# fetch_stage

==> fetch_stage/layer_met3.png <==
Scale: 2 px per µm.
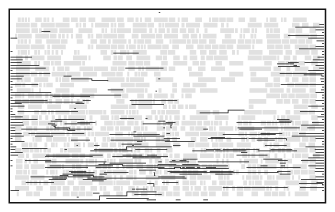

File: src/rtl/armv8_pkg.sv
// Shared ARMv8 pipeline constants and the fetch FSM state encoding.
package armv8_pkg;
    localparam int          XLEN          = 64;
    localparam int          ILEN          = 32;
    localparam logic [31:0] NOP_INSTR     = 32'hD503201F;
    localparam logic [31:0] HALT_SENTINEL = 32'h0000_0000;

    typedef enum logic [1:0] {
        ST_BOOT = 2'd0,
        ST_RUN  = 2'd1,
        ST_HALT = 2'd2
    } fetch_state_e;
endpackage

File: src/rtl/if_id_reg.sv
// IF/ID pipeline register: flush inserts a NOP bubble and beats load; otherwise holds.
module if_id_reg
    import armv8_pkg::*;
#(
    parameter logic [ILEN-1:0] BUBBLE_INSTR = armv8_pkg::NOP_INSTR
) (
    input  logic            clk,
    input  logic            reset,
    input  logic            load,
    input  logic            flush,
    input  logic [XLEN-1:0] pc_in,
    input  logic [ILEN-1:0] instr_in,
    output logic [XLEN-1:0] pc,
    output logic [ILEN-1:0] instr,
    output logic            valid
);
    logic [XLEN-1:0] r_pc;
    logic [ILEN-1:0] r_instr;
    logic            r_valid;

    always_ff @(posedge clk) begin
        if (reset || flush) begin
            r_pc    <= '0;
            r_instr <= BUBBLE_INSTR;
            r_valid <= 1'b0;
        end else if (load) begin
            r_pc    <= pc_in;
            r_instr <= instr_in;
            r_valid <= 1'b1;
        end
    end

    assign pc    = r_pc;
    assign instr = r_instr;
    assign valid = r_valid;
endmodule

File: src/rtl/fetch_stage.sv
// Instruction fetch: PC register, next-PC selection, BOOT/RUN/HALT control and halt detection.
module fetch_stage
    import armv8_pkg::*;
#(
    parameter logic [63:0] RESET_PC   = 64'h0,
    parameter int          IMEM_WORDS = 64,
    parameter logic [31:0] NOP_INSTR  = armv8_pkg::NOP_INSTR
) (
    input  logic            clk,
    input  logic            reset,
    input  logic            stall,
    input  logic            branch_taken,
    input  logic [XLEN-1:0] branch_target,
    output logic [XLEN-1:0] imem_addr,
    input  logic [ILEN-1:0] imem_instr,
    output logic [XLEN-1:0] if_id_pc,
    output logic [ILEN-1:0] if_id_instr,
    output logic            if_id_valid,
    output logic            halted
);
    localparam logic [XLEN-3:0] IMEM_LIMIT = (XLEN-2)'(IMEM_WORDS);

    fetch_state_e    r_state;
    fetch_state_e    w_state_next;
    logic [XLEN-1:0] r_pc;
    logic [XLEN-1:0] w_pc_next;
    logic [XLEN-1:0] w_target;
    logic            r_halted;
    logic            w_halt_hit;
    logic            w_load;
    logic            w_flush;

    assign imem_addr  = r_pc;
    assign w_target   = {branch_target[XLEN-1:2], 2'b00};
    // Stop on the sentinel word or once the PC walks off the end of instruction memory.
    assign w_halt_hit = (imem_instr == HALT_SENTINEL) || (r_pc[XLEN-1:2] >= IMEM_LIMIT);

    always_ff @(posedge clk) begin
        if (reset) begin
            r_state  <= ST_BOOT;
            r_pc     <= RESET_PC;
            r_halted <= 1'b0;
        end else begin
            r_state  <= w_state_next;
            r_pc     <= w_pc_next;
            r_halted <= (w_state_next == ST_HALT);
        end
    end

    always_comb begin
        w_state_next = r_state;
        case (r_state)
            ST_BOOT: w_state_next = ST_RUN;
            ST_RUN: begin
                if (branch_taken)    w_state_next = ST_RUN;
                else if (w_halt_hit) w_state_next = ST_HALT;
            end
            ST_HALT: begin
                if (branch_taken) w_state_next = ST_RUN;
            end
            default: w_state_next = ST_BOOT;
        endcase
    end

    always_comb begin
        w_pc_next = r_pc;
        w_load    = 1'b0;
        w_flush   = 1'b0;
        case (r_state)
            ST_RUN: begin
                if (branch_taken) begin
                    w_pc_next = w_target;
                    w_flush   = 1'b1;
                end else if (w_halt_hit) begin
                    w_flush = 1'b1;
                end else if (!stall) begin
                    w_load    = 1'b1;
                    w_pc_next = r_pc + 64'd4;
                end
            end
            ST_HALT: begin
                w_flush = 1'b1;
                if (branch_taken) w_pc_next = w_target;
            end
            default: w_flush = 1'b1;
        endcase
    end

    if_id_reg #(
        .BUBBLE_INSTR(NOP_INSTR)
    ) u_if_id (
        .clk     (clk),
        .reset   (reset),
        .load    (w_load),
        .flush   (w_flush),
        .pc_in   (r_pc),
        .instr_in(imem_instr),
        .pc      (if_id_pc),
        .instr   (if_id_instr),
        .valid   (if_id_valid)
    );

    assign halted = r_halted;
endmodule

File: config.mk
export PLATFORM = sky130hd
export DESIGN_NAME = fetch_stage
export DESIGN_NICKNAME = d
export VERILOG_FILES = /design/src/rtl/armv8_pkg.sv /design/src/rtl/if_id_reg.sv /design/src/rtl/fetch_stage.sv
export SDC_FILE = /design/constraint.sdc
export NUM_CORES = 1
export LEC_CHECK = 0
export CORE_ASPECT_RATIO = 0.6
export CORE_MARGIN = 2
export CORE_UTILIZATION = 47
export DETAILED_ROUTE_END_ITERATION = 16
export GPL_ROUTABILITY_DRIVEN = 0
export PLACE_DENSITY = 0.86
export SLEW_MARGIN = 10
export SYNTH_ARGS = -nofsm -noshare
export SYNTH_HDL_FRONTEND = slang
export SYNTH_SLANG_ARGS = --single-unit
File: constraint.sdc
create_clock -name clk -period 3.9 [get_ports clk]
set_input_delay 0.78 -clock clk [delete_from_list [all_inputs] [get_ports clk]]
set_output_delay 0.78 -clock clk [all_outputs]
set_load 0.01 [all_outputs]
# cla_error_monitor

File: config.mk
export PLATFORM = sky130hd
export DESIGN_NAME = cla_error_monitor
export DESIGN_NICKNAME = d
export VERILOG_FILES = /design/src/rtl/cla_error_monitor.sv
export SDC_FILE = /design/constraint.sdc
export NUM_CORES = 1
export LEC_CHECK = 0
export CORE_ASPECT_RATIO = 2
export CORE_MARGIN = 1
export CORE_UTILIZATION = 50
export CTS_BUF_LIST = sky130_fd_sc_hd__clkbuf_8
export CTS_CLUSTER_DIAMETER = 50
export DETAILED_ROUTE_END_ITERATION = 7
export DONT_BUFFER_PORTS = 1
export PLACE_DENSITY_LB_ADDON = 0.08
export SLEW_MARGIN = 20
export SYNTH_ARGS = -nofsm -noshare
export SYNTH_HDL_FRONTEND = slang
export SYNTH_SLANG_ARGS = --single-unit
File: constraint.sdc
create_clock -name clk -period 3.45 [get_ports clk]
set_input_delay 0.69 -clock clk [delete_from_list [all_inputs] [get_ports clk]]
set_output_delay 0.69 -clock clk [all_outputs]
set_load 0.03 [all_outputs]
File: src/rtl/cla_error_monitor.sv
`default_nettype none
// ============================================================================
// Module      : cla_error_monitor
// Description : Receiving end of an adder test path. Samples the operands and
//               the approximate SUM/COUT of an adder under test, recomputes
//               the exact A+B+CIN and accumulates error statistics over a
//               programmed number of samples.
// Ports       : clk, rst        - clock, synchronous active-high reset
//               start           - 1-cycle pulse: clear stats, latch n_samples
//               n_samples       - samples to accept in this run
//               in_valid        - a/b/cin/sum/cout valid this cycle
//               a, b, cin       - operands applied to the adder under test
//               sum, cout       - approximate result from the adder under test
//               busy, done      - run in progress / run complete
//               err_pulse       - 1-cycle pulse when a retiring sample mismatches
//               sample_cnt      - samples retired this run
//               err_cnt         - retired samples with exact != approx
//               err_sum         - saturating sum of error distances
//               max_ed          - largest error distance seen this run
// Revision    : 1.0 - initial release
// ============================================================================
module cla_error_monitor #(
  parameter int SIZE  = 16,
  parameter int CNT_W = 16,
  parameter int ACC_W = 32
) (
  input  logic             clk,
  input  logic             rst,
  input  logic             start,
  input  logic [CNT_W-1:0] n_samples,
  input  logic             in_valid,
  input  logic [SIZE-1:0]  a,
  input  logic [SIZE-1:0]  b,
  input  logic             cin,
  input  logic [SIZE-1:0]  sum,
  input  logic             cout,
  output logic             busy,
  output logic             done,
  output logic             err_pulse,
  output logic [CNT_W-1:0] sample_cnt,
  output logic [CNT_W-1:0] err_cnt,
  output logic [ACC_W-1:0] err_sum,
  output logic [SIZE:0]    max_ed
);

  typedef enum logic [1:0] {
    ST_IDLE  = 2'd0,
    ST_RUN   = 2'd1,
    ST_DRAIN = 2'd2,
    ST_DONE  = 2'd3
  } state_t;

  state_t           state;
  state_t           state_nxt;

  logic [CNT_W-1:0] n_lat;
  logic [CNT_W-1:0] accepted;
  logic             launch;
  logic             accept;
  logic             last_accept;

  // Stage 1: exact and approximate results of the accepted sample
  logic             s1_valid;
  logic [SIZE:0]    s1_exact;
  logic [SIZE:0]    s1_approx;

  // Stage 2: error distance of the sample about to retire
  logic             s2_valid;
  logic             s2_mis;
  logic [SIZE:0]    s2_ed;

  logic [SIZE:0]    ed_next;
  logic [ACC_W:0]   ed_ext;
  logic [ACC_W:0]   sum_ext;

  // START only launches a run from IDLE or DONE; mid-run pulses are dropped.
  assign launch      = start && ((state == ST_IDLE) || (state == ST_DONE));
  assign accept      = (state == ST_RUN) && in_valid && (accepted < n_lat);
  assign last_accept = accept && ((accepted + CNT_W'(1)) == n_lat);

  assign busy = (state == ST_RUN) || (state == ST_DRAIN);
  assign done = (state == ST_DONE);

  always_ff @(posedge clk) begin
    if (rst) begin
      state <= ST_IDLE;
    end else begin
      state <= state_nxt;
    end
  end

  always_comb begin
    state_nxt = state;
    case (state)
      ST_IDLE, ST_DONE: begin
        if (start) state_nxt = ST_RUN;
      end
      ST_RUN: begin
        if ((n_lat == '0) || last_accept) state_nxt = ST_DRAIN;
      end
      ST_DRAIN: begin
        // Nothing is accepted in DRAIN, so once stage 1 is empty the sample in
        // stage 2 (if any) retires on this edge and the pipeline is empty.
        if (!s1_valid) state_nxt = ST_DONE;
      end
      default: state_nxt = ST_IDLE;
    endcase
  end

  always_comb begin
    ed_next = (s1_exact >= s1_approx) ? (s1_exact - s1_approx)
                                      : (s1_approx - s1_exact);
    ed_ext          = '0;
    ed_ext[SIZE:0]  = s2_ed;
    // One extra bit catches the overflow that drives saturation.
    sum_ext         = {1'b0, err_sum} + ed_ext;
  end

  always_ff @(posedge clk) begin
    if (rst) begin
      n_lat      <= '0;
      accepted   <= '0;
      s1_valid   <= 1'b0;
      s1_exact   <= '0;
      s1_approx  <= '0;
      s2_valid   <= 1'b0;
      s2_mis     <= 1'b0;
      s2_ed      <= '0;
      err_pulse  <= 1'b0;
      sample_cnt <= '0;
      err_cnt    <= '0;
      err_sum    <= '0;
      max_ed     <= '0;
    end else begin
      s1_valid <= accept;
      if (accept) begin
        s1_exact  <= {1'b0, a} + {1'b0, b} + {{SIZE{1'b0}}, cin};
        s1_approx <= {cout, sum};
      end

      s2_valid <= s1_valid;
      if (s1_valid) begin
        s2_ed  <= ed_next;
        s2_mis <= (ed_next != '0);
      end

      err_pulse <= s2_valid && s2_mis;

      if (launch) begin
        n_lat      <= n_samples;
        accepted   <= '0;
        sample_cnt <= '0;
        err_cnt    <= '0;
        err_sum    <= '0;
        max_ed     <= '0;
      end else begin
        if (accept) accepted <= accepted + CNT_W'(1);
        if (s2_valid) begin
          sample_cnt <= sample_cnt + CNT_W'(1);
          if (s2_mis) err_cnt <= err_cnt + CNT_W'(1);
          err_sum <= sum_ext[ACC_W] ? '1 : sum_ext[ACC_W-1:0];
          if (s2_ed > max_ed) max_ed <= s2_ed;
        end
      end
    end
  end

endmodule
`default_nettype wire

==> fetch_stage/congestion.png <==
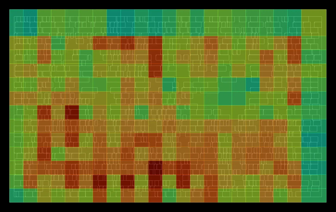
met1 Resource Use GR: 43.11%
met2 usage: 42.61%

About fetch_stage/layer_met3.png:
The layer carries 2520 µm of wire. The layer holds 11% of the routed length. The wires run mostly horizontal.

==> flow_summary_export.csv, fetch_stage <==
group,metric,value,unit
drt,antenna_left,0,
finish,drive_above_1_share,8.549,%
clock_network,postCtsSetupBuffers,0,
worst_hold_path,hold_path_end,"u_if_id.pc[39]",
drt,wl_met1,10190,µm
clock_network,clk_pin_slew,0.07,ns
clock_network,root_buffer,"clkbuf_16",
clock_network,ctsHoldBuffers,0,
synth,area_leaders,"dfxtp_1, a21oi_1, nand2_1, inv_1, o221a_2",
finish,lay_top_count,"clkdlybuf4s50_1",
worst_setup_path,timing.rr.start,"imem_addr[8]",
status,status,"finished, final reports clean",
placement,post_dp_cell_area,0.009218,mm²
global_routing,grt_pass1_vias,6227,
synth,ys_ff,160,
worst_setup_path,path_class,"reg -> reg",
timing,final.setup_skew,0.01723,ns
global_routing,antenna_found_initial,0,
synth,synth_cell_types,63,
==> fetch_stage: metal layers <==
layer	up-vias	track usage, %
li1	3235	-
met1	3239	43.11
met2	417	42.61
met3	26	6.439
met4	0	7.879
met5	-	0
==> fetch_stage: report_power, final <==
| group | switching [µW] | leakage, µW | total (µW) | internal, µW |
|---|---|---|---|---|
| sequential | 55.6 | 0.00130 | 1730 | 1670 |
| combinational | 228 | 0.00173 | 449 | 221 |
| clock | 754 | 0.000284 | 1670 | 915 |
| total | 1040 | 0.00331 | 3840 | 2810 |
==> cla_error_monitor/layer_met3.png <==
Scale: 1.5 px per µm.
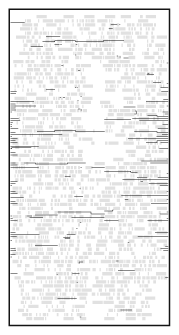
The layer holds 4.3% of the routed length. The layer carries 1100 µm of wire.
total wire length: 25390 µm
met3 usage: 5.807%
routed vias: 9066

==> flow_summary_export.csv, cla_error_monitor <==
group,metric,value,unit
timing,finalHoldViolations,0,
timing,fmax,308.8,MHz
worst_setup_path,r2r_cells,12,
worst_setup_path,cp_top_family,"simple AND/OR/NAND/NOR gates",
clock_network,clock_sinks,170,
worst_hold_path,hold_path_end,"state[0]",
worst_setup_path,arrival,3.61,ns
clock_network,numCtsBuffers,17,
clock_network,cts_max_path_buffers,2,
status,status,"finished, final reports clean",
global_routing,grt_pass1_vias,9026,
global_routing,grtUsageMet1,23.85,%
synth,synth-warning-count,0,
power_and_ir_drop,peakVddDrop,0.5312,mV
finish,clockNetworkAreaShare,3.368,%
finish,num_antenna_cells,0,
placement,dpl.cell_count,1602,
synth,ys_ff,170,
==> cla_error_monitor: registers in the layout, indices dropped and copies added, names as in the netlist <==
signal and flops:
s2_ed 17, state 2, s1_approx 17, err_sum 32, s2_valid 1, s2_mis 1, sample_cnt 16, accepted 16
max_ed 17, err_cnt 16, n_lat 16, s1_exact 17, s1_valid 1, err_pulse 1
==> cla_error_monitor: report_power, final <==
group | switching [µW] | total [µW] | internal, µW
Combinational | 2350 | 4080 | 1730
Sequential | 162 | 2280 | 2120
Clock | 808 | 1440 | 629

# key_scan_module

==> key_scan_module/congestion.png <==
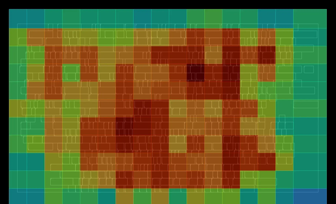

### config.mk
export PLATFORM = sky130hd
export DESIGN_NAME = key_scan_module
export DESIGN_NICKNAME = d
export VERILOG_FILES = /design/src/rtl/key_scan_module.sv
export SDC_FILE = /design/constraint.sdc
export NUM_CORES = 1
export LEC_CHECK = 0
export CAP_MARGIN = 20
export CORE_ASPECT_RATIO = 0.6
export CORE_MARGIN = 3
export CORE_UTILIZATION = 57
export CTS_CLUSTER_DIAMETER = 50
export CTS_CLUSTER_SIZE = 16
export DETAILED_ROUTE_END_ITERATION = 12
export PLACE_DENSITY = 0.87
export SYNTH_ARGS = -nofsm -noshare
export SYNTH_HDL_FRONTEND = slang
export SYNTH_SLANG_ARGS = --single-unit
### constraint.sdc
create_clock -name CLK -period 8.65 [get_ports CLK]
set_input_delay 1.73 -clock CLK [delete_from_list [all_inputs] [get_ports CLK]]
set_output_delay 1.73 -clock CLK [all_outputs]
set_load 0.02 [all_outputs]
### src/rtl/key_scan_module.sv
// ---------------------------------------------------------------------------
// key_scan_module
//   Scans a 4x4 active-low keypad matrix one column at a time, debounces
//   whole-keypad frames and reports a single accepted key.
//
// Ports
//   CLK            in   system clock, all logic on the rising edge
//   RSTn           in   asynchronous active-low reset
//   Row_Sense_Sig  in   [3:0] row lines, active-low, asynchronous to CLK
//   Col_Scan_Sig   out  [3:0] column drive, active-low, one-cold
//   Key_Code       out  [3:0] last accepted key code (row*4 + col)
//   Key_Valid      out  one-cycle pulse when a press is accepted
//   Key_Down       out  high while the accepted key is held
// ---------------------------------------------------------------------------
module key_scan_module #(
    parameter int SCAN_CYCLES    = 50000,  // clocks per column slot, >= 4
    parameter int DEBOUNCE_SCANS = 20      // identical frames to accept, 2..255
) (
    input  logic       CLK,
    input  logic       RSTn,
    input  logic [3:0] Row_Sense_Sig,
    output logic [3:0] Col_Scan_Sig,
    output logic [3:0] Key_Code,
    output logic       Key_Valid,
    output logic       Key_Down
);

    localparam int                SLOT_W    = $clog2(SCAN_CYCLES);
    localparam logic [SLOT_W-1:0] SLOT_LAST = SLOT_W'(SCAN_CYCLES - 1);
    localparam logic [7:0]        DB_TARGET = 8'(DEBOUNCE_SCANS);

    typedef enum logic [1:0] {IDLE, PRESS_DB, HELD, REL_DB} state_t;
    typedef enum logic [1:0] {CLS_NONE, CLS_ONE, CLS_MULTI} frame_cls_t;

    // -----------------------------------------------------------------------
    // Row synchronizer (idles at 1111 = no key)
    // -----------------------------------------------------------------------
    logic [3:0] row_meta, row_sync;

    // NOTE: sequential state uses non-blocking assignments so every flop
    // samples pre-edge values regardless of statement order.
    always_ff @(posedge CLK or negedge RSTn) begin
        if (!RSTn) begin
            row_meta <= 4'hF;
            row_sync <= 4'hF;
        end else begin
            row_meta <= Row_Sense_Sig;
            row_sync <= row_meta;
        end
    end

    // -----------------------------------------------------------------------
    // Free-running column scanner
    // -----------------------------------------------------------------------
    logic [SLOT_W-1:0] slot_cnt;
    logic [1:0]        col_idx;
    logic              slot_end, frame_end;

    assign slot_end     = (slot_cnt == SLOT_LAST);
    assign frame_end    = slot_end && (col_idx == 2'd3);
    assign Col_Scan_Sig = ~(4'b0001 << col_idx);

    always_ff @(posedge CLK or negedge RSTn) begin
        if (!RSTn) begin
            slot_cnt <= '0;
            col_idx  <= 2'd0;
        end else if (slot_end) begin
            slot_cnt <= '0;
            col_idx  <= col_idx + 2'd1;  // 3 wraps to 0
        end else begin
            slot_cnt <= slot_cnt + SLOT_W'(1);
        end
    end

    // Row samples of columns 0..2; column 3 is read live at frame end.
    logic [2:0][3:0] col_samp;

    // NOTE: this small sample store is reset so a frame straddling reset
    // cannot classify stale rows as pressed keys.
    always_ff @(posedge CLK or negedge RSTn) begin
        if (!RSTn) begin
            col_samp <= {3{4'hF}};
        end else if (slot_end) begin
            case (col_idx)
                2'd0:    col_samp[0] <= row_sync;
                2'd1:    col_samp[1] <= row_sync;
                2'd2:    col_samp[2] <= row_sync;
                default: ;
            endcase
        end
    end

    // -----------------------------------------------------------------------
    // Frame classification
    // -----------------------------------------------------------------------
    logic [3:0][3:0] frame_rows;   // frame_rows[col][row], 0 = pressed
    logic [4:0]      key_cnt;
    logic [3:0]      key_idx;
    frame_cls_t      frame_cls;

    assign frame_rows = {row_sync, col_samp};

    // NOTE: every always_comb output gets a default first so no path can
    // infer a latch.
    always_comb begin
        key_cnt = '0;
        key_idx = '0;
        for (int r = 0; r < 4; r++) begin
            for (int c = 0; c < 4; c++) begin
                if (!frame_rows[c][r]) begin
                    key_cnt = key_cnt + 5'd1;
                    key_idx = 4'(r * 4 + c);
                end
            end
        end
        if (key_cnt == 5'd0)      frame_cls = CLS_NONE;
        else if (key_cnt == 5'd1) frame_cls = CLS_ONE;
        else                      frame_cls = CLS_MULTI;
    end

    // -----------------------------------------------------------------------
    // Debounce FSM: state register / next state / outputs
    // -----------------------------------------------------------------------
    state_t     state, state_nxt;
    logic [3:0] cand, cand_nxt;
    logic [7:0] count, count_nxt, count_inc;
    logic       same_key, accept, release_done;

    assign count_inc = (count == 8'hFF) ? count : count + 8'd1;  // saturates
    assign same_key  = (frame_cls == CLS_ONE) && (key_idx == cand);

    always_ff @(posedge CLK or negedge RSTn) begin
        if (!RSTn) begin
            state     <= IDLE;
            cand      <= 4'h0;
            count     <= 8'd0;
            Key_Code  <= 4'h0;
            Key_Valid <= 1'b0;
            Key_Down  <= 1'b0;
        end else begin
            state     <= state_nxt;
            cand      <= cand_nxt;
            count     <= count_nxt;
            Key_Valid <= accept;
            if (accept) begin
                Key_Code <= cand;
                Key_Down <= 1'b1;
            end else if (release_done) begin
                Key_Down <= 1'b0;
            end
        end
    end

    always_comb begin
        state_nxt = state;
        if (frame_end) begin
            case (state)
                IDLE:     if (frame_cls == CLS_ONE) state_nxt = PRESS_DB;
                PRESS_DB: if (!same_key)               state_nxt = IDLE;
                          else if (count_inc >= DB_TARGET) state_nxt = HELD;
                HELD:     if (frame_cls == CLS_NONE) state_nxt = REL_DB;
                REL_DB:   if (frame_cls != CLS_NONE)   state_nxt = HELD;
                          else if (count_inc >= DB_TARGET) state_nxt = IDLE;
                default:  state_nxt = IDLE;
            endcase
        end
    end

    always_comb begin
        cand_nxt     = cand;
        count_nxt    = count;
        accept       = 1'b0;
        release_done = 1'b0;
        if (frame_end) begin
            case (state)
                IDLE: begin
                    if (frame_cls == CLS_ONE) begin
                        cand_nxt  = key_idx;
                        count_nxt = 8'd1;
                    end
                end
                PRESS_DB: begin
                    count_nxt = same_key ? count_inc : 8'd0;
                    accept    = (state_nxt == HELD);
                end
                HELD: begin
                    if (frame_cls == CLS_NONE) count_nxt = 8'd1;
                end
                REL_DB: begin
                    if (frame_cls == CLS_NONE && state_nxt == REL_DB) begin
                        count_nxt = count_inc;
                    end else begin
                        count_nxt    = 8'd0;
                        release_done = (state_nxt == IDLE);
                    end
                end
                default: count_nxt = 8'd0;
            endcase
        end
    end

endmodule

# trace_packet_fifo

**src/rtl/trace_packet_fifo.sv**
```systemverilog
// First-word-fall-through trace packet buffer feeding the trace-assisted cache.
// Raises a cache lock request once the fill level reaches LOCK_THRESHOLD and holds it until drained.
module trace_packet_fifo #(
    parameter int TRACE_WIDTH    = 128,
    parameter int DEPTH          = 8,
    parameter int LOCK_THRESHOLD = 6
) (
    input  logic                           clk,
    input  logic                           rst,
    input  logic                           flush_i,
    input  logic                           trace_wr_i,
    input  logic [TRACE_WIDTH-1:0]         trace_data_i,
    output logic                           trace_full_o,
    output logic [TRACE_WIDTH-1:0]         trace_out,
    output logic                           trace_capture_enable,
    input  logic                           trace_ack_i,
    output logic                           lock,
    output logic [$clog2(DEPTH+1)-1:0]     level_o,
    output logic                           overflow_o
);

    // state    | meaning
    // UNLOCKED | fill below threshold since last drain; cache free to evict
    // LOCKED   | threshold reached; held until the FIFO fully drains
    typedef enum logic {UNLOCKED, LOCKED} lock_state_t;

    localparam int PTR_W = (DEPTH > 1) ? $clog2(DEPTH) : 1;
    localparam int LVL_W = $clog2(DEPTH + 1);

    logic [TRACE_WIDTH-1:0] mem [DEPTH];
    logic [PTR_W-1:0]       rd_ptr;
    logic [PTR_W-1:0]       wr_ptr;
    logic [LVL_W-1:0]       level;
    logic [LVL_W-1:0]       level_nxt;
    lock_state_t            lock_state;
    logic                   push;
    logic                   pop;

    assign trace_full_o         = (level == LVL_W'(DEPTH));
    assign trace_capture_enable = (level != '0);
    assign push                 = trace_wr_i && !trace_full_o;
    assign pop                  = trace_capture_enable && trace_ack_i;
    assign level_o              = level;
    assign lock                 = (lock_state == LOCKED);
    // Storage is never cleared, so mask the head while empty.
    assign trace_out            = trace_capture_enable ? mem[rd_ptr] : '0;

    always_comb begin
        level_nxt = level;
        if (push && !pop) begin
            level_nxt = level + LVL_W'(1);
        end else if (pop && !push) begin
            level_nxt = level - LVL_W'(1);
        end
    end

    always_ff @(posedge clk) begin
        if (push) begin
            mem[wr_ptr] <= trace_data_i;
        end
    end

    always_ff @(posedge clk) begin
        if (rst || flush_i) begin
            rd_ptr     <= '0;
            wr_ptr     <= '0;
            level      <= '0;
            overflow_o <= 1'b0;
            lock_state <= UNLOCKED;
        end else begin
            level <= level_nxt;
            if (push) begin
                wr_ptr <= wr_ptr + PTR_W'(1);
            end
            if (pop) begin
                rd_ptr <= rd_ptr + PTR_W'(1);
            end
            // A write against a full FIFO is lost even if the head pops this cycle.
            if (trace_wr_i && trace_full_o) begin
                overflow_o <= 1'b1;
            end
            case (lock_state)
                UNLOCKED: if (level_nxt >= LVL_W'(LOCK_THRESHOLD)) lock_state <= LOCKED;
                LOCKED:   if (level_nxt == '0) lock_state <= UNLOCKED;
                default:  lock_state <= UNLOCKED;
            endcase
        end
    end

endmodule

```
**config.mk**
```make
export PLATFORM = sky130hd
export DESIGN_NAME = trace_packet_fifo
export DESIGN_NICKNAME = d
export VERILOG_FILES = /design/src/rtl/trace_packet_fifo.sv
export SDC_FILE = /design/constraint.sdc
export NUM_CORES = 1
export LEC_CHECK = 0
export ABC_AREA = 1
export CELL_PAD_IN_SITES_DETAIL_PLACEMENT = 0
export CELL_PAD_IN_SITES_GLOBAL_PLACEMENT = 2
export CORE_ASPECT_RATIO = 0.5
export CORE_UTILIZATION = 45
export DETAILED_ROUTE_END_ITERATION = 12
export GPL_ROUTABILITY_DRIVEN = 0
export PLACE_DENSITY = 0.85
export SKIP_LAST_GASP = 1
export SLEW_MARGIN = 15
export SYNTH_ARGS = -nofsm -noshare
export SYNTH_HDL_FRONTEND = slang
export SYNTH_SLANG_ARGS = --single-unit
```
**constraint.sdc**
```tcl
create_clock -name clk -period 17.71 [get_ports clk]
set_clock_uncertainty 0.05 [all_clocks]
set_input_delay 1.771 -clock clk [delete_from_list [all_inputs] [get_ports clk]]
set_output_delay 1.771 -clock clk [all_outputs]
set_load 0.01 [all_outputs]
```
# add_share_arbiter_flat

### config.mk
export PLATFORM = sky130hd
export DESIGN_NAME = add_share_arbiter_flat
export DESIGN_NICKNAME = d
export VERILOG_FILES = /design/src/rtl/add_share_arbiter_if.sv /design/src/rtl/add_share_arbiter.sv /design/src/flat_wrapper.sv
export SDC_FILE = /design/constraint.sdc
export NUM_CORES = 1
export LEC_CHECK = 0
export ABC_CLOCK_PERIOD_IN_PS = 3900
export CAP_MARGIN = 20
export CORE_ASPECT_RATIO = 0.8
export CORE_MARGIN = 5
export CORE_UTILIZATION = 29
export DETAILED_ROUTE_END_ITERATION = 6
export GPL_TIMING_DRIVEN = 0
export SYNTH_ARGS = -nofsm -noshare
export SYNTH_HDL_FRONTEND = slang
export SYNTH_SLANG_ARGS = --single-unit
### constraint.sdc
create_clock -name clk -period 3.9 [get_ports clk]
set_input_delay 1.17 -clock clk [delete_from_list [all_inputs] [get_ports clk]]
set_output_delay 1.17 -clock clk [all_outputs]
set_load 0.1 [all_outputs]
### src/rtl/add_share_arbiter_if.sv
// ============================================================================
// add_share_arbiter_if : requester and response channels of add_share_arbiter
// Revision 1.0
// ============================================================================
`default_nettype none

interface add_share_arbiter_if;
  logic       req0_valid;
  logic [3:0] req0_a;
  logic [3:0] req0_b;
  logic       req0_ready;
  logic       req1_valid;
  logic [3:0] req1_a;
  logic [3:0] req1_b;
  logic       req1_ready;
  logic       resp_valid;
  logic       resp_ready;
  logic       resp_id;
  logic [4:0] resp_sum;
  logic [5:0] resp_bcd;
  logic       resp_drop;

  modport slave (
    input  req0_valid, req0_a, req0_b,
    output req0_ready,
    input  req1_valid, req1_a, req1_b,
    output req1_ready,
    input  resp_ready,
    output resp_valid, resp_id, resp_sum, resp_bcd, resp_drop
  );

  modport master (
    output req0_valid, req0_a, req0_b,
    input  req0_ready,
    output req1_valid, req1_a, req1_b,
    input  req1_ready,
    output resp_ready,
    input  resp_valid, resp_id, resp_sum, resp_bcd, resp_drop
  );
endinterface

`default_nettype wire

### src/rtl/add_share_arbiter.sv
// ============================================================================
// add_share_arbiter : round-robin shared 4-bit signed adder with BCD result
// Revision 1.0
// ============================================================================
`default_nettype none

module add_share_arbiter #(
  parameter int RR_INIT  = 0,
  parameter int HOLD_MAX = 15
) (
  input  wire logic          clk,
  input  wire logic          rst,
  add_share_arbiter_if.slave bus
);

  localparam int c_hold_w = (HOLD_MAX < 2) ? 1 : $clog2(HOLD_MAX + 1);
  localparam logic [c_hold_w-1:0] c_hold_last = c_hold_w'(HOLD_MAX - 1);

  localparam logic [1:0] c_st_idle = 2'd0;
  localparam logic [1:0] c_st_calc = 2'd1;
  localparam logic [1:0] c_st_resp = 2'd2;

  logic [1:0]          r_state;
  logic                r_ptr;
  logic [3:0]          r_a;
  logic [3:0]          r_b;
  logic                r_id;
  logic [c_hold_w-1:0] r_hold;
  logic                r_resp_valid;
  logic                r_resp_id;
  logic [4:0]          r_resp_sum;
  logic [5:0]          r_resp_bcd;
  logic                r_resp_drop;

  logic       w_idle;
  logic       w_gnt0;
  logic       w_gnt1;
  logic [4:0] w_sum;
  logic [4:0] w_mag;
  logic       w_tens;
  logic [3:0] w_ones;
  logic       w_hold_hit;

  // Ties go to the pointer; a lone valid requester always wins.
  assign w_idle = (r_state == c_st_idle) & ~rst;
  assign w_gnt0 = w_idle & bus.req0_valid & (~bus.req1_valid | ~r_ptr);
  assign w_gnt1 = w_idle & bus.req1_valid & (~bus.req0_valid |  r_ptr);

  assign w_sum  = {r_a[3], r_a} + {r_b[3], r_b};
  assign w_mag  = w_sum[4] ? (5'd0 - w_sum) : w_sum;
  assign w_tens = (w_mag >= 5'd10);
  assign w_ones = w_tens ? 4'(w_mag - 5'd10) : w_mag[3:0];

  // Counter reaches HOLD_MAX on the edge that ends this unready cycle.
  assign w_hold_hit = (HOLD_MAX != 0) && (r_hold == c_hold_last);

  always_ff @(posedge clk) begin
    if (rst) begin
      r_state      <= c_st_idle;
      r_ptr        <= 1'(RR_INIT);
      r_a          <= 4'd0;
      r_b          <= 4'd0;
      r_id         <= 1'b0;
      r_hold       <= '0;
      r_resp_valid <= 1'b0;
      r_resp_id    <= 1'b0;
      r_resp_sum   <= 5'd0;
      r_resp_bcd   <= 6'd0;
      r_resp_drop  <= 1'b0;
    end else begin
      r_resp_drop <= 1'b0;
      case (r_state)
        c_st_idle: begin
          if (w_gnt0 | w_gnt1) begin
            r_a     <= w_gnt1 ? bus.req1_a : bus.req0_a;
            r_b     <= w_gnt1 ? bus.req1_b : bus.req0_b;
            r_id    <= w_gnt1;
            r_ptr   <= ~w_gnt1;
            r_state <= c_st_calc;
          end
        end
        c_st_calc: begin
          r_resp_sum   <= w_sum;
          r_resp_bcd   <= {w_sum[4], w_tens, w_ones};
          r_resp_id    <= r_id;
          r_resp_valid <= 1'b1;
          r_hold       <= '0;
          r_state      <= c_st_resp;
        end
        c_st_resp: begin
          if (bus.resp_ready) begin
            r_resp_valid <= 1'b0;
            r_hold       <= '0;
            r_state      <= c_st_idle;
          end else if (w_hold_hit) begin
            r_resp_valid <= 1'b0;
            r_resp_drop  <= 1'b1;
            r_hold       <= '0;
            r_state      <= c_st_idle;
          end else begin
            r_hold <= r_hold + c_hold_w'(1);
          end
        end
        default: r_state <= c_st_idle;
      endcase
    end
  end

  assign bus.req0_ready = w_gnt0;
  assign bus.req1_ready = w_gnt1;
  assign bus.resp_valid = r_resp_valid;
  assign bus.resp_id    = r_resp_id;
  assign bus.resp_sum   = r_resp_sum;
  assign bus.resp_bcd   = r_resp_bcd;
  assign bus.resp_drop  = r_resp_drop;

endmodule

`default_nettype wire

### src/flat_wrapper.sv
// flat-port wrapper written by rule: the top's interface ports become plain ports
module add_share_arbiter_flat 
#(
  parameter int RR_INIT  = 0,
  parameter int HOLD_MAX = 15
)
  (clk, rst, bus_req0_valid, bus_req0_a, bus_req0_b, bus_req0_ready, bus_req1_valid, bus_req1_a, bus_req1_b, bus_req1_ready, bus_resp_ready, bus_resp_valid, bus_resp_id, bus_resp_sum, bus_resp_bcd, bus_resp_drop);
  add_share_arbiter_if bus_i ();
  input  wire logic clk;
  input  wire logic rst;
  input wire logic [$bits(bus_i.req0_valid)-1:0] bus_req0_valid;
  input wire logic [$bits(bus_i.req0_a)-1:0] bus_req0_a;
  input wire logic [$bits(bus_i.req0_b)-1:0] bus_req0_b;
  output wire logic [$bits(bus_i.req0_ready)-1:0] bus_req0_ready;
  input wire logic [$bits(bus_i.req1_valid)-1:0] bus_req1_valid;
  input wire logic [$bits(bus_i.req1_a)-1:0] bus_req1_a;
  input wire logic [$bits(bus_i.req1_b)-1:0] bus_req1_b;
  output wire logic [$bits(bus_i.req1_ready)-1:0] bus_req1_ready;
  input wire logic [$bits(bus_i.resp_ready)-1:0] bus_resp_ready;
  output wire logic [$bits(bus_i.resp_valid)-1:0] bus_resp_valid;
  output wire logic [$bits(bus_i.resp_id)-1:0] bus_resp_id;
  output wire logic [$bits(bus_i.resp_sum)-1:0] bus_resp_sum;
  output wire logic [$bits(bus_i.resp_bcd)-1:0] bus_resp_bcd;
  output wire logic [$bits(bus_i.resp_drop)-1:0] bus_resp_drop;
  assign bus_i.req0_valid = bus_req0_valid;
  assign bus_i.req0_a = bus_req0_a;
  assign bus_i.req0_b = bus_req0_b;
  assign bus_req0_ready = bus_i.req0_ready;
  assign bus_i.req1_valid = bus_req1_valid;
  assign bus_i.req1_a = bus_req1_a;
  assign bus_i.req1_b = bus_req1_b;
  assign bus_req1_ready = bus_i.req1_ready;
  assign bus_i.resp_ready = bus_resp_ready;
  assign bus_resp_valid = bus_i.resp_valid;
  assign bus_resp_id = bus_i.resp_id;
  assign bus_resp_sum = bus_i.resp_sum;
  assign bus_resp_bcd = bus_i.resp_bcd;
  assign bus_resp_drop = bus_i.resp_drop;
  add_share_arbiter #(.RR_INIT(RR_INIT), .HOLD_MAX(HOLD_MAX)) u_core (.clk(clk), .rst(rst), .bus(bus_i));
endmodule

==> layout pictures side by side <==
M3 wires.
Plate I
Scale: 3 px per µm.
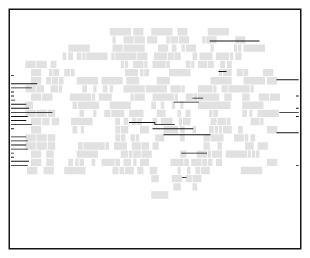
Plate II
Scale: 1 px per µm.
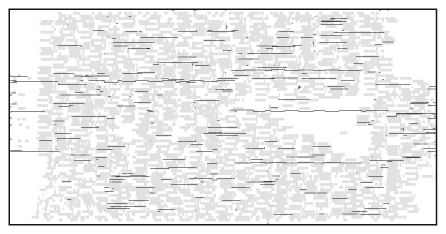
Plate III
Scale: 3 px per µm.
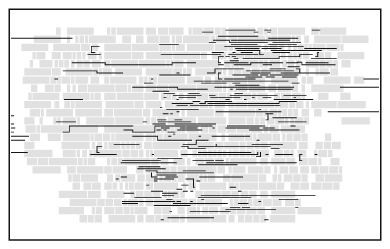
The one with the largest die is Plate II.
The one with the smallest die is Plate I.
Plate III: key_scan_module
Plate II: trace_packet_fifo
Plate I: add_share_arbiter_flat

Key to Plate II:
The wires run mostly horizontal. 125 nets have wire on it. The longest straight run is 50.6 µm. The layer carries 3890 µm of wire. The layer holds 4.1% of the routed length.

==> add_share_arbiter_flat/layer_met1.png <==
Scale: 4 px per µm.
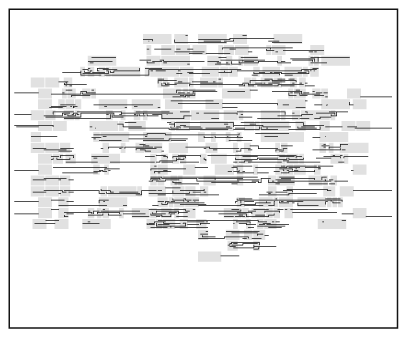
261 nets have wire on it. The wires run mostly horizontal. The longest straight run is 27.6 µm.

==> add_share_arbiter_flat/congestion.png <==
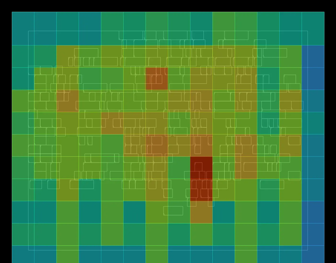
met2 usage: 17.56%
met3 usage: 3.161%
gr usage total: 11.70%

==> flow_summary_export.csv, add_share_arbiter_flat <==
group,metric,value,unit
worst_setup_path,crit_buf_inv,3,
worst_setup_path,required,2.73,ns
drt,via_per_inst,4.797,
synth,syn-cell-area,0.001743,mm²
placement,io_buffer_count,36,
synth,synthCells,214,
floorplan,rows,25,
finish,flop_area,560.5,µm²
worst_setup_path,timing.rr.start,"u_core.r_b[0]",
floorplan,core-area,0.005881,mm²
status,status,"finished, final reports clean",
finish,clockNetworkAreaShare,3.137,%
synth,synth_top_cell_by_area,"dfxtp_1",
clock_network,tritoncts,"built",
worst_setup_path,arrival,2.49,ns
synth,topCombFamilyByArea,"simple AND/OR/NAND/NOR gates",
synth,yosys.stat.chipArea,0.001743,mm²
timing,tightest_slew,0.9751,ns
worst_setup_path,path_class,"in -> out",
global_routing,grt_busiest_layer,"met2",
floorplan,fp_util,29.64,%
power_and_ir_drop,p_clk,227,µW
[add_share_arbiter_flat: flip-flops by register name, indices dropped and copies added, names as in the netlist]
signal and flops:
u_core.r_ptr 1, u_core.bus.resp_sum 3, u_core.bus.resp_valid 1, u_core.r_state 2
u_core.r_hold 4, u_core.bus.resp_id 1, u_core.r_b 4, u_core.r_id 1
u_core.bus.resp_bcd 6, u_core.bus.resp_drop 1, u_core.r_a 4
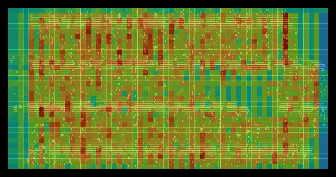
(trace_packet_fifo/congestion.png)
met3 usage: 2.999%
Final Util: 52.73%
met2 usage: 34.37%

==> flow_summary_export.csv, trace_packet_fifo <==
group,metric,value,unit
status,status,"finished, final reports clean",
floorplan,nWellTaps,1185,
synth,ys_cells,3023,
timing,finalHoldViolations,0,
timing,fin_crit_sh,37.65,%
synth,synth.most_common_cell,"edfxtp_1",
clock_network,numCtsBuffers,91,
clock_network,cts-resized-gates,0,
power_and_ir_drop,p_clk_share,39.0,%
timing,rsz0062_at_grt,"no",
floorplan,die_area,0.09108,mm²
floorplan,rows,77,
timing,finalMaxSlewViolations,0,
synth,fp_nets,3160,
worst_setup_path,path_class,"reg -> out",
finish,flop_area,0.03106,mm²
drt,antenna_left,0,
==> trace_packet_fifo: cell families (layout without fill, tap and decap cells) <==
logic type                 Yosys count  after routing  share of synthesized area, %
AOI/OAI and AO/OA                  911            911                         12.11
xor gates and xnor gates             1              1                       0.02168
adders and majority gates            4              4                        0.1238
buffers and inverters              232            482                         3.056
DFF                               1039           1039                         76.83
other                                0              4                             0
and+or+nand+nor                    836            836                         7.861
==> trace_packet_fifo: sequential cells by signal (all words and copies together) (netlist names), named ones only <==
name        cells
level_o         4
rd_ptr          3
overflow_o      1
wr_ptr          3
lock            1
mem          1024
==> key_scan_module/layer_met1.png <==
Scale: 4 px per µm.
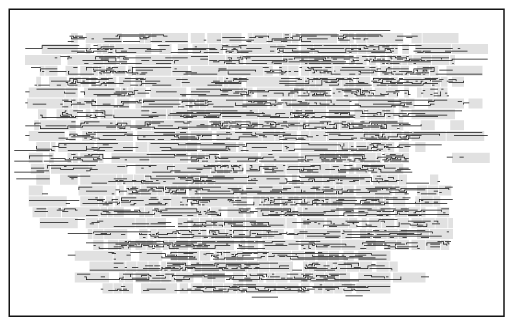
The layer carries 5690 µm of wire. The wires run mostly horizontal.

About key_scan_module/congestion.png:
met1 Resource Use GR: 39.24%
WL/cell: 21.32 µm
met2 usage: 42.87%

==> flow_summary_export.csv, key_scan_module <==
group,metric,value,unit
timing,setup_slack,-1.115,ns
timing,fin_crit_sh,112.9,%
timing,setup_viol,20,
power_and_ir_drop,p_clk_share,26.7,%
placement,place_congestion,0.9681,
placement,io_buffer_count,15,
timing,finalCriticalPeriod,9.765,ns
finish,n_all_buffers,78,
power_and_ir_drop,fin_total_pwr,1481,µW
clock_network,postCtsSetupBuffers,14,
status,violations,"negative setup slack",
status,status,"finished with violations",
timing,finalHoldViolations,0,
worst_setup_path,reg2reg_to,"cand[3]",
placement,dpl.cell_count,646,
power_and_ir_drop,p_clk,396,µW
global_routing,grt.overflow.total,0,
drt,drt_iter0_drc,791,
worst_setup_path,cp_common_cell,"ha_4",
worst_setup_path,crit_path_end,"cand[3]",
power_and_ir_drop,p_comb_share,54.4,%
power_and_ir_drop,p_seq,280,µW
finish,fin_util,78.66,%
worst_setup_path,start_kind,"flip-flop",
-- key_scan_module: critical path, delay by kind of cell, from the launching register on --
family / cells / cell delay (ns)
xor+xnor: 2 / 0.30
mux: 3 / 0.73
flops: 1 / 0.57
fa+ha+maj: 14 / 3.70
buf+inv: 3 / 0.37
compound gates: 10 / 1.60
simple gates: 19 / 2.38
-- key_scan_module: flip-flops by register name (all words and copies together) (netlist names) --
signal,flops
slot_cnt,16
col_samp,12
count,8
Key_Code,4
cand,4
row_meta,4
row_sync,4
col_idx,2
state,2
Key_Down,1
Key_Valid,1

# cavlc_coeff_token_encoder

[config.mk]
export PLATFORM = sky130hd
export DESIGN_NAME = cavlc_coeff_token_encoder
export DESIGN_NICKNAME = d
export VERILOG_FILES = /design/src/rtl/cavlc_coeff_token_encoder.sv
export SDC_FILE = /design/constraint.sdc
export NUM_CORES = 1
export LEC_CHECK = 0
export ABC_AREA = 1
export CAP_MARGIN = 10
export CORE_UTILIZATION = 30
export DETAILED_ROUTE_END_ITERATION = 12
export GPL_ROUTABILITY_DRIVEN = 0
export HOLD_SLACK_MARGIN = 0.12
export PLACE_DENSITY = 0.49
export SLEW_MARGIN = 15
export SYNTH_ARGS = -nofsm -noshare
export SYNTH_HDL_FRONTEND = slang
export SYNTH_SLANG_ARGS = --single-unit
export TNS_END_PERCENT = 1
[constraint.sdc]
create_clock -name Clk -period 4.5 [get_ports Clk]
set_input_delay 0.45 -clock Clk [delete_from_list [all_inputs] [get_ports Clk]]
set_output_delay 0.45 -clock Clk [all_outputs]
set_load 0.05 [all_outputs]
[src/rtl/cavlc_coeff_token_encoder.sv]
// cavlc_coeff_token_encoder
//   Maps a (TotalCoeff, TrailingOnes) pair to its H.264 coeff_token codeword
//   for the 0 <= nC < 2 table. The codeword is sent MSB-first, one bit per
//   handshake, on a valid/ready serial port that feeds the CAVLC bitstream
//   writer.
// Ports
//   Clk, nReset               clock (rising edge), async active-low reset
//   TokenValid/TokenReady     token handshake; a token is accepted only in IDLE
//   TotalCoeff[4:0]           nonzero coefficient count, 0..16
//   TrailingOnes[1:0]         trailing +/-1 count, 0..3
//   BitValid/BitReady         serial bit handshake
//   BitOut                    current codeword bit, MSB first
//   BitLast                   marks the final bit of the codeword
//   TokenErr                  one-cycle pulse after an illegal token is dropped
module cavlc_coeff_token_encoder #(
  parameter int MAX_LEN = 16,
  parameter int LEN_W   = 5
) (
  input  logic       Clk,
  input  logic       nReset,
  input  logic       TokenValid,
  output logic       TokenReady,
  input  logic [4:0] TotalCoeff,
  input  logic [1:0] TrailingOnes,
  output logic       BitValid,
  input  logic       BitReady,
  output logic       BitOut,
  output logic       BitLast,
  output logic       TokenErr
);

  localparam logic [0:0] ST_IDLE  = 1'b0;
  localparam logic [0:0] ST_SHIFT = 1'b1;

  logic [0:0]         state_q, state_d;
  logic [MAX_LEN-1:0] shreg_q, shreg_d;
  logic [LEN_W-1:0]   cnt_q, cnt_d;
  logic               err_q, err_d;

  logic [4:0]  tab_len;
  logic [15:0] tab_code;

  // Codeword table, right-aligned value + length. Illegal pairs fall to the
  // default with length 0, which doubles as the illegal-token flag.
  always_comb begin : coeff_token_table
    tab_len  = 5'd0;
    tab_code = 16'd0;
    case ({TotalCoeff, TrailingOnes})
      {5'd0,  2'd0}: {tab_len, tab_code} = {5'd1,  16'd1};
      {5'd1,  2'd0}: {tab_len, tab_code} = {5'd6,  16'd5};
      {5'd1,  2'd1}: {tab_len, tab_code} = {5'd2,  16'd1};
      {5'd2,  2'd0}: {tab_len, tab_code} = {5'd8,  16'd7};
      {5'd2,  2'd1}: {tab_len, tab_code} = {5'd6,  16'd4};
      {5'd2,  2'd2}: {tab_len, tab_code} = {5'd3,  16'd1};
      {5'd3,  2'd0}: {tab_len, tab_code} = {5'd9,  16'd7};
      {5'd3,  2'd1}: {tab_len, tab_code} = {5'd8,  16'd6};
      {5'd3,  2'd2}: {tab_len, tab_code} = {5'd7,  16'd5};
      {5'd3,  2'd3}: {tab_len, tab_code} = {5'd5,  16'd3};
      {5'd4,  2'd0}: {tab_len, tab_code} = {5'd10, 16'd7};
      {5'd4,  2'd1}: {tab_len, tab_code} = {5'd9,  16'd6};
      {5'd4,  2'd2}: {tab_len, tab_code} = {5'd8,  16'd5};
      {5'd4,  2'd3}: {tab_len, tab_code} = {5'd6,  16'd3};
      {5'd5,  2'd0}: {tab_len, tab_code} = {5'd11, 16'd7};
      {5'd5,  2'd1}: {tab_len, tab_code} = {5'd10, 16'd6};
      {5'd5,  2'd2}: {tab_len, tab_code} = {5'd9,  16'd5};
      {5'd5,  2'd3}: {tab_len, tab_code} = {5'd7,  16'd4};
      {5'd6,  2'd0}: {tab_len, tab_code} = {5'd13, 16'd15};
      {5'd6,  2'd1}: {tab_len, tab_code} = {5'd11, 16'd6};
      {5'd6,  2'd2}: {tab_len, tab_code} = {5'd10, 16'd5};
      {5'd6,  2'd3}: {tab_len, tab_code} = {5'd8,  16'd4};
      {5'd7,  2'd0}: {tab_len, tab_code} = {5'd13, 16'd11};
      {5'd7,  2'd1}: {tab_len, tab_code} = {5'd13, 16'd14};
      {5'd7,  2'd2}: {tab_len, tab_code} = {5'd11, 16'd5};
      {5'd7,  2'd3}: {tab_len, tab_code} = {5'd9,  16'd4};
      {5'd8,  2'd0}: {tab_len, tab_code} = {5'd13, 16'd8};
      {5'd8,  2'd1}: {tab_len, tab_code} = {5'd13, 16'd10};
      {5'd8,  2'd2}: {tab_len, tab_code} = {5'd13, 16'd13};
      {5'd8,  2'd3}: {tab_len, tab_code} = {5'd10, 16'd4};
      {5'd9,  2'd0}: {tab_len, tab_code} = {5'd14, 16'd15};
      {5'd9,  2'd1}: {tab_len, tab_code} = {5'd14, 16'd14};
      {5'd9,  2'd2}: {tab_len, tab_code} = {5'd13, 16'd9};
      {5'd9,  2'd3}: {tab_len, tab_code} = {5'd11, 16'd4};
      {5'd10, 2'd0}: {tab_len, tab_code} = {5'd14, 16'd11};
      {5'd10, 2'd1}: {tab_len, tab_code} = {5'd14, 16'd10};
      {5'd10, 2'd2}: {tab_len, tab_code} = {5'd14, 16'd13};
      {5'd10, 2'd3}: {tab_len, tab_code} = {5'd13, 16'd12};
      {5'd11, 2'd0}: {tab_len, tab_code} = {5'd15, 16'd15};
      {5'd11, 2'd1}: {tab_len, tab_code} = {5'd15, 16'd14};
      {5'd11, 2'd2}: {tab_len, tab_code} = {5'd14, 16'd9};
      {5'd11, 2'd3}: {tab_len, tab_code} = {5'd14, 16'd12};
      {5'd12, 2'd0}: {tab_len, tab_code} = {5'd15, 16'd11};
      {5'd12, 2'd1}: {tab_len, tab_code} = {5'd15, 16'd10};
      {5'd12, 2'd2}: {tab_len, tab_code} = {5'd15, 16'd13};
      {5'd12, 2'd3}: {tab_len, tab_code} = {5'd14, 16'd8};
      {5'd13, 2'd0}: {tab_len, tab_code} = {5'd16, 16'd15};
      {5'd13, 2'd1}: {tab_len, tab_code} = {5'd15, 16'd1};
      {5'd13, 2'd2}: {tab_len, tab_code} = {5'd15, 16'd9};
      {5'd13, 2'd3}: {tab_len, tab_code} = {5'd15, 16'd12};
      {5'd14, 2'd0}: {tab_len, tab_code} = {5'd16, 16'd11};
      {5'd14, 2'd1}: {tab_len, tab_code} = {5'd16, 16'd14};
      {5'd14, 2'd2}: {tab_len, tab_code} = {5'd16, 16'd13};
      {5'd14, 2'd3}: {tab_len, tab_code} = {5'd15, 16'd8};
      {5'd15, 2'd0}: {tab_len, tab_code} = {5'd16, 16'd7};
      {5'd15, 2'd1}: {tab_len, tab_code} = {5'd16, 16'd10};
      {5'd15, 2'd2}: {tab_len, tab_code} = {5'd16, 16'd9};
      {5'd15, 2'd3}: {tab_len, tab_code} = {5'd16, 16'd12};
      {5'd16, 2'd0}: {tab_len, tab_code} = {5'd16, 16'd4};
      {5'd16, 2'd1}: {tab_len, tab_code} = {5'd16, 16'd6};
      {5'd16, 2'd2}: {tab_len, tab_code} = {5'd16, 16'd5};
      {5'd16, 2'd3}: {tab_len, tab_code} = {5'd16, 16'd8};
      default:       {tab_len, tab_code} = {5'd0,  16'd0};
    endcase
  end

  always_comb begin : next_state
    state_d = state_q;
    shreg_d = shreg_q;
    cnt_d   = cnt_q;
    err_d   = 1'b0;
    if (state_q == ST_IDLE) begin
      if (TokenValid) begin
        if (tab_len == 5'd0) begin
          // Illegal token: consumed, flagged, nothing emitted.
          err_d = 1'b1;
        end else begin
          // Left-align so the codeword MSB sits at the shift-out position.
          shreg_d = MAX_LEN'(tab_code) << (MAX_LEN - int'(tab_len));
          cnt_d   = LEN_W'(tab_len);
          state_d = ST_SHIFT;
        end
      end
    end else begin
      if (BitReady) begin
        shreg_d = {shreg_q[MAX_LEN-2:0], 1'b0};
        cnt_d   = cnt_q - 1'b1;
        if (cnt_q == LEN_W'(1)) state_d = ST_IDLE;
      end
    end
  end

  always_ff @(posedge Clk or negedge nReset) begin
    if (!nReset) begin
      state_q <= ST_IDLE;
      shreg_q <= '0;
      cnt_q   <= '0;
      err_q   <= 1'b0;
    end else begin
      state_q <= state_d;
      shreg_q <= shreg_d;
      cnt_q   <= cnt_d;
      err_q   <= err_d;
    end
  end

  // Outputs decode straight from state so reset drops BitValid at once.
  assign TokenReady = (state_q == ST_IDLE);
  assign BitValid   = (state_q == ST_SHIFT);
  assign BitOut     = BitValid & shreg_q[MAX_LEN-1];
  assign BitLast    = BitValid & (cnt_q == LEN_W'(1));
  assign TokenErr   = err_q;

endmodule

# line_split_sequencer

$ cat src/rtl/line_split_sequencer.sv
// Splits one CPU access into one or two line-aligned cache sub-requests and merges read data back.
// Latency: 1 cycle capture->mem_valid, 1 cycle last mem_rvalid->resp_valid; mem_*/resp_* held under backpressure.
module line_split_sequencer #(
    parameter int ADDR_W     = 32,
    parameter int LINE_BYTES = 16,
    parameter int MAX_BYTES  = 8,
    parameter int ID_W       = 7,
    localparam int OFF_W     = $clog2(LINE_BYTES),
    localparam int LG_MAX    = $clog2(MAX_BYTES),
    localparam int SZ_W      = ($clog2(LG_MAX + 1) < 1) ? 1 : $clog2(LG_MAX + 1),
    localparam int LINE_W    = ADDR_W - OFF_W,
    localparam int CW        = OFF_W + 1,
    localparam int LB        = LINE_BYTES * 8,
    localparam int MB        = MAX_BYTES * 8
) (
    input  logic              clk,
    input  logic              rst,
    input  logic              req_valid,
    output logic              req_ready,
    input  logic [ADDR_W-1:0] req_addr,
    input  logic [SZ_W-1:0]   req_size,
    input  logic              req_wr,
    input  logic [MB-1:0]     req_wdata,
    input  logic [ID_W-1:0]   req_id,
    output logic              mem_valid,
    input  logic              mem_ready,
    output logic [LINE_W-1:0] mem_line,
    output logic              mem_wr,
    output logic [LB-1:0]     mem_wdata,
    output logic [LINE_BYTES-1:0] mem_mask,
    output logic              mem_last,
    input  logic              mem_rvalid,
    input  logic [LB-1:0]     mem_rdata,
    output logic              resp_valid,
    input  logic              resp_ready,
    output logic [MB-1:0]     resp_rdata,
    output logic [ID_W-1:0]   resp_id,
    output logic              resp_split
);

    typedef enum logic [2:0] {IDLE, SEND0, WAIT0, SEND1, WAIT1, RESP} state_t;

    state_t r_state, w_state_nxt;

    logic                  r_cross, r_wr, r_last;
    logic [OFF_W-1:0]      r_off;
    logic [CW-1:0]         r_b0, r_n;
    logic [LINE_W-1:0]     r_line;
    logic [LB-1:0]         r_wdata, r_wdata1;
    logic [LINE_BYTES-1:0] r_mask, r_mask1;
    logic [ID_W-1:0]       r_id;
    logic [MB-1:0]         r_rdata;

    logic [SZ_W-1:0]       w_sz;
    logic [OFF_W-1:0]      w_off;
    logic [CW-1:0]         w_n, w_end, w_b0, w_b1;
    logic                  w_cross;
    logic [LINE_BYTES-1:0] w_mask0, w_mask1;
    logic [LB-1:0]         w_wdata0, w_wdata1;
    logic [MB-1:0]         w_rsh0, w_rsh1, w_merge0, w_merge1;

    // Split geometry of the incoming request; only consumed on capture.
    always_comb begin
        w_sz     = (req_size > SZ_W'(LG_MAX)) ? SZ_W'(LG_MAX) : req_size;
        w_off    = req_addr[OFF_W-1:0];
        w_n      = CW'(1) << w_sz;
        w_end    = {1'b0, w_off} + w_n;
        w_cross  = w_end > CW'(LINE_BYTES);
        w_b0     = w_cross ? (CW'(LINE_BYTES) - {1'b0, w_off}) : w_n;
        w_b1     = w_n - w_b0;
        w_wdata0 = LB'(req_wdata) << {w_off, 3'b000};
        w_wdata1 = LB'(req_wdata >> {w_b0, 3'b000});
        w_mask0  = '0;
        w_mask1  = '0;
        for (int i = 0; i < LINE_BYTES; i++) begin
            w_mask0[i] = (CW'(i) >= {1'b0, w_off}) && (CW'(i) < w_end);
            w_mask1[i] = CW'(i) < w_b1;
        end
    end

    // Second-line bytes land directly above the b0 bytes taken from the first line.
    always_comb begin
        w_rsh0   = MB'(mem_rdata >> {r_off, 3'b000});
        w_rsh1   = MB'(mem_rdata) << {r_b0, 3'b000};
        w_merge0 = '0;
        w_merge1 = '0;
        for (int k = 0; k < MAX_BYTES; k++) begin
            w_merge0[8*k +: 8] = (CW'(k) < r_b0) ? w_rsh0[8*k +: 8] : 8'h00;
            w_merge1[8*k +: 8] = ((CW'(k) >= r_b0) && (CW'(k) < r_n)) ? w_rsh1[8*k +: 8] : 8'h00;
        end
    end

    always_ff @(posedge clk or posedge rst) begin
        if (rst) r_state <= IDLE;
        else     r_state <= w_state_nxt;
    end

    always_comb begin
        w_state_nxt = r_state;
        case (r_state)
            IDLE:  if (req_valid)  w_state_nxt = SEND0;
            SEND0: if (mem_ready)  w_state_nxt = WAIT0;
            WAIT0: if (mem_rvalid) w_state_nxt = r_cross ? SEND1 : RESP;
            SEND1: if (mem_ready)  w_state_nxt = WAIT1;
            WAIT1: if (mem_rvalid) w_state_nxt = RESP;
            RESP:  if (resp_ready) w_state_nxt = IDLE;
            default:               w_state_nxt = IDLE;
        endcase
    end

    always_ff @(posedge clk or posedge rst) begin
        if (rst) begin
            r_cross  <= 1'b0;
            r_wr     <= 1'b0;
            r_last   <= 1'b0;
            r_off    <= '0;
            r_b0     <= '0;
            r_n      <= '0;
            r_line   <= '0;
            r_wdata  <= '0;
            r_wdata1 <= '0;
            r_mask   <= '0;
            r_mask1  <= '0;
            r_id     <= '0;
            r_rdata  <= '0;
        end else if (r_state == IDLE) begin
            if (req_valid) begin
                r_cross  <= w_cross;
                r_wr     <= req_wr;
                r_last   <= !w_cross;
                r_off    <= w_off;
                r_b0     <= w_b0;
                r_n      <= w_n;
                r_line   <= req_addr[ADDR_W-1:OFF_W];
                r_wdata  <= w_wdata0;
                r_wdata1 <= w_wdata1;
                r_mask   <= w_mask0;
                r_mask1  <= w_mask1;
                r_id     <= req_id;
                r_rdata  <= '0;
            end
        end else if (r_state == WAIT0) begin
            if (mem_rvalid) begin
                if (!r_wr) r_rdata <= w_merge0;
                if (r_cross) begin
                    r_line  <= r_line + LINE_W'(1);
                    r_mask  <= r_mask1;
                    r_wdata <= r_wdata1;
                    r_last  <= 1'b1;
                end
            end
        end else if (r_state == WAIT1) begin
            if (mem_rvalid && !r_wr) r_rdata <= r_rdata | w_merge1;
        end
    end

    assign req_ready  = (r_state == IDLE);
    assign mem_valid  = (r_state == SEND0) || (r_state == SEND1);
    assign mem_line   = r_line;
    assign mem_wr     = r_wr;
    assign mem_wdata  = r_wdata;
    assign mem_mask   = r_mask;
    assign mem_last   = r_last;
    assign resp_valid = (r_state == RESP);
    assign resp_rdata = r_rdata;
    assign resp_id    = r_id;
    assign resp_split = r_cross;

endmodule

$ cat config.mk
export PLATFORM = sky130hd
export DESIGN_NAME = line_split_sequencer
export DESIGN_NICKNAME = d
export VERILOG_FILES = /design/src/rtl/line_split_sequencer.sv
export SDC_FILE = /design/constraint.sdc
export NUM_CORES = 2
export LEC_CHECK = 0
export CORE_ASPECT_RATIO = 1.25
export CORE_MARGIN = 2
export CORE_UTILIZATION = 53
export CTS_CLUSTER_DIAMETER = 100
export DETAILED_ROUTE_END_ITERATION = 7
export PLACE_DENSITY = 0.82
export SYNTH_ARGS = -nofsm -noshare
export SYNTH_HDL_FRONTEND = slang
export SYNTH_SLANG_ARGS = --single-unit
$ cat constraint.sdc
create_clock -name clk -period 12.22 [get_ports clk]
set_input_delay 1.833 -clock clk [delete_from_list [all_inputs] [get_ports clk]]
set_output_delay 1.833 -clock clk [all_outputs]
set_load 0.03 [all_outputs]

==> layout pictures side by side <==
Routing congestion map.
(a)
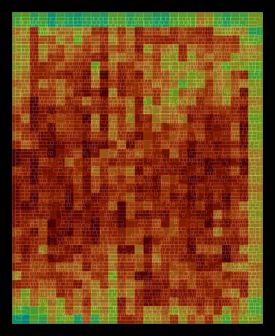
(b)
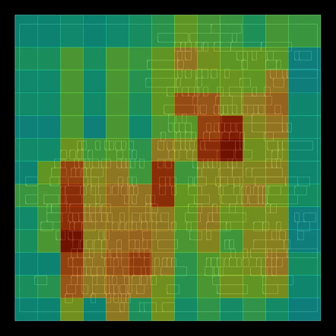
| picture | from |
|---|---|
| (b) | cavlc_coeff_token_encoder |
| (a) | line_split_sequencer |

==> line_split_sequencer/layer_met4.png <==
Scale: 1 px per µm.
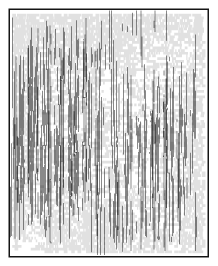
The layer holds 12% of the routed length. The wires run mostly vertical. 260 nets have wire on it.

==> flow_summary_export.csv, line_split_sequencer <==
group,metric,value,unit
status,status,"finished with violations",
finish,design_area,0.03106,mm²
power_and_ir_drop,pg_comb,4860,µW
drt,wirelength,125100,µm
floorplan,die_h,245.9,µm
synth,synth.most_common_cell,"nand2_1",
global_routing,grt_pass1_wl,181500,µm
global_routing,grt_util_met2,77.25,%
power_and_ir_drop,peakVddDrop,0.2236,mV
timing,tightest_slew,1.517,ns
drt,via_per_inst,7.089,
floorplan,ioPinCount,489,
finish,comb_area,0.01507,mm²
synth,top_area_share,34.49,%
power_and_ir_drop,switching_share,51.11,%
status,violations,"max-capacitance violations, max-slew violations",
worst_hold_path,hp-start,"resp_id[0]",
power_and_ir_drop,p_leak,0.01262,µW
timing,finalMaxSlewViolations,3,
clock_network,cts_max_path_buffers,3,
job,cap_viol_max_count,1,
drt,first_pass_iters,8,
finish,nets,3657,
clock_network,numCtsBuffers,39,
job,tool_warnings,34,
placement,post_dp_cell_area,0.02974,mm²
synth,edf_count,0,
## line_split_sequencer: cell type report
class | instances | area share (%)
timing repair buffer | 541 | 16.97
clock inverter | 21 | 0.8540
multi-input combinational | 2459 | 48.52
tap | 585 | 2.357
sequential | 342 | 27.59
antenna | 4 | 0.03223
clock buffer | 47 | 3.368
inverter | 24 | 0.3142
## line_split_sequencer: worst max-delay path, delay by kind of cell
kind,cells,cell delay (ns)
AND/OR/NAND/NOR,4,1.33
XOR/XNOR,1,0.20
AND-OR/OR-AND,6,1.09
buffers and inverters,4,1.82
multiplexers,1,0.41
adder cells (fa/ha/maj),3,0.89
==> cavlc_coeff_token_encoder/io_placement.png <==
Scale: 4 px per µm. Pins as bars across the die edge, other pins in gray.
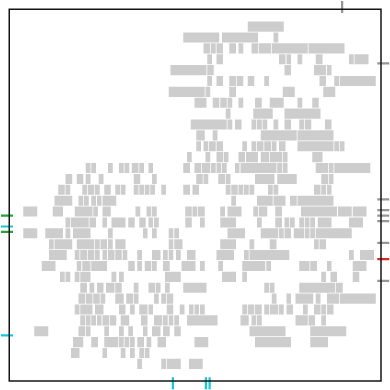
Red is TokenReady, pins 1, direction output, edge right. Cyan is TotalCoeff, pins 5, direction input, edge 3 bottom, 2 left. Green is TrailingOnes, pins 2, direction input, edge left.
Die Span Y: 92.55 µm
PortBufs: 15
Chip Width: 92.55 µm

==> flow_summary_export.csv, cavlc_coeff_token_encoder <==
group,metric,value,unit
worst_hold_path,hold_path_class,"in -> async",
status,status,"finished, final reports clean",
drt,first_pass_iters,4,
synth,synthMuxAreaShare,0,%
power_and_ir_drop,switching_share,47.00,%
floorplan,fp_util,31.35,%
global_routing,grt_pass1_wl,11250,µm
worst_setup_path,arrival,4.06,ns
worst_setup_path,slowest_delay,0.63,ns
drt,antenna_left,0,
power_and_ir_drop,pg_comb,582,µW
worst_setup_path,crit_path_end,"shreg_q[9]",
worst_setup_path,r2r_cells,9,
worst_setup_path,start_kind,"primary input",
synth,synth.most_common_cell,"nand2_1",
finish,final_layout_top_logic_cells,"nand2_1, nand3_1, nor2_1",
global_routing,grt_use_met3,1.970,%
clock_network,ctsHoldBuffers,0,
worst_setup_path,critPathCaptureType,"flip-flop",
clock_network,insertion_delay,0.26,ns
synth,synth-simple-area-share,45.42,%
clock_network,cts_max_path_buffers,2,
finish,nets,412,
power_and_ir_drop,p_seq_share,34.7,%
drt,top_layer,"met4",
finish,drive_above_1_share,13.66,%
cavlc_coeff_token_encoder: flip-flops by register name (all words and copies together) (netlist names):
register,flops
BitValid,1
shreg_q,16
TokenErr,1
cnt_q,5
cavlc_coeff_token_encoder: stage by stage:
stage / instances / hold slack, ns / utilization [%] / area [µm²]
floorplan: 379 / 0.1544 / - / 2460
global placement: 486 / 0.5021 / 33.98 / 2666
detailed placement: 486 / 0.5077 / 33.98 / 2666
CTS: 490 / 0.5282 / 34.57 / 2713
global route: 490 / 0.1920 / 34.50 / 2708
finish: 490 / 0.1601 / 34.50 / 2708

# tdm_demux_4

==> tdm_demux_4/io_placement.png <==
Scale: 10 px per µm. Pins as bars across the die edge, other pins in gray.
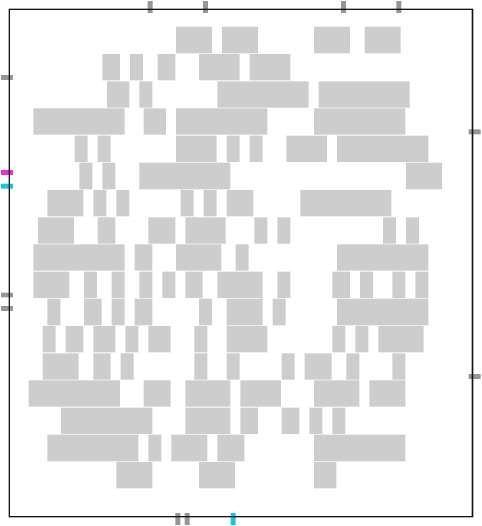

`src/rtl/tdm_pkg.sv`:
```
// Shared constants for the 4-slot TDM receive path: channel count, slot/miss widths and
// frame-tracker state encodings.
package tdm_pkg;

  localparam int unsigned NCH    = 4;
  localparam int unsigned SLOT_W = 2;
  localparam int unsigned MISS_W = 3;

  typedef logic [0:0] state_t;

  localparam state_t HUNT   = 1'b0;
  localparam state_t LOCKED = 1'b1;

endpackage

```
`src/rtl/tdm_sync_tracker.sv`:
```
// Frame alignment tracker: HUNT/LOCKED FSM, expected-slot counter and missing-sync counter.
// Tells the datapath which beats to keep and when a frame completes.
module tdm_sync_tracker
  import tdm_pkg::*;
#(
  parameter int unsigned SYNC_LOSS_LIMIT = 3
) (
  input  logic              clk,
  input  logic              rst_n,
  input  logic              in_valid,
  input  logic              in_sync,
  output logic [SLOT_W-1:0] slot,
  output logic              locked,
  output logic              accept,
  output logic              frame_done,
  output logic              sync_err
);

  localparam logic [MISS_W-1:0] LossLimit = MISS_W'(SYNC_LOSS_LIMIT);

  state_t              state_q, state_d;
  logic [SLOT_W-1:0]   slot_q, slot_d;
  logic [MISS_W-1:0]   miss_q, miss_d;
  logic [MISS_W-1:0]   miss_inc;
  logic                sync_err_q, sync_err_d;

  assign miss_inc = miss_q + MISS_W'(1);

  always_comb begin
    state_d    = state_q;
    slot_d     = slot_q;
    miss_d     = miss_q;
    sync_err_d = 1'b0;
    accept     = 1'b0;
    frame_done = 1'b0;
    if (in_valid) begin
      if (state_q == HUNT) begin
        if (in_sync) begin
          accept  = 1'b1;
          state_d = LOCKED;
          slot_d  = SLOT_W'(1);
        end
      end else if (in_sync) begin
        // Sync always restarts the frame; mid-frame it is an early-sync realign.
        accept = 1'b1;
        slot_d = SLOT_W'(1);
        if (slot_q == '0) begin
          miss_d = '0;
        end else begin
          sync_err_d = 1'b1;
        end
      end else if (slot_q != '0) begin
        accept     = 1'b1;
        slot_d     = slot_q + SLOT_W'(1);
        frame_done = (slot_q == SLOT_W'(NCH - 1));
      end else begin
        sync_err_d = 1'b1;
        if (miss_inc == LossLimit) begin
          state_d = HUNT;
          slot_d  = '0;
          miss_d  = '0;
        end else begin
          // Flywheel: trust the slot count and take the beat as slot 0.
          miss_d = miss_inc;
          accept = 1'b1;
          slot_d = SLOT_W'(1);
        end
      end
    end
  end

  always_ff @(posedge clk or negedge rst_n) begin
    if (!rst_n) begin
      state_q    <= HUNT;
      slot_q     <= '0;
      miss_q     <= '0;
      sync_err_q <= 1'b0;
    end else begin
      state_q    <= state_d;
      slot_q     <= slot_d;
      miss_q     <= miss_d;
      sync_err_q <= sync_err_d;
    end
  end

  assign slot     = slot_q;
  assign locked   = (state_q == LOCKED);
  assign sync_err = sync_err_q;

endmodule

```
`src/rtl/tdm_demux_4.sv`:
```
// 4-slot TDM demultiplexer: collects slots 0..2 in shadow registers and publishes all four
// channels together, held stable, one cycle after the slot-3 beat.
module tdm_demux_4
  import tdm_pkg::*;
#(
  parameter int unsigned WIDTH           = 1,
  parameter int unsigned SYNC_LOSS_LIMIT = 3
) (
  input  logic              clk,
  input  logic              rst_n,
  input  logic              in_valid,
  input  logic [WIDTH-1:0]  in_data,
  input  logic              in_sync,
  output logic [WIDTH-1:0]  out0,
  output logic [WIDTH-1:0]  out1,
  output logic [WIDTH-1:0]  out2,
  output logic [WIDTH-1:0]  out3,
  output logic              out_valid,
  output logic              locked,
  output logic [SLOT_W-1:0] slot,
  output logic              sync_err
);

  logic              accept;
  logic              frame_done;
  logic [SLOT_W-1:0] wr_idx;

  logic [WIDTH-1:0]  shadow0_q, shadow1_q, shadow2_q;
  logic [WIDTH-1:0]  out0_q, out1_q, out2_q, out3_q;
  logic              out_valid_q;

  tdm_sync_tracker #(
    .SYNC_LOSS_LIMIT(SYNC_LOSS_LIMIT)
  ) u_tracker (
    .clk       (clk),
    .rst_n     (rst_n),
    .in_valid  (in_valid),
    .in_sync   (in_sync),
    .slot      (slot),
    .locked    (locked),
    .accept    (accept),
    .frame_done(frame_done),
    .sync_err  (sync_err)
  );

  // Any accepted sync beat lands in slot 0, even when it arrives early.
  assign wr_idx = in_sync ? '0 : slot;

  always_ff @(posedge clk or negedge rst_n) begin
    if (!rst_n) begin
      shadow0_q <= '0;
      shadow1_q <= '0;
      shadow2_q <= '0;
    end else if (accept) begin
      case (wr_idx)
        2'd0:    shadow0_q <= in_data;
        2'd1:    shadow1_q <= in_data;
        2'd2:    shadow2_q <= in_data;
        default: ;
      endcase
    end
  end

  always_ff @(posedge clk or negedge rst_n) begin
    if (!rst_n) begin
      out0_q      <= '0;
      out1_q      <= '0;
      out2_q      <= '0;
      out3_q      <= '0;
      out_valid_q <= 1'b0;
    end else begin
      out_valid_q <= frame_done;
      if (frame_done) begin
        out0_q <= shadow0_q;
        out1_q <= shadow1_q;
        out2_q <= shadow2_q;
        out3_q <= in_data;
      end
    end
  end

  assign out0      = out0_q;
  assign out1      = out1_q;
  assign out2      = out2_q;
  assign out3      = out3_q;
  assign out_valid = out_valid_q;

endmodule

```
`config.mk`:
```
export PLATFORM = sky130hd
export DESIGN_NAME = tdm_demux_4
export DESIGN_NICKNAME = d
export VERILOG_FILES = /design/src/rtl/tdm_pkg.sv /design/src/rtl/tdm_sync_tracker.sv /design/src/rtl/tdm_demux_4.sv
export SDC_FILE = /design/constraint.sdc
export NUM_CORES = 1
export LEC_CHECK = 0
export ABC_AREA = 1
export CAP_MARGIN = 40
export CELL_PAD_IN_SITES_DETAIL_PLACEMENT = 1
export CELL_PAD_IN_SITES_GLOBAL_PLACEMENT = 1
export CORE_ASPECT_RATIO = 1.1
export CORE_UTILIZATION = 37
export CTS_CLUSTER_SIZE = 40
export DETAILED_ROUTE_END_ITERATION = 8
export PLACE_DENSITY = 0.78
export SYNTH_ARGS = -nofsm -noshare
export SYNTH_HDL_FRONTEND = slang
export SYNTH_HIERARCHICAL = 1
export SYNTH_SLANG_ARGS = --single-unit
```
`constraint.sdc`:
```
create_clock -name clk -period 1.9 [get_ports clk]
set_input_delay 0.19 -clock clk [delete_from_list [all_inputs] [get_ports clk]]
set_output_delay 0.19 -clock clk [all_outputs]
set_load 0.01 [all_outputs]
```
# jk_bank_arbiter

==> src/rtl/jk_bank_arbiter_pkg.sv <==
// Shared types for the JK bank arbiter: opcodes, FSM states,
// and the opcode to J/K level decode.
package jk_bank_arbiter_pkg;

  localparam logic [1:0] OP_HOLD = 2'b00;
  localparam logic [1:0] OP_RST  = 2'b01;
  localparam logic [1:0] OP_SET  = 2'b10;
  localparam logic [1:0] OP_TGL  = 2'b11;

  typedef enum logic [2:0] {
    S_IDLE,
    S_SETUP,
    S_CLK_HI,
    S_CLK_LO,
    S_CLRP,
    S_SETTLE,
    S_CHECK
  } state_e;

  // Returns {j, k} for one selected bit.
  function automatic logic [1:0] jk_decode(input logic [1:0] op);
    logic [1:0] jk;
    case (op)
      OP_RST:  jk = 2'b01;
      OP_SET:  jk = 2'b10;
      OP_TGL:  jk = 2'b11;
      default: jk = 2'b00;
    endcase
    return jk;
  endfunction

endpackage

==> src/rtl/jk_bank_arbiter_rr_arbiter.sv <==
// Round-robin picker: first asserted req at or after ptr wins.
// Ports: req, ptr in; one-hot gnt and valid out (combinational).
module rr_arbiter #(
  parameter int NREQ = 4,
  localparam int PW = $clog2(NREQ)
) (
  input  logic [NREQ-1:0] req,
  input  logic [PW-1:0]   ptr,
  output logic [NREQ-1:0] gnt,
  output logic            valid
);

  logic [PW:0] idx;

  always_comb begin
    gnt   = '0;
    valid = 1'b0;
    idx   = '0;
    for (int i = 0; i < NREQ; i++) begin
      idx = {1'b0, ptr} + (PW+1)'(i);
      if (idx >= (PW+1)'(NREQ))
        idx = idx - (PW+1)'(NREQ);
      if (!valid && req[idx[PW-1:0]]) begin
        gnt[idx[PW-1:0]] = 1'b1;
        valid = 1'b1;
      end
    end
  end

endmodule

==> src/rtl/jk_bank_arbiter.sv <==
// Round-robin command arbiter and clock sequencer for a JK flip-flop bank.
// Ports: clk/clr, per-requester req/op/mask, bank_clr_req; gnt/done/busy;
// bank drive ff_j/ff_k/ff_clk/ff_clr_n, ff_q return; shadow_q, mismatch.
module jk_bank_arbiter
  import jk_bank_arbiter_pkg::*;
#(
  parameter int NREQ       = 4,
  parameter int WIDTH      = 4,
  parameter int SETUP_CYC  = 1,
  parameter int PULSE_CYC  = 1,
  parameter int SETTLE_CYC = 2
) (
  input  logic               clk,
  input  logic               clr,
  input  logic [NREQ-1:0]    req,
  input  logic [2*NREQ-1:0]  op,
  input  logic [WIDTH*NREQ-1:0] mask,
  input  logic               bank_clr_req,
  output logic [NREQ-1:0]    gnt,
  output logic               done,
  output logic               busy,
  output logic [WIDTH-1:0]   ff_j,
  output logic [WIDTH-1:0]   ff_k,
  output logic               ff_clk,
  output logic               ff_clr_n,
  input  logic [WIDTH-1:0]   ff_q,
  output logic [WIDTH-1:0]   shadow_q,
  output logic               mismatch
);

  localparam int PW = $clog2(NREQ);

  state_e           state;
  logic [7:0]       cnt;
  logic [PW-1:0]    ptr;
  logic [PW-1:0]    gidx_q;
  logic [1:0]       op_q;
  logic [WIDTH-1:0] mask_q;

  logic [NREQ-1:0]  arb_gnt;
  logic             arb_valid;
  logic [PW-1:0]    sel_idx;
  logic [1:0]       sel_op;
  logic [WIDTH-1:0] sel_mask;
  logic [1:0]       sel_jk;
  logic [WIDTH-1:0] shadow_next;
  logic [PW-1:0]    ptr_next;

  rr_arbiter #(.NREQ(NREQ)) u_rr (
    .req   (req),
    .ptr   (ptr),
    .gnt   (arb_gnt),
    .valid (arb_valid)
  );

  always_comb begin
    sel_idx  = '0;
    sel_op   = '0;
    sel_mask = '0;
    for (int i = 0; i < NREQ; i++) begin
      if (arb_gnt[i]) begin
        sel_idx  = PW'(i);
        sel_op   = op[2*i +: 2];
        sel_mask = mask[WIDTH*i +: WIDTH];
      end
    end
  end

  assign sel_jk = jk_decode(sel_op);

  assign ptr_next = (gidx_q == PW'(NREQ-1)) ?
                    '0 : gidx_q + PW'(1);

  always_comb begin
    shadow_next = shadow_q;
    case (op_q)
      OP_SET:  shadow_next = shadow_q | mask_q;
      OP_RST:  shadow_next = shadow_q & ~mask_q;
      OP_TGL:  shadow_next = shadow_q ^ mask_q;
      default: shadow_next = shadow_q;
    endcase
  end

  always_ff @(posedge clk or posedge clr) begin
    if (clr) begin
      state    <= S_IDLE;
      cnt      <= '0;
      ptr      <= '0;
      gidx_q   <= '0;
      op_q     <= OP_HOLD;
      mask_q   <= '0;
      gnt      <= '0;
      done     <= 1'b0;
      busy     <= 1'b0;
      ff_j     <= '0;
      ff_k     <= '0;
      ff_clk   <= 1'b0;
      ff_clr_n <= 1'b0;
      shadow_q <= '0;
      mismatch <= 1'b0;
    end else begin
      done <= 1'b0;
      unique case (state)
        S_IDLE: begin
          ff_clr_n <= 1'b1;
          cnt      <= '0;
          if (bank_clr_req) begin
            state    <= S_CLRP;
            ff_clr_n <= 1'b0;
            shadow_q <= '0;
            busy     <= 1'b1;
          end else if (arb_valid) begin
            state  <= S_SETUP;
            gnt    <= arb_gnt;
            gidx_q <= sel_idx;
            op_q   <= sel_op;
            mask_q <= sel_mask;
            ff_j   <= {WIDTH{sel_jk[1]}} & sel_mask;
            ff_k   <= {WIDTH{sel_jk[0]}} & sel_mask;
            busy   <= 1'b1;
          end
        end
        S_SETUP: begin
          if (cnt == 8'(SETUP_CYC-1)) begin
            state  <= S_CLK_HI;
            ff_clk <= 1'b1;
            cnt    <= '0;
          end else begin
            cnt <= cnt + 8'd1;
          end
        end
        S_CLK_HI: begin
          if (cnt == 8'(PULSE_CYC-1)) begin
            state    <= S_CLK_LO;
            ff_clk   <= 1'b0;
            ff_j     <= '0;
            ff_k     <= '0;
            shadow_q <= shadow_next;
            cnt      <= '0;
          end else begin
            cnt <= cnt + 8'd1;
          end
        end
        S_CLK_LO: begin
          if (cnt == 8'(PULSE_CYC-1)) begin
            state <= S_SETTLE;
            cnt   <= '0;
          end else begin
            cnt <= cnt + 8'd1;
          end
        end
        S_CLRP: begin
          if (cnt == 8'(PULSE_CYC-1)) begin
            state    <= S_SETTLE;
            ff_clr_n <= 1'b1;
            cnt      <= '0;
          end else begin
            cnt <= cnt + 8'd1;
          end
        end
        S_SETTLE: begin
          if (cnt == 8'(SETTLE_CYC-1)) begin
            // Compare on entry so mismatch rises together with done.
            state <= S_CHECK;
            done  <= 1'b1;
            cnt   <= '0;
            if (ff_q != shadow_q)
              mismatch <= 1'b1;
          end else begin
            cnt <= cnt + 8'd1;
          end
        end
        S_CHECK: begin
          state <= S_IDLE;
          busy  <= 1'b0;
          gnt   <= '0;
          // gnt is zero after a bank clear, which leaves ptr alone.
          if (gnt != '0)
            ptr <= ptr_next;
        end
        default: state <= S_IDLE;
      endcase
    end
  end

endmodule
==> config.mk <==
export PLATFORM = sky130hd
export DESIGN_NAME = jk_bank_arbiter
export DESIGN_NICKNAME = d
export VERILOG_FILES = /design/src/rtl/jk_bank_arbiter_pkg.sv /design/src/rtl/jk_bank_arbiter_rr_arbiter.sv /design/src/rtl/jk_bank_arbiter.sv
export SDC_FILE = /design/constraint.sdc
export NUM_CORES = 1
export LEC_CHECK = 0
export CAP_MARGIN = 20
export CORE_MARGIN = 5
export CORE_UTILIZATION = 50
export CTS_CLUSTER_SIZE = 14
export DETAILED_ROUTE_END_ITERATION = 12
export HOLD_SLACK_MARGIN = 0.06
export PLACE_DENSITY_LB_ADDON = 0.25
export SLEW_MARGIN = 20
export SYNTH_ARGS = -nofsm -noshare
export SYNTH_HDL_FRONTEND = slang
export SYNTH_SLANG_ARGS = --single-unit
==> constraint.sdc <==
create_clock -name clk -period 4.45 [get_ports clk]
set_input_delay 0.89 -clock clk [delete_from_list [all_inputs] [get_ports clk]]
set_output_delay 0.89 -clock clk [all_outputs]
set_load 0.005 [all_outputs]
# instr_sequencer

File: src/rtl/cpu_pkg.sv
// cpu_pkg -- shared definitions for the CPU control path.
//   INSTR_W           instruction word width
//   OPC_*/OPD_*       opcode and operand field positions inside an instruction
//   OP_*              opcode constants
//   seqState_t        instruction sequencer state encoding
// Optional macro SEQ_SINGLE_STEP_EN adds the S_STEP state.
package cpu_pkg;

  localparam int INSTR_W = 8;
  localparam int OPC_HI  = 7;
  localparam int OPC_LO  = 4;
  localparam int OPD_HI  = 3;
  localparam int OPD_LO  = 0;

  localparam logic [3:0] OP_ADD = 4'h0;
  localparam logic [3:0] OP_SUB = 4'h1;
  localparam logic [3:0] OP_AND = 4'h2;
  localparam logic [3:0] OP_OR  = 4'h3;
  localparam logic [3:0] OP_XOR = 4'h4;
  localparam logic [3:0] OP_NOT = 4'h5;
  localparam logic [3:0] OP_LD  = 4'h6;
  localparam logic [3:0] OP_ST  = 4'h7;
  localparam logic [3:0] OP_LDI = 4'h8;
  localparam logic [3:0] OP_OUT = 4'h9;
  localparam logic [3:0] OP_IN  = 4'hA;
  localparam logic [3:0] OP_JMP = 4'hB;
  localparam logic [3:0] OP_NOP = 4'hC;
  localparam logic [3:0] OP_HLT = 4'hF;

  typedef enum logic [2:0] {
    S_IDLE,
    S_FETCH,
    S_DECODE,
    S_ISSUE,
    S_EXEC,
`ifdef SEQ_SINGLE_STEP_EN
    S_HALT,
    S_STEP
`else
    S_HALT
`endif
  } seqState_t;

endpackage

File: src/rtl/pc_counter.sv
// pc_counter -- program counter with load, increment and hold.
//   clk      system clock
//   rstN     asynchronous active-low clear
//   load     load loadVal (has priority over inc)
//   inc      increment, wrapping modulo 2^PC_W
//   loadVal  jump target
//   pc       current program counter
module pc_counter #(
  parameter int PC_W = 4
) (
  input  logic            clk,
  input  logic            rstN,
  input  logic            load,
  input  logic            inc,
  input  logic [PC_W-1:0] loadVal,
  output logic [PC_W-1:0] pc
);

  always_ff @(posedge clk or negedge rstN) begin
    if (!rstN) begin
      pc <= '0;
    end else if (load) begin
      pc <= loadVal;
    end else if (inc) begin
      pc <= pc + PC_W'(1);
    end
  end

endmodule

File: src/rtl/instr_sequencer.sv
// instr_sequencer -- fetches instructions from a synchronous program ROM and
// issues opcode/operand to the control unit one instruction at a time.
// Resolves JMP and HLT locally; hold stretches the EXEC cycle.
//   clk       system clock
//   rstN      asynchronous active-low reset
//   run       level, start/continue execution
//   hold      stretch EXEC (sampled only in EXEC)
//   step      single-step advance (only with SEQ_SINGLE_STEP_EN)
//   progAddr  ROM address (the PC)
//   progData  ROM data, valid one cycle after progAddr
//   opCode    opcode to control unit (OP_NOP outside ISSUE/EXEC)
//   operand   immediate / jump target (0 outside ISSUE/EXEC)
//   opValid   one-cycle pulse in ISSUE
//   busy      high in FETCH, DECODE, ISSUE, EXEC
//   halted    high in HALT
//   pcOut     current PC for debug
// Optional macro SEQ_SINGLE_STEP_EN: adds the step port and the STEP state.
//
// state    | meaning
// ---------+-------------------------------------------------------------
// S_IDLE   | waiting for run
// S_FETCH  | progAddr = pc, ROM read in flight
// S_DECODE | progData captured into the instruction register
// S_ISSUE  | opCode/operand presented, opValid pulse
// S_EXEC   | control unit executes; PC updated when hold is low
// S_HALT   | HLT reached, PC frozen on the HLT address until run drops
// S_STEP   | (single-step build) waiting for a step pulse
module instr_sequencer #(
  parameter int PC_W    = 4,
  parameter int INSTR_W = 8
) (
  input  logic               clk,
  input  logic               rstN,
  input  logic               run,
  input  logic               hold,
`ifdef SEQ_SINGLE_STEP_EN
  input  logic               step,
`endif
  output logic [PC_W-1:0]    progAddr,
  input  logic [INSTR_W-1:0] progData,
  output logic [3:0]         opCode,
  output logic [3:0]         operand,
  output logic               opValid,
  output logic               busy,
  output logic               halted,
  output logic [PC_W-1:0]    pcOut
);
  import cpu_pkg::*;

  seqState_t          state;
  logic [INSTR_W-1:0] ir;
  logic [PC_W-1:0]    pc;
  logic [PC_W-1:0]    jumpTarget;
  logic               isJump;
  logic               execDone;
  logic               pcLoad;
  logic               pcInc;

  assign isJump     = (ir[OPC_HI:OPC_LO] == OP_JMP);
  assign execDone   = (state == S_EXEC) && !hold;
  // Size cast zero-extends or truncates the 4-bit operand to PC_W.
  assign jumpTarget = PC_W'(ir[OPD_HI:OPD_LO]);
  assign pcLoad     = execDone && isJump;
  // Leaving HALT advances past the HLT so a later run restarts after it.
  assign pcInc      = (execDone && !isJump) || ((state == S_HALT) && !run);

  pc_counter #(.PC_W(PC_W)) uPc (
    .clk     (clk),
    .rstN    (rstN),
    .load    (pcLoad),
    .inc     (pcInc),
    .loadVal (jumpTarget),
    .pc      (pc)
  );

  // The PC is stable from FETCH through DECODE, so it serves directly as the
  // ROM address and the read data lines up with DECODE.
  assign progAddr = pc;
  assign pcOut    = pc;

  always_ff @(posedge clk or negedge rstN) begin
    if (!rstN) begin
      state   <= S_IDLE;
      ir      <= '0;
      opCode  <= OP_NOP;
      operand <= '0;
      opValid <= 1'b0;
      busy    <= 1'b0;
      halted  <= 1'b0;
    end else begin
      opValid <= 1'b0;
      case (state)
        S_IDLE: begin
          if (run) begin
            state <= S_FETCH;
            busy  <= 1'b1;
          end
        end
        S_FETCH: begin
          state <= S_DECODE;
        end
        S_DECODE: begin
          ir      <= progData;
          opCode  <= progData[OPC_HI:OPC_LO];
          operand <= progData[OPD_HI:OPD_LO];
          opValid <= 1'b1;
          state   <= S_ISSUE;
        end
        S_ISSUE: begin
          if (ir[OPC_HI:OPC_LO] == OP_HLT) begin
            state   <= S_HALT;
            busy    <= 1'b0;
            halted  <= 1'b1;
            opCode  <= OP_NOP;
            operand <= '0;
          end else begin
            state <= S_EXEC;
          end
        end
        S_EXEC: begin
          if (!hold) begin
            opCode  <= OP_NOP;
            operand <= '0;
`ifdef SEQ_SINGLE_STEP_EN
            state   <= S_STEP;
            busy    <= 1'b0;
`else
            if (run) begin
              state <= S_FETCH;
            end else begin
              state <= S_IDLE;
              busy  <= 1'b0;
            end
`endif
          end
        end
        S_HALT: begin
          if (!run) begin
            state  <= S_IDLE;
            halted <= 1'b0;
          end
        end
`ifdef SEQ_SINGLE_STEP_EN
        S_STEP: begin
          if (step) begin
            if (run) begin
              state <= S_FETCH;
              busy  <= 1'b1;
            end else begin
              state <= S_IDLE;
            end
          end
        end
`endif
        default: begin
          state <= S_IDLE;
          busy  <= 1'b0;
        end
      endcase
    end
  end

endmodule

File: config.mk
export PLATFORM = sky130hd
export DESIGN_NAME = instr_sequencer
export DESIGN_NICKNAME = d
export VERILOG_FILES = /design/src/rtl/cpu_pkg.sv /design/src/rtl/pc_counter.sv /design/src/rtl/instr_sequencer.sv
export SDC_FILE = /design/constraint.sdc
export NUM_CORES = 1
export LEC_CHECK = 0
export CAP_MARGIN = 30
export CORE_MARGIN = 5
export CORE_UTILIZATION = 43
export CTS_CLUSTER_SIZE = 8
export DETAILED_ROUTE_END_ITERATION = 10
export PLACE_DENSITY_LB_ADDON = 0.1
export SLEW_MARGIN = 10
export SYNTH_ARGS = -nofsm -noshare
export SYNTH_HDL_FRONTEND = slang
export SYNTH_HIERARCHICAL = 1
export SYNTH_SLANG_ARGS = --single-unit
File: constraint.sdc
create_clock -name clk -period 4.3 [get_ports clk]
set_clock_uncertainty 0.15 [all_clocks]
set_input_delay 1.29 -clock clk [delete_from_list [all_inputs] [get_ports clk]]
set_output_delay 1.29 -clock clk [all_outputs]
set_load 0.01 [all_outputs]
# load_store_unit_flat

### src/rtl/load_store_unit_if.sv
// Bus bundles for load_store_unit.
//   load_store_unit_req_if : execute stage (master) <-> LSU (slave) request/response
//   load_store_unit_mem_if : LSU (master) <-> data memory (slave) read/write ports
interface load_store_unit_req_if;
    logic        ReqValid;
    logic        ReqReady;
    logic        ReqWrite;
    logic [1:0]  ReqSize;
    logic        ReqSigned;
    logic [31:0] ReqAddr;
    logic [31:0] ReqWData;
    logic        RespValid;
    logic        RespReady;
    logic [31:0] RespData;
    logic        RespErr;

    modport master (
        output ReqValid, ReqWrite, ReqSize, ReqSigned, ReqAddr, ReqWData, RespReady,
        input  ReqReady, RespValid, RespData, RespErr
    );
    modport slave (
        input  ReqValid, ReqWrite, ReqSize, ReqSigned, ReqAddr, ReqWData, RespReady,
        output ReqReady, RespValid, RespData, RespErr
    );
endinterface

interface load_store_unit_mem_if;
    logic        ReadValid;
    logic [31:0] ReadAddr;
    logic [31:0] ReadData;
    logic        ReadReady;
    logic        WriteValid;
    logic [31:0] WriteAddr;
    logic [31:0] WriteData;

    modport master (
        output ReadValid, ReadAddr, WriteValid, WriteAddr, WriteData,
        input  ReadData, ReadReady
    );
    modport slave (
        input  ReadValid, ReadAddr, WriteValid, WriteAddr, WriteData,
        output ReadData, ReadReady
    );
endinterface

### src/rtl/load_store_unit.sv
// load_store_unit: one-at-a-time load/store engine between execute stage and
// a word-wide data memory. Loads read a word and extract/extend the lane;
// sub-word stores do read-modify-write; misaligned or illegal sizes answer
// with RespErr and no memory traffic.
// Build option: define LSU_SUBWORD_EN to support byte/halfword accesses;
// without it only word accesses are legal and all others return an error.
module load_store_unit (
    input  logic                  CLK,
    input  logic                  RSTn,
    load_store_unit_req_if.slave  req,
    load_store_unit_mem_if.master mem
);

    localparam logic [1:0] IDLE  = 2'd0;
    localparam logic [1:0] READ  = 2'd1;
    localparam logic [1:0] WRITE = 2'd2;
    localparam logic [1:0] RESP  = 2'd3;

    logic [1:0]  state;
    logic [31:2] word_addr_q;   // word address of the request
    logic [31:0] wdata_q;       // store data, later the full word to write
    logic [31:0] resp_data_q;
    logic        resp_err_q;
    logic        req_err;

`ifdef LSU_SUBWORD_EN
    logic [1:0]  lane_q;        // byte offset inside the word
    logic [1:0]  size_q;
    logic        signed_q;
    logic        write_q;
    logic [7:0]  byte_lane;
    logic [15:0] half_lane;
    logic [31:0] load_value;
    logic [31:0] merged_word;

    // Misalignment / illegal-size detection with sub-word support
    always_comb begin
        case (req.ReqSize)
            2'd0:    req_err = 1'b0;
            2'd1:    req_err = req.ReqAddr[0];
            2'd2:    req_err = |req.ReqAddr[1:0];
            default: req_err = 1'b1;
        endcase
    end

    // Lane extraction with extension for loads, lane merge for sub-word stores
    always_comb begin
        // NOTE: every variable gets a default before the case so no path infers a latch.
        byte_lane   = mem.ReadData[{lane_q, 3'b000} +: 8];
        half_lane   = lane_q[1] ? mem.ReadData[31:16] : mem.ReadData[15:0];
        load_value  = mem.ReadData;
        merged_word = mem.ReadData;
        case (size_q)
            2'd0: begin
                load_value = {{24{signed_q & byte_lane[7]}}, byte_lane};
                merged_word[{lane_q, 3'b000} +: 8] = wdata_q[7:0];
            end
            2'd1: begin
                load_value = {{16{signed_q & half_lane[15]}}, half_lane};
                if (lane_q[1]) merged_word[31:16] = wdata_q[15:0];
                else           merged_word[15:0]  = wdata_q[15:0];
            end
            default: ;
        endcase
    end
`else
    // Word-only build: anything but an aligned word is an error
    assign req_err = (req.ReqSize != 2'd2) || (|req.ReqAddr[1:0]);
`endif

    // Request capture, state sequencing and response registers
    always_ff @(posedge CLK or negedge RSTn) begin
        if (!RSTn) begin
            state       <= IDLE;
            word_addr_q <= '0;
            wdata_q     <= '0;
            resp_data_q <= '0;
            resp_err_q  <= 1'b0;
`ifdef LSU_SUBWORD_EN
            lane_q      <= '0;
            size_q      <= '0;
            signed_q    <= 1'b0;
            write_q     <= 1'b0;
`endif
        end else begin
            // NOTE: non-blocking so every register here sees pre-edge values.
            case (state)
                IDLE: begin
                    if (req.ReqValid) begin
                        word_addr_q <= req.ReqAddr[31:2];
                        wdata_q     <= req.ReqWData;
                        resp_data_q <= '0;
                        resp_err_q  <= req_err;
`ifdef LSU_SUBWORD_EN
                        lane_q      <= req.ReqAddr[1:0];
                        size_q      <= req.ReqSize;
                        signed_q    <= req.ReqSigned;
                        write_q     <= req.ReqWrite;
                        if (req_err)                  state <= RESP;
                        else if (!req.ReqWrite)       state <= READ;
                        else if (req.ReqSize == 2'd2) state <= WRITE;
                        else                          state <= READ;
`else
                        if (req_err)            state <= RESP;
                        else if (!req.ReqWrite) state <= READ;
                        else                    state <= WRITE;
`endif
                    end
                end
                READ: begin
                    if (mem.ReadReady) begin
`ifdef LSU_SUBWORD_EN
                        if (write_q) begin
                            wdata_q <= merged_word;
                            state   <= WRITE;
                        end else begin
                            resp_data_q <= load_value;
                            state       <= RESP;
                        end
`else
                        resp_data_q <= mem.ReadData;
                        state       <= RESP;
`endif
                    end
                end
                WRITE: state <= RESP;
                default: begin
                    if (req.RespReady) state <= IDLE;
                end
            endcase
        end
    end

    // Outputs decode straight from state; addresses/data are zero when not valid
    assign req.ReqReady   = (state == IDLE);
    assign req.RespValid  = (state == RESP);
    assign req.RespData   = req.RespValid ? resp_data_q : 32'h0;
    assign req.RespErr    = req.RespValid & resp_err_q;
    assign mem.ReadValid  = (state == READ);
    assign mem.ReadAddr   = mem.ReadValid ? {word_addr_q, 2'b00} : 32'h0;
    assign mem.WriteValid = (state == WRITE);
    assign mem.WriteAddr  = mem.WriteValid ? {word_addr_q, 2'b00} : 32'h0;
    assign mem.WriteData  = mem.WriteValid ? wdata_q : 32'h0;

endmodule

### src/flat_wrapper.sv
// flat-port wrapper written by rule: the top's interface ports become plain ports
module load_store_unit_flat 
  (CLK, RSTn, req_ReqValid, req_ReqWrite, req_ReqSize, req_ReqSigned, req_ReqAddr, req_ReqWData, req_RespReady, req_ReqReady, req_RespValid, req_RespData, req_RespErr, mem_ReadValid, mem_ReadAddr, mem_WriteValid, mem_WriteAddr, mem_WriteData, mem_ReadData, mem_ReadReady);
  load_store_unit_req_if req_i ();
  load_store_unit_mem_if mem_i ();
  input  logic CLK;
  input  logic RSTn;
  input wire logic [$bits(req_i.ReqValid)-1:0] req_ReqValid;
  input wire logic [$bits(req_i.ReqWrite)-1:0] req_ReqWrite;
  input wire logic [$bits(req_i.ReqSize)-1:0] req_ReqSize;
  input wire logic [$bits(req_i.ReqSigned)-1:0] req_ReqSigned;
  input wire logic [$bits(req_i.ReqAddr)-1:0] req_ReqAddr;
  input wire logic [$bits(req_i.ReqWData)-1:0] req_ReqWData;
  input wire logic [$bits(req_i.RespReady)-1:0] req_RespReady;
  output wire logic [$bits(req_i.ReqReady)-1:0] req_ReqReady;
  output wire logic [$bits(req_i.RespValid)-1:0] req_RespValid;
  output wire logic [$bits(req_i.RespData)-1:0] req_RespData;
  output wire logic [$bits(req_i.RespErr)-1:0] req_RespErr;
  output wire logic [$bits(mem_i.ReadValid)-1:0] mem_ReadValid;
  output wire logic [$bits(mem_i.ReadAddr)-1:0] mem_ReadAddr;
  output wire logic [$bits(mem_i.WriteValid)-1:0] mem_WriteValid;
  output wire logic [$bits(mem_i.WriteAddr)-1:0] mem_WriteAddr;
  output wire logic [$bits(mem_i.WriteData)-1:0] mem_WriteData;
  input wire logic [$bits(mem_i.ReadData)-1:0] mem_ReadData;
  input wire logic [$bits(mem_i.ReadReady)-1:0] mem_ReadReady;
  assign req_i.ReqValid = req_ReqValid;
  assign req_i.ReqWrite = req_ReqWrite;
  assign req_i.ReqSize = req_ReqSize;
  assign req_i.ReqSigned = req_ReqSigned;
  assign req_i.ReqAddr = req_ReqAddr;
  assign req_i.ReqWData = req_ReqWData;
  assign req_i.RespReady = req_RespReady;
  assign req_ReqReady = req_i.ReqReady;
  assign req_RespValid = req_i.RespValid;
  assign req_RespData = req_i.RespData;
  assign req_RespErr = req_i.RespErr;
  assign mem_ReadValid = mem_i.ReadValid;
  assign mem_ReadAddr = mem_i.ReadAddr;
  assign mem_WriteValid = mem_i.WriteValid;
  assign mem_WriteAddr = mem_i.WriteAddr;
  assign mem_WriteData = mem_i.WriteData;
  assign mem_i.ReadData = mem_ReadData;
  assign mem_i.ReadReady = mem_ReadReady;
  load_store_unit u_core (.CLK(CLK), .RSTn(RSTn), .req(req_i), .mem(mem_i));
endmodule
### config.mk
export PLATFORM = sky130hd
export DESIGN_NAME = load_store_unit_flat
export DESIGN_NICKNAME = d
export VERILOG_FILES = /design/src/rtl/load_store_unit_if.sv /design/src/rtl/load_store_unit.sv /design/src/flat_wrapper.sv
export SDC_FILE = /design/constraint.sdc
export NUM_CORES = 1
export LEC_CHECK = 0
export CORE_MARGIN = 5
export CORE_UTILIZATION = 37
export CTS_CLUSTER_DIAMETER = 60
export DETAILED_ROUTE_END_ITERATION = 12
export GPL_ROUTABILITY_DRIVEN = 0
export PLACE_DENSITY = 0.76
export REMOVE_ABC_BUFFERS = 1
export SKIP_CTS_REPAIR_TIMING = 1
export SLEW_MARGIN = 20
export SYNTH_ARGS = -nofsm -noshare
export SYNTH_HDL_FRONTEND = slang
export SYNTH_SLANG_ARGS = --single-unit
export TNS_END_PERCENT = 100
### constraint.sdc
create_clock -name CLK -period 1.7 [get_ports CLK]
set_clock_uncertainty 0.15 [all_clocks]
set_input_delay 0.17 -clock CLK [delete_from_list [all_inputs] [get_ports CLK]]
set_output_delay 0.17 -clock CLK [all_outputs]
set_load 0.03 [all_outputs]

==> gallery <==
Met2 routing.
panel A
Scale: 4 px per µm.
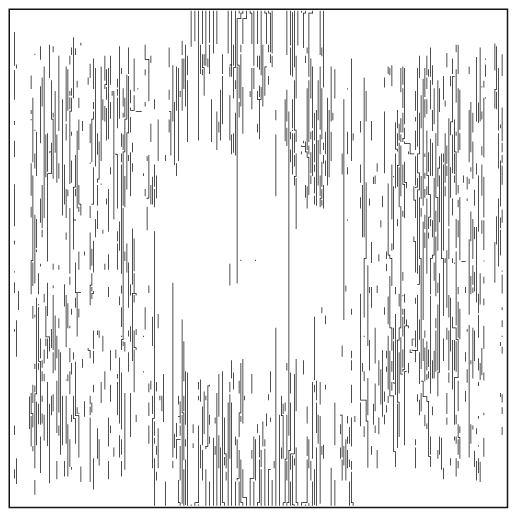
panel B
Scale: 10 px per µm.
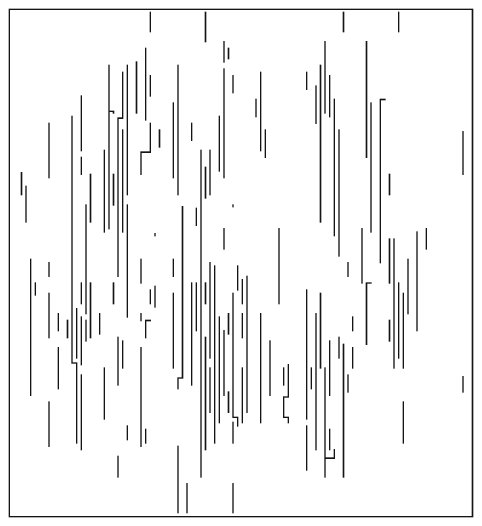
panel C
Scale: 6 px per µm.
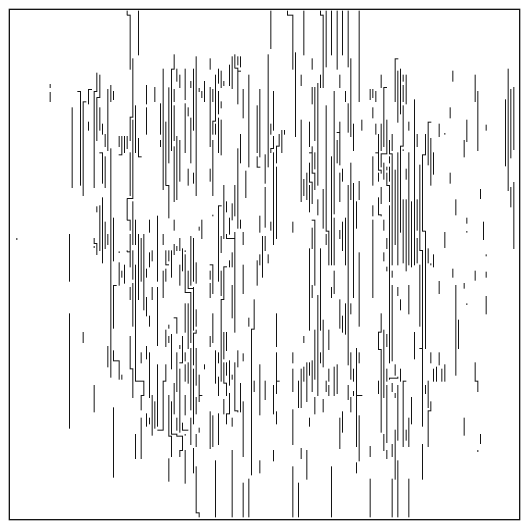
panel D
Scale: 8 px per µm.
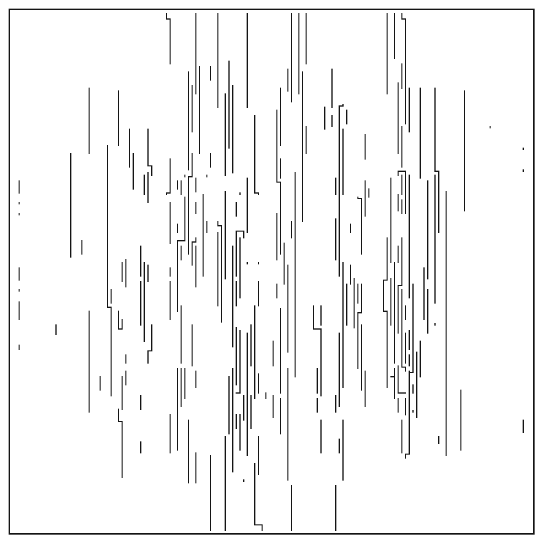
- tdm_demux_4 = panel B
- jk_bank_arbiter = panel C
- load_store_unit_flat = panel A
- instr_sequencer = panel D

==> load_store_unit_flat/layer_met3.png <==
Scale: 2 px per µm.
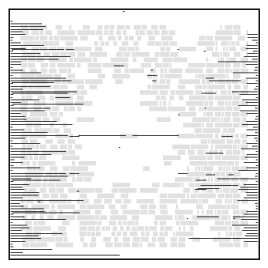
The layer carries 1790 µm of wire. The longest straight run is 54.3 µm.
met3 usage: 8.962%
routed vias: 4050
total wire length: 15280 µm

==> flow_summary_export.csv, load_store_unit_flat <==
group,metric,value,unit
synth,fa_ha_area_share,1.037,%
finish,comb_area,0.002195,mm²
synth,async_flop_share,100.0,%
synth,ys_ff,97,
finish,seq_cell_count,97,
worst_setup_path,timing.rr.start,"u_core.state[0]",
timing,setup_slack,-0.1934,ns
finish,area_growth,68.27,%
clock_network,clock_sinks,97,
floorplan,fp_util,37.93,%
job,cap_viol_max_count,0,
status,violations,"negative setup slack",
worst_setup_path,r2r_cells,7,
global_routing,grt_max_degree,98,
floorplan,die_area,0.01543,mm²
timing,setup_viol,162,
finish,seq_share,29.89,%
timing,fin_crit_sh,111.4,%
power_and_ir_drop,fin_total_pwr,15070,µW
finish,num_antenna_cells,0,
synth,area_leaders,"dfrtp_1, and2_1, mux2_1, mux2i_1, nand2_1",
global_routing,track_usage,16.99,%
status,status,"finished with violations",
worst_hold_path,hold_path_class,"in -> reg",
floorplan,ioPinCount,238,
drt,dr_wl_met3,1787,µm
worst_setup_path,cp_top_family,"buffers and inverters",
-- load_store_unit_flat: through the flow --
stage,util (%),setup TNS [ns]
6_report,63.83,-23.33
5_1_grt,63.83,-33.04
2_1_floorplan,-,-197.30
3_3_place_gp,56.10,-1.649
4_1_cts,58.29,-43.23
3_5_place_dp,56.10,-5.729
-- load_store_unit_flat: report_power, final --
part	switching [µW]	total [µW]	internal (µW)
registers	562	3860	3300
clock network	825	1960	1130
logic	4790	9250	4460
total	6180	15100	8890
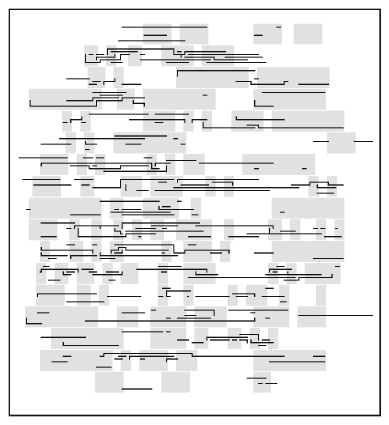
(tdm_demux_4/layer_met1.png)
Scale: 8 px per µm.
The layer carries 827 µm of wire. The layer holds 48% of the routed length. 108 nets have wire on it. The longest straight run is 21.2 µm.
met1 Resource Use GR: 23.02%
routed vias: 636

==> tdm_demux_4/congestion.png <==
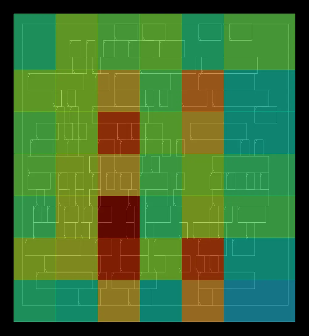
busiest grt layer: met2
met2 usage: 27.46%
Final Util: 49.23%
WL/cell: 12.67 µm

Notes on tdm_demux_4/io_placement.png above:
Magenta is out1, pins 1, direction output, edge left. Cyan is slot, pins 2, direction output, edge 1 bottom, 1 left.
All pins by edge: 5 left, 4 top, 3 bottom, 2 right.
Die Span Y: 50.60 µm
PortBufs: 13

==> flow_summary_export.csv, tdm_demux_4 <==
group,metric,value,unit
floorplan,core-area,0.002021,mm²
global_routing,grt_pass1_vias,679,
floorplan,die_w,46.18,µm
synth,yosys.stat.chipArea,794.5,µm²
global_routing,grt_max_degree,16,
power_and_ir_drop,power.internal,698.3,µW
placement,dpl.cell_count,131,
synth,syn-cell-area,794.5,µm²
worst_setup_path,start_kind,"flip-flop",
job,tool_warnings,29,
clock_network,postCtsSetupBuffers,0,
clock_network,clk_pin_slew,0.10,ns
finish,flop_area,375.4,µm²
power_and_ir_drop,p_comb_share,37.6,%
worst_setup_path,critPathCaptureType,"flip-flop",
synth,synthXorXnorAreaFrac,0,%
synth,synth_top_cell_by_area,"dfrtp_1",
synth,ys_seq_share,47.24,%
power_and_ir_drop,switching_share,36.19,%
worst_setup_path,slowest_delay,0.43,ns
status,status,"finished, final reports clean",
clock_network,clock_sinks,15,
power_and_ir_drop,peakVddDrop,0.6143,mV
timing,fin_crit_sh,83.90,%
## tdm_demux_4: layer usage
metal  vias up  routed length (µm)  part of all wire (%)
met5         -                   0                     0
met4         0                  15                  0.88
met3         2                  36                   2.1
met2         9                 832                    49
met1       305                 826                    48
li1        320                   -                     -
## tdm_demux_4: metrics by stage
step                worst slack (ns)  instance area [µm²]  total power [µW]
floorplan                     0.4800                794.5             724.1
global placement              0.1767                967.2             890.7
detailed placement           0.07891                967.2             914.9
CTS                           0.2719                994.7              1110
global route                  0.1504                994.7              1180
finish                        0.3059                994.7              1094
==> instr_sequencer/congestion.png <==
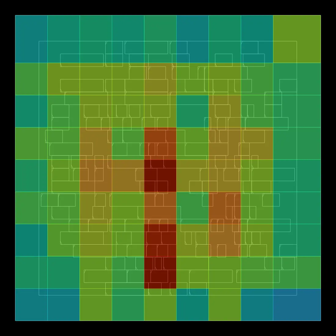
Final Util: 54.92%
met3 usage: 2.564%
gr usage total: 14.52%
met2 usage: 22.88%
WL/cell: 15.70 µm

==> instr_sequencer/io_placement.png <==
Scale: 8 px per µm. Pins as bars across the die edge, other pins in gray.
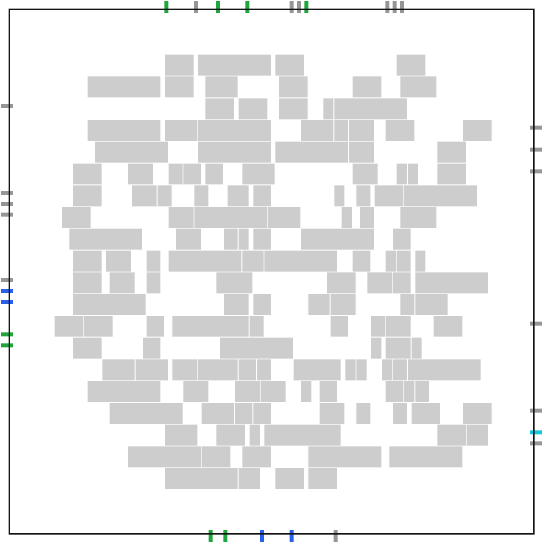
Cyan is halted, pins 1, direction output, edge right. Green is progData, pins 8, direction input, edge 4 top, 2 left, 2 bottom. Blue is opCode, pins 4, direction output, edge 2 left, 2 bottom.
All pins by edge: 10 top, 9 left, 7 right, 5 bottom.

==> flow_summary_export.csv, instr_sequencer <==
group,metric,value,unit
finish,seq_cell_count,26,
finish,seq_share,39.61,%
finish,drive_above_1_share,15.65,%
power_and_ir_drop,fin_total_pwr,1275,µW
floorplan,die_area,0.004275,mm²
worst_setup_path,start_kind,"flip-flop",
worst_setup_path,cp_top_family,"flip-flops",
clock_network,insertion_delay,0.32,ns
worst_setup_path,cp_cell_sequence,"clkdlybuf4s50_1",
timing,finalCriticalPeriod,2.883,ns
worst_setup_path,worstSetupStartpoint,"opCode[3]",
status,status,"finished, final reports clean",
synth,fp_nets,134,
clock_network,cts_max_path_buffers,2,
synth,topCombFamilyByArea,"simple AND/OR/NAND/NOR gates",
worst_setup_path,slowest_delay,0.58,ns
instr_sequencer: flip-flops by register name (all words and copies together), names as in the netlist:
| register | flops |
|---|---|
| ir | 8 |
| uPc/pc | 4 |
| busy | 1 |
| state | 3 |
| halted | 1 |
| opValid | 1 |
| opCode | 4 |
| operand | 4 |
instr_sequencer: kinds of logic (layout without fill, tap and decap cells):
logic type / count (synthesis) / in the layout
xor gates and xnor gates: 4 / 4
AOI/OAI and AO/OA: 31 / 31
DFF: 26 / 26
adders and majority gates: 1 / 1
buffers and inverters: 13 / 39
and+or+nand+nor: 36 / 36
muxes: 10 / 10
==> jk_bank_arbiter/layer_met1.png <==
Scale: 4 px per µm.
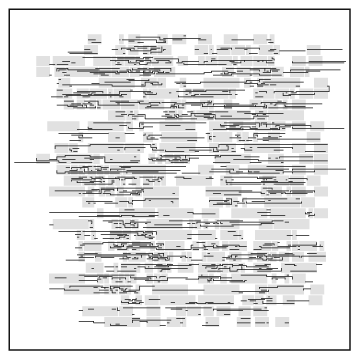
The layer holds 48% of the routed length. The wires run mostly horizontal. The layer carries 2990 µm of wire.
met1 Resource Use GR: 25.14%
routed vias: 2400

==> flow_summary_export.csv, jk_bank_arbiter <==
group,metric,value,unit
finish,comb_share,44.89,%
synth,synthCells,295,
synth,synth-simple-area-share,14.48,%
global_routing,grt_util_met2,28.90,%
synth,top_area_share,37.55,%
job,tool_warnings,39,
clock_network,insertion_delay,0.30,ns
worst_hold_path,hold_path_end,"mismatch",
synth,ys_cells,295,
worst_setup_path,critPathCaptureType,"flip-flop",
drt,wirelength,6303,µm
floorplan,nWellTaps,72,
worst_setup_path,worstSetupStartpoint,"req[2]",
worst_setup_path,r2r_cells,9,
timing,tightest_slew,0.9822,ns
synth,synth_cell_types,59,
finish,fin_cells,420,
status,status,"finished, final reports clean",
power_and_ir_drop,p_comb_share,57.8,%
clock_network,tritoncts,"built",
timing,finalHoldViolations,0,
drt,dr_wl_met3,348,µm
-- jk_bank_arbiter: power groups by stage --
stage               clock [µW]  sequential, µW  combinational, µW
finish                     301             672               1330
global route               319             699               1490
CTS                        305             672               1340
detailed placement           0             679               1330
global placement             0             677               1300
floorplan                    0             621               1020
-- jk_bank_arbiter: flip-flops by register name, summed over array words and instances, names as in the netlist --
signal,count
mismatch,1
mask_q,4
ff_clk,1
state,3
cnt,8
done,1
ff_k,4
ff_j,4
ptr,2
shadow_q,4
ff_clr_n,1
busy,1
gidx_q,2
op_q,2
gnt,4

# atm_cash_dispenser

==> atm_cash_dispenser/layer_met4.png <==
Scale: 2 px per µm.
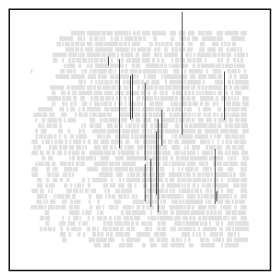

==> config.mk <==
export PLATFORM = sky130hd
export DESIGN_NAME = atm_cash_dispenser
export DESIGN_NICKNAME = d
export VERILOG_FILES = /design/src/rtl/atm_cash_pkg.sv /design/src/rtl/atm_cash_stock.sv /design/src/rtl/atm_cash_dispenser.sv
export SDC_FILE = /design/constraint.sdc
export NUM_CORES = 1
export LEC_CHECK = 0
export CORE_MARGIN = 10
export CORE_UTILIZATION = 66
export CTS_CLUSTER_SIZE = 16
export DETAILED_ROUTE_END_ITERATION = 6
export PLACE_DENSITY = 0.88
export SLEW_MARGIN = 0
export SYNTH_ARGS = -nofsm -noshare
export SYNTH_HDL_FRONTEND = slang
export SYNTH_SLANG_ARGS = --single-unit
==> constraint.sdc <==
create_clock -name clk -period 9.2 [get_ports clk]
set_input_delay 1.84 -clock clk [delete_from_list [all_inputs] [get_ports clk]]
set_output_delay 1.84 -clock clk [all_outputs]
set_load 0.01 [all_outputs]
==> src/rtl/atm_cash_pkg.sv <==
// Shared encodings for the ATM cash dispenser: denominations, note values,
// completion codes and the controller state type.
package atm_cash_pkg;

  localparam logic [1:0] DEN_50   = 2'd0;
  localparam logic [1:0] DEN_100  = 2'd1;
  localparam logic [1:0] DEN_200  = 2'd2;
  localparam logic [1:0] DEN_NONE = 2'd3;

  localparam logic [11:0] VAL_50  = 12'd50;
  localparam logic [11:0] VAL_100 = 12'd100;
  localparam logic [11:0] VAL_200 = 12'd200;

  localparam logic [1:0] ERR_OK     = 2'd0;
  localparam logic [1:0] ERR_AMOUNT = 2'd1;
  localparam logic [1:0] ERR_STOCK  = 2'd2;
  localparam logic [1:0] ERR_MANY   = 2'd3;

  typedef enum logic [2:0] {
    ST_IDLE     = 3'd0,
    ST_PLAN     = 3'd1,
    ST_DISPENSE = 3'd2,
    ST_GAP      = 3'd3,
    ST_DONE     = 3'd4
  } state_e;

  function automatic logic [11:0] note_value(input logic [1:0] denom);
    case (denom)
      DEN_200: return VAL_200;
      DEN_100: return VAL_100;
      default: return VAL_50;
    endcase
  endfunction

endpackage

==> src/rtl/atm_cash_stock.sv <==
// Per-denomination note stock: three CNT_W counters loaded with INIT_STOCK on
// reset, with a saturating refill add and a single-note decrement.
module atm_cash_stock
  import atm_cash_pkg::*;
#(
  parameter int CNT_W      = 8,
  parameter int INIT_STOCK = 50
) (
  input  logic             clk,
  input  logic             rst,
  input  logic             load_en,
  input  logic [1:0]       load_denom,
  input  logic [CNT_W-1:0] load_count,
  input  logic             dec_en,
  input  logic [1:0]       dec_denom,
  output logic [CNT_W-1:0] stock_50,
  output logic [CNT_W-1:0] stock_100,
  output logic [CNT_W-1:0] stock_200
);

  localparam logic [CNT_W-1:0] INIT_V = CNT_W'(INIT_STOCK);
  localparam logic [CNT_W-1:0] ONE_V  = CNT_W'(1);

  logic [CNT_W-1:0] s50_q, s50_d;
  logic [CNT_W-1:0] s100_q, s100_d;
  logic [CNT_W-1:0] s200_q, s200_d;

  function automatic logic [CNT_W-1:0] sat_add(input logic [CNT_W-1:0] a,
                                                input logic [CNT_W-1:0] b);
    logic [CNT_W:0] sum;
    sum = {1'b0, a} + {1'b0, b};
    return sum[CNT_W] ? '1 : sum[CNT_W-1:0];
  endfunction

  // The planner never schedules more notes than are in stock; the floor at
  // zero only keeps a counter from wrapping if that ever breaks.
  function automatic logic [CNT_W-1:0] sat_dec(input logic [CNT_W-1:0] a);
    return (a == '0) ? a : a - ONE_V;
  endfunction

  always_comb begin
    s50_d  = s50_q;
    s100_d = s100_q;
    s200_d = s200_q;
    if (load_en) begin
      case (load_denom)
        DEN_50:  s50_d  = sat_add(s50_q, load_count);
        DEN_100: s100_d = sat_add(s100_q, load_count);
        DEN_200: s200_d = sat_add(s200_q, load_count);
        default: ;
      endcase
    end
    if (dec_en) begin
      case (dec_denom)
        DEN_50:  s50_d  = sat_dec(s50_q);
        DEN_100: s100_d = sat_dec(s100_q);
        DEN_200: s200_d = sat_dec(s200_q);
        default: ;
      endcase
    end
  end

  always_ff @(posedge clk) begin
    if (!rst) begin
      s50_q  <= INIT_V;
      s100_q <= INIT_V;
      s200_q <= INIT_V;
    end else begin
      s50_q  <= s50_d;
      s100_q <= s100_d;
      s200_q <= s200_d;
    end
  end

  assign stock_50  = s50_q;
  assign stock_100 = s100_q;
  assign stock_200 = s200_q;

endmodule

==> src/rtl/atm_cash_dispenser.sv <==
// Pays out an accepted withdrawal as a greedy 200/100/50 note plan, one motor
// pulse per note. Optional low-cash alarm: define ATM_LOW_CASH_ALARM_EN.
module atm_cash_dispenser
  import atm_cash_pkg::*;
#(
  parameter int CNT_W      = 8,
  parameter int INIT_STOCK = 50,
  parameter int MAX_NOTES  = 40,
  parameter int GAP_CYCLES = 4
`ifdef ATM_LOW_CASH_ALARM_EN
  ,
  parameter int LOW_THRESH = 5
`endif
) (
  input  logic             clk,
  input  logic             rst,
  input  logic             req_valid,
  output logic             req_ready,
  input  logic [11:0]      req_amount,
  input  logic             load_valid,
  input  logic [1:0]       load_denom,
  input  logic [CNT_W-1:0] load_count,
  output logic             dispense_pulse,
  output logic [1:0]       dispense_denom,
  output logic             done,
  output logic             done_ok,
  output logic [1:0]       err_code,
  output logic [CNT_W-1:0] stock_50,
  output logic [CNT_W-1:0] stock_100,
  output logic [CNT_W-1:0] stock_200,
  output logic             low_cash
);

  localparam int TOT_W = $clog2(MAX_NOTES + 1);
  localparam int GAP_W = $clog2(GAP_CYCLES + 1);

  localparam logic [TOT_W-1:0] MAX_N    = TOT_W'(MAX_NOTES);
  localparam logic [TOT_W-1:0] TOT_ONE  = TOT_W'(1);
  localparam logic [GAP_W-1:0] GAP_INIT = GAP_W'(GAP_CYCLES);
  localparam logic [GAP_W-1:0] GAP_ONE  = GAP_W'(1);
  localparam logic [CNT_W-1:0] CNT_ONE  = CNT_W'(1);

  // Request handshake: a request transfers on a cycle where req_valid and
  // req_ready are both high; req_ready is high only while idle, and the
  // requester holds req_valid/req_amount stable until that transfer.

  state_e           state_q, state_d;
  logic [11:0]      rem_q, rem_d;
  logic [CNT_W-1:0] plan_50_q, plan_50_d;
  logic [CNT_W-1:0] plan_100_q, plan_100_d;
  logic [CNT_W-1:0] plan_200_q, plan_200_d;
  logic [TOT_W-1:0] total_q, total_d;
  logic [GAP_W-1:0] gap_q, gap_d;
  logic [1:0]       err_q, err_d;
  logic             bad_amt_q, bad_amt_d;

  logic             accept;
  logic             load_en;
  logic             dec_en;
  logic             pick_ok;
  logic [1:0]       pick_denom;
  logic [1:0]       disp_denom;
  logic             any_plan;

  assign accept = req_valid && (state_q == ST_IDLE);

  atm_cash_stock #(
    .CNT_W      (CNT_W),
    .INIT_STOCK (INIT_STOCK)
  ) u_stock (
    .clk        (clk),
    .rst        (rst),
    .load_en    (load_en),
    .load_denom (load_denom),
    .load_count (load_count),
    .dec_en     (dec_en),
    .dec_denom  (disp_denom),
    .stock_50   (stock_50),
    .stock_100  (stock_100),
    .stock_200  (stock_200)
  );

  // Next note to plan: largest denomination that still fits the remainder
  // and has stock beyond what is already earmarked.
  always_comb begin
    pick_ok    = 1'b1;
    pick_denom = DEN_200;
    if ((rem_q >= VAL_200) && (stock_200 > plan_200_q)) begin
      pick_denom = DEN_200;
    end else if ((rem_q >= VAL_100) && (stock_100 > plan_100_q)) begin
      pick_denom = DEN_100;
    end else if ((rem_q >= VAL_50) && (stock_50 > plan_50_q)) begin
      pick_denom = DEN_50;
    end else begin
      pick_ok = 1'b0;
    end
  end

  always_comb begin
    disp_denom = DEN_50;
    if (plan_200_q != '0) begin
      disp_denom = DEN_200;
    end else if (plan_100_q != '0) begin
      disp_denom = DEN_100;
    end
  end

  assign any_plan = (plan_200_q != '0) || (plan_100_q != '0) || (plan_50_q != '0);

  always_comb begin
    state_d    = state_q;
    rem_d      = rem_q;
    plan_50_d  = plan_50_q;
    plan_100_d = plan_100_q;
    plan_200_d = plan_200_q;
    total_d    = total_q;
    gap_d      = gap_q;
    err_d      = err_q;
    bad_amt_d  = bad_amt_q;
    load_en    = 1'b0;
    dec_en     = 1'b0;

    case (state_q)
      ST_IDLE: begin
        if (accept) begin
          state_d    = ST_PLAN;
          rem_d      = req_amount;
          plan_50_d  = '0;
          plan_100_d = '0;
          plan_200_d = '0;
          total_d    = '0;
          err_d      = ERR_OK;
          bad_amt_d  = (req_amount == 12'd0) || ((req_amount % VAL_50) != 12'd0);
        end else if (load_valid && (load_denom != DEN_NONE)) begin
          load_en = 1'b1;
        end
      end

      ST_PLAN: begin
        if (bad_amt_q) begin
          err_d   = ERR_AMOUNT;
          state_d = ST_DONE;
        end else if (pick_ok) begin
          if (total_q == MAX_N) begin
            err_d   = ERR_MANY;
            state_d = ST_DONE;
          end else begin
            rem_d   = rem_q - note_value(pick_denom);
            total_d = total_q + TOT_ONE;
            case (pick_denom)
              DEN_200: plan_200_d = plan_200_q + CNT_ONE;
              DEN_100: plan_100_d = plan_100_q + CNT_ONE;
              default: plan_50_d  = plan_50_q + CNT_ONE;
            endcase
          end
        end else if (rem_q == 12'd0) begin
          state_d = ST_DISPENSE;
        end else begin
          err_d   = ERR_STOCK;
          state_d = ST_DONE;
        end
      end

      ST_DISPENSE: begin
        dec_en  = 1'b1;
        gap_d   = GAP_INIT;
        state_d = ST_GAP;
        case (disp_denom)
          DEN_200: plan_200_d = plan_200_q - CNT_ONE;
          DEN_100: plan_100_d = plan_100_q - CNT_ONE;
          default: plan_50_d  = plan_50_q - CNT_ONE;
        endcase
      end

      ST_GAP: begin
        if (gap_q <= GAP_ONE) begin
          state_d = any_plan ? ST_DISPENSE : ST_DONE;
        end else begin
          gap_d = gap_q - GAP_ONE;
        end
      end

      ST_DONE: begin
        // Drop any plan left behind by an error so the next request starts clean.
        plan_50_d  = '0;
        plan_100_d = '0;
        plan_200_d = '0;
        state_d    = ST_IDLE;
      end

      default: state_d = ST_IDLE;
    endcase
  end

  always_ff @(posedge clk) begin
    if (!rst) begin
      state_q    <= ST_IDLE;
      rem_q      <= '0;
      plan_50_q  <= '0;
      plan_100_q <= '0;
      plan_200_q <= '0;
      total_q    <= '0;
      gap_q      <= '0;
      err_q      <= ERR_OK;
      bad_amt_q  <= 1'b0;
    end else begin
      state_q    <= state_d;
      rem_q      <= rem_d;
      plan_50_q  <= plan_50_d;
      plan_100_q <= plan_100_d;
      plan_200_q <= plan_200_d;
      total_q    <= total_d;
      gap_q      <= gap_d;
      err_q      <= err_d;
      bad_amt_q  <= bad_amt_d;
    end
  end

  assign req_ready      = (state_q == ST_IDLE);
  assign dispense_pulse = (state_q == ST_DISPENSE);
  assign dispense_denom = dispense_pulse ? disp_denom : DEN_50;
  assign done           = (state_q == ST_DONE);
  assign done_ok        = done && (err_q == ERR_OK);
  assign err_code       = done ? err_q : ERR_OK;

`ifdef ATM_LOW_CASH_ALARM_EN
  localparam logic [CNT_W-1:0] LOW_V = CNT_W'(LOW_THRESH);

  logic low_q, low_d;

  assign low_d = (stock_50 < LOW_V) || (stock_100 < LOW_V) || (stock_200 < LOW_V);

  always_ff @(posedge clk) begin
    if (!rst) begin
      low_q <= 1'b0;
    end else begin
      low_q <= low_d;
    end
  end

  assign low_cash = low_q;
`else
  assign low_cash = 1'b0;
`endif

endmodule

# alu_mc

==> config.mk <==
export PLATFORM = sky130hd
export DESIGN_NAME = alu_mc
export DESIGN_NICKNAME = d
export VERILOG_FILES = /design/src/rtl/alu_pkg.sv /design/src/rtl/alu_shifter.sv /design/src/rtl/alu_mc.sv
export SDC_FILE = /design/constraint.sdc
export NUM_CORES = 1
export LEC_CHECK = 0
export CAP_MARGIN = 20
export CORE_ASPECT_RATIO = 1.1
export CORE_MARGIN = 2
export CORE_UTILIZATION = 50
export CTS_BUF_LIST = sky130_fd_sc_hd__clkbuf_8
export DETAILED_ROUTE_END_ITERATION = 8
export PLACE_DENSITY = 0.7
export SLEW_MARGIN = 40
export SYNTH_ARGS = -nofsm -noshare
export SYNTH_HDL_FRONTEND = slang
export SYNTH_SLANG_ARGS = --single-unit
==> constraint.sdc <==
create_clock -name clk -period 7.3 [get_ports clk]
set_input_delay 0.73 -clock clk [delete_from_list [all_inputs] [get_ports clk]]
set_output_delay 0.73 -clock clk [all_outputs]
set_load 0.03 [all_outputs]
==> src/rtl/alu_pkg.sv <==
// Shared definitions for the multi-cycle ALU: opcodes, flag bit positions,
// controller states and a flag-packing helper.
package alu_pkg;

  localparam logic [2:0] OP_ADD   = 3'b000;
  localparam logic [2:0] OP_AND   = 3'b001;
  localparam logic [2:0] OP_OR    = 3'b010;
  localparam logic [2:0] OP_XOR   = 3'b011;
  localparam logic [2:0] OP_SHIFT = 3'b100;
  localparam logic [2:0] OP_MUL   = 3'b101;
  localparam logic [2:0] OP_CMP   = 3'b110;
  localparam logic [2:0] OP_ZERO  = 3'b111;

  localparam int FLAG_C = 0;
  localparam int FLAG_L = 1;
  localparam int FLAG_F = 2;
  localparam int FLAG_Z = 3;
  localparam int FLAG_N = 4;

  typedef enum logic {
    ST_IDLE = 1'b0,
    ST_MUL  = 1'b1
  } state_t;

  function automatic logic [4:0] pack_flags(input logic n, input logic z,
                                            input logic f, input logic l,
                                            input logic c);
    logic [4:0] v;
    v         = '0;
    v[FLAG_N] = n;
    v[FLAG_Z] = z;
    v[FLAG_F] = f;
    v[FLAG_L] = l;
    v[FLAG_C] = c;
    return v;
  endfunction

endpackage

==> src/rtl/alu_shifter.sv <==
// Combinational logarithmic barrel shifter: logical left, or arithmetic right
// when 'right' is set. One mux stage per shift-amount bit.
module alu_shifter
  import alu_pkg::*;
#(
  parameter int WIDTH = 16,
  parameter int SHW   = $clog2(WIDTH)
) (
  input  logic [WIDTH-1:0] data,
  input  logic [SHW-1:0]   amt,
  input  logic             right,
  output logic [WIDTH-1:0] out
);

  logic [WIDTH-1:0] stg [SHW+1];

  assign stg[0] = data;

  for (genvar s = 0; s < SHW; s++) begin : g_stage
    localparam int K = 1 << s;
    logic [WIDTH-1:0] sl;
    logic [WIDTH-1:0] sr;
    assign sl         = {stg[s][WIDTH-1-K:0], {K{1'b0}}};
    assign sr         = {{K{stg[s][WIDTH-1]}}, stg[s][WIDTH-1:K]};
    assign stg[s+1]   = amt[s] ? (right ? sr : sl) : stg[s];
  end

  assign out = stg[SHW];

endmodule

==> src/rtl/alu_mc.sv <==
// Multi-cycle ALU for the execute stage: single-cycle ops plus an iterative
// shift-add multiplier, with registered result/flags and a done pulse.
//
// state   | meaning
// --------+-----------------------------------------------------------
// ST_IDLE | accepting start; non-multiply ops complete on the same edge
// ST_MUL  | shift-add multiply iterating, busy=1, starts ignored
module alu_mc
  import alu_pkg::*;
#(
  parameter int WIDTH = 16
) (
  input  logic             clk,
  input  logic             reset,
  input  logic             start,
  input  logic [WIDTH-1:0] reg1,
  input  logic [WIDTH-1:0] reg2,
  input  logic [4:0]       inst,
  output logic [WIDTH-1:0] result,
  output logic [4:0]       flags,
  output logic             busy,
  output logic             done
);

  localparam int SHW = $clog2(WIDTH);
  localparam int CW  = SHW + 1;
  localparam int MSB = WIDTH - 1;

  state_t           state, state_next;
  logic [WIDTH-1:0] result_next;
  logic [4:0]       flags_next;
  logic             done_next;
  logic [WIDTH-1:0] mcand, mcand_next;
  logic [WIDTH-1:0] mplier, mplier_next;
  logic [WIDTH-1:0] acc, acc_next;
  logic [CW-1:0]    count, count_next;
  logic             fwe_q, fwe_q_next;
  logic             lt_q, lt_q_next;

  logic [2:0]       opcode;
  logic             sub_mode;
  logic [WIDTH-1:0] addend;
  logic [WIDTH:0]   sum;
  logic             ovf;
  logic             lt;
  logic [WIDTH-1:0] shifted;
  logic [WIDTH-1:0] alu_val;
  logic             arith_op;
  logic [WIDTH-1:0] mul_step;

  assign opcode   = inst[2:0];
  // Compare always subtracts, whatever the modifier bit says.
  assign sub_mode = inst[3] | (opcode == OP_CMP);
  assign addend   = sub_mode ? ~reg2 : reg2;
  assign sum      = {1'b0, reg1} + {1'b0, addend} + {{WIDTH{1'b0}}, sub_mode};
  assign ovf      = sub_mode
                  ? (reg1[MSB] != reg2[MSB]) && (sum[MSB] != reg1[MSB])
                  : (reg1[MSB] == reg2[MSB]) && (sum[MSB] != reg1[MSB]);
  assign lt       = reg2 < reg1;
  assign arith_op = (opcode == OP_ADD) || (opcode == OP_CMP);
  assign mul_step = acc + (mplier[0] ? mcand : '0);

  alu_shifter #(
    .WIDTH (WIDTH),
    .SHW   (SHW)
  ) u_shifter (
    .data  (reg1),
    .amt   (reg2[SHW-1:0]),
    .right (inst[3]),
    .out   (shifted)
  );

  always_comb begin
    alu_val = '0;
    case (opcode)
      OP_ADD, OP_CMP: alu_val = sum[WIDTH-1:0];
      OP_AND:         alu_val = reg1 & reg2;
      OP_OR:          alu_val = reg1 | reg2;
      OP_XOR:         alu_val = reg1 ^ reg2;
      OP_SHIFT:       alu_val = shifted;
      default:        alu_val = '0;
    endcase
  end

  always_comb begin
    state_next  = state;
    result_next = result;
    flags_next  = flags;
    done_next   = 1'b0;
    mcand_next  = mcand;
    mplier_next = mplier;
    acc_next    = acc;
    count_next  = count;
    fwe_q_next  = fwe_q;
    lt_q_next   = lt_q;
    case (state)
      ST_IDLE: begin
        if (start) begin
          if (opcode == OP_MUL) begin
            mcand_next  = reg1;
            mplier_next = reg2;
            fwe_q_next  = inst[4];
            lt_q_next   = lt;
            acc_next    = '0;
            count_next  = CW'(WIDTH);
            state_next  = ST_MUL;
          end else begin
            if (opcode != OP_CMP) result_next = alu_val;
            if (inst[4]) begin
              flags_next = pack_flags(alu_val[MSB], alu_val == '0,
                                      arith_op & ovf, lt,
                                      arith_op & sum[WIDTH]);
            end
            done_next = 1'b1;
          end
        end
      end
      ST_MUL: begin
        acc_next    = mul_step;
        mcand_next  = mcand << 1;
        mplier_next = mplier >> 1;
        count_next  = count - 1'b1;
        // Last iteration: the final partial product goes straight to result.
        if (count == CW'(1)) begin
          result_next = mul_step;
          if (fwe_q) begin
            flags_next = pack_flags(mul_step[MSB], mul_step == '0,
                                    1'b0, lt_q, 1'b0);
          end
          done_next  = 1'b1;
          state_next = ST_IDLE;
        end
      end
      default: state_next = ST_IDLE;
    endcase
  end

  always_ff @(posedge clk) begin
    if (reset) state <= ST_IDLE;
    else       state <= state_next;
  end

  always_ff @(posedge clk) begin
    if (reset) begin
      result <= '0;
      flags  <= '0;
      done   <= 1'b0;
      mcand  <= '0;
      mplier <= '0;
      acc    <= '0;
      count  <= '0;
      fwe_q  <= 1'b0;
      lt_q   <= 1'b0;
    end else begin
      result <= result_next;
      flags  <= flags_next;
      done   <= done_next;
      mcand  <= mcand_next;
      mplier <= mplier_next;
      acc    <= acc_next;
      count  <= count_next;
      fwe_q  <= fwe_q_next;
      lt_q   <= lt_q_next;
    end
  end

  assign busy = (state == ST_MUL);

endmodule

# if_fetch_queue_flat

## config.mk

```make
export PLATFORM = sky130hd
export DESIGN_NAME = if_fetch_queue_flat
export DESIGN_NICKNAME = d
export VERILOG_FILES = /design/src/rtl/if_fetch_queue_if.sv /design/src/rtl/if_fetch_queue.sv /design/src/flat_wrapper.sv
export SDC_FILE = /design/constraint.sdc
export NUM_CORES = 1
export LEC_CHECK = 0
export CORE_MARGIN = 4
export CORE_UTILIZATION = 51
export CTS_CLUSTER_SIZE = 12
export DETAILED_ROUTE_END_ITERATION = 10
export GPL_TIMING_DRIVEN = 1
export PLACE_DENSITY_LB_ADDON = 0.1
export SLEW_MARGIN = 10
export SYNTH_ARGS = -nofsm -noshare
export SYNTH_HDL_FRONTEND = slang
export SYNTH_SLANG_ARGS = --single-unit
```

## constraint.sdc

```tcl
create_clock -name clk -period 3.8 [get_ports clk]
set_input_delay 0.38 -clock clk [delete_from_list [all_inputs] [get_ports clk]]
set_output_delay 0.38 -clock clk [all_outputs]
set_load 0.01 [all_outputs]
```

## src/rtl/if_fetch_queue_if.sv

```systemverilog
// rtl/if_fetch_queue_if.sv - fetch queue bundle: redirect, imem and decode-side handshake
interface if_fetch_queue_if #(
    parameter int XLEN  = 32,
    parameter int ILEN  = 32,
    parameter int DEPTH = 4
);
    localparam int CW = $clog2(DEPTH) + 1;

    logic            redirect_i;
    logic [XLEN-1:0] redirect_pc_i;
    logic            imem_req_o;
    logic [XLEN-1:0] imem_addr_o;
    logic [ILEN-1:0] imem_rdata_i;
    logic            id_valid_o;
    logic            id_ready_i;
    logic [ILEN-1:0] id_instr_o;
    logic [XLEN-1:0] id_pc_o;
    logic [XLEN-1:0] id_pcp4_o;
    logic [CW-1:0]   fifo_count_o;

    modport master (
        input  redirect_i, redirect_pc_i, imem_rdata_i, id_ready_i,
        output imem_req_o, imem_addr_o, id_valid_o, id_instr_o, id_pc_o, id_pcp4_o,
               fifo_count_o
    );

    modport slave (
        output redirect_i, redirect_pc_i, imem_rdata_i, id_ready_i,
        input  imem_req_o, imem_addr_o, id_valid_o, id_instr_o, id_pc_o, id_pcp4_o,
               fifo_count_o
    );
endinterface

```

## src/rtl/if_fetch_queue.sv

```systemverilog
// rtl/if_fetch_queue.sv - instruction fetch stage with PC and DEPTH-entry prefetch FIFO
module if_fetch_queue #(
    parameter int              XLEN      = 32,
    parameter int              ILEN      = 32,
    parameter int              DEPTH     = 4,
    parameter logic [XLEN-1:0] RESET_PC  = '0,
    parameter int              PC_INC    = 4,
    parameter logic [ILEN-1:0] NOP_INSTR = 32'h00000013
) (
    input  logic               clk,
    input  logic               rst,
    if_fetch_queue_if.master   fq
);
    localparam int AW = $clog2(DEPTH);
    localparam int CW = AW + 1;

    logic [XLEN-1:0] pc;
    logic [XLEN-1:0] pc_next_seq;
    logic [XLEN-1:0] redirect_target;
    logic [AW-1:0]   rd_ptr;
    logic [AW-1:0]   wr_ptr;
    logic [CW-1:0]   count;
    logic [XLEN-1:0] last_pc;
    logic [XLEN-1:0] last_pcp4;
    logic            nonempty;
    logic            push;
    logic            pop;

    logic [ILEN-1:0] mem_instr [DEPTH];
    logic [XLEN-1:0] mem_pc    [DEPTH];
    logic [XLEN-1:0] mem_pcp4  [DEPTH];

    always_comb begin
        pc_next_seq     = pc + XLEN'(PC_INC);
        redirect_target = fq.redirect_pc_i & ~XLEN'(3);
        nonempty        = (count != '0);
        pop             = nonempty && fq.id_ready_i && !fq.redirect_i;
        // A full queue may still fetch when the head leaves in the same cycle.
        push            = rst && !fq.redirect_i && ((count < CW'(DEPTH)) || pop);
    end

    always_ff @(posedge clk) begin
        if (push) begin
            mem_instr[wr_ptr] <= fq.imem_rdata_i;
            mem_pc[wr_ptr]    <= pc;
            mem_pcp4[wr_ptr]  <= pc_next_seq;
        end
    end

    always_ff @(posedge clk) begin
        if (!rst) begin
            pc        <= RESET_PC;
            rd_ptr    <= '0;
            wr_ptr    <= '0;
            count     <= '0;
            last_pc   <= '0;
            last_pcp4 <= '0;
        end else begin
            // Remember the presented head so pc/pcp4 outputs hold once the queue drains.
            if (nonempty) begin
                last_pc   <= mem_pc[rd_ptr];
                last_pcp4 <= mem_pcp4[rd_ptr];
            end
            if (fq.redirect_i) begin
                pc     <= redirect_target;
                rd_ptr <= '0;
                wr_ptr <= '0;
                count  <= '0;
            end else begin
                if (push) begin
                    pc     <= pc_next_seq;
                    wr_ptr <= wr_ptr + AW'(1);
                end
                if (pop) begin
                    rd_ptr <= rd_ptr + AW'(1);
                end
                if (push && !pop) begin
                    count <= count + CW'(1);
                end else if (pop && !push) begin
                    count <= count - CW'(1);
                end
            end
        end
    end

    always_comb begin
        fq.imem_req_o   = push;
        fq.imem_addr_o  = pc;
        fq.fifo_count_o = count;
        fq.id_valid_o   = nonempty && !fq.redirect_i;
        fq.id_instr_o   = NOP_INSTR;
        fq.id_pc_o      = last_pc;
        fq.id_pcp4_o    = last_pcp4;
        if (nonempty) begin
            fq.id_pc_o   = mem_pc[rd_ptr];
            fq.id_pcp4_o = mem_pcp4[rd_ptr];
        end
        if (fq.id_valid_o) begin
            fq.id_instr_o = mem_instr[rd_ptr];
        end
    end
endmodule

```

## src/flat_wrapper.sv

```systemverilog
// flat-port wrapper written by rule: the top's interface ports become plain ports
module if_fetch_queue_flat 
#(
    parameter int              XLEN      = 32,
    parameter int              ILEN      = 32,
    parameter int              DEPTH     = 4,
    parameter logic [XLEN-1:0] RESET_PC  = '0,
    parameter int              PC_INC    = 4,
    parameter logic [ILEN-1:0] NOP_INSTR = 32'h00000013
)
  (clk, rst, fq_redirect_i, fq_redirect_pc_i, fq_imem_rdata_i, fq_id_ready_i, fq_imem_req_o, fq_imem_addr_o, fq_id_valid_o, fq_id_instr_o, fq_id_pc_o, fq_id_pcp4_o, fq_fifo_count_o);
  if_fetch_queue_if #(.XLEN(XLEN), .ILEN(ILEN), .DEPTH(DEPTH)) fq_i ();
  input  logic clk;
  input  logic rst;
  input wire logic [$bits(fq_i.redirect_i)-1:0] fq_redirect_i;
  input wire logic [$bits(fq_i.redirect_pc_i)-1:0] fq_redirect_pc_i;
  input wire logic [$bits(fq_i.imem_rdata_i)-1:0] fq_imem_rdata_i;
  input wire logic [$bits(fq_i.id_ready_i)-1:0] fq_id_ready_i;
  output wire logic [$bits(fq_i.imem_req_o)-1:0] fq_imem_req_o;
  output wire logic [$bits(fq_i.imem_addr_o)-1:0] fq_imem_addr_o;
  output wire logic [$bits(fq_i.id_valid_o)-1:0] fq_id_valid_o;
  output wire logic [$bits(fq_i.id_instr_o)-1:0] fq_id_instr_o;
  output wire logic [$bits(fq_i.id_pc_o)-1:0] fq_id_pc_o;
  output wire logic [$bits(fq_i.id_pcp4_o)-1:0] fq_id_pcp4_o;
  output wire logic [$bits(fq_i.fifo_count_o)-1:0] fq_fifo_count_o;
  assign fq_i.redirect_i = fq_redirect_i;
  assign fq_i.redirect_pc_i = fq_redirect_pc_i;
  assign fq_i.imem_rdata_i = fq_imem_rdata_i;
  assign fq_i.id_ready_i = fq_id_ready_i;
  assign fq_imem_req_o = fq_i.imem_req_o;
  assign fq_imem_addr_o = fq_i.imem_addr_o;
  assign fq_id_valid_o = fq_i.id_valid_o;
  assign fq_id_instr_o = fq_i.id_instr_o;
  assign fq_id_pc_o = fq_i.id_pc_o;
  assign fq_id_pcp4_o = fq_i.id_pcp4_o;
  assign fq_fifo_count_o = fq_i.fifo_count_o;
  if_fetch_queue #(.XLEN(XLEN), .ILEN(ILEN), .DEPTH(DEPTH), .RESET_PC(RESET_PC), .PC_INC(PC_INC), .NOP_INSTR(NOP_INSTR)) u_core (.clk(clk), .rst(rst), .fq(fq_i));
endmodule
```

==> alu_mc/layer_met2.png <==
Scale: 3 px per µm.
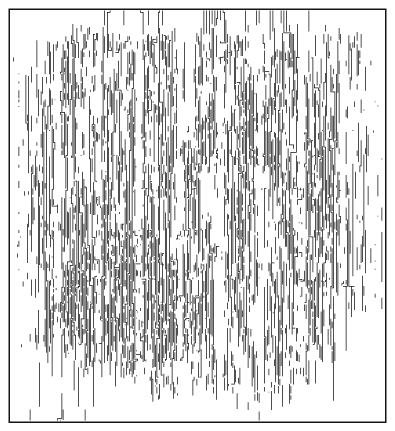
The longest straight run is 71.7 µm. The layer holds 45% of the routed length.
total wire length: 26210 µm
met2 usage: 48.22%
routed vias: 8237

==> alu_mc/layer_met1.png <==
Scale: 3 px per µm.
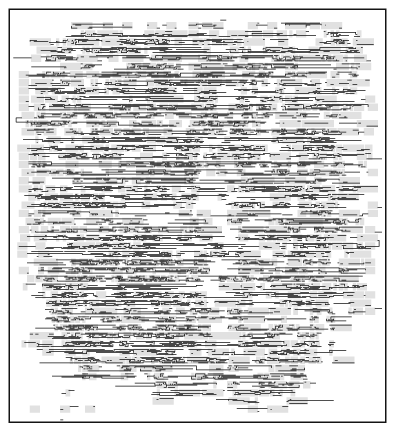
The longest straight run is 46.0 µm. 1044 nets have wire on it. The wires run mostly horizontal. The layer carries 11500 µm of wire. The layer holds 44% of the routed length.

==> flow_summary_export.csv, alu_mc <==
group,metric,value,unit
status,status,"finished, final reports clean",
worst_setup_path,reg2reg_slack,3.51,ns
synth,syn-cell-area,0.008058,mm²
finish,drive_above_1_share,7.736,%
worst_setup_path,reg2reg_to,"flags[3]",
timing,rsz0062_at_grt,"no",
power_and_ir_drop,powerDensity,152.7,mW/mm²
global_routing,grt.overflow.total,0,
power_and_ir_drop,p_seq_share,32.6,%
synth,edf_count,0,
placement,io_buffer_count,62,
placement,dpl.cell_count,1244,
drt,via_per_inst,6.537,
global_routing,grt_pass1_vias,7520,
worst_setup_path,arrival,5.07,ns
global_routing,antenna_found_initial,0,
power_and_ir_drop,power.internal,892.0,µW
synth,async_flop_share,0,%
synth,synthMuxAreaShare,8.401,%
drt,dr_wl_met3,1990,µm
synth,top_area_share,19.38,%
timing,slew-limit-headroom,45.06,%
floorplan,die_w,125.0,µm
floorplan,rows,48,
synth,fp_nets,1165,
worst_setup_path,cp_top_family,"AND-OR/OR-AND gates",
worst_setup_path,critPathCaptureType,"flip-flop",
clock_network,cts-resized-gates,0,
alu_mc: power groups by stage:
stage / combinational, µW / sequential (µW) / clock, µW
6_report: 485 / 450 / 445
4_1_cts: 475 / 450 / 453
3_3_place_gp: 470 / 459 / 0
2_1_floorplan: 308 / 473 / 0
3_5_place_dp: 473 / 460 / 0
5_1_grt: 525 / 452 / 469
alu_mc: final cells by class:
cell class	count	area [µm²]	area share, %
inverters	51	191.4	2.120
flip-flops and latches	78	1563	17.31
clock buffers	9	123.9	1.372
well taps	200	250.2	2.772
clock inverters	7	145.1	1.608
multi-input cells	833	6005	66.50
repair buffers	82	750.7	8.315
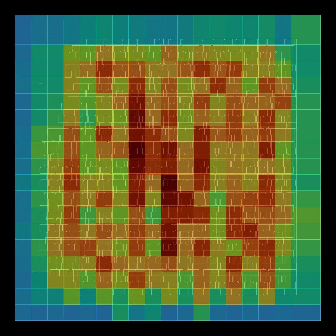
(atm_cash_dispenser/congestion.png)
gr usage total: 25.03%
WL/cell: 17.20 µm
met2 usage: 42.23%
Final Util: 74.37%

## Picture notes: atm_cash_dispenser/layer_met4.png
The wires run mostly vertical. The layer carries 385 µm of wire. 13 nets have wire on it. The layer holds 1.8% of the routed length. The longest straight run is 61.2 µm.

==> flow_summary_export.csv, atm_cash_dispenser <==
group,metric,value,unit
status,status,"finished, final reports clean",
worst_hold_path,hold_depth,2,
synth,ff_type,"dfxtp_1",
drt,dr_wl_met3,1234,µm
placement,io_buffer_count,57,
timing,fmax,141.9,MHz
synth,synth-simple-area-share,22.73,%
timing,setup_viol,0,
power_and_ir_drop,powerDensity,167.3,mW/mm²
clock_network,cts-resized-gates,0,
floorplan,core-area,0.01191,mm²
finish,fillCellCount,933,
worst_setup_path,cp_slowest_cell,"o21ai_0",
job,tool_warnings,30,
worst_hold_path,hold_path_class,"reg -> reg",
global_routing,grt_pass1_wl,35670,µm
finish,lay_top_count,"nand2_1",
synth,aoi_share,31.66,%
worst_setup_path,start_kind,"primary input",
clock_network,clk_pin_slew,0.06,ns
[atm_cash_dispenser: power groups by stage]
stage	Sequential (µW)	Clock, µW	Combinational (µW)
after floorplan	379	0	563
after global placement	388	0	702
after detailed placement	389	0	726
after CTS	382	349	737
after global routing	388	367	827
final	384	350	748
[atm_cash_dispenser: metrics by stage]
step	hold WS (ns)	setup WS, ns
global route	0.5326	1.688
global placement	0.4658	2.064
finish	0.4756	2.154
CTS	0.4800	2.251
floorplan	0.4431	3.452
detailed placement	0.4718	1.918
==> if_fetch_queue_flat/layer_met4.png <==
Scale: 1.5 px per µm.
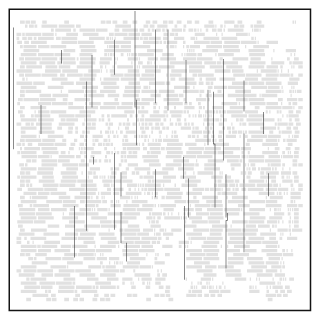
17 nets have wire on it. The layer carries 1110 µm of wire. The longest straight run is 99.3 µm. The layer holds 2.6% of the routed length. The wires run mostly vertical.

==> flow_summary_export.csv, if_fetch_queue_flat <==
group,metric,value,unit
worst_setup_path,crit_buf_inv,2,
drt,wl_met2,21300,µm
worst_setup_path,cp_top_family,"buffers and inverters",
synth,ys_cells,1224,
power_and_ir_drop,powerDensity,497.5,mW/mm²
status,status,"finished, final reports clean",
timing,rsz0062_at_grt,"no",
timing,fmax,302.7,MHz
timing,finalHoldViolations,0,
finish,buffer_area_share,10.37,%
worst_hold_path,hp-start,"rst",
power_and_ir_drop,p_switching,2486,µW
drt,via_per_inst,5.673,
synth,synth_cell_types,59,
drt,wl_per_cell,22.09,µm
finish,comb_area,0.005301,mm²
if_fetch_queue_flat: worst register-to-register path, delay by kind of cell, from the launching register on:
family                     cells  cell delay, ns
xor gates and xnor gates       1            0.38
adders and majority gates      1            0.36
DFF                            1            0.65
and+or+nand+nor                3            1.13
if_fetch_queue_flat: logic make-up after synthesis:
family | Yosys count | synth area share, %
buffers and inverters | 93 | 2.041
DFF | 471 | 69.89
adders and majority gates | 7 | 0.5069
xor gates and xnor gates | 40 | 1.867
muxes | 93 | 11.10
and+or+nand+nor | 447 | 11.85
AOI/OAI and AO/OA | 72 | 2.721
other | 1 | 0.01999

# tx_axis_frame_arbiter

==> src/rtl/tx_arb_pkg.sv <==
// Shared types and helpers for the TX AXI-Stream frame arbiter.
package tx_arb_pkg;

  typedef enum logic [1:0] {
    StIdle,
    StFwd,
    StDrain
  } arb_state_e;

  localparam int unsigned DefMaxBeats = 375;

  function automatic int unsigned cnt_width(input int unsigned max_beats);
    return $clog2(max_beats + 1);
  endfunction

endpackage

==> src/rtl/rr_select.sv <==
// Combinational round-robin picker: first set request at or after ptr, wrapping modulo NUM_REQ.
module rr_select #(
  parameter int unsigned NUM_REQ = 3,
  parameter int unsigned PTR_W   = (NUM_REQ > 1) ? $clog2(NUM_REQ) : 1
) (
  input  logic [NUM_REQ-1:0] req,
  input  logic [PTR_W-1:0]   ptr,
  output logic [NUM_REQ-1:0] grant,
  output logic               found
);

  logic [PTR_W-1:0] idx;

  always_comb begin
    grant = '0;
    found = 1'b0;
    idx   = '0;
    for (int i = 0; i < int'(NUM_REQ); i++) begin
      idx = PTR_W'((int'(ptr) + i) % NUM_REQ);
      if (!found && req[idx]) begin
        grant[idx] = 1'b1;
        found      = 1'b1;
      end
    end
  end

endmodule

==> src/rtl/tx_axis_frame_arbiter.sv <==
// Frame-level round-robin AXI-Stream arbiter for the TX MAC with length limit and pause hold-off.
// Optional per-port frame / truncation counters when TX_ARB_STATS_EN is defined.
module tx_axis_frame_arbiter
  import tx_arb_pkg::*;
#(
  parameter int unsigned NUM_PORTS       = 3,
  parameter int unsigned AXIS_DATA_WIDTH = 32,
  parameter int unsigned AXIS_DATA_BYTES = AXIS_DATA_WIDTH / 8,
  parameter int unsigned MAX_BEATS       = DefMaxBeats
) (
  input  logic                                 tx_clk,
  input  logic                                 tx_rst,
  input  logic [NUM_PORTS*AXIS_DATA_WIDTH-1:0] in_s_tdata,
  input  logic [NUM_PORTS*AXIS_DATA_BYTES-1:0] in_s_tkeep,
  input  logic [NUM_PORTS-1:0]                 in_s_tvalid,
  input  logic [NUM_PORTS-1:0]                 in_s_tlast,
  output logic [NUM_PORTS-1:0]                 out_s_tready,
  output logic [AXIS_DATA_WIDTH-1:0]           out_m_tdata,
  output logic [AXIS_DATA_BYTES-1:0]           out_m_tkeep,
  output logic                                 out_m_tvalid,
  output logic                                 out_m_tlast,
  input  logic                                 in_m_tready,
  input  logic                                 in_tx_pause,
  output logic [NUM_PORTS-1:0]                 out_grant,
  output logic                                 out_trunc_err
`ifdef TX_ARB_STATS_EN
  ,
  output logic [NUM_PORTS*16-1:0]              out_frame_cnt,
  output logic [15:0]                          out_trunc_cnt
`endif
);

  localparam int unsigned PtrW = (NUM_PORTS > 1) ? $clog2(NUM_PORTS) : 1;
  localparam int unsigned CntW = cnt_width(MAX_BEATS);
  localparam logic [CntW-1:0] LastCnt = CntW'(MAX_BEATS - 1);

  arb_state_e           state_q, state_d;
  logic [NUM_PORTS-1:0] grant_q, grant_d;
  logic [PtrW-1:0]      gidx_q, gidx_d, rr_ptr_q, rr_ptr_d, sel_idx;
  logic [CntW-1:0]      beat_cnt_q, beat_cnt_d;
  logic                 trunc_err_q, trunc_err_d;
  logic [NUM_PORTS-1:0] sel_grant;
  logic                 sel_found;
  logic                 src_valid, src_last, at_limit, frame_done, trunc_hit;

  logic [AXIS_DATA_WIDTH-1:0] tdata_arr [NUM_PORTS];
  logic [AXIS_DATA_BYTES-1:0] tkeep_arr [NUM_PORTS];

  for (genvar p = 0; p < NUM_PORTS; p++) begin : g_unpack
    assign tdata_arr[p] = in_s_tdata[p*AXIS_DATA_WIDTH +: AXIS_DATA_WIDTH];
    assign tkeep_arr[p] = in_s_tkeep[p*AXIS_DATA_BYTES +: AXIS_DATA_BYTES];
  end

  rr_select #(
    .NUM_REQ (NUM_PORTS),
    .PTR_W   (PtrW)
  ) u_rr_select (
    .req   (in_s_tvalid),
    .ptr   (rr_ptr_q),
    .grant (sel_grant),
    .found (sel_found)
  );

  always_comb begin
    sel_idx = '0;
    for (int i = 0; i < int'(NUM_PORTS); i++) begin
      if (sel_grant[i]) sel_idx = PtrW'(i);
    end
  end

  assign src_valid = in_s_tvalid[gidx_q];
  assign src_last  = in_s_tlast[gidx_q];
  assign at_limit  = (beat_cnt_q == LastCnt);

  always_comb begin
    state_d      = state_q;
    grant_d      = grant_q;
    gidx_d       = gidx_q;
    rr_ptr_d     = rr_ptr_q;
    beat_cnt_d   = beat_cnt_q;
    trunc_err_d  = 1'b0;
    frame_done   = 1'b0;
    trunc_hit    = 1'b0;
    out_s_tready = '0;
    out_m_tdata  = '0;
    out_m_tkeep  = '0;
    out_m_tvalid = 1'b0;
    out_m_tlast  = 1'b0;

    unique case (state_q)
      StIdle: begin
        // Grant is registered here; the first beat moves in the following cycle.
        if (!in_tx_pause && sel_found) begin
          state_d    = StFwd;
          grant_d    = sel_grant;
          gidx_d     = sel_idx;
          beat_cnt_d = '0;
        end
      end
      StFwd: begin
        out_s_tready[gidx_q] = in_m_tready;
        out_m_tdata          = tdata_arr[gidx_q];
        out_m_tkeep          = tkeep_arr[gidx_q];
        out_m_tvalid         = src_valid;
        out_m_tlast          = src_last | at_limit;
        if (src_valid && in_m_tready) begin
          beat_cnt_d = beat_cnt_q + CntW'(1);
          if (src_last) begin
            frame_done = 1'b1;
          end else if (at_limit) begin
            trunc_hit   = 1'b1;
            trunc_err_d = 1'b1;
            state_d     = StDrain;
          end
        end
      end
      StDrain: begin
        out_s_tready[gidx_q] = 1'b1;
        if (src_valid && src_last) frame_done = 1'b1;
      end
      default: state_d = StIdle;
    endcase

    if (frame_done) begin
      state_d    = StIdle;
      grant_d    = '0;
      beat_cnt_d = '0;
      rr_ptr_d   = PtrW'((int'(gidx_q) + 1) % NUM_PORTS);
    end
  end

  always_ff @(posedge tx_clk or posedge tx_rst) begin
    if (tx_rst) begin
      state_q     <= StIdle;
      grant_q     <= '0;
      gidx_q      <= '0;
      rr_ptr_q    <= '0;
      beat_cnt_q  <= '0;
      trunc_err_q <= 1'b0;
    end else begin
      state_q     <= state_d;
      grant_q     <= grant_d;
      gidx_q      <= gidx_d;
      rr_ptr_q    <= rr_ptr_d;
      beat_cnt_q  <= beat_cnt_d;
      trunc_err_q <= trunc_err_d;
    end
  end

  assign out_grant     = grant_q;
  assign out_trunc_err = trunc_err_q;

`ifdef TX_ARB_STATS_EN
  logic [15:0] frame_cnt_q [NUM_PORTS];
  logic [15:0] trunc_cnt_q;

  always_ff @(posedge tx_clk or posedge tx_rst) begin
    if (tx_rst) begin
      for (int p = 0; p < int'(NUM_PORTS); p++) frame_cnt_q[p] <= '0;
      trunc_cnt_q <= '0;
    end else begin
      if (frame_done) frame_cnt_q[gidx_q] <= frame_cnt_q[gidx_q] + 16'd1;
      if (trunc_hit) trunc_cnt_q <= trunc_cnt_q + 16'd1;
    end
  end

  for (genvar p = 0; p < NUM_PORTS; p++) begin : g_stats
    assign out_frame_cnt[p*16 +: 16] = frame_cnt_q[p];
  end
  assign out_trunc_cnt = trunc_cnt_q;
`endif

endmodule

==> config.mk <==
export PLATFORM = sky130hd
export DESIGN_NAME = tx_axis_frame_arbiter
export DESIGN_NICKNAME = d
export VERILOG_FILES = /design/src/rtl/tx_arb_pkg.sv /design/src/rtl/rr_select.sv /design/src/rtl/tx_axis_frame_arbiter.sv
export SDC_FILE = /design/constraint.sdc
export NUM_CORES = 1
export LEC_CHECK = 0
export ABC_AREA = 1
export CAP_MARGIN = 0
export CELL_PAD_IN_SITES_DETAIL_PLACEMENT = 1
export CELL_PAD_IN_SITES_GLOBAL_PLACEMENT = 2
export CORE_MARGIN = 2
export CORE_UTILIZATION = 29
export DETAILED_ROUTE_END_ITERATION = 6
export DONT_BUFFER_PORTS = 1
export PLACE_DENSITY_LB_ADDON = 0.1
export SYNTH_ARGS = -nofsm -noshare
export SYNTH_HDL_FRONTEND = slang
export SYNTH_SLANG_ARGS = --single-unit
==> constraint.sdc <==
create_clock -name tx_clk -period 2.35 [get_ports tx_clk]
set_input_delay 0.5875 -clock tx_clk [delete_from_list [all_inputs] [get_ports tx_clk]]
set_output_delay 0.5875 -clock tx_clk [all_outputs]
set_load 0.005 [all_outputs]
# dctrl_xcvr_sched

==> src/rtl/dctrl_xcvr_sched.sv <==
// Half-duplex direction scheduler for one bidirectional DCTRL transceiver channel.
// Optional statistics counters are enabled with `define DCTRL_SCHED_STATS_EN.
module dctrl_xcvr_sched #(
  parameter int unsigned TURN_CYC   = 4,
  parameter int unsigned RX_WINDOW  = 64,
  parameter logic        IDLE_LEVEL = 1'b1
) (
  input  logic        clk,
  input  logic        rst_n,
  input  logic        a_valid,
  input  logic        a_data,
  input  logic        a_last,
  input  logic        a_expect_rx,
  output logic        a_ready,
  input  logic        b_valid,
  input  logic        b_data,
  input  logic        b_last,
  input  logic        b_expect_rx,
  output logic        b_ready,
  output logic        D,
  output logic        DE,
  output logic        REn,
  input  logic        R,
  input  logic        rx_stop,
  output logic        rx_data,
  output logic        rx_valid,
  output logic        rx_timeout,
  output logic        busy,
`ifdef DCTRL_SCHED_STATS_EN
  input  logic        stats_clr,
  output logic [15:0] frames_cnt,
  output logic [15:0] timeouts_cnt,
`endif
  output logic [2:0]  dbgState
);

  typedef enum logic [2:0] {
    RST_TURN = 3'd0,
    IDLE     = 3'd1,
    TX       = 3'd2,
    TURN_RX  = 3'd3,
    RX       = 3'd4,
    TURN_TX  = 3'd5
  } stateT;

  localparam logic [3:0] TURN_LAST = 4'(TURN_CYC - 1);
  localparam logic [9:0] WIN_LAST  = 10'(RX_WINDOW - 1);

  stateT      state;
  logic [3:0] turnCnt;
  logic [9:0] winCnt;
  logic       grantB;
  logic       rrB;
  logic       expRx;
  logic       txOpen;

  logic       pickB;
  logic       selData;
  logic       selLast;
  logic       accept;
  logic       turnDone;
  logic       winDone;

  // Handshake: a bit transfers on a rising edge where valid and ready are both
  // high; ready is only ever raised for the granted requester while its frame
  // is open, and it mirrors that requester's valid combinationally.
  assign a_ready  = txOpen & ~grantB & a_valid;
  assign b_ready  = txOpen &  grantB & b_valid;
  assign accept   = a_ready | b_ready;

  assign pickB    = b_valid & (~a_valid | rrB);
  assign selData  = grantB ? b_data : a_data;
  assign selLast  = grantB ? b_last : a_last;
  assign turnDone = (turnCnt == TURN_LAST);
  assign winDone  = (winCnt == WIN_LAST);

  assign dbgState = state;

  always_ff @(posedge clk or negedge rst_n) begin
    if (!rst_n) begin
      state      <= RST_TURN;
      DE         <= 1'b0;
      REn        <= 1'b1;
      D          <= IDLE_LEVEL;
      rx_data    <= 1'b0;
      rx_valid   <= 1'b0;
      rx_timeout <= 1'b0;
      busy       <= 1'b1;
      turnCnt    <= 4'd0;
      winCnt     <= 10'd0;
      rrB        <= 1'b0;
      grantB     <= 1'b0;
      expRx      <= 1'b0;
      txOpen     <= 1'b0;
    end else begin
      rx_valid   <= 1'b0;
      rx_timeout <= 1'b0;
      case (state)
        RST_TURN: begin
          if (turnDone) begin
            state <= IDLE;
            DE    <= 1'b1;
            D     <= IDLE_LEVEL;
            busy  <= 1'b0;
          end else begin
            turnCnt <= turnCnt + 4'd1;
          end
        end

        IDLE: begin
          if (a_valid || b_valid) begin
            state  <= TX;
            busy   <= 1'b1;
            grantB <= pickB;
            expRx  <= pickB ? b_expect_rx : a_expect_rx;
            txOpen <= 1'b1;
            // The round-robin pointer only matters, and only moves, on contention.
            if (a_valid && b_valid) begin
              rrB <= ~pickB;
            end
          end
        end

        TX: begin
          if (txOpen) begin
            if (accept) begin
              D <= selData;
              if (selLast) begin
                txOpen <= 1'b0;
              end
            end
          end else if (expRx) begin
            // Last bit has had its one hold cycle; release the driver.
            state   <= TURN_RX;
            DE      <= 1'b0;
            D       <= IDLE_LEVEL;
            turnCnt <= 4'd0;
          end else begin
            state <= IDLE;
            D     <= IDLE_LEVEL;
            busy  <= 1'b0;
          end
        end

        TURN_RX: begin
          if (turnDone) begin
            state  <= RX;
            REn    <= 1'b0;
            winCnt <= 10'd0;
          end else begin
            turnCnt <= turnCnt + 4'd1;
          end
        end

        RX: begin
          rx_data  <= R;
          rx_valid <= 1'b1;
          if (rx_stop || winDone) begin
            state      <= TURN_TX;
            REn        <= 1'b1;
            turnCnt    <= 4'd0;
            rx_timeout <= ~rx_stop;
          end else begin
            winCnt <= winCnt + 10'd1;
          end
        end

        TURN_TX: begin
          if (turnDone) begin
            state <= IDLE;
            DE    <= 1'b1;
            D     <= IDLE_LEVEL;
            busy  <= 1'b0;
          end else begin
            turnCnt <= turnCnt + 4'd1;
          end
        end

        default: begin
          state   <= RST_TURN;
          DE      <= 1'b0;
          REn     <= 1'b1;
          D       <= IDLE_LEVEL;
          busy    <= 1'b1;
          turnCnt <= 4'd0;
          txOpen  <= 1'b0;
        end
      endcase
    end
  end

`ifdef DCTRL_SCHED_STATS_EN
  logic frameDone;
  logic timeoutHit;

  assign frameDone  = (state == TX) && !txOpen;
  assign timeoutHit = (state == RX) && !rx_stop && winDone;

  always_ff @(posedge clk or negedge rst_n) begin
    if (!rst_n) begin
      frames_cnt   <= 16'd0;
      timeouts_cnt <= 16'd0;
    end else if (stats_clr) begin
      frames_cnt   <= 16'd0;
      timeouts_cnt <= 16'd0;
    end else begin
      if (frameDone && (frames_cnt != 16'hFFFF)) begin
        frames_cnt <= frames_cnt + 16'd1;
      end
      if (timeoutHit && (timeouts_cnt != 16'hFFFF)) begin
        timeouts_cnt <= timeouts_cnt + 16'd1;
      end
    end
  end
`endif

endmodule
==> config.mk <==
export PLATFORM = sky130hd
export DESIGN_NAME = dctrl_xcvr_sched
export DESIGN_NICKNAME = d
export VERILOG_FILES = /design/src/rtl/dctrl_xcvr_sched.sv
export SDC_FILE = /design/constraint.sdc
export NUM_CORES = 1
export LEC_CHECK = 0
export CAP_MARGIN = 20
export CORE_ASPECT_RATIO = 1.75
export CORE_UTILIZATION = 62
export DETAILED_ROUTE_END_ITERATION = 8
export DONT_BUFFER_PORTS = 1
export GPL_ROUTABILITY_DRIVEN = 0
export PLACE_DENSITY = 0.84
export SLEW_MARGIN = 0
export SYNTH_ARGS = -nofsm -noshare
export SYNTH_HDL_FRONTEND = slang
export SYNTH_SLANG_ARGS = --single-unit
==> constraint.sdc <==
create_clock -name clk -period 2.3 [get_ports clk]
set_input_delay 0.69 -clock clk [delete_from_list [all_inputs] [get_ports clk]]
set_output_delay 0.69 -clock clk [all_outputs]
set_load 0.03 [all_outputs]
# ssc_dsd_encoder

$ cat src/rtl/ssc_dsd_pkg.sv
// SSC-DSD shared types and GF(2^8) helpers.
// Used by both encoder and decoder sides.
package ssc_dsd_pkg;

  typedef logic [7:0] sym_t;

  localparam sym_t GF_POLY = 8'h1D;
  localparam int   SSC_K   = 8;

  typedef enum logic {
    COLLECT,
    OUT
  } state_t;

  function automatic sym_t gf_mul_alpha(sym_t x);
    return {x[6:0], 1'b0} ^ (x[7] ? GF_POLY : 8'h00);
  endfunction

endpackage

$ cat src/rtl/ssc_dsd_parity_acc.sv
// SSC-DSD parity accumulators.
// Horner form: acc1 = acc1*alpha ^ sym per beat.
module ssc_dsd_parity_acc
  import ssc_dsd_pkg::*;
(
  input  logic       clk,
  input  logic       rst_n,
  input  logic       zero,
  input  logic       en,
  input  logic [7:0] sym,
  output logic [7:0] acc0,
  output logic [7:0] acc1
);

  // P0 is a plain XOR; P1 folds in alpha once per beat
  always_ff @(posedge clk or negedge rst_n) begin
    if (!rst_n) begin
      acc0 <= '0;
      acc1 <= '0;
    end else if (zero) begin
      acc0 <= '0;
      acc1 <= '0;
    end else if (en) begin
      acc0 <= acc0 ^ sym;
      acc1 <= gf_mul_alpha(acc1) ^ sym;
    end
  end

endmodule

$ cat src/rtl/ssc_dsd_encoder.sv
// Streaming SSC-DSD encoder: K data beats in,
// one codeword with P0/P1 parity out.
module ssc_dsd_encoder
  import ssc_dsd_pkg::*;
#(
  parameter int K     = SSC_K,
  parameter int SYM_W = 8
) (
  input  logic           clk,
  input  logic           rst_n,
  input  logic           clear,
  input  logic           in_valid,
  output logic           in_ready,
  input  logic [7:0]     in_sym,
  output logic           out_valid,
  input  logic           out_ready,
  output logic [8*K-1:0] out_data,
  output logic [7:0]     out_p0,
  output logic [7:0]     out_p1
);

  localparam int CW = $clog2(K);
  localparam logic [CW-1:0] LAST = CW'(K - 1);

  if (SYM_W != 8) begin : g_bad_symw
    $error("ssc_dsd_encoder: SYM_W must be 8");
  end
  if (K < 2 || K > 16) begin : g_bad_k
    $error("ssc_dsd_encoder: K must be 2..16");
  end

  state_t          state;
  state_t          state_nx;
  logic [CW-1:0]   cnt;
  logic [8*K-1:0]  data_q;
  logic            accept;
  logic            done;
  logic            zero;

  assign accept = in_ready & in_valid & ~clear;
  assign done   = out_valid & out_ready;
  assign zero   = done | (clear & in_ready);

  // state register
  always_ff @(posedge clk or negedge rst_n) begin
    if (!rst_n) state <= COLLECT;
    else        state <= state_nx;
  end

  // next state: leave COLLECT on last beat, OUT on handshake
  always_comb begin
    state_nx = state;
    unique case (state)
      COLLECT: if (accept && cnt == LAST) state_nx = OUT;
      OUT:     if (out_ready) state_nx = COLLECT;
      default: state_nx = COLLECT;
    endcase
  end

  // handshake outputs decode straight from state
  always_comb begin
    in_ready  = 1'b0;
    out_valid = 1'b0;
    unique case (state)
      COLLECT: in_ready  = 1'b1;
      OUT:     out_valid = 1'b1;
      default: in_ready  = 1'b0;
    endcase
  end

  // beat counter, wraps on the last beat
  always_ff @(posedge clk or negedge rst_n) begin
    if (!rst_n) begin
      cnt <= '0;
    end else if (zero) begin
      cnt <= '0;
    end else if (accept) begin
      cnt <= (cnt == LAST) ? '0 : cnt + 1'b1;
    end
  end

  // first beat shifts up to d_{K-1}, last lands at d_0
  always_ff @(posedge clk or negedge rst_n) begin
    if (!rst_n) begin
      data_q <= '0;
    end else if (accept) begin
      data_q <= {data_q[8*K-9:0], in_sym};
    end
  end

  ssc_dsd_parity_acc u_acc (
    .clk   (clk),
    .rst_n (rst_n),
    .zero  (zero),
    .en    (accept),
    .sym   (in_sym),
    .acc0  (out_p0),
    .acc1  (out_p1)
  );

  assign out_data = data_q;

endmodule
$ cat config.mk
export PLATFORM = sky130hd
export DESIGN_NAME = ssc_dsd_encoder
export DESIGN_NICKNAME = d
export VERILOG_FILES = /design/src/rtl/ssc_dsd_pkg.sv /design/src/rtl/ssc_dsd_parity_acc.sv /design/src/rtl/ssc_dsd_encoder.sv
export SDC_FILE = /design/constraint.sdc
export NUM_CORES = 1
export LEC_CHECK = 0
export ABC_AREA = 0
export CORE_ASPECT_RATIO = 1.5
export CORE_MARGIN = 10
export CORE_UTILIZATION = 40
export DETAILED_ROUTE_END_ITERATION = 12
export GPL_ROUTABILITY_DRIVEN = 1
export GPL_TIMING_DRIVEN = 1
export PLACE_DENSITY = 0.71
export SLEW_MARGIN = 20
export SYNTH_ARGS = -nofsm -noshare
export SYNTH_HDL_FRONTEND = slang
export SYNTH_HIERARCHICAL = 1
export SYNTH_SLANG_ARGS = --single-unit
$ cat constraint.sdc
create_clock -name clk -period 4.5 [get_ports clk]
set_input_delay 0.9 -clock clk [delete_from_list [all_inputs] [get_ports clk]]
set_output_delay 0.9 -clock clk [all_outputs]
set_load 0.005 [all_outputs]
# bit_timer_ctrl_flat

$ cat src/rtl/bit_timer_if.sv
// Receive bit-timer bus: start/abort/period from the edge detector side,
// strobes and status back toward the shift register and control logic.
interface bit_timer_if #(
   parameter int CNT_BITS = 8
);
   logic                start;
   logic                abort;
   logic [CNT_BITS-1:0] bit_period;
   logic                shift_strobe;
   logic                parity_strobe;
   logic                stop_strobe;
   logic                packet_done;
   logic                busy;
   logic [3:0]          bit_idx;

   modport master (
      output start, abort, bit_period,
      input  shift_strobe, parity_strobe, stop_strobe, packet_done, busy, bit_idx
   );

   modport slave (
      input  start, abort, bit_period,
      output shift_strobe, parity_strobe, stop_strobe, packet_done, busy, bit_idx
   );
endinterface

$ cat src/rtl/bit_timer_ctrl.sv
// Receive bit-timing sequencer. After an accepted start it waits half a bit,
// then issues one mid-bit shift strobe per data bit, an optional parity strobe,
// a stop strobe and finally a one-cycle packet_done.
// Optional feature macro: PARITY_SLOT_EN adds one parity slot after the data bits.
module bit_timer_ctrl #(
   parameter int CNT_BITS  = 8,
   parameter int DATA_BITS = 8
) (
   input logic       clk,
   input logic       n_rst,
   bit_timer_if.slave bus
);

   localparam logic [2:0] S_IDLE   = 3'd0;
   localparam logic [2:0] S_HALF   = 3'd1;
   localparam logic [2:0] S_DATA   = 3'd2;
`ifdef PARITY_SLOT_EN
   localparam logic [2:0] S_PARITY = 3'd3;
`endif
   localparam logic [2:0] S_STOP   = 3'd4;
   localparam logic [2:0] S_DONE   = 3'd5;

   localparam logic [3:0] LAST_IDX = 4'(DATA_BITS - 1);

`ifdef PARITY_SLOT_EN
   localparam logic [2:0] S_AFTER_DATA = S_PARITY;
`else
   localparam logic [2:0] S_AFTER_DATA = S_STOP;
`endif

   logic [2:0]          state_q, state_d;
   logic [CNT_BITS-1:0] cnt_q, cnt_d;
   logic [CNT_BITS-1:0] p_q, p_d;
   logic [3:0]          bit_idx_q, bit_idx_d;

   logic [CNT_BITS-1:0] p_new;
   logic                half_end;
   logic                bit_end;
   logic                shift_s;
   logic                stop_s;
   logic                done_s;
`ifdef PARITY_SLOT_EN
   logic                parity_s;
`endif

   // Periods below 2 would give a zero-length half bit, so clamp to 2.
   assign p_new    = (bus.bit_period < CNT_BITS'(2)) ? CNT_BITS'(2) : bus.bit_period;
   assign half_end = (cnt_q == ((p_q >> 1) - CNT_BITS'(1)));
   assign bit_end  = (cnt_q == (p_q - CNT_BITS'(1)));

   // Next-state, counter rollover and strobe decode; abort overrides everything.
   always_comb begin
      state_d   = state_q;
      cnt_d     = cnt_q;
      p_d       = p_q;
      bit_idx_d = bit_idx_q;
      shift_s   = 1'b0;
      stop_s    = 1'b0;
      done_s    = 1'b0;
`ifdef PARITY_SLOT_EN
      parity_s  = 1'b0;
`endif
      case (state_q)
         S_IDLE: begin
            if (bus.start && !bus.abort) begin
               p_d       = p_new;
               bit_idx_d = 4'd0;
               cnt_d     = '0;
               state_d   = S_HALF;
            end
         end
         S_HALF: begin
            if (half_end) begin
               cnt_d   = '0;
               state_d = S_DATA;
            end else begin
               cnt_d = cnt_q + CNT_BITS'(1);
            end
         end
         S_DATA: begin
            if (bit_end) begin
               cnt_d     = '0;
               shift_s   = 1'b1;
               bit_idx_d = bit_idx_q + 4'd1;
               if (bit_idx_q == LAST_IDX) begin
                  state_d = S_AFTER_DATA;
               end
            end else begin
               cnt_d = cnt_q + CNT_BITS'(1);
            end
         end
`ifdef PARITY_SLOT_EN
         S_PARITY: begin
            if (bit_end) begin
               cnt_d    = '0;
               parity_s = 1'b1;
               state_d  = S_STOP;
            end else begin
               cnt_d = cnt_q + CNT_BITS'(1);
            end
         end
`endif
         S_STOP: begin
            if (bit_end) begin
               cnt_d   = '0;
               stop_s  = 1'b1;
               state_d = S_DONE;
            end else begin
               cnt_d = cnt_q + CNT_BITS'(1);
            end
         end
         S_DONE: begin
            done_s  = 1'b1;
            state_d = S_IDLE;
         end
         default: begin
            state_d = S_IDLE;
            cnt_d   = '0;
         end
      endcase

      if (bus.abort && (state_q != S_IDLE)) begin
         state_d   = S_IDLE;
         cnt_d     = '0;
         p_d       = p_q;
         bit_idx_d = bit_idx_q;
         shift_s   = 1'b0;
         stop_s    = 1'b0;
         done_s    = 1'b0;
`ifdef PARITY_SLOT_EN
         parity_s  = 1'b0;
`endif
      end
   end

   // State, counters and latched period; async reset returns everything to idle.
   always_ff @(posedge clk or negedge n_rst) begin
      if (!n_rst) begin
         state_q   <= S_IDLE;
         cnt_q     <= '0;
         p_q       <= '0;
         bit_idx_q <= 4'd0;
      end else begin
         state_q   <= state_d;
         cnt_q     <= cnt_d;
         p_q       <= p_d;
         bit_idx_q <= bit_idx_d;
      end
   end

   assign bus.shift_strobe  = shift_s;
   assign bus.stop_strobe   = stop_s;
   assign bus.packet_done   = done_s;
   assign bus.busy          = (state_q != S_IDLE);
   assign bus.bit_idx       = bit_idx_q;
`ifdef PARITY_SLOT_EN
   assign bus.parity_strobe = parity_s;
`else
   assign bus.parity_strobe = 1'b0;
`endif

endmodule

$ cat src/flat_wrapper.sv
// flat-port wrapper written by rule: the top's interface ports become plain ports
module bit_timer_ctrl_flat 
#(
   parameter int CNT_BITS  = 8,
   parameter int DATA_BITS = 8
)
  (clk, n_rst, bus_start, bus_abort, bus_bit_period, bus_shift_strobe, bus_parity_strobe, bus_stop_strobe, bus_packet_done, bus_busy, bus_bit_idx);
  bit_timer_if #(.CNT_BITS(CNT_BITS)) bus_i ();
  input logic clk;
  input logic n_rst;
  input wire logic [$bits(bus_i.start)-1:0] bus_start;
  input wire logic [$bits(bus_i.abort)-1:0] bus_abort;
  input wire logic [$bits(bus_i.bit_period)-1:0] bus_bit_period;
  output wire logic [$bits(bus_i.shift_strobe)-1:0] bus_shift_strobe;
  output wire logic [$bits(bus_i.parity_strobe)-1:0] bus_parity_strobe;
  output wire logic [$bits(bus_i.stop_strobe)-1:0] bus_stop_strobe;
  output wire logic [$bits(bus_i.packet_done)-1:0] bus_packet_done;
  output wire logic [$bits(bus_i.busy)-1:0] bus_busy;
  output wire logic [$bits(bus_i.bit_idx)-1:0] bus_bit_idx;
  assign bus_i.start = bus_start;
  assign bus_i.abort = bus_abort;
  assign bus_i.bit_period = bus_bit_period;
  assign bus_shift_strobe = bus_i.shift_strobe;
  assign bus_parity_strobe = bus_i.parity_strobe;
  assign bus_stop_strobe = bus_i.stop_strobe;
  assign bus_packet_done = bus_i.packet_done;
  assign bus_busy = bus_i.busy;
  assign bus_bit_idx = bus_i.bit_idx;
  bit_timer_ctrl #(.CNT_BITS(CNT_BITS), .DATA_BITS(DATA_BITS)) u_core (.clk(clk), .n_rst(n_rst), .bus(bus_i));
endmodule
$ cat config.mk
export PLATFORM = sky130hd
export DESIGN_NAME = bit_timer_ctrl_flat
export DESIGN_NICKNAME = d
export VERILOG_FILES = /design/src/rtl/bit_timer_if.sv /design/src/rtl/bit_timer_ctrl.sv /design/src/flat_wrapper.sv
export SDC_FILE = /design/constraint.sdc
export NUM_CORES = 1
export LEC_CHECK = 0
export CAP_MARGIN = 20
export CORE_MARGIN = 2
export CORE_UTILIZATION = 30
export DETAILED_ROUTE_END_ITERATION = 12
export PLACE_DENSITY = 0.56
export SYNTH_ARGS = -nofsm -noshare
export SYNTH_HDL_FRONTEND = slang
export SYNTH_SLANG_ARGS = --single-unit
$ cat constraint.sdc
create_clock -name clk -period 3.3 [get_ports clk]
set_input_delay 0.495 -clock clk [delete_from_list [all_inputs] [get_ports clk]]
set_output_delay 0.495 -clock clk [all_outputs]
set_load 0.005 [all_outputs]

==> screenshots <==
Ports around the boundary.
picture 1
Scale: 8 px per µm. Pins as bars across the die edge, other pins in gray.
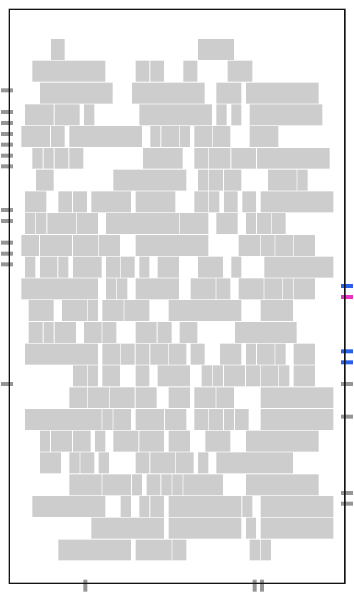
picture 2
Scale: 3 px per µm. Pins as bars across the die edge, other pins in gray.
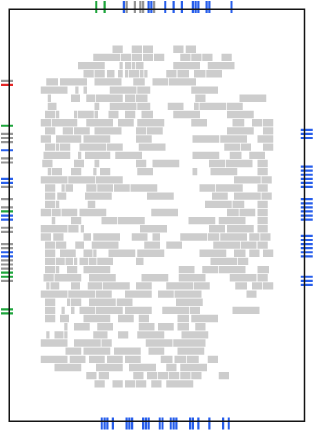
picture 3
Scale: 6 px per µm. Pins as bars across the die edge, other pins in gray.
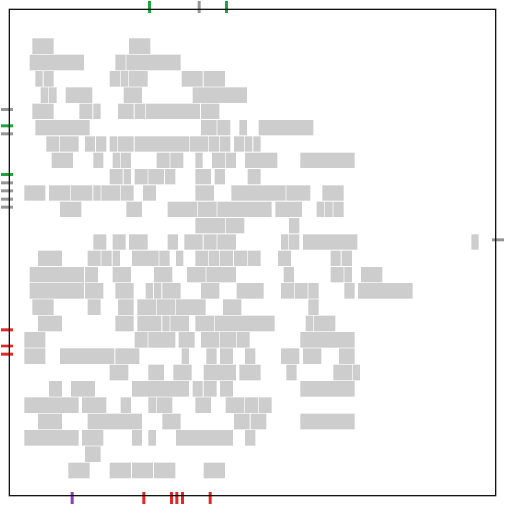
picture 4
Scale: 4 px per µm. Pins as bars across the die edge, other pins in gray.
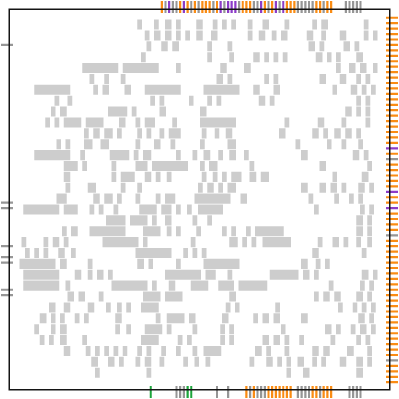
dctrl_xcvr_sched: picture 1
ssc_dsd_encoder: picture 2
bit_timer_ctrl_flat: picture 3
tx_axis_frame_arbiter: picture 4
The one with the largest die is picture 2.
The one with the most pins is picture 4.

==> ssc_dsd_encoder/layer_met3.png <==
Scale: 2 px per µm.
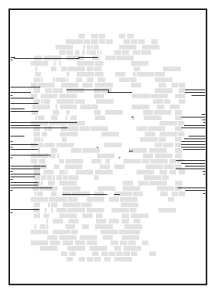
The wires run mostly horizontal. 56 nets have wire on it. The layer holds 8.5% of the routed length.
met3 usage: 5.250%
routed vias: 2082

==> ssc_dsd_encoder/congestion.png <==
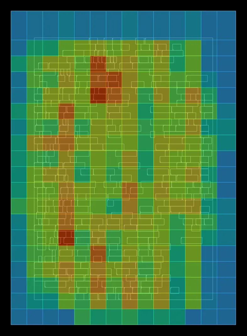
WL/cell: 17.10 µm
met2 usage: 17.90%
gr usage total: 11.16%
busiest grt layer: met2

==> flow_summary_export.csv, ssc_dsd_encoder <==
group,metric,value,unit
worst_hold_path,hp-start,"out_data[62]",
finish,nets,336,
finish,n_all_buffers,97,
finish,drive_above_1_share,26.99,%
placement,post_dp_cell_area,0.004584,mm²
power_and_ir_drop,top_power_group,"registers",
finish,buffer_area_share,19.72,%
finish,seq_cell_count,84,
power_and_ir_drop,peakVddDrop,0.2963,mV
drt,wl_met1,3067,µm
synth,synthCells,225,
placement,dpl.cell_count,420,
worst_setup_path,cp_top_family,"buffers and inverters",
timing,finalMaxSlewViolations,0,
finish,area_growth,34.33,%
timing,finalCriticalPeriod,2.723,ns
floorplan,die_w,97.90,µm
worst_setup_path,cp_cell_sequence,"clkdlybuf4s50_1 > and3_4 > buf_4 > mux2_2",
timing,slew-limit-headroom,49.40,%
synth,synth_cell_types,23,
finish,flop_area,0.002102,mm²
status,status,"finished, final reports clean",
worst_setup_path,crit_buf_inv,2,
worst_hold_path,hold_path_end,"out_data[62]",
global_routing,grtUsageMet1,12.60,%
drt,antenna_left,0,
worst_setup_path,arrival,2.93,ns
synth,ff_type,"dfrtp_1",
finish,inv_count,2,
==> ssc_dsd_encoder: Yosys cell counts, types with 2 or more instances <==
cell and instances:
xor2_1 8, buf_12 6, a32o_1 2, a211oi_1 5, nand2_1 10, mux2i_1 4
xnor2_1 5, dfrtp_1 84, ha_1 2, buf_2 4, nor2_1 17, xor3_1 3
mux2_4 49, mux2_2 17
==> ssc_dsd_encoder: kinds of logic after synthesis <==
group | count (synthesis)
xor gates and xnor gates | 16
DFF | 84
AOI/OAI and AO/OA | 10
muxes | 70
and+or+nand+nor | 29
buffers and inverters | 14
adders and majority gates | 2
==> tx_axis_frame_arbiter/layer_met3.png <==
Scale: 3 px per µm.
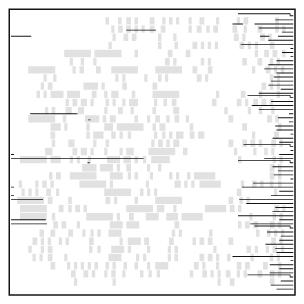
The layer holds 7.5% of the routed length. The layer carries 661 µm of wire. The wires run mostly horizontal.

==> tx_axis_frame_arbiter/layer_met1.png <==
Scale: 4 px per µm.
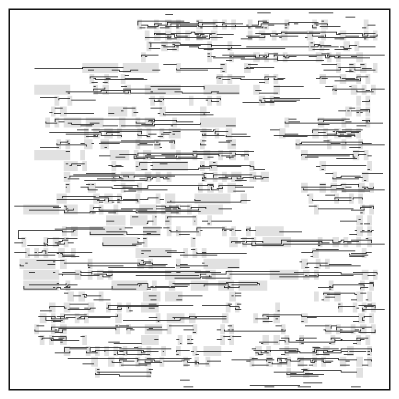
The layer carries 3890 µm of wire. The wires run mostly horizontal.
routed vias: 2711
total wire length: 8767 µm
met1 Resource Use GR: 24.51%

==> flow_summary_export.csv, tx_axis_frame_arbiter <==
group,metric,value,unit
status,status,"finished, final reports clean",
timing,setup_slack,0.1201,ns
synth,area_leaders,"dfrtp_1, nand2_1, nor2_1, o21ai_0, a21oi_1",
finish,drive_above_1_share,5.226,%
finish,clockNetworkAreaShare,1.803,%
synth,fa_ha_area_share,6.810,%
finish,comb_cells,353,
job,cap_viol_max_count,0,
synth,synth-warning-count,0,
power_and_ir_drop,p_clk,238,µW
drt,top_layer,"met4",
synth,syn-cell-area,0.002389,mm²
finish,lay_top_count,"nand2_1",
worst_setup_path,arrival,1.64,ns
finish,fillCellCount,1109,
finish,regMostFlops,"beat_cnt_q",
power_and_ir_drop,p_switching,1605,µW
floorplan,die_w,94.76,µm
timing,finalSetupTns,0,ns
power_and_ir_drop,p_comb_share,73.8,%
global_routing,grt_busiest_layer,"met2",
clock_network,ctsHoldBuffers,0,
timing,finalHoldViolations,0,
clock_network,root_buffer,"clkbuf_8",
==> tx_axis_frame_arbiter: per-stage QoR <==
| step | util, % | power (µW) | hold slack (ns) |
|---|---|---|---|
| global route | 31.73 | 3103 | 0.3993 |
| detailed placement | 31.09 | 2562 | 0.5008 |
| finish | 31.73 | 2767 | 0.3523 |
| CTS | 31.66 | 2818 | 0.3910 |
| global placement | 31.09 | 2526 | 0.4867 |
| floorplan | - | 1975 | 0.4643 |
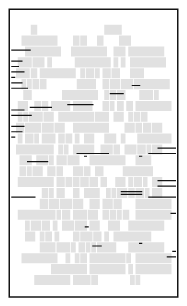
(dctrl_xcvr_sched/layer_met3.png)
Scale: 4 px per µm.
The longest straight run is 7.80 µm. The layer holds 3.1% of the routed length. 30 nets have wire on it. The layer carries 112 µm of wire. The wires run mostly horizontal.
routed vias: 1465
total wire length: 3603 µm
met3 usage: 1.763%

==> flow_summary_export.csv, dctrl_xcvr_sched <==
group,metric,value,unit
status,status,"finished, final reports clean",
global_routing,grt_max_degree,29,
finish,design_area,0.001821,mm²
timing,finalCriticalPeriod,2.123,ns
clock_network,ctsHoldBuffers,0,
global_routing,grt_pass1_wl,6320,µm
timing,fin_crit_sh,92.30,%
finish,final_layout_top_logic_cells,"dfrtp_1, nand2_1, o21ai_0",
synth,synth_cell_types,52,
synth,async_flop_share,100.0,%
timing,finalHoldViolations,0,
timing,finalMaxSlewViolations,0,
job,cap_viol_max_count,0,
global_routing,grt_busiest_layer,"met2",
synth,ys_seq_share,41.06,%
power_and_ir_drop,p_clk,306,µW
timing,fmax,471.1,MHz
power_and_ir_drop,p_comb_share,44.7,%
[dctrl_xcvr_sched: cell families (layout without fill, tap and decap cells)]
family	count (synthesis)	in the layout	share of synthesized area [%]
AND/OR/NAND/NOR	72	72	23.71
AND-OR/OR-AND	55	55	22.47
flip-flops	28	28	41.07
buffers and inverters	22	26	5.543
multiplexers	7	7	4.231
XOR/XNOR	3	3	1.532
adder cells (fa/ha/maj)	2	2	1.459
[dctrl_xcvr_sched: area by class of cell]
type	count	area, µm²
clock buffer	4	55.05
tap	26	32.53
multi-input combinational	139	915.9
timing repair buffer	8	60.06
sequential	28	704.4
fill	205	732.0
inverter	14	52.55
==> bit_timer_ctrl_flat/layer_met2.png <==
Scale: 6 px per µm.
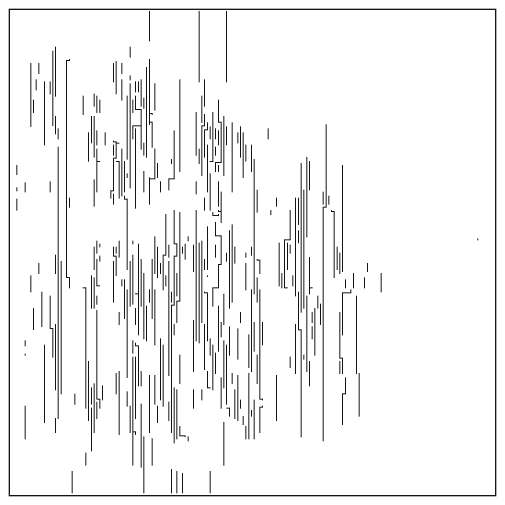
186 nets have wire on it. The wires run mostly vertical. The layer carries 1860 µm of wire.

==> bit_timer_ctrl_flat/layer_met1.png <==
Scale: 4 px per µm.
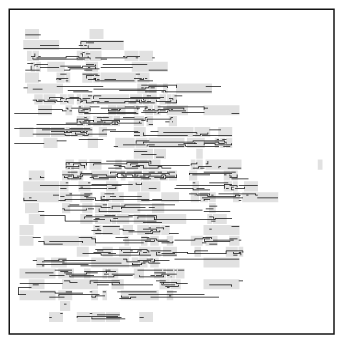
The layer holds 50% of the routed length. The longest straight run is 19.3 µm. 202 nets have wire on it. The wires run mostly horizontal.

==> flow_summary_export.csv, bit_timer_ctrl_flat <==
group,metric,value,unit
timing,finalCriticalPeriod,3.218,ns
synth,area_leaders,"dfrtp_1, xnor2_1, mux2_2, a21oi_1, ha_1",
finish,fin_util,36.64,%
worst_setup_path,critPathCaptureType,"primary output",
timing,finalMaxSlewViolations,0,
power_and_ir_drop,p_switching,293.1,µW
status,status,"finished, final reports clean",
power_and_ir_drop,power.internal,547.6,µW
placement,place_congestion,0.7833,
finish,num_antenna_cells,0,
global_routing,grt_util_met2,21.90,%
timing,fin_crit_sh,97.52,%
worst_setup_path,slowest_delay,0.57,ns
worst_setup_path,required,2.80,ns
placement,post_dp_cell_area,0.001999,mm²
synth,ff_type,"dfrtp_1",
finish,nets,227,
power_and_ir_drop,switching_share,34.86,%
synth,edf_count,0,
timing,setup_viol,0,
global_routing,track_usage,13.54,%
drt,drt_iter0_drc,36,
global_routing,grt.overflow.total,0,
worst_setup_path,reg2reg_to,"u_core.cnt_q[6]",
timing,finalHoldViolations,0,
-- bit_timer_ctrl_flat: cell type report --
type | count | share of cell area, %
multi-input combinational | 152 | 52.92
sequential | 23 | 28.14
timing repair buffer | 24 | 11.08
tap | 72 | 4.385
clock buffer | 4 | 2.192
inverter | 7 | 1.279
-- bit_timer_ctrl_flat: cells by family after synthesis --
kind of cell,Yosys count
simple gates,78
compound gates,41
flops,23
buf+inv,23
xor+xnor,18
mux,10
fa+ha+maj,4
other cells,1
-- bit_timer_ctrl_flat: tightest hold or removal path, stage by stage, from the launching register on --
cell and delay (ns):
dfrtp_1 0.39, nand3_1 0.08, nand2_1 0.06

# count_display_driver_flat

==> count_display_driver_flat/layer_met2.png <==
Scale: 4 px per µm.
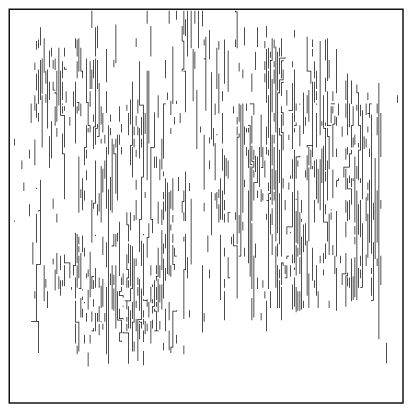

`src/rtl/count_display_if.sv`:
```
// Bundle between the 4-bit counter and the seven-segment display driver.
//   value : counter value, synchronous to clk (driven by the counter side)
//   an    : digit anodes, active-low, an[0] is the rightmost digit
//   seg   : segments {g,f,e,d,c,b,a}, active-low
//   dp    : decimal point, active-low
interface count_display_if;
    logic [3:0] value;
    logic [3:0] an;
    logic [6:0] seg;
    logic       dp;

    // Counter / board side: supplies value, observes the display pins.
    modport master (
        output value,
        input  an,
        input  seg,
        input  dp
    );

    // Display driver side.
    modport slave (
        input  value,
        output an,
        output seg,
        output dp
    );
endinterface

```
`src/rtl/count_display_driver.sv`:
```
// Time-multiplexed 4-digit common-anode seven-segment driver for the LED counter.
// Slot 0 shows the ones digit, slot 1 the tens digit (leading zero blanked),
// slot 2 the value in hex, slot 3 is always dark. The decimal point of slot 0
// flashes for FLASH_CYCLES after every change of the counter value.
//   clk     : board clock
//   clear_n : asynchronous active-low reset
//   bus     : value in; an/seg/dp out (all registered)
module count_display_driver #(
    parameter int unsigned DIGIT_CYCLES = 100000,
    parameter int unsigned BLANK_CYCLES = 1000,
    parameter int unsigned FLASH_CYCLES = 25000000
) (
    input  logic            clk,
    input  logic            clear_n,
    count_display_if.slave  bus
);

    localparam int unsigned TICK_W  = (DIGIT_CYCLES > 1) ? $clog2(DIGIT_CYCLES) : 1;
    localparam int unsigned FLASH_W = $clog2(FLASH_CYCLES + 1);

    localparam logic [TICK_W-1:0]  TICK_LAST  = TICK_W'(DIGIT_CYCLES - 1);
    localparam logic [TICK_W-1:0]  BLANK_END  = TICK_W'(BLANK_CYCLES);
    localparam logic [FLASH_W-1:0] FLASH_LOAD = FLASH_W'(FLASH_CYCLES);

    logic [3:0]         val_q;
    logic [3:0]         val_prev;
    logic [3:0]         disp_val;
    logic [TICK_W-1:0]  tick;
    logic [1:0]         idx;
    logic [FLASH_W-1:0] flash_cnt;

    logic [3:0]         an_q;
    logic [6:0]         seg_q;
    logic               dp_q;

    logic               changed;
    logic               tick_wrap;
    logic               tens;
    logic [3:0]         ones;
    logic [3:0]         slot_digit;
    logic               slot_lit;
    logic               in_blank;
    logic [3:0]         an_d;
    logic [6:0]         seg_d;
    logic               dp_d;

    // Active-low segment pattern for one hex digit.
    function automatic logic [6:0] hex_seg(input logic [3:0] d);
        logic [6:0] s;
        s = 7'h7F;
        case (d)
            4'h0: s = 7'h40;
            4'h1: s = 7'h79;
            4'h2: s = 7'h24;
            4'h3: s = 7'h30;
            4'h4: s = 7'h19;
            4'h5: s = 7'h12;
            4'h6: s = 7'h02;
            4'h7: s = 7'h78;
            4'h8: s = 7'h00;
            4'h9: s = 7'h10;
            4'hA: s = 7'h08;
            4'hB: s = 7'h03;
            4'hC: s = 7'h46;
            4'hD: s = 7'h21;
            4'hE: s = 7'h06;
            4'hF: s = 7'h0E;
        endcase
        return s;
    endfunction

    assign changed   = (val_q != val_prev);
    assign tick_wrap = (tick == TICK_LAST);
    assign tens      = (disp_val >= 4'd10);
    assign ones      = disp_val - (tens ? 4'd10 : 4'd0);
    assign in_blank  = (tick < BLANK_END);

    // Slot content selection and next output values.
    always_comb begin
        slot_digit = 4'd0;
        slot_lit   = 1'b0;
        case (idx)
            2'd0: begin
                slot_digit = ones;
                slot_lit   = 1'b1;
            end
            2'd1: begin
                slot_digit = 4'd1;
                slot_lit   = tens;
            end
            2'd2: begin
                slot_digit = disp_val;
                slot_lit   = 1'b1;
            end
            default: begin
                slot_digit = 4'd0;
                slot_lit   = 1'b0;
            end
        endcase

        an_d  = 4'b1111;
        seg_d = slot_lit ? hex_seg(slot_digit) : 7'h7F;
        dp_d  = 1'b1;
        if (slot_lit && !in_blank) begin
            an_d = ~(4'b0001 << idx);
            dp_d = !((flash_cnt != '0) && (idx == 2'd0));
        end
    end

    // Input capture, one-cycle history for change detection.
    always_ff @(posedge clk or negedge clear_n) begin
        if (!clear_n) begin
            val_q    <= 4'd0;
            val_prev <= 4'd0;
        end else begin
            val_q    <= bus.value;
            val_prev <= val_q;
        end
    end

    // Scan timing; the displayed value only moves at the slot3->slot0 boundary.
    always_ff @(posedge clk or negedge clear_n) begin
        if (!clear_n) begin
            tick     <= '0;
            idx      <= 2'd0;
            disp_val <= 4'd0;
        end else if (tick_wrap) begin
            tick <= '0;
            idx  <= idx + 2'd1;
            if (idx == 2'd3) begin
                disp_val <= val_q;
            end
        end else begin
            tick <= tick + TICK_W'(1);
        end
    end

    // Decimal-point flash: restart on every change, count down and stick at zero.
    always_ff @(posedge clk or negedge clear_n) begin
        if (!clear_n) begin
            flash_cnt <= '0;
        end else if (changed) begin
            flash_cnt <= FLASH_LOAD;
        end else if (flash_cnt != '0) begin
            flash_cnt <= flash_cnt - FLASH_W'(1);
        end
    end

    // Output registers.
    always_ff @(posedge clk or negedge clear_n) begin
        if (!clear_n) begin
            an_q  <= 4'b1111;
            seg_q <= 7'h7F;
            dp_q  <= 1'b1;
        end else begin
            an_q  <= an_d;
            seg_q <= seg_d;
            dp_q  <= dp_d;
        end
    end

    assign bus.an  = an_q;
    assign bus.seg = seg_q;
    assign bus.dp  = dp_q;

endmodule

```
`src/flat_wrapper.sv`:
```
// flat-port wrapper written by rule: the top's interface ports become plain ports
module count_display_driver_flat 
#(
    parameter int unsigned DIGIT_CYCLES = 100000,
    parameter int unsigned BLANK_CYCLES = 1000,
    parameter int unsigned FLASH_CYCLES = 25000000
)
  (clk, clear_n, bus_value, bus_an, bus_seg, bus_dp);
  count_display_if bus_i ();
  input  logic clk;
  input  logic clear_n;
  input wire logic [$bits(bus_i.value)-1:0] bus_value;
  output wire logic [$bits(bus_i.an)-1:0] bus_an;
  output wire logic [$bits(bus_i.seg)-1:0] bus_seg;
  output wire logic [$bits(bus_i.dp)-1:0] bus_dp;
  assign bus_i.value = bus_value;
  assign bus_an = bus_i.an;
  assign bus_seg = bus_i.seg;
  assign bus_dp = bus_i.dp;
  count_display_driver #(.DIGIT_CYCLES(DIGIT_CYCLES), .BLANK_CYCLES(BLANK_CYCLES), .FLASH_CYCLES(FLASH_CYCLES)) u_core (.clk(clk), .clear_n(clear_n), .bus(bus_i));
endmodule
```
`config.mk`:
```
export PLATFORM = sky130hd
export DESIGN_NAME = count_display_driver_flat
export DESIGN_NICKNAME = d
export VERILOG_FILES = /design/src/rtl/count_display_if.sv /design/src/rtl/count_display_driver.sv /design/src/flat_wrapper.sv
export SDC_FILE = /design/constraint.sdc
export NUM_CORES = 1
export LEC_CHECK = 0
export ABC_AREA = 1
export CORE_MARGIN = 1
export CORE_UTILIZATION = 44
export CTS_BUF_LIST = sky130_fd_sc_hd__clkbuf_8
export CTS_CLUSTER_DIAMETER = 100
export DETAILED_ROUTE_END_ITERATION = 10
export GPL_ROUTABILITY_DRIVEN = 0
export PLACE_DENSITY = 0.64
export SLEW_MARGIN = 20
export SYNTH_ARGS = -nofsm -noshare
export SYNTH_HDL_FRONTEND = slang
export SYNTH_SLANG_ARGS = --single-unit
```
`constraint.sdc`:
```
create_clock -name clk -period 2.5 [get_ports clk]
set_input_delay 0.5 -clock clk [delete_from_list [all_inputs] [get_ports clk]]
set_output_delay 0.5 -clock clk [all_outputs]
set_load 0.02 [all_outputs]
```
# pipe_host_ctrl

**src/rtl/pipe_host_ctrl.sv**
```systemverilog
// Host command controller: programs I/D memories, starts/stops/single-steps the pipeline and pulses its PC reset.
// Optional feature: define PHC_CYCLE_COUNT_EN to build the 32-bit run/step cycle counter reported by STATUS.
module pipe_host_ctrl (
  input  logic        clk,
  input  logic        reset_n,
  // Command channel: a command is taken on a rising edge where cmd_valid && cmd_ready;
  // cmd_ready is high only in IDLE. Each command yields exactly one rsp_valid cycle (no backpressure).
  input  logic        cmd_valid,
  output logic        cmd_ready,
  input  logic [2:0]  cmd_op,
  input  logic [8:0]  cmd_addr,
  input  logic [63:0] cmd_wdata,
  output logic        rsp_valid,
  output logic        rsp_err,
  output logic [63:0] rsp_data,
  output logic        run,
  output logic        step,
  output logic        pc_reset_pulse,
  output logic        imem_prog_we,
  output logic [8:0]  imem_prog_addr,
  output logic [31:0] imem_prog_wdata,
  output logic        dmem_prog_en,
  output logic        dmem_prog_we,
  output logic [7:0]  dmem_prog_addr,
  output logic [63:0] dmem_prog_wdata,
  input  logic [63:0] dmem_prog_rdata,
  output logic [3:0]  o_dbg_state
);

  typedef enum logic [3:0] {
    S_IDLE    = 4'd0,
    S_IWR     = 4'd1,
    S_DWR     = 4'd2,
    S_DRD0    = 4'd3,
    S_DRD1    = 4'd4,
    S_STEP_HI = 4'd5,
    S_STEP_LO = 4'd6,
    S_PCRST   = 4'd7,
    S_RSP     = 4'd8
  } state_t;

  localparam logic [2:0] OP_STATUS    = 3'd0;
  localparam logic [2:0] OP_IMEM_WR   = 3'd1;
  localparam logic [2:0] OP_DMEM_WR   = 3'd2;
  localparam logic [2:0] OP_DMEM_RD   = 3'd3;
  localparam logic [2:0] OP_RUN_START = 3'd4;
  localparam logic [2:0] OP_RUN_STOP  = 3'd5;
  localparam logic [2:0] OP_STEP      = 3'd6;
  localparam logic [2:0] OP_PC_RESET  = 3'd7;

  state_t      r_state;
  state_t      w_next;
  logic        r_rdy;
  logic        r_run;
  logic [8:0]  r_addr;
  logic [63:0] r_wdata;
  logic        r_rsp_err;
  logic [63:0] r_rsp_data;
  logic [15:0] r_step_cnt;
  logic [31:0] w_cnt;
  logic        w_accept;
  logic        w_step;

  assign w_accept = cmd_valid && cmd_ready;
  assign w_step   = (r_state == S_STEP_HI);

  always_comb begin
    w_next = r_state;
    case (r_state)
      S_IDLE: begin
        if (w_accept) begin
          case (cmd_op)
            OP_IMEM_WR:  w_next = r_run ? S_RSP : S_IWR;
            OP_DMEM_WR:  w_next = S_DWR;
            OP_DMEM_RD:  w_next = S_DRD0;
            OP_STEP:     w_next = (r_run || (cmd_wdata[15:0] == 16'd0)) ? S_RSP : S_STEP_HI;
            OP_PC_RESET: w_next = S_PCRST;
            default:     w_next = S_RSP;
          endcase
        end
      end
      S_IWR, S_DWR, S_PCRST, S_DRD1: w_next = S_RSP;
      S_DRD0:    w_next = S_DRD1;
      S_STEP_HI: w_next = S_STEP_LO;
      // A full low cycle always separates two step pulses.
      S_STEP_LO: w_next = (r_step_cnt == 16'd1) ? S_RSP : S_STEP_HI;
      default:   w_next = S_IDLE;
    endcase
  end

  always_ff @(posedge clk or negedge reset_n) begin
    if (!reset_n) begin
      r_state    <= S_IDLE;
      r_rdy      <= 1'b0;
      r_run      <= 1'b0;
      r_addr     <= '0;
      r_wdata    <= '0;
      r_rsp_err  <= 1'b0;
      r_rsp_data <= '0;
      r_step_cnt <= '0;
    end else begin
      r_state <= w_next;
      r_rdy   <= 1'b1;
      if (w_accept) begin
        r_addr     <= cmd_addr;
        r_wdata    <= cmd_wdata;
        r_rsp_err  <= 1'b0;
        r_rsp_data <= '0;
        case (cmd_op)
          OP_STATUS:    r_rsp_data <= {31'b0, r_run, w_cnt};
          OP_IMEM_WR:   r_rsp_err  <= r_run;
          OP_RUN_START: r_run      <= 1'b1;
          OP_RUN_STOP:  r_run      <= 1'b0;
          OP_STEP: begin
            r_rsp_err  <= r_run;
            r_step_cnt <= r_run ? 16'd0 : cmd_wdata[15:0];
          end
          default: ;
        endcase
      end
      if (r_state == S_STEP_LO) r_step_cnt <= r_step_cnt - 16'd1;
      // Port B returned the word during DRD1; latch it for the response.
      if (r_state == S_DRD1) r_rsp_data <= dmem_prog_rdata;
    end
  end

`ifdef PHC_CYCLE_COUNT_EN
  logic [31:0] r_cnt;
  always_ff @(posedge clk or negedge reset_n) begin
    if (!reset_n) begin
      r_cnt <= '0;
    end else if (r_state == S_PCRST) begin
      r_cnt <= '0;
    end else if (r_run || w_step) begin
      r_cnt <= r_cnt + 32'd1;
    end
  end
  assign w_cnt = r_cnt;
`else
  assign w_cnt = '0;
`endif

  assign cmd_ready       = r_rdy && (r_state == S_IDLE);
  assign rsp_valid       = (r_state == S_RSP);
  assign rsp_err         = (r_state == S_RSP) && r_rsp_err;
  assign rsp_data        = (r_state == S_RSP) ? r_rsp_data : '0;
  assign run             = r_run;
  assign step            = w_step;
  assign pc_reset_pulse  = (r_state == S_PCRST);
  assign imem_prog_we    = (r_state == S_IWR);
  assign imem_prog_addr  = (r_state == S_IWR) ? r_addr : '0;
  assign imem_prog_wdata = (r_state == S_IWR) ? r_wdata[31:0] : '0;
  assign dmem_prog_en    = (r_state == S_DWR) || (r_state == S_DRD0);
  assign dmem_prog_we    = (r_state == S_DWR);
  assign dmem_prog_addr  = ((r_state == S_DWR) || (r_state == S_DRD0)) ? r_addr[7:0] : '0;
  assign dmem_prog_wdata = (r_state == S_DWR) ? r_wdata : '0;
  assign o_dbg_state     = r_state;

endmodule

```
**config.mk**
```make
export PLATFORM = sky130hd
export DESIGN_NAME = pipe_host_ctrl
export DESIGN_NICKNAME = d
export VERILOG_FILES = /design/src/rtl/pipe_host_ctrl.sv
export SDC_FILE = /design/constraint.sdc
export NUM_CORES = 1
export LEC_CHECK = 0
export CORE_ASPECT_RATIO = 0.8
export CORE_UTILIZATION = 47
export CTS_BUF_LIST = sky130_fd_sc_hd__clkbuf_16
export DETAILED_ROUTE_END_ITERATION = 12
export GPL_ROUTABILITY_DRIVEN = 0
export GPL_TIMING_DRIVEN = 0
export PLACE_DENSITY = 0.89
export SLEW_MARGIN = 20
export SYNTH_ARGS = -nofsm -noshare
export SYNTH_HDL_FRONTEND = slang
export SYNTH_SLANG_ARGS = --single-unit
```
**constraint.sdc**
```tcl
create_clock -name clk -period 2.7 [get_ports clk]
set_input_delay 0.27 -clock clk [delete_from_list [all_inputs] [get_ports clk]]
set_output_delay 0.27 -clock clk [all_outputs]
set_load 0.01 [all_outputs]
```
==> count_display_driver_flat/congestion.png <==
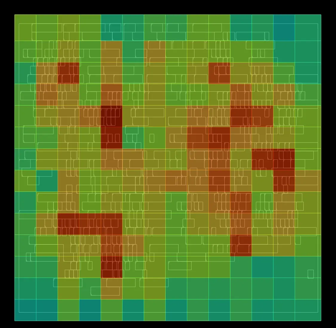
busiest grt layer: met2
met1 Resource Use GR: 24.08%

Notes on count_display_driver_flat/layer_met2.png above:
The layer holds 49% of the routed length. 456 nets have wire on it. The longest straight run is 63.9 µm. The wires run mostly vertical.
routed vias: 3312
met2 usage: 34.02%
total wire length: 8533 µm

==> flow_summary_export.csv, count_display_driver_flat <==
group,metric,value,unit
synth,ys_ff,68,
worst_setup_path,critPathCaptureType,"flip-flop",
synth,synthXorXnorAreaFrac,3.019,%
finish,comb_cells,372,
finish,area_growth,12.17,%
clock_network,ctsHoldBuffers,0,
status,status,"finished, final reports clean",
clock_network,cts-resized-gates,0,
timing,fmax,498.7,MHz
timing,rsz0062_at_grt,"no",
clock_network,htree_levels,3,
worst_setup_path,timing.rr.start,"u_core.disp_val[1]",
power_and_ir_drop,p_comb_share,6.9,%
synth,edf_count,0,
finish,largest_cell_class,"combinational gates",
power_and_ir_drop,powerDensity,454.4,mW/mm²
worst_setup_path,reg2reg_slack,0.49,ns
finish,n_all_buffers,20,
placement,post_dp_cell_area,0.004384,mm²
floorplan,rows,34,
timing,final.setup_skew,0.01603,ns
placement,dpl.cell_count,646,
count_display_driver_flat: routing by layer:
metal / vias up / wire length (µm)
met5: - / 0
li1: 1697 / -
met1: 1549 / 3875
met4: 0 / 125
met3: 10 / 317
met2: 56 / 4215
count_display_driver_flat: worst max-delay path, stage by stage (launching register included):
cell and delay, ns:
dfrtp_1 0.40, nor2_1 0.17, nor2_1 0.09, ha_1 0.27, o21ai_0 0.15, nand2_1 0.15
inv_1 0.15, ha_1 0.18, nand3_1 0.12, o21ai_0 0.11, nand2_1 0.07, o21ai_1 0.08
==> pipe_host_ctrl/layer_met1.png <==
Scale: 2 px per µm.
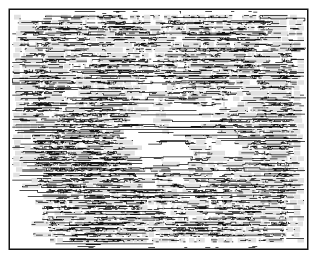
The layer holds 41% of the routed length. The wires run mostly horizontal. 1296 nets have wire on it.
met1 Resource Use GR: 42.82%
total wire length: 28510 µm
routed vias: 8575

==> flow_summary_export.csv, pipe_host_ctrl <==
group,metric,value,unit
status,status,"finished, final reports clean",
synth,ff_type,"dfrtp_1",
floorplan,die_h,119.2,µm
drt,drt_iter0_drc,648,
timing,finalHoldViolations,0,
drt,wl_per_cell,18.16,µm
finish,buffer_area_share,30.98,%
power_and_ir_drop,top_power_group,"registers",
worst_setup_path,cp_slowest_cell,"nor4_4",
clock_network,tritoncts,"built",
clock_network,numCtsBuffers,17,
timing,finalSetupTns,0,ns
clock_network,postCtsSetupBuffers,6,
power_and_ir_drop,peakVddDrop,0.5013,mV
synth,area_leaders,"dfrtp_1, nand2_1, and3_1, nand3_1, and2_1",
## pipe_host_ctrl: cells by family (layout without fill, tap and decap cells)
logic type      count (synthesis)  in the layout  synth area share [%]
compound gates                 47             47                 4.171
xor+xnor                        2              2                0.2171
fa+ha+maj                       2              2                0.3101
buf+inv                        85            458                 4.729
flops                         160            160                 49.62
mux                             2              2                0.2481
other cells                     1              1               0.04647
simple gates                  678            678                 40.66
## pipe_host_ctrl: state kept, by name (all words and copies together), names as in the netlist
signal,cells
r_wdata,64
r_rsp_err,1
r_step_cnt,16
o_dbg_state,4
r_rdy,1
r_rsp_data,64
run,1
r_addr,9

# tp_link_tx

==> tp_link_tx/layer_met3.png <==
Scale: 4 px per µm.
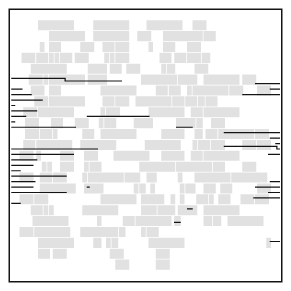

$ cat src/rtl/tp_link_tx.sv
// Clocked transmitter for a dual-rail two-phase link: one rail transition per data bit, next token
// only after the receiver's ack toggle. Optional ack watchdog built with TP_LINK_TX_TIMEOUT_EN.

module tp_link_tx_lane (
  input  logic       clk,
  input  logic       rst,
  input  logic       load,
  input  logic       d,
  output logic [1:0] rails
);
  // Two-phase encoding: a transition on the 1-rail carries a one, on the 0-rail a zero.
  always_ff @(posedge clk or posedge rst) begin
    if (rst)       rails <= 2'b00;
    else if (load) rails <= rails ^ (d ? 2'b10 : 2'b01);
  end
endmodule

module tp_link_tx #(
  parameter int WIDTH       = 8,
  parameter int SYNC_STAGES = 2,
  parameter int TIMEOUT_CYC = 1024
) (
  input  logic               clk,
  input  logic               rst,
  input  logic [WIDTH-1:0]   in_data,
  input  logic               in_valid,
  output logic               in_ready,
  output logic [2*WIDTH-1:0] link,
  input  logic               ack,
  output logic               busy,
  output logic [15:0]        tx_count,
  output logic               proto_err,
  output logic               timeout
);
  typedef enum logic {S_IDLE, S_WAIT} state_t;

  if (SYNC_STAGES < 2 || SYNC_STAGES > 4 || TIMEOUT_CYC < 1 || TIMEOUT_CYC > 65535) begin : g_param_chk
    $error("tp_link_tx: SYNC_STAGES must be 2..4 and TIMEOUT_CYC 1..65535");
  end

  state_t                 state;
  logic [SYNC_STAGES-1:0] ack_sync;
  logic                   ack_s;
  logic                   ack_phase;
  logic                   ack_edge;
  logic                   accept;

  // Raw ack is only ever seen by the first synchroniser flop.
  always_ff @(posedge clk or posedge rst) begin
    if (rst) ack_sync <= '0;
    else     ack_sync <= {ack_sync[SYNC_STAGES-2:0], ack};
  end

  assign ack_s    = ack_sync[SYNC_STAGES-1];
  assign ack_edge = ack_s != ack_phase;
  assign accept   = in_ready & in_valid;

  for (genvar i = 0; i < WIDTH; i++) begin : g_lane
    tp_link_tx_lane u_lane (
      .clk   (clk),
      .rst   (rst),
      .load  (accept),
      .d     (in_data[i]),
      .rails (link[2*i+1:2*i])
    );
  end

  always_ff @(posedge clk or posedge rst) begin
    if (rst) begin
      state     <= S_IDLE;
      in_ready  <= 1'b1;
      busy      <= 1'b0;
      tx_count  <= 16'd0;
      proto_err <= 1'b0;
      ack_phase <= 1'b0;
    end else begin
      case (state)
        S_IDLE: begin
          // A stray ack is absorbed and flagged; it does not block a same-cycle accept.
          if (ack_edge) begin
            ack_phase <= ack_s;
            proto_err <= 1'b1;
          end
          if (in_valid) begin
            state    <= S_WAIT;
            in_ready <= 1'b0;
            busy     <= 1'b1;
          end
        end
        S_WAIT: begin
          if (ack_edge) begin
            ack_phase <= ack_s;
            tx_count  <= tx_count + 16'd1;
            state     <= S_IDLE;
            in_ready  <= 1'b1;
            busy      <= 1'b0;
          end
        end
        default: begin
          state    <= S_IDLE;
          in_ready <= 1'b1;
          busy     <= 1'b0;
        end
      endcase
    end
  end

`ifdef TP_LINK_TX_TIMEOUT_EN
  localparam logic [15:0] TO_LIMIT = 16'(TIMEOUT_CYC);
  logic [15:0] wait_cnt;
  logic        timeout_q;

  // Watchdog only reports; the FSM keeps waiting for the ack.
  always_ff @(posedge clk or posedge rst) begin
    if (rst) begin
      wait_cnt  <= 16'd0;
      timeout_q <= 1'b0;
    end else if (accept) begin
      wait_cnt <= 16'd0;
    end else if (busy) begin
      if (wait_cnt != 16'hFFFF) wait_cnt <= wait_cnt + 16'd1;
      if (wait_cnt + 16'd1 == TO_LIMIT) timeout_q <= 1'b1;
    end
  end

  assign timeout = timeout_q;
`else
  assign timeout = 1'b0;
`endif

endmodule

$ cat config.mk
export PLATFORM = sky130hd
export DESIGN_NAME = tp_link_tx
export DESIGN_NICKNAME = d
export VERILOG_FILES = /design/src/rtl/tp_link_tx.sv
export SDC_FILE = /design/constraint.sdc
export NUM_CORES = 1
export LEC_CHECK = 0
export ABC_AREA = 0
export CAP_MARGIN = 20
export CORE_MARGIN = 2
export CORE_UTILIZATION = 39
export DETAILED_ROUTE_END_ITERATION = 6
export PLACE_DENSITY = 0.68
export SLEW_MARGIN = 0
export SYNTH_ARGS = -nofsm -noshare
export SYNTH_HDL_FRONTEND = slang
export SYNTH_SLANG_ARGS = --single-unit
$ cat constraint.sdc
create_clock -name clk -period 3.97 [get_ports clk]
set_input_delay 0.794 -clock clk [delete_from_list [all_inputs] [get_ports clk]]
set_output_delay 0.794 -clock clk [all_outputs]
set_load 0.1 [all_outputs]
# usart_packet_tx_flat

===== config.mk =====
export PLATFORM = sky130hd
export DESIGN_NAME = usart_packet_tx_flat
export DESIGN_NICKNAME = d
export VERILOG_FILES = /design/src/rtl/usart_packet_tx_pkg.sv /design/src/rtl/usart_packet_tx_if.sv /design/src/rtl/usart_packet_tx_bit_timer.sv /design/src/rtl/usart_packet_tx.sv /design/src/flat_wrapper.sv
export SDC_FILE = /design/constraint.sdc
export NUM_CORES = 1
export LEC_CHECK = 0
export ABC_AREA = 1
export CELL_PAD_IN_SITES_DETAIL_PLACEMENT = 1
export CELL_PAD_IN_SITES_GLOBAL_PLACEMENT = 2
export CORE_MARGIN = 4
export CORE_UTILIZATION = 34
export DETAILED_ROUTE_END_ITERATION = 8
export DONT_BUFFER_PORTS = 1
export PLACE_DENSITY = 0.9
export SYNTH_ARGS = -nofsm -noshare
export SYNTH_HDL_FRONTEND = slang
export SYNTH_HIERARCHICAL = 1
export SYNTH_SLANG_ARGS = --single-unit

===== constraint.sdc =====
create_clock -name clk -period 1.8 [get_ports clk]
set_clock_uncertainty 0.05 [all_clocks]
set_input_delay 0.36 -clock clk [delete_from_list [all_inputs] [get_ports clk]]
set_output_delay 0.36 -clock clk [all_outputs]
set_load 0.02 [all_outputs]

===== src/rtl/usart_packet_tx_pkg.sv =====
// Shared USART definitions: line levels, tx state encoding and frame length.
// Build option USART_TX_PARITY_EN adds an even-parity bit to every byte frame.
package usart_pkg;

  localparam logic START_BIT  = 1'b0;
  localparam logic STOP_BIT   = 1'b1;
  localparam logic IDLE_LEVEL = 1'b1;
  localparam int   BYTE_WIDTH = 8;

`ifdef USART_TX_PARITY_EN
  localparam int FRAME_BITS = 11;
  typedef enum logic [2:0] {IDLE, START, DATA, PARITY, STOP} tx_state_e;
`else
  localparam int FRAME_BITS = 10;
  typedef enum logic [2:0] {IDLE, START, DATA, STOP} tx_state_e;
`endif

  function automatic logic even_parity(input logic [BYTE_WIDTH-1:0] b);
    return ^b;
  endfunction

endpackage


===== src/rtl/usart_packet_tx_if.sv =====
// Message handshake between the link manager (master) and the packet transmitter (slave).
interface usart_packet_tx_if #(
  parameter int MSG_LENGTH = 48
) ();

  logic [MSG_LENGTH-1:0] tx_data;
  logic                  tx_valid;
  logic                  tx_ready;

  modport master (output tx_data, output tx_valid, input  tx_ready);
  modport slave  (input  tx_data, input  tx_valid, output tx_ready);

endinterface


===== src/rtl/usart_packet_tx_bit_timer.sv =====
// Bit-period counter: counts 0..CLKS_PER_BIT-1 and flags the last cycle of each bit.
// Shared with the receive side, which restarts it on the start-bit edge.
module usart_bit_timer #(
  parameter int CLKS_PER_BIT = 16
) (
  input  logic clk,
  input  logic rst,
  input  logic restart,
  output logic bit_tick
);

  localparam int CW = (CLKS_PER_BIT > 2) ? $clog2(CLKS_PER_BIT) : 1;
  localparam logic [CW-1:0] LAST = CW'(CLKS_PER_BIT - 1);

  logic [CW-1:0] count_q;

  if (CLKS_PER_BIT < 2) begin : g_bad_clks
    $error("usart_bit_timer: CLKS_PER_BIT must be at least 2");
  end

  always_ff @(posedge clk) begin
    if (rst || restart) begin
      count_q <= '0;
    end else if (count_q == LAST) begin
      count_q <= '0;
    end else begin
      count_q <= count_q + 1'b1;
    end
  end

  assign bit_tick = (count_q == LAST);

endmodule


===== src/rtl/usart_packet_tx.sv =====
// USART packet transmitter: sends a MSG_LENGTH-bit message as MSB-first byte frames.
// Define USART_TX_PARITY_EN to insert an even-parity bit after each byte's data bits.
module usart_packet_tx
  import usart_pkg::*;
#(
  parameter int MSG_LENGTH   = 48,
  parameter int CLKS_PER_BIT = 16
) (
  input  logic            clk,
  input  logic            rsnt,
  usart_packet_tx_if.slave tx_if,
  output logic            tx_serial,
  output logic            frame_done
);

  localparam int NB_BYTES = MSG_LENGTH / BYTE_WIDTH;
  localparam int BCW      = (NB_BYTES > 1) ? $clog2(NB_BYTES) : 1;
  localparam logic [BCW-1:0] LAST_BYTE = BCW'(NB_BYTES - 1);
  localparam logic [2:0]     LAST_BIT  = 3'(BYTE_WIDTH - 1);

  if ((MSG_LENGTH % BYTE_WIDTH) != 0 || MSG_LENGTH < BYTE_WIDTH) begin : g_bad_len
    $error("usart_packet_tx: MSG_LENGTH must be a non-zero multiple of 8");
  end

  tx_state_e             state_q, state_n;
  logic [MSG_LENGTH-1:0] msg_q;
  logic [2:0]            bit_q, bit_n;
  logic [BCW-1:0]        byte_q, byte_n;
  logic                  ready_q, ready_n;
  logic                  serial_n, done_n;
  logic                  load, shift;
  logic                  bit_tick;
  logic [BYTE_WIDTH-1:0] cur_byte;

  // The byte on the wire is always the top byte; the message shifts left per byte.
  assign cur_byte       = msg_q[MSG_LENGTH-1 -: BYTE_WIDTH];
  assign tx_if.tx_ready = ready_q;

  usart_bit_timer #(
    .CLKS_PER_BIT(CLKS_PER_BIT)
  ) u_bit_timer (
    .clk     (clk),
    .rst     (rsnt),
    .restart (state_q == IDLE),
    .bit_tick(bit_tick)
  );

  always_ff @(posedge clk) begin
    if (rsnt) begin
      state_q    <= IDLE;
      msg_q      <= '0;
      bit_q      <= '0;
      byte_q     <= '0;
      tx_serial  <= IDLE_LEVEL;
      ready_q    <= 1'b1;
      frame_done <= 1'b0;
    end else begin
      state_q    <= state_n;
      bit_q      <= bit_n;
      byte_q     <= byte_n;
      tx_serial  <= serial_n;
      ready_q    <= ready_n;
      frame_done <= done_n;
      if (load) begin
        msg_q <= tx_if.tx_data;
      end else if (shift) begin
        msg_q <= msg_q << BYTE_WIDTH;
      end
    end
  end

  // Next-state logic computes the level of the bit being entered, so the line is registered.
  always_comb begin
    state_n  = state_q;
    serial_n = tx_serial;
    ready_n  = 1'b0;
    done_n   = 1'b0;
    bit_n    = bit_q;
    byte_n   = byte_q;
    load     = 1'b0;
    shift    = 1'b0;
    case (state_q)
      IDLE: begin
        serial_n = IDLE_LEVEL;
        ready_n  = 1'b1;
        if (tx_if.tx_valid && ready_q) begin
          state_n  = START;
          serial_n = START_BIT;
          ready_n  = 1'b0;
          bit_n    = '0;
          byte_n   = '0;
          load     = 1'b1;
        end
      end
      START: begin
        if (bit_tick) begin
          state_n  = DATA;
          serial_n = cur_byte[0];
          bit_n    = '0;
        end
      end
      DATA: begin
        if (bit_tick) begin
          if (bit_q == LAST_BIT) begin
`ifdef USART_TX_PARITY_EN
            state_n  = PARITY;
            serial_n = even_parity(cur_byte);
`else
            state_n  = STOP;
            serial_n = STOP_BIT;
`endif
          end else begin
            bit_n    = bit_q + 3'd1;
            serial_n = cur_byte[bit_n];
          end
        end
      end
`ifdef USART_TX_PARITY_EN
      PARITY: begin
        if (bit_tick) begin
          state_n  = STOP;
          serial_n = STOP_BIT;
        end
      end
`endif
      STOP: begin
        if (bit_tick) begin
          if (byte_q == LAST_BYTE) begin
            state_n  = IDLE;
            serial_n = IDLE_LEVEL;
            ready_n  = 1'b1;
            done_n   = 1'b1;
          end else begin
            state_n  = START;
            serial_n = START_BIT;
            byte_n   = byte_q + 1'b1;
            shift    = 1'b1;
          end
        end
      end
      default: begin
        state_n  = IDLE;
        serial_n = IDLE_LEVEL;
        ready_n  = 1'b1;
      end
    endcase
  end

endmodule


===== src/flat_wrapper.sv =====
// flat-port wrapper written by rule: the top's interface ports become plain ports
module usart_packet_tx_flat import usart_pkg::*;
#(
  parameter int MSG_LENGTH   = 48,
  parameter int CLKS_PER_BIT = 16
)
  (clk, rsnt, tx_serial, frame_done, tx_if_tx_data, tx_if_tx_valid, tx_if_tx_ready);
  usart_packet_tx_if #(.MSG_LENGTH(MSG_LENGTH)) tx_if_i ();
  input  logic clk;
  input  logic rsnt;
  output logic tx_serial;
  output logic frame_done;
  input wire logic [$bits(tx_if_i.tx_data)-1:0] tx_if_tx_data;
  input wire logic [$bits(tx_if_i.tx_valid)-1:0] tx_if_tx_valid;
  output wire logic [$bits(tx_if_i.tx_ready)-1:0] tx_if_tx_ready;
  assign tx_if_i.tx_data = tx_if_tx_data;
  assign tx_if_i.tx_valid = tx_if_tx_valid;
  assign tx_if_tx_ready = tx_if_i.tx_ready;
  usart_packet_tx #(.MSG_LENGTH(MSG_LENGTH), .CLKS_PER_BIT(CLKS_PER_BIT)) u_core (.clk(clk), .rsnt(rsnt), .tx_if(tx_if_i), .tx_serial(tx_serial), .frame_done(frame_done));
endmodule

# text_banner

<file path="config.mk">
export PLATFORM = sky130hd
export DESIGN_NAME = text_banner
export DESIGN_NICKNAME = d
export VERILOG_FILES = /design/src/rtl/pong_text_pkg.sv /design/src/rtl/glyph_rom.sv /design/src/rtl/text_banner.sv
export SDC_FILE = /design/constraint.sdc
export NUM_CORES = 1
export LEC_CHECK = 0
export CORE_ASPECT_RATIO = 1.2
export CORE_UTILIZATION = 40
export DETAILED_ROUTE_END_ITERATION = 16
export PLACE_DENSITY = 0.65
export SLEW_MARGIN = 10
export SYNTH_ARGS = -nofsm -noshare
export SYNTH_HDL_FRONTEND = slang
export SYNTH_SLANG_ARGS = --single-unit
</file>
<file path="constraint.sdc">
create_clock -name clk -period 3 [get_ports clk]
set_input_delay 0.3 -clock clk [delete_from_list [all_inputs] [get_ports clk]]
set_output_delay 0.3 -clock clk [all_outputs]
set_load 0.1 [all_outputs]
</file>
<file path="src/rtl/pong_text_pkg.sv">
// pong_text_pkg
//   Shared definitions for the Pong text overlay:
//   - character codes (CH_BLANK = 0, CH_A..CH_Z = 1..26, 27..31 reserved/blank)
//   - banner animation mode codes
//   - 8x8 glyph bitmap table, one 64-bit word per code.
//     Row 0 (top) sits in bits [63:56]; within a row, bit 7 is the leftmost column.
package pong_text_pkg;

  typedef enum logic [4:0] {
    CH_BLANK = 5'd0,
    CH_A, CH_B, CH_C, CH_D, CH_E, CH_F, CH_G, CH_H, CH_I,
    CH_J, CH_K, CH_L, CH_M, CH_N, CH_O, CH_P, CH_Q, CH_R,
    CH_S, CH_T, CH_U, CH_V, CH_W, CH_X, CH_Y, CH_Z
  } char_code_e;

  // Highest code that maps to a real glyph; everything above renders blank.
  localparam int CH_LAST = 26;

  typedef enum logic [1:0] {
    MODE_STATIC     = 2'd0,
    MODE_BLINK      = 2'd1,
    MODE_TYPE       = 2'd2,
    MODE_TYPE_BLINK = 2'd3
  } mode_e;

  localparam int GLYPH_COUNT = 32;

  localparam logic [63:0] GLYPH_TABLE [GLYPH_COUNT] = '{
    64'h0000_0000_0000_0000,  // blank
    64'h1824_4242_7E42_4200,  // A
    64'h7C42_427C_4242_7C00,  // B
    64'h3C42_4040_4042_3C00,  // C
    64'h7844_4242_4244_7800,  // D
    64'h7E40_407C_4040_7E00,  // E
    64'h7E40_407C_4040_4000,  // F
    64'h3C42_404E_4242_3C00,  // G
    64'h4242_427E_4242_4200,  // H
    64'h3E08_0808_0808_3E00,  // I
    64'h1E04_0404_4444_3800,  // J
    64'h4448_5060_5048_4400,  // K
    64'h4040_4040_4040_7E00,  // L
    64'h4266_5A5A_4242_4200,  // M
    64'h4262_524A_4642_4200,  // N
    64'h3C42_4242_4242_3C00,  // O
    64'h7C42_427C_4040_4000,  // P
    64'h3C42_4242_4A44_3A00,  // Q
    64'h7C42_427C_4844_4200,  // R
    64'h3C42_403C_0242_3C00,  // S
    64'h7F08_0808_0808_0800,  // T
    64'h4242_4242_4242_3C00,  // U
    64'h4242_4242_2424_1800,  // V
    64'h4242_425A_5A66_4200,  // W
    64'h4224_1818_1824_4200,  // X
    64'h4122_1408_0808_0800,  // Y
    64'h7E04_0810_2040_7E00,  // Z
    64'h0000_0000_0000_0000,  // 27 reserved
    64'h0000_0000_0000_0000,  // 28 reserved
    64'h0000_0000_0000_0000,  // 29 reserved
    64'h0000_0000_0000_0000,  // 30 reserved
    64'h0000_0000_0000_0000   // 31 reserved
  };

endpackage

</file>
<file path="src/rtl/glyph_rom.sv">
// glyph_rom
//   Combinational glyph lookup: (code, row, col) -> pixel bit.
//   Ports:
//     i_code  character code (CODE_W bits)
//     i_row   glyph row 0..7, 0 = top
//     i_col   glyph column 0..7, 0 = leftmost
//     o_bit   1 when the glyph pixel is set; always 0 for blank/reserved codes
module glyph_rom
  import pong_text_pkg::*;
#(
  parameter int CODE_W = 5
) (
  input  logic [CODE_W-1:0] i_code,
  input  logic [2:0]        i_row,
  input  logic [2:0]        i_col,
  output logic              o_bit
);

  logic        w_blank;
  logic [4:0]  w_idx;
  logic [63:0] w_glyph;

  assign w_blank = (i_code == '0) || (i_code > CODE_W'(CH_LAST));
  // Blank codes are steered to entry 0 so the table index never leaves range.
  assign w_idx   = w_blank ? 5'd0 : 5'(i_code);
  assign w_glyph = GLYPH_TABLE[w_idx];
  // Row r occupies byte (7-r), column c is bit (7-c) of that byte, so the
  // flat bit index is simply {~row, ~col}.
  assign o_bit   = ~w_blank & w_glyph[{~i_row, ~i_col}];

endmodule

</file>
<file path="src/rtl/text_banner.sv">
// text_banner
//   Draws a run of N_CHARS scaled 8x8 glyphs at (start_x, start_y) as the VGA
//   scan passes over it, with optional blink and typewriter-reveal animation.
//   Ports:
//     clk, rst_n  pixel clock, asynchronous active-low reset
//     frame_tick  one-cycle pulse per frame, advances animation counters
//     start       one-cycle pulse, restarts animation state
//     mode        0 static, 1 blink, 2 typewriter, 3 typewriter then blink
//     start_x/y   banner top-left corner
//     x/y         current scan position
//     text        slot k at bits [k*CODE_W +: CODE_W], slot 0 leftmost
//     pixel       banner pixel lit, 2 cycles after x/y
//     done        typewriter reveal complete
module text_banner
  import pong_text_pkg::*;
#(
  parameter int N_CHARS       = 8,
  parameter int CODE_W        = 5,
  parameter int COORD_W       = 10,
  parameter int SCALE_LOG2    = 2,
  parameter int GAP           = 4,
  parameter int BLINK_FRAMES  = 30,
  parameter int REVEAL_FRAMES = 8
) (
  input  logic                        clk,
  input  logic                        rst_n,
  input  logic                        frame_tick,
  input  logic                        start,
  input  logic [1:0]                  mode,
  input  logic [COORD_W-1:0]          start_x,
  input  logic [COORD_W-1:0]          start_y,
  input  logic [COORD_W-1:0]          x,
  input  logic [COORD_W-1:0]          y,
  input  logic [N_CHARS*CODE_W-1:0]   text,
  output logic                        pixel,
  output logic                        done
);

  localparam int G      = 8 << SCALE_LOG2;
  localparam int PITCH  = G + GAP;
  localparam int BOX_W  = N_CHARS * PITCH - GAP;
  localparam int W      = COORD_W + 1;
  localparam int SLOT_W = (N_CHARS > 1) ? $clog2(N_CHARS) : 1;
  localparam int RV_W   = $clog2(N_CHARS + 1);
  localparam int BCNT_W = (BLINK_FRAMES > 1) ? $clog2(BLINK_FRAMES) : 1;
  localparam int RCNT_W = (REVEAL_FRAMES > 1) ? $clog2(REVEAL_FRAMES) : 1;

  // ---------------------------------------------------------------- animation
  logic [RV_W-1:0]   r_rv;
  logic [RCNT_W-1:0] r_rev_cnt;
  logic [BCNT_W-1:0] r_blink_cnt;
  logic              r_blink_phase;
  logic              w_tick;
  logic              w_done;
  logic              w_blink_hold;

  // A start in the same cycle as a tick swallows the tick.
  assign w_tick       = frame_tick & ~start;
  assign w_done       = (r_rv == RV_W'(N_CHARS));
  assign w_blink_hold = (mode == MODE_TYPE_BLINK) && !w_done;

  always_ff @(posedge clk or negedge rst_n) begin
    if (!rst_n) begin
      r_rv      <= '0;
      r_rev_cnt <= '0;
    end else if (start) begin
      r_rv      <= '0;
      r_rev_cnt <= '0;
    end else if (w_tick) begin
      if (r_rev_cnt == RCNT_W'(REVEAL_FRAMES - 1)) begin
        r_rev_cnt <= '0;
        if (!w_done) r_rv <= r_rv + 1'b1;
      end else begin
        r_rev_cnt <= r_rev_cnt + 1'b1;
      end
    end
  end

  // In mode 3 blinking must begin from a fresh half-period once the reveal
  // completes, so the blink state is pinned until then.
  always_ff @(posedge clk or negedge rst_n) begin
    if (!rst_n) begin
      r_blink_cnt   <= '0;
      r_blink_phase <= 1'b1;
    end else if (start || w_blink_hold) begin
      r_blink_cnt   <= '0;
      r_blink_phase <= 1'b1;
    end else if (w_tick) begin
      if (r_blink_cnt == BCNT_W'(BLINK_FRAMES - 1)) begin
        r_blink_cnt   <= '0;
        r_blink_phase <= ~r_blink_phase;
      end else begin
        r_blink_cnt   <= r_blink_cnt + 1'b1;
      end
    end
  end

  // ---------------------------------------------------------------- stage 1
  logic [W-1:0]      w_dx;
  logic [W-1:0]      w_dy;
  logic              w_in_box;
  logic [N_CHARS-1:0] w_ge;
  logic [W-1:0]      w_off_k [N_CHARS];
  logic [SLOT_W-1:0] w_slot;
  logic [W-1:0]      w_off;
  logic              w_in_glyph;
  logic              w_visible;
  logic [CODE_W-1:0] w_code;

  // Extra top bit: a negative difference (scan left of / above the origin)
  // shows up as the MSB being set instead of wrapping into the box.
  assign w_dx = {1'b0, x} - {1'b0, start_x};
  assign w_dy = {1'b0, y} - {1'b0, start_y};

  assign w_in_box = ~w_dx[W-1] && (w_dx < W'(BOX_W)) &&
                    ~w_dy[W-1] && (w_dy < W'(G));

  // Slot boundaries are constants, so each slot gets its own comparator and
  // subtractor; the highest boundary passed selects the slot.
  for (genvar gi = 0; gi < N_CHARS; gi++) begin : g_slot
    assign w_ge[gi]    = (w_dx >= W'(gi * PITCH));
    assign w_off_k[gi] = w_dx - W'(gi * PITCH);
  end

  always_comb begin
    w_slot = '0;
    w_off  = w_off_k[0];
    for (int k = 1; k < N_CHARS; k++) begin
      if (w_ge[k]) begin
        w_slot = SLOT_W'(k);
        w_off  = w_off_k[k];
      end
    end
  end

  assign w_in_glyph = w_in_box && (w_off < W'(G));
  assign w_code     = text[w_slot*CODE_W +: CODE_W];

  always_comb begin
    w_visible = 1'b1;
    case (mode)
      MODE_STATIC:     w_visible = 1'b1;
      MODE_BLINK:      w_visible = r_blink_phase;
      MODE_TYPE:       w_visible = (RV_W'(w_slot) < r_rv);
      MODE_TYPE_BLINK: w_visible = w_done ? r_blink_phase : (RV_W'(w_slot) < r_rv);
      default:         w_visible = 1'b1;
    endcase
  end

  logic              r_lit_en;
  logic [CODE_W-1:0] r_code;
  logic [2:0]        r_row;
  logic [2:0]        r_col;

  always_ff @(posedge clk or negedge rst_n) begin
    if (!rst_n) begin
      r_lit_en <= 1'b0;
      r_code   <= '0;
      r_row    <= '0;
      r_col    <= '0;
    end else begin
      r_lit_en <= w_in_glyph && w_visible;
      r_code   <= w_code;
      r_row    <= w_dy[SCALE_LOG2 +: 3];
      r_col    <= w_off[SCALE_LOG2 +: 3];
    end
  end

  // ---------------------------------------------------------------- stage 2
  logic w_rom_bit;
  logic r_pixel;

  glyph_rom #(
    .CODE_W (CODE_W)
  ) u_glyph_rom (
    .i_code (r_code),
    .i_row  (r_row),
    .i_col  (r_col),
    .o_bit  (w_rom_bit)
  );

  always_ff @(posedge clk or negedge rst_n) begin
    if (!rst_n) r_pixel <= 1'b0;
    else        r_pixel <= w_rom_bit & r_lit_en;
  end

  assign pixel = r_pixel;
  assign done  = w_done;

endmodule
</file>
# timer_key_ctrl

<file path="src/rtl/timer_key_ctrl.sv">
// Key debounce and start/pause/done control for the 0-59 s seconds timer.
// Define AUTO_RESTART_EN to make RUN wrap on full_count instead of entering DONE.
module timer_key_ctrl #(
   parameter int DEBOUNCE_CYCLES = 1000000,
   parameter int CNT_W           = 20
) (
   input  logic       clk,
   input  logic       rst,
   input  logic       key_run_n,
   input  logic       key_clr_n,
   input  logic       full_count,
   output logic       ena,
   output logic       tmr_clr,
   output logic [1:0] state,
   output logic       done_led
);

   typedef enum logic [1:0] {
      ST_IDLE  = 2'b00,
      ST_RUN   = 2'b01,
      ST_PAUSE = 2'b10,
      ST_DONE  = 2'b11
   } state_t;

   logic [1:0] key_n;
   logic [1:0] press_evt;
   logic       run_evt;
   logic       clr_evt;

   assign key_n = {key_clr_n, key_run_n};

   generate
      for (genvar gi = 0; gi < 2; gi++) begin : g_deb
         logic             s1_reg;
         logic             s2_reg;
         logic             stable_reg;
         logic             stable_d_reg;
         logic             evt_reg;
         logic [CNT_W-1:0] cnt_reg;

         always_ff @(posedge clk) begin
            if (rst) begin
               s1_reg       <= 1'b1;
               s2_reg       <= 1'b1;
               stable_reg   <= 1'b1;
               stable_d_reg <= 1'b1;
               evt_reg      <= 1'b0;
               cnt_reg      <= '0;
            end else begin
               s1_reg       <= key_n[gi];
               s2_reg       <= s1_reg;
               stable_d_reg <= stable_reg;
               // Event only on the released->pressed edge of the accepted level
               evt_reg      <= stable_d_reg & ~stable_reg;
               if (s2_reg == stable_reg) begin
                  cnt_reg <= '0;
               end else if (cnt_reg == CNT_W'(DEBOUNCE_CYCLES - 1)) begin
                  stable_reg <= s2_reg;
                  cnt_reg    <= '0;
               end else begin
                  cnt_reg <= cnt_reg + CNT_W'(1);
               end
            end
         end

         assign press_evt[gi] = evt_reg;
      end
   endgenerate

   assign run_evt = press_evt[0];
   assign clr_evt = press_evt[1];

   state_t state_reg;
   logic   ena_reg;
   logic   tmr_clr_reg;
   logic   done_reg;
   logic   mask_reg;
   logic   full_eff;

   // A stale full flag must not act during a clear pulse or the cycle after it
   assign full_eff = full_count & ~tmr_clr_reg & ~mask_reg;

   always_ff @(posedge clk) begin
      if (rst) begin
         state_reg   <= ST_IDLE;
         ena_reg     <= 1'b0;
         tmr_clr_reg <= 1'b0;
         done_reg    <= 1'b0;
         mask_reg    <= 1'b0;
      end else begin
         tmr_clr_reg <= 1'b0;
         mask_reg    <= tmr_clr_reg;
         if (clr_evt) begin
            state_reg   <= ST_IDLE;
            ena_reg     <= 1'b0;
            done_reg    <= 1'b0;
            tmr_clr_reg <= 1'b1;
         end else begin
            case (state_reg)
               ST_IDLE: begin
                  if (run_evt) begin
                     state_reg <= ST_RUN;
                     ena_reg   <= 1'b1;
                  end
               end
               ST_RUN: begin
                  if (full_eff) begin
`ifdef AUTO_RESTART_EN
                     tmr_clr_reg <= 1'b1;
`else
                     state_reg <= ST_DONE;
                     ena_reg   <= 1'b0;
                     done_reg  <= 1'b1;
`endif
                  end else if (run_evt) begin
                     state_reg <= ST_PAUSE;
                     ena_reg   <= 1'b0;
                  end
               end
               ST_PAUSE: begin
                  if (run_evt) begin
                     state_reg <= ST_RUN;
                     ena_reg   <= 1'b1;
                  end
               end
               ST_DONE: begin
                  if (run_evt) begin
                     state_reg   <= ST_RUN;
                     ena_reg     <= 1'b1;
                     done_reg    <= 1'b0;
                     tmr_clr_reg <= 1'b1;
                  end
               end
               default: begin
                  state_reg <= ST_IDLE;
                  ena_reg   <= 1'b0;
                  done_reg  <= 1'b0;
               end
            endcase
         end
      end
   end

   assign state    = state_reg;
   assign ena      = ena_reg;
   assign tmr_clr  = tmr_clr_reg;
   assign done_led = done_reg;

endmodule

</file>
<file path="config.mk">
export PLATFORM = sky130hd
export DESIGN_NAME = timer_key_ctrl
export DESIGN_NICKNAME = d
export VERILOG_FILES = /design/src/rtl/timer_key_ctrl.sv
export SDC_FILE = /design/constraint.sdc
export NUM_CORES = 1
export LEC_CHECK = 0
export CAP_MARGIN = 20
export CORE_ASPECT_RATIO = 0.7
export CORE_UTILIZATION = 50
export DETAILED_ROUTE_END_ITERATION = 8
export PLACE_DENSITY = 0.78
export SLEW_MARGIN = 20
export SYNTH_ARGS = -nofsm -noshare
export SYNTH_HDL_FRONTEND = slang
export SYNTH_SLANG_ARGS = --single-unit
</file>
<file path="constraint.sdc">
create_clock -name clk -period 4.25 [get_ports clk]
set_clock_uncertainty 0.1 [all_clocks]
set_input_delay 1.275 -clock clk [delete_from_list [all_inputs] [get_ports clk]]
set_output_delay 1.275 -clock clk [all_outputs]
set_load 0.005 [all_outputs]
</file>
==> text_banner/layer_met2.png <==
Scale: 4 px per µm.
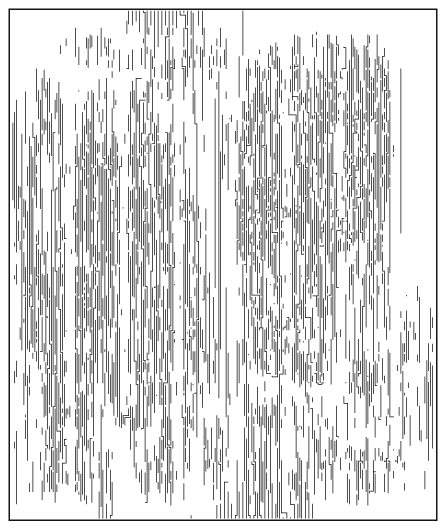
The layer carries 11000 µm of wire. The wires run mostly vertical.
routed vias: 6753
met2 usage: 59.32%

==> flow_summary_export.csv, text_banner <==
group,metric,value,unit
timing,fin_crit_sh,133.8,%
clock_network,htree_levels,1,
global_routing,grt_max_degree,35,
timing,setup_viol,9,
timing,slew-limit-headroom,56.23,%
status,status,"finished with violations",
status,violations,"negative setup slack",
timing,setup_slack,-1.013,ns
timing,fmax,249.2,MHz
worst_setup_path,crit_path_end,"r_lit_en",
finish,comb_area,0.004553,mm²
worst_setup_path,arrival,4.20,ns
synth,synth.most_common_cell,"nand2_1",
global_routing,track_usage,31.99,%
worst_setup_path,reg2reg_to,"pixel",
synth,synth-simple-area-share,22.75,%
placement,place_congestion,1.001,
drt,drt_iter0_drc,361,
synth,synth_cell_types,86,
floorplan,ioPinCount,88,
timing,finalMaxSlewViolations,0,
## text_banner: layout by cell type (no fill, tap or decap), types with 15 or more instances in the layout
cell	count
a21o_1	15
a21oi_1	62
a31oi_1	15
buf_4	167
clkdlybuf4s50_1	75
dfrtp_1	25
ha_1	37
inv_1	33
mux2i_1	26
nand2_1	82
nand2b_1	15
nand3_1	29
nor2_1	34
nor3_1	16
o21ai_0	58
xnor2_1	16
## text_banner: metal layers
metal	vias up	GRT usage (%)	share of wire, %
li1	3179	-	-
met1	3182	33.30	36
met2	280	59.32	51
met3	112	2.959	4.9
met4	0	23.69	7.6
met5	-	0	0
==> timer_key_ctrl/layer_met3.png <==
Scale: 3 px per µm.
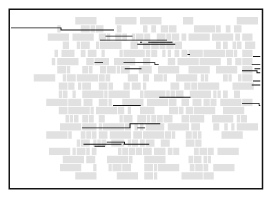
The layer holds 5.0% of the routed length. The layer carries 208 µm of wire. The longest straight run is 22.1 µm.

==> flow_summary_export.csv, timer_key_ctrl <==
group,metric,value,unit
finish,num_antenna_cells,0,
worst_setup_path,r2r_cells,5,
finish,seq_cell_count,56,
placement,place_congestion,0.7557,
global_routing,grt.overflow.total,0,
synth,fa_ha_area_share,1.065,%
status,status,"finished with violations",
clock_network,clk_pin_slew,0.10,ns
status,violations,"design-rule violations",
synth,async_flop_share,0,%
floorplan,nWellTaps,55,
worst_setup_path,cp_cell_sequence,"clkdlybuf4s50_1",
synth,syn-cell-area,0.002350,mm²
synth,synth.most_common_cell,"dfxtp_1",
worst_setup_path,arrival,1.26,ns
synth,top_area_share,47.71,%
timing,setup_viol,0,
worst_hold_path,hp-start,"g_deb[1].stable_d_reg",
worst_setup_path,start_kind,"flip-flop",
drt,wl_per_cell,12.88,µm
worst_setup_path,crit_path_end,"state[0]",
worst_setup_path,timing.rr.start,"g_deb[1].cnt_reg[0]",
finish,nets,278,
drt,drc,5,
finish,clockNetworkAreaShare,3.165,%
synth,synth-simple-area-share,27.96,%
-- timer_key_ctrl: per-stage QoR --
step / area (µm²)
floorplan: 2350
global placement: 2489
detailed placement: 2489
CTS: 2570
global route: 2570
finish: 2570
-- timer_key_ctrl: per-layer routing --
layer / share of wire (%) / vias up / track usage [%]
li1: - / 939 / -
met1: 51 / 825 / 24.78
met2: 42 / 36 / 29.63
met3: 5.0 / 8 / 4.875
met4: 1.7 / 0 / 8.867
met5: 0 / - / 0
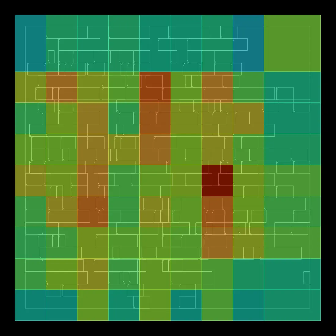
(tp_link_tx/congestion.png)
gr usage total: 14.94%
met1 Resource Use GR: 17.93%
busiest grt layer: met2
met2 usage: 23.16%

## Picture notes: tp_link_tx/layer_met3.png
34 nets have wire on it. The layer holds 8.6% of the routed length. The layer carries 253 µm of wire. The longest straight run is 21.4 µm.
total wire length: 2950 µm
routed vias: 1066
met3 usage: 6.333%

==> flow_summary_export.csv, tp_link_tx <==
group,metric,value,unit
synth,edf_count,0,
status,status,"finished, final reports clean",
timing,fmax,361.5,MHz
drt,top_layer,"met4",
drt,dr_wl_met3,253,µm
worst_hold_path,hold_depth,0,
global_routing,grt_pass1_wl,4878,µm
finish,seq_share,43.98,%
floorplan,fp_util,40.18,%
worst_setup_path,crit_buf_inv,1,
timing,tightest_slew,1.004,ns
finish,num_antenna_cells,0,
clock_network,ctsHoldBuffers,0,
timing,rsz0062_at_grt,"no",
synth,synth-warning-count,0,
worst_setup_path,start_kind,"flip-flop",
clock_network,root_buffer,"clkbuf_8",
placement,dp_hpwl,2139,µm
worst_setup_path,crit_path_end,"in_ready",
worst_setup_path,cp_slowest_cell,"clkdlybuf4s50_1",
[tp_link_tx: per-stage QoR]
| step | area (µm²) | util (%) |
|---|---|---|
| after floorplan | 1584 | - |
| after global placement | 2095 | 53.13 |
| after detailed placement | 2095 | 53.13 |
| after CTS | 2195 | 55.66 |
| after global routing | 2222 | 56.36 |
| final | 2222 | 56.36 |
[tp_link_tx: logic make-up after synthesis]
logic type	synth area share, %
compound gates	1.422
other cells	0.2367
mux	1.422
buf+inv	1.738
flops	61.69
simple gates	13.98
xor+xnor	18.72
fa+ha+maj	0.7898
==> usart_packet_tx_flat/layer_met3.png <==
Scale: 3 px per µm.
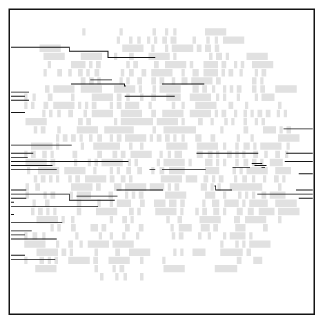
37 nets have wire on it. The layer carries 509 µm of wire. The layer holds 6.1% of the routed length. The wires run mostly horizontal.

==> usart_packet_tx_flat/layer_met1.png <==
Scale: 4 px per µm.
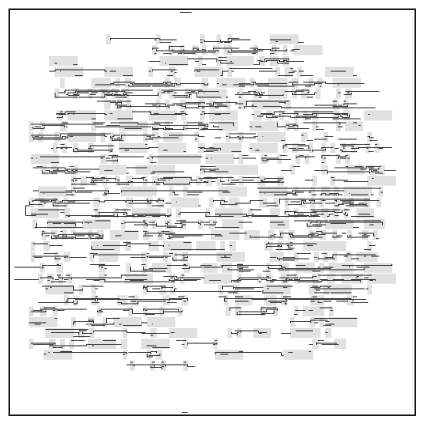
The layer carries 3570 µm of wire. The longest straight run is 31.7 µm.

==> flow_summary_export.csv, usart_packet_tx_flat <==
group,metric,value,unit
status,status,"finished, final reports clean",
worst_setup_path,slowest_delay,0.38,ns
worst_setup_path,path_class,"reg -> reg",
clock_network,clock_sinks,63,
synth,yosys-top-cells-count,"nand2_1, dfxtp_1, nor2_1, nand3_1, o21ai_0",
timing,rsz0062_at_grt,"yes",
finish,comb_cells,316,
synth,synthCells,431,
worst_hold_path,hold_path_end,"u_core/byte_q[2]",
finish,lay_top_count,"nand2_1",
worst_hold_path,hp-start,"rsnt",
timing,finalCriticalPeriod,1.652,ns
placement,dp_hpwl,5349,µm
finish,clockNetworkAreaShare,7.245,%
global_routing,grt.overflow.total,0,
finish,inv_count,28,
finish,reg_top3,"u_core/msg_q (48), u_core/u_bit_timer/count_q (4)",
worst_hold_path,hold_depth,1,
drt,first_pass_iters,4,
worst_setup_path,cp_cell_sequence,"ha_1 > ha_1 > o21ai_0 > nor2_1 > o21ai_0 > nor2_1",
worst_setup_path,r2r_cells,6,
drt,wl_per_cell,15.54,µm
finish,largest_cell_class,"combinational gates",
finish,design_area,0.003402,mm²
synth,synth_area_per_cell,6.845,µm²
floorplan,die_h,101.2,µm
drt,via_per_inst,5.136,
usart_packet_tx_flat: per-layer routing:
metal  vias up  wire [µm]  track usage (%)
met2        56       4222            29.68
li1       1381          -                -
met4         0         61            3.476
met5         -          0                0
met1      1322       3569            19.52
met3         4        508            6.749


==> layout pictures side by side <==
Routing congestion map.
image #1
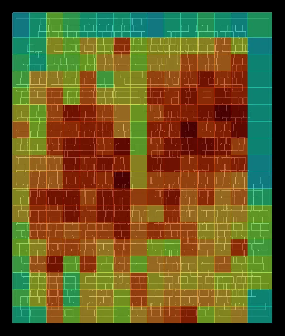
image #2
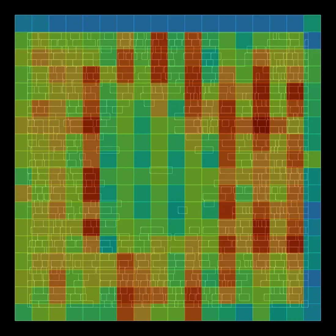
image #3
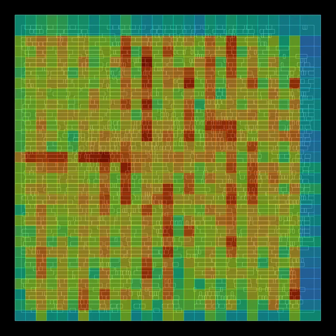
image #4
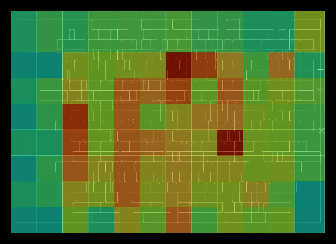
image #5
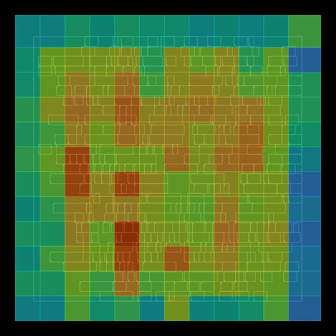
image #6
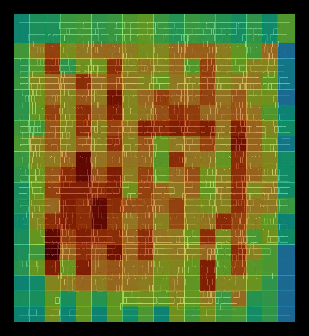
| from | picture |
|---|---|
| load_store_unit_flat | image #2 |
| if_fetch_queue_flat | image #3 |
| timer_key_ctrl | image #4 |
| alu_mc | image #6 |
| text_banner | image #1 |
| jk_bank_arbiter | image #5 |
Of these, least wire per cell: image #4


==> gallery <==
M3 wires.
shot_01.png
Scale: 3 px per µm.
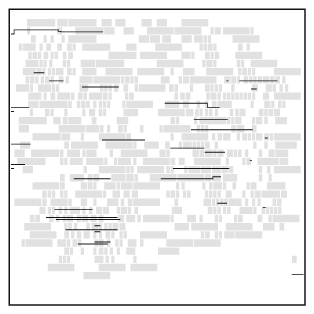
shot_02.png
Scale: 3 px per µm.
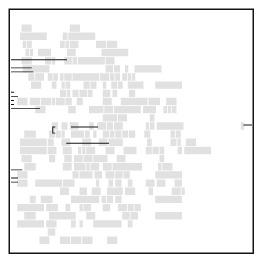
shot_03.png
Scale: 6 px per µm.
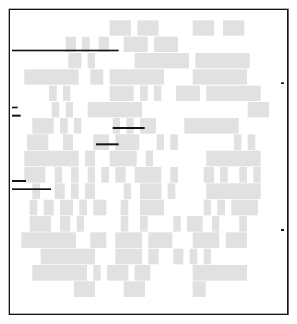
shot_04.png
Scale: 2 px per µm.
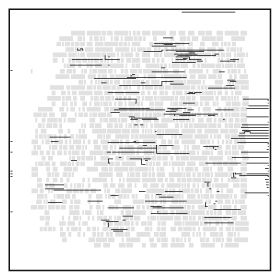
shot_05.png
Scale: 3 px per µm.
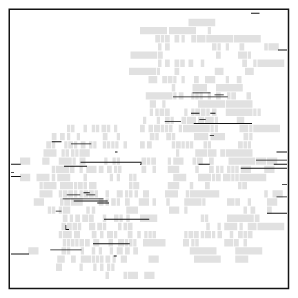
shot_06.png
Scale: 3 px per µm.
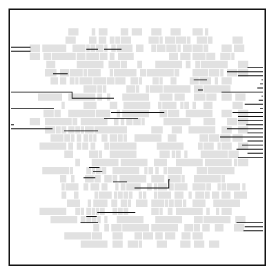
shot_05.png -> cavlc_coeff_token_encoder
shot_02.png -> bit_timer_ctrl_flat
shot_06.png -> jk_bank_arbiter
shot_03.png -> tdm_demux_4
shot_01.png -> count_display_driver_flat
shot_04.png -> atm_cash_dispenser

Key to shot_03.png:
The wires run mostly horizontal. 8 nets have wire on it. The layer carries 36.6 µm of wire. The layer holds 2.1% of the routed length. The longest straight run is 17.5 µm.

Power is estimated from default activity; no workload was simulated.
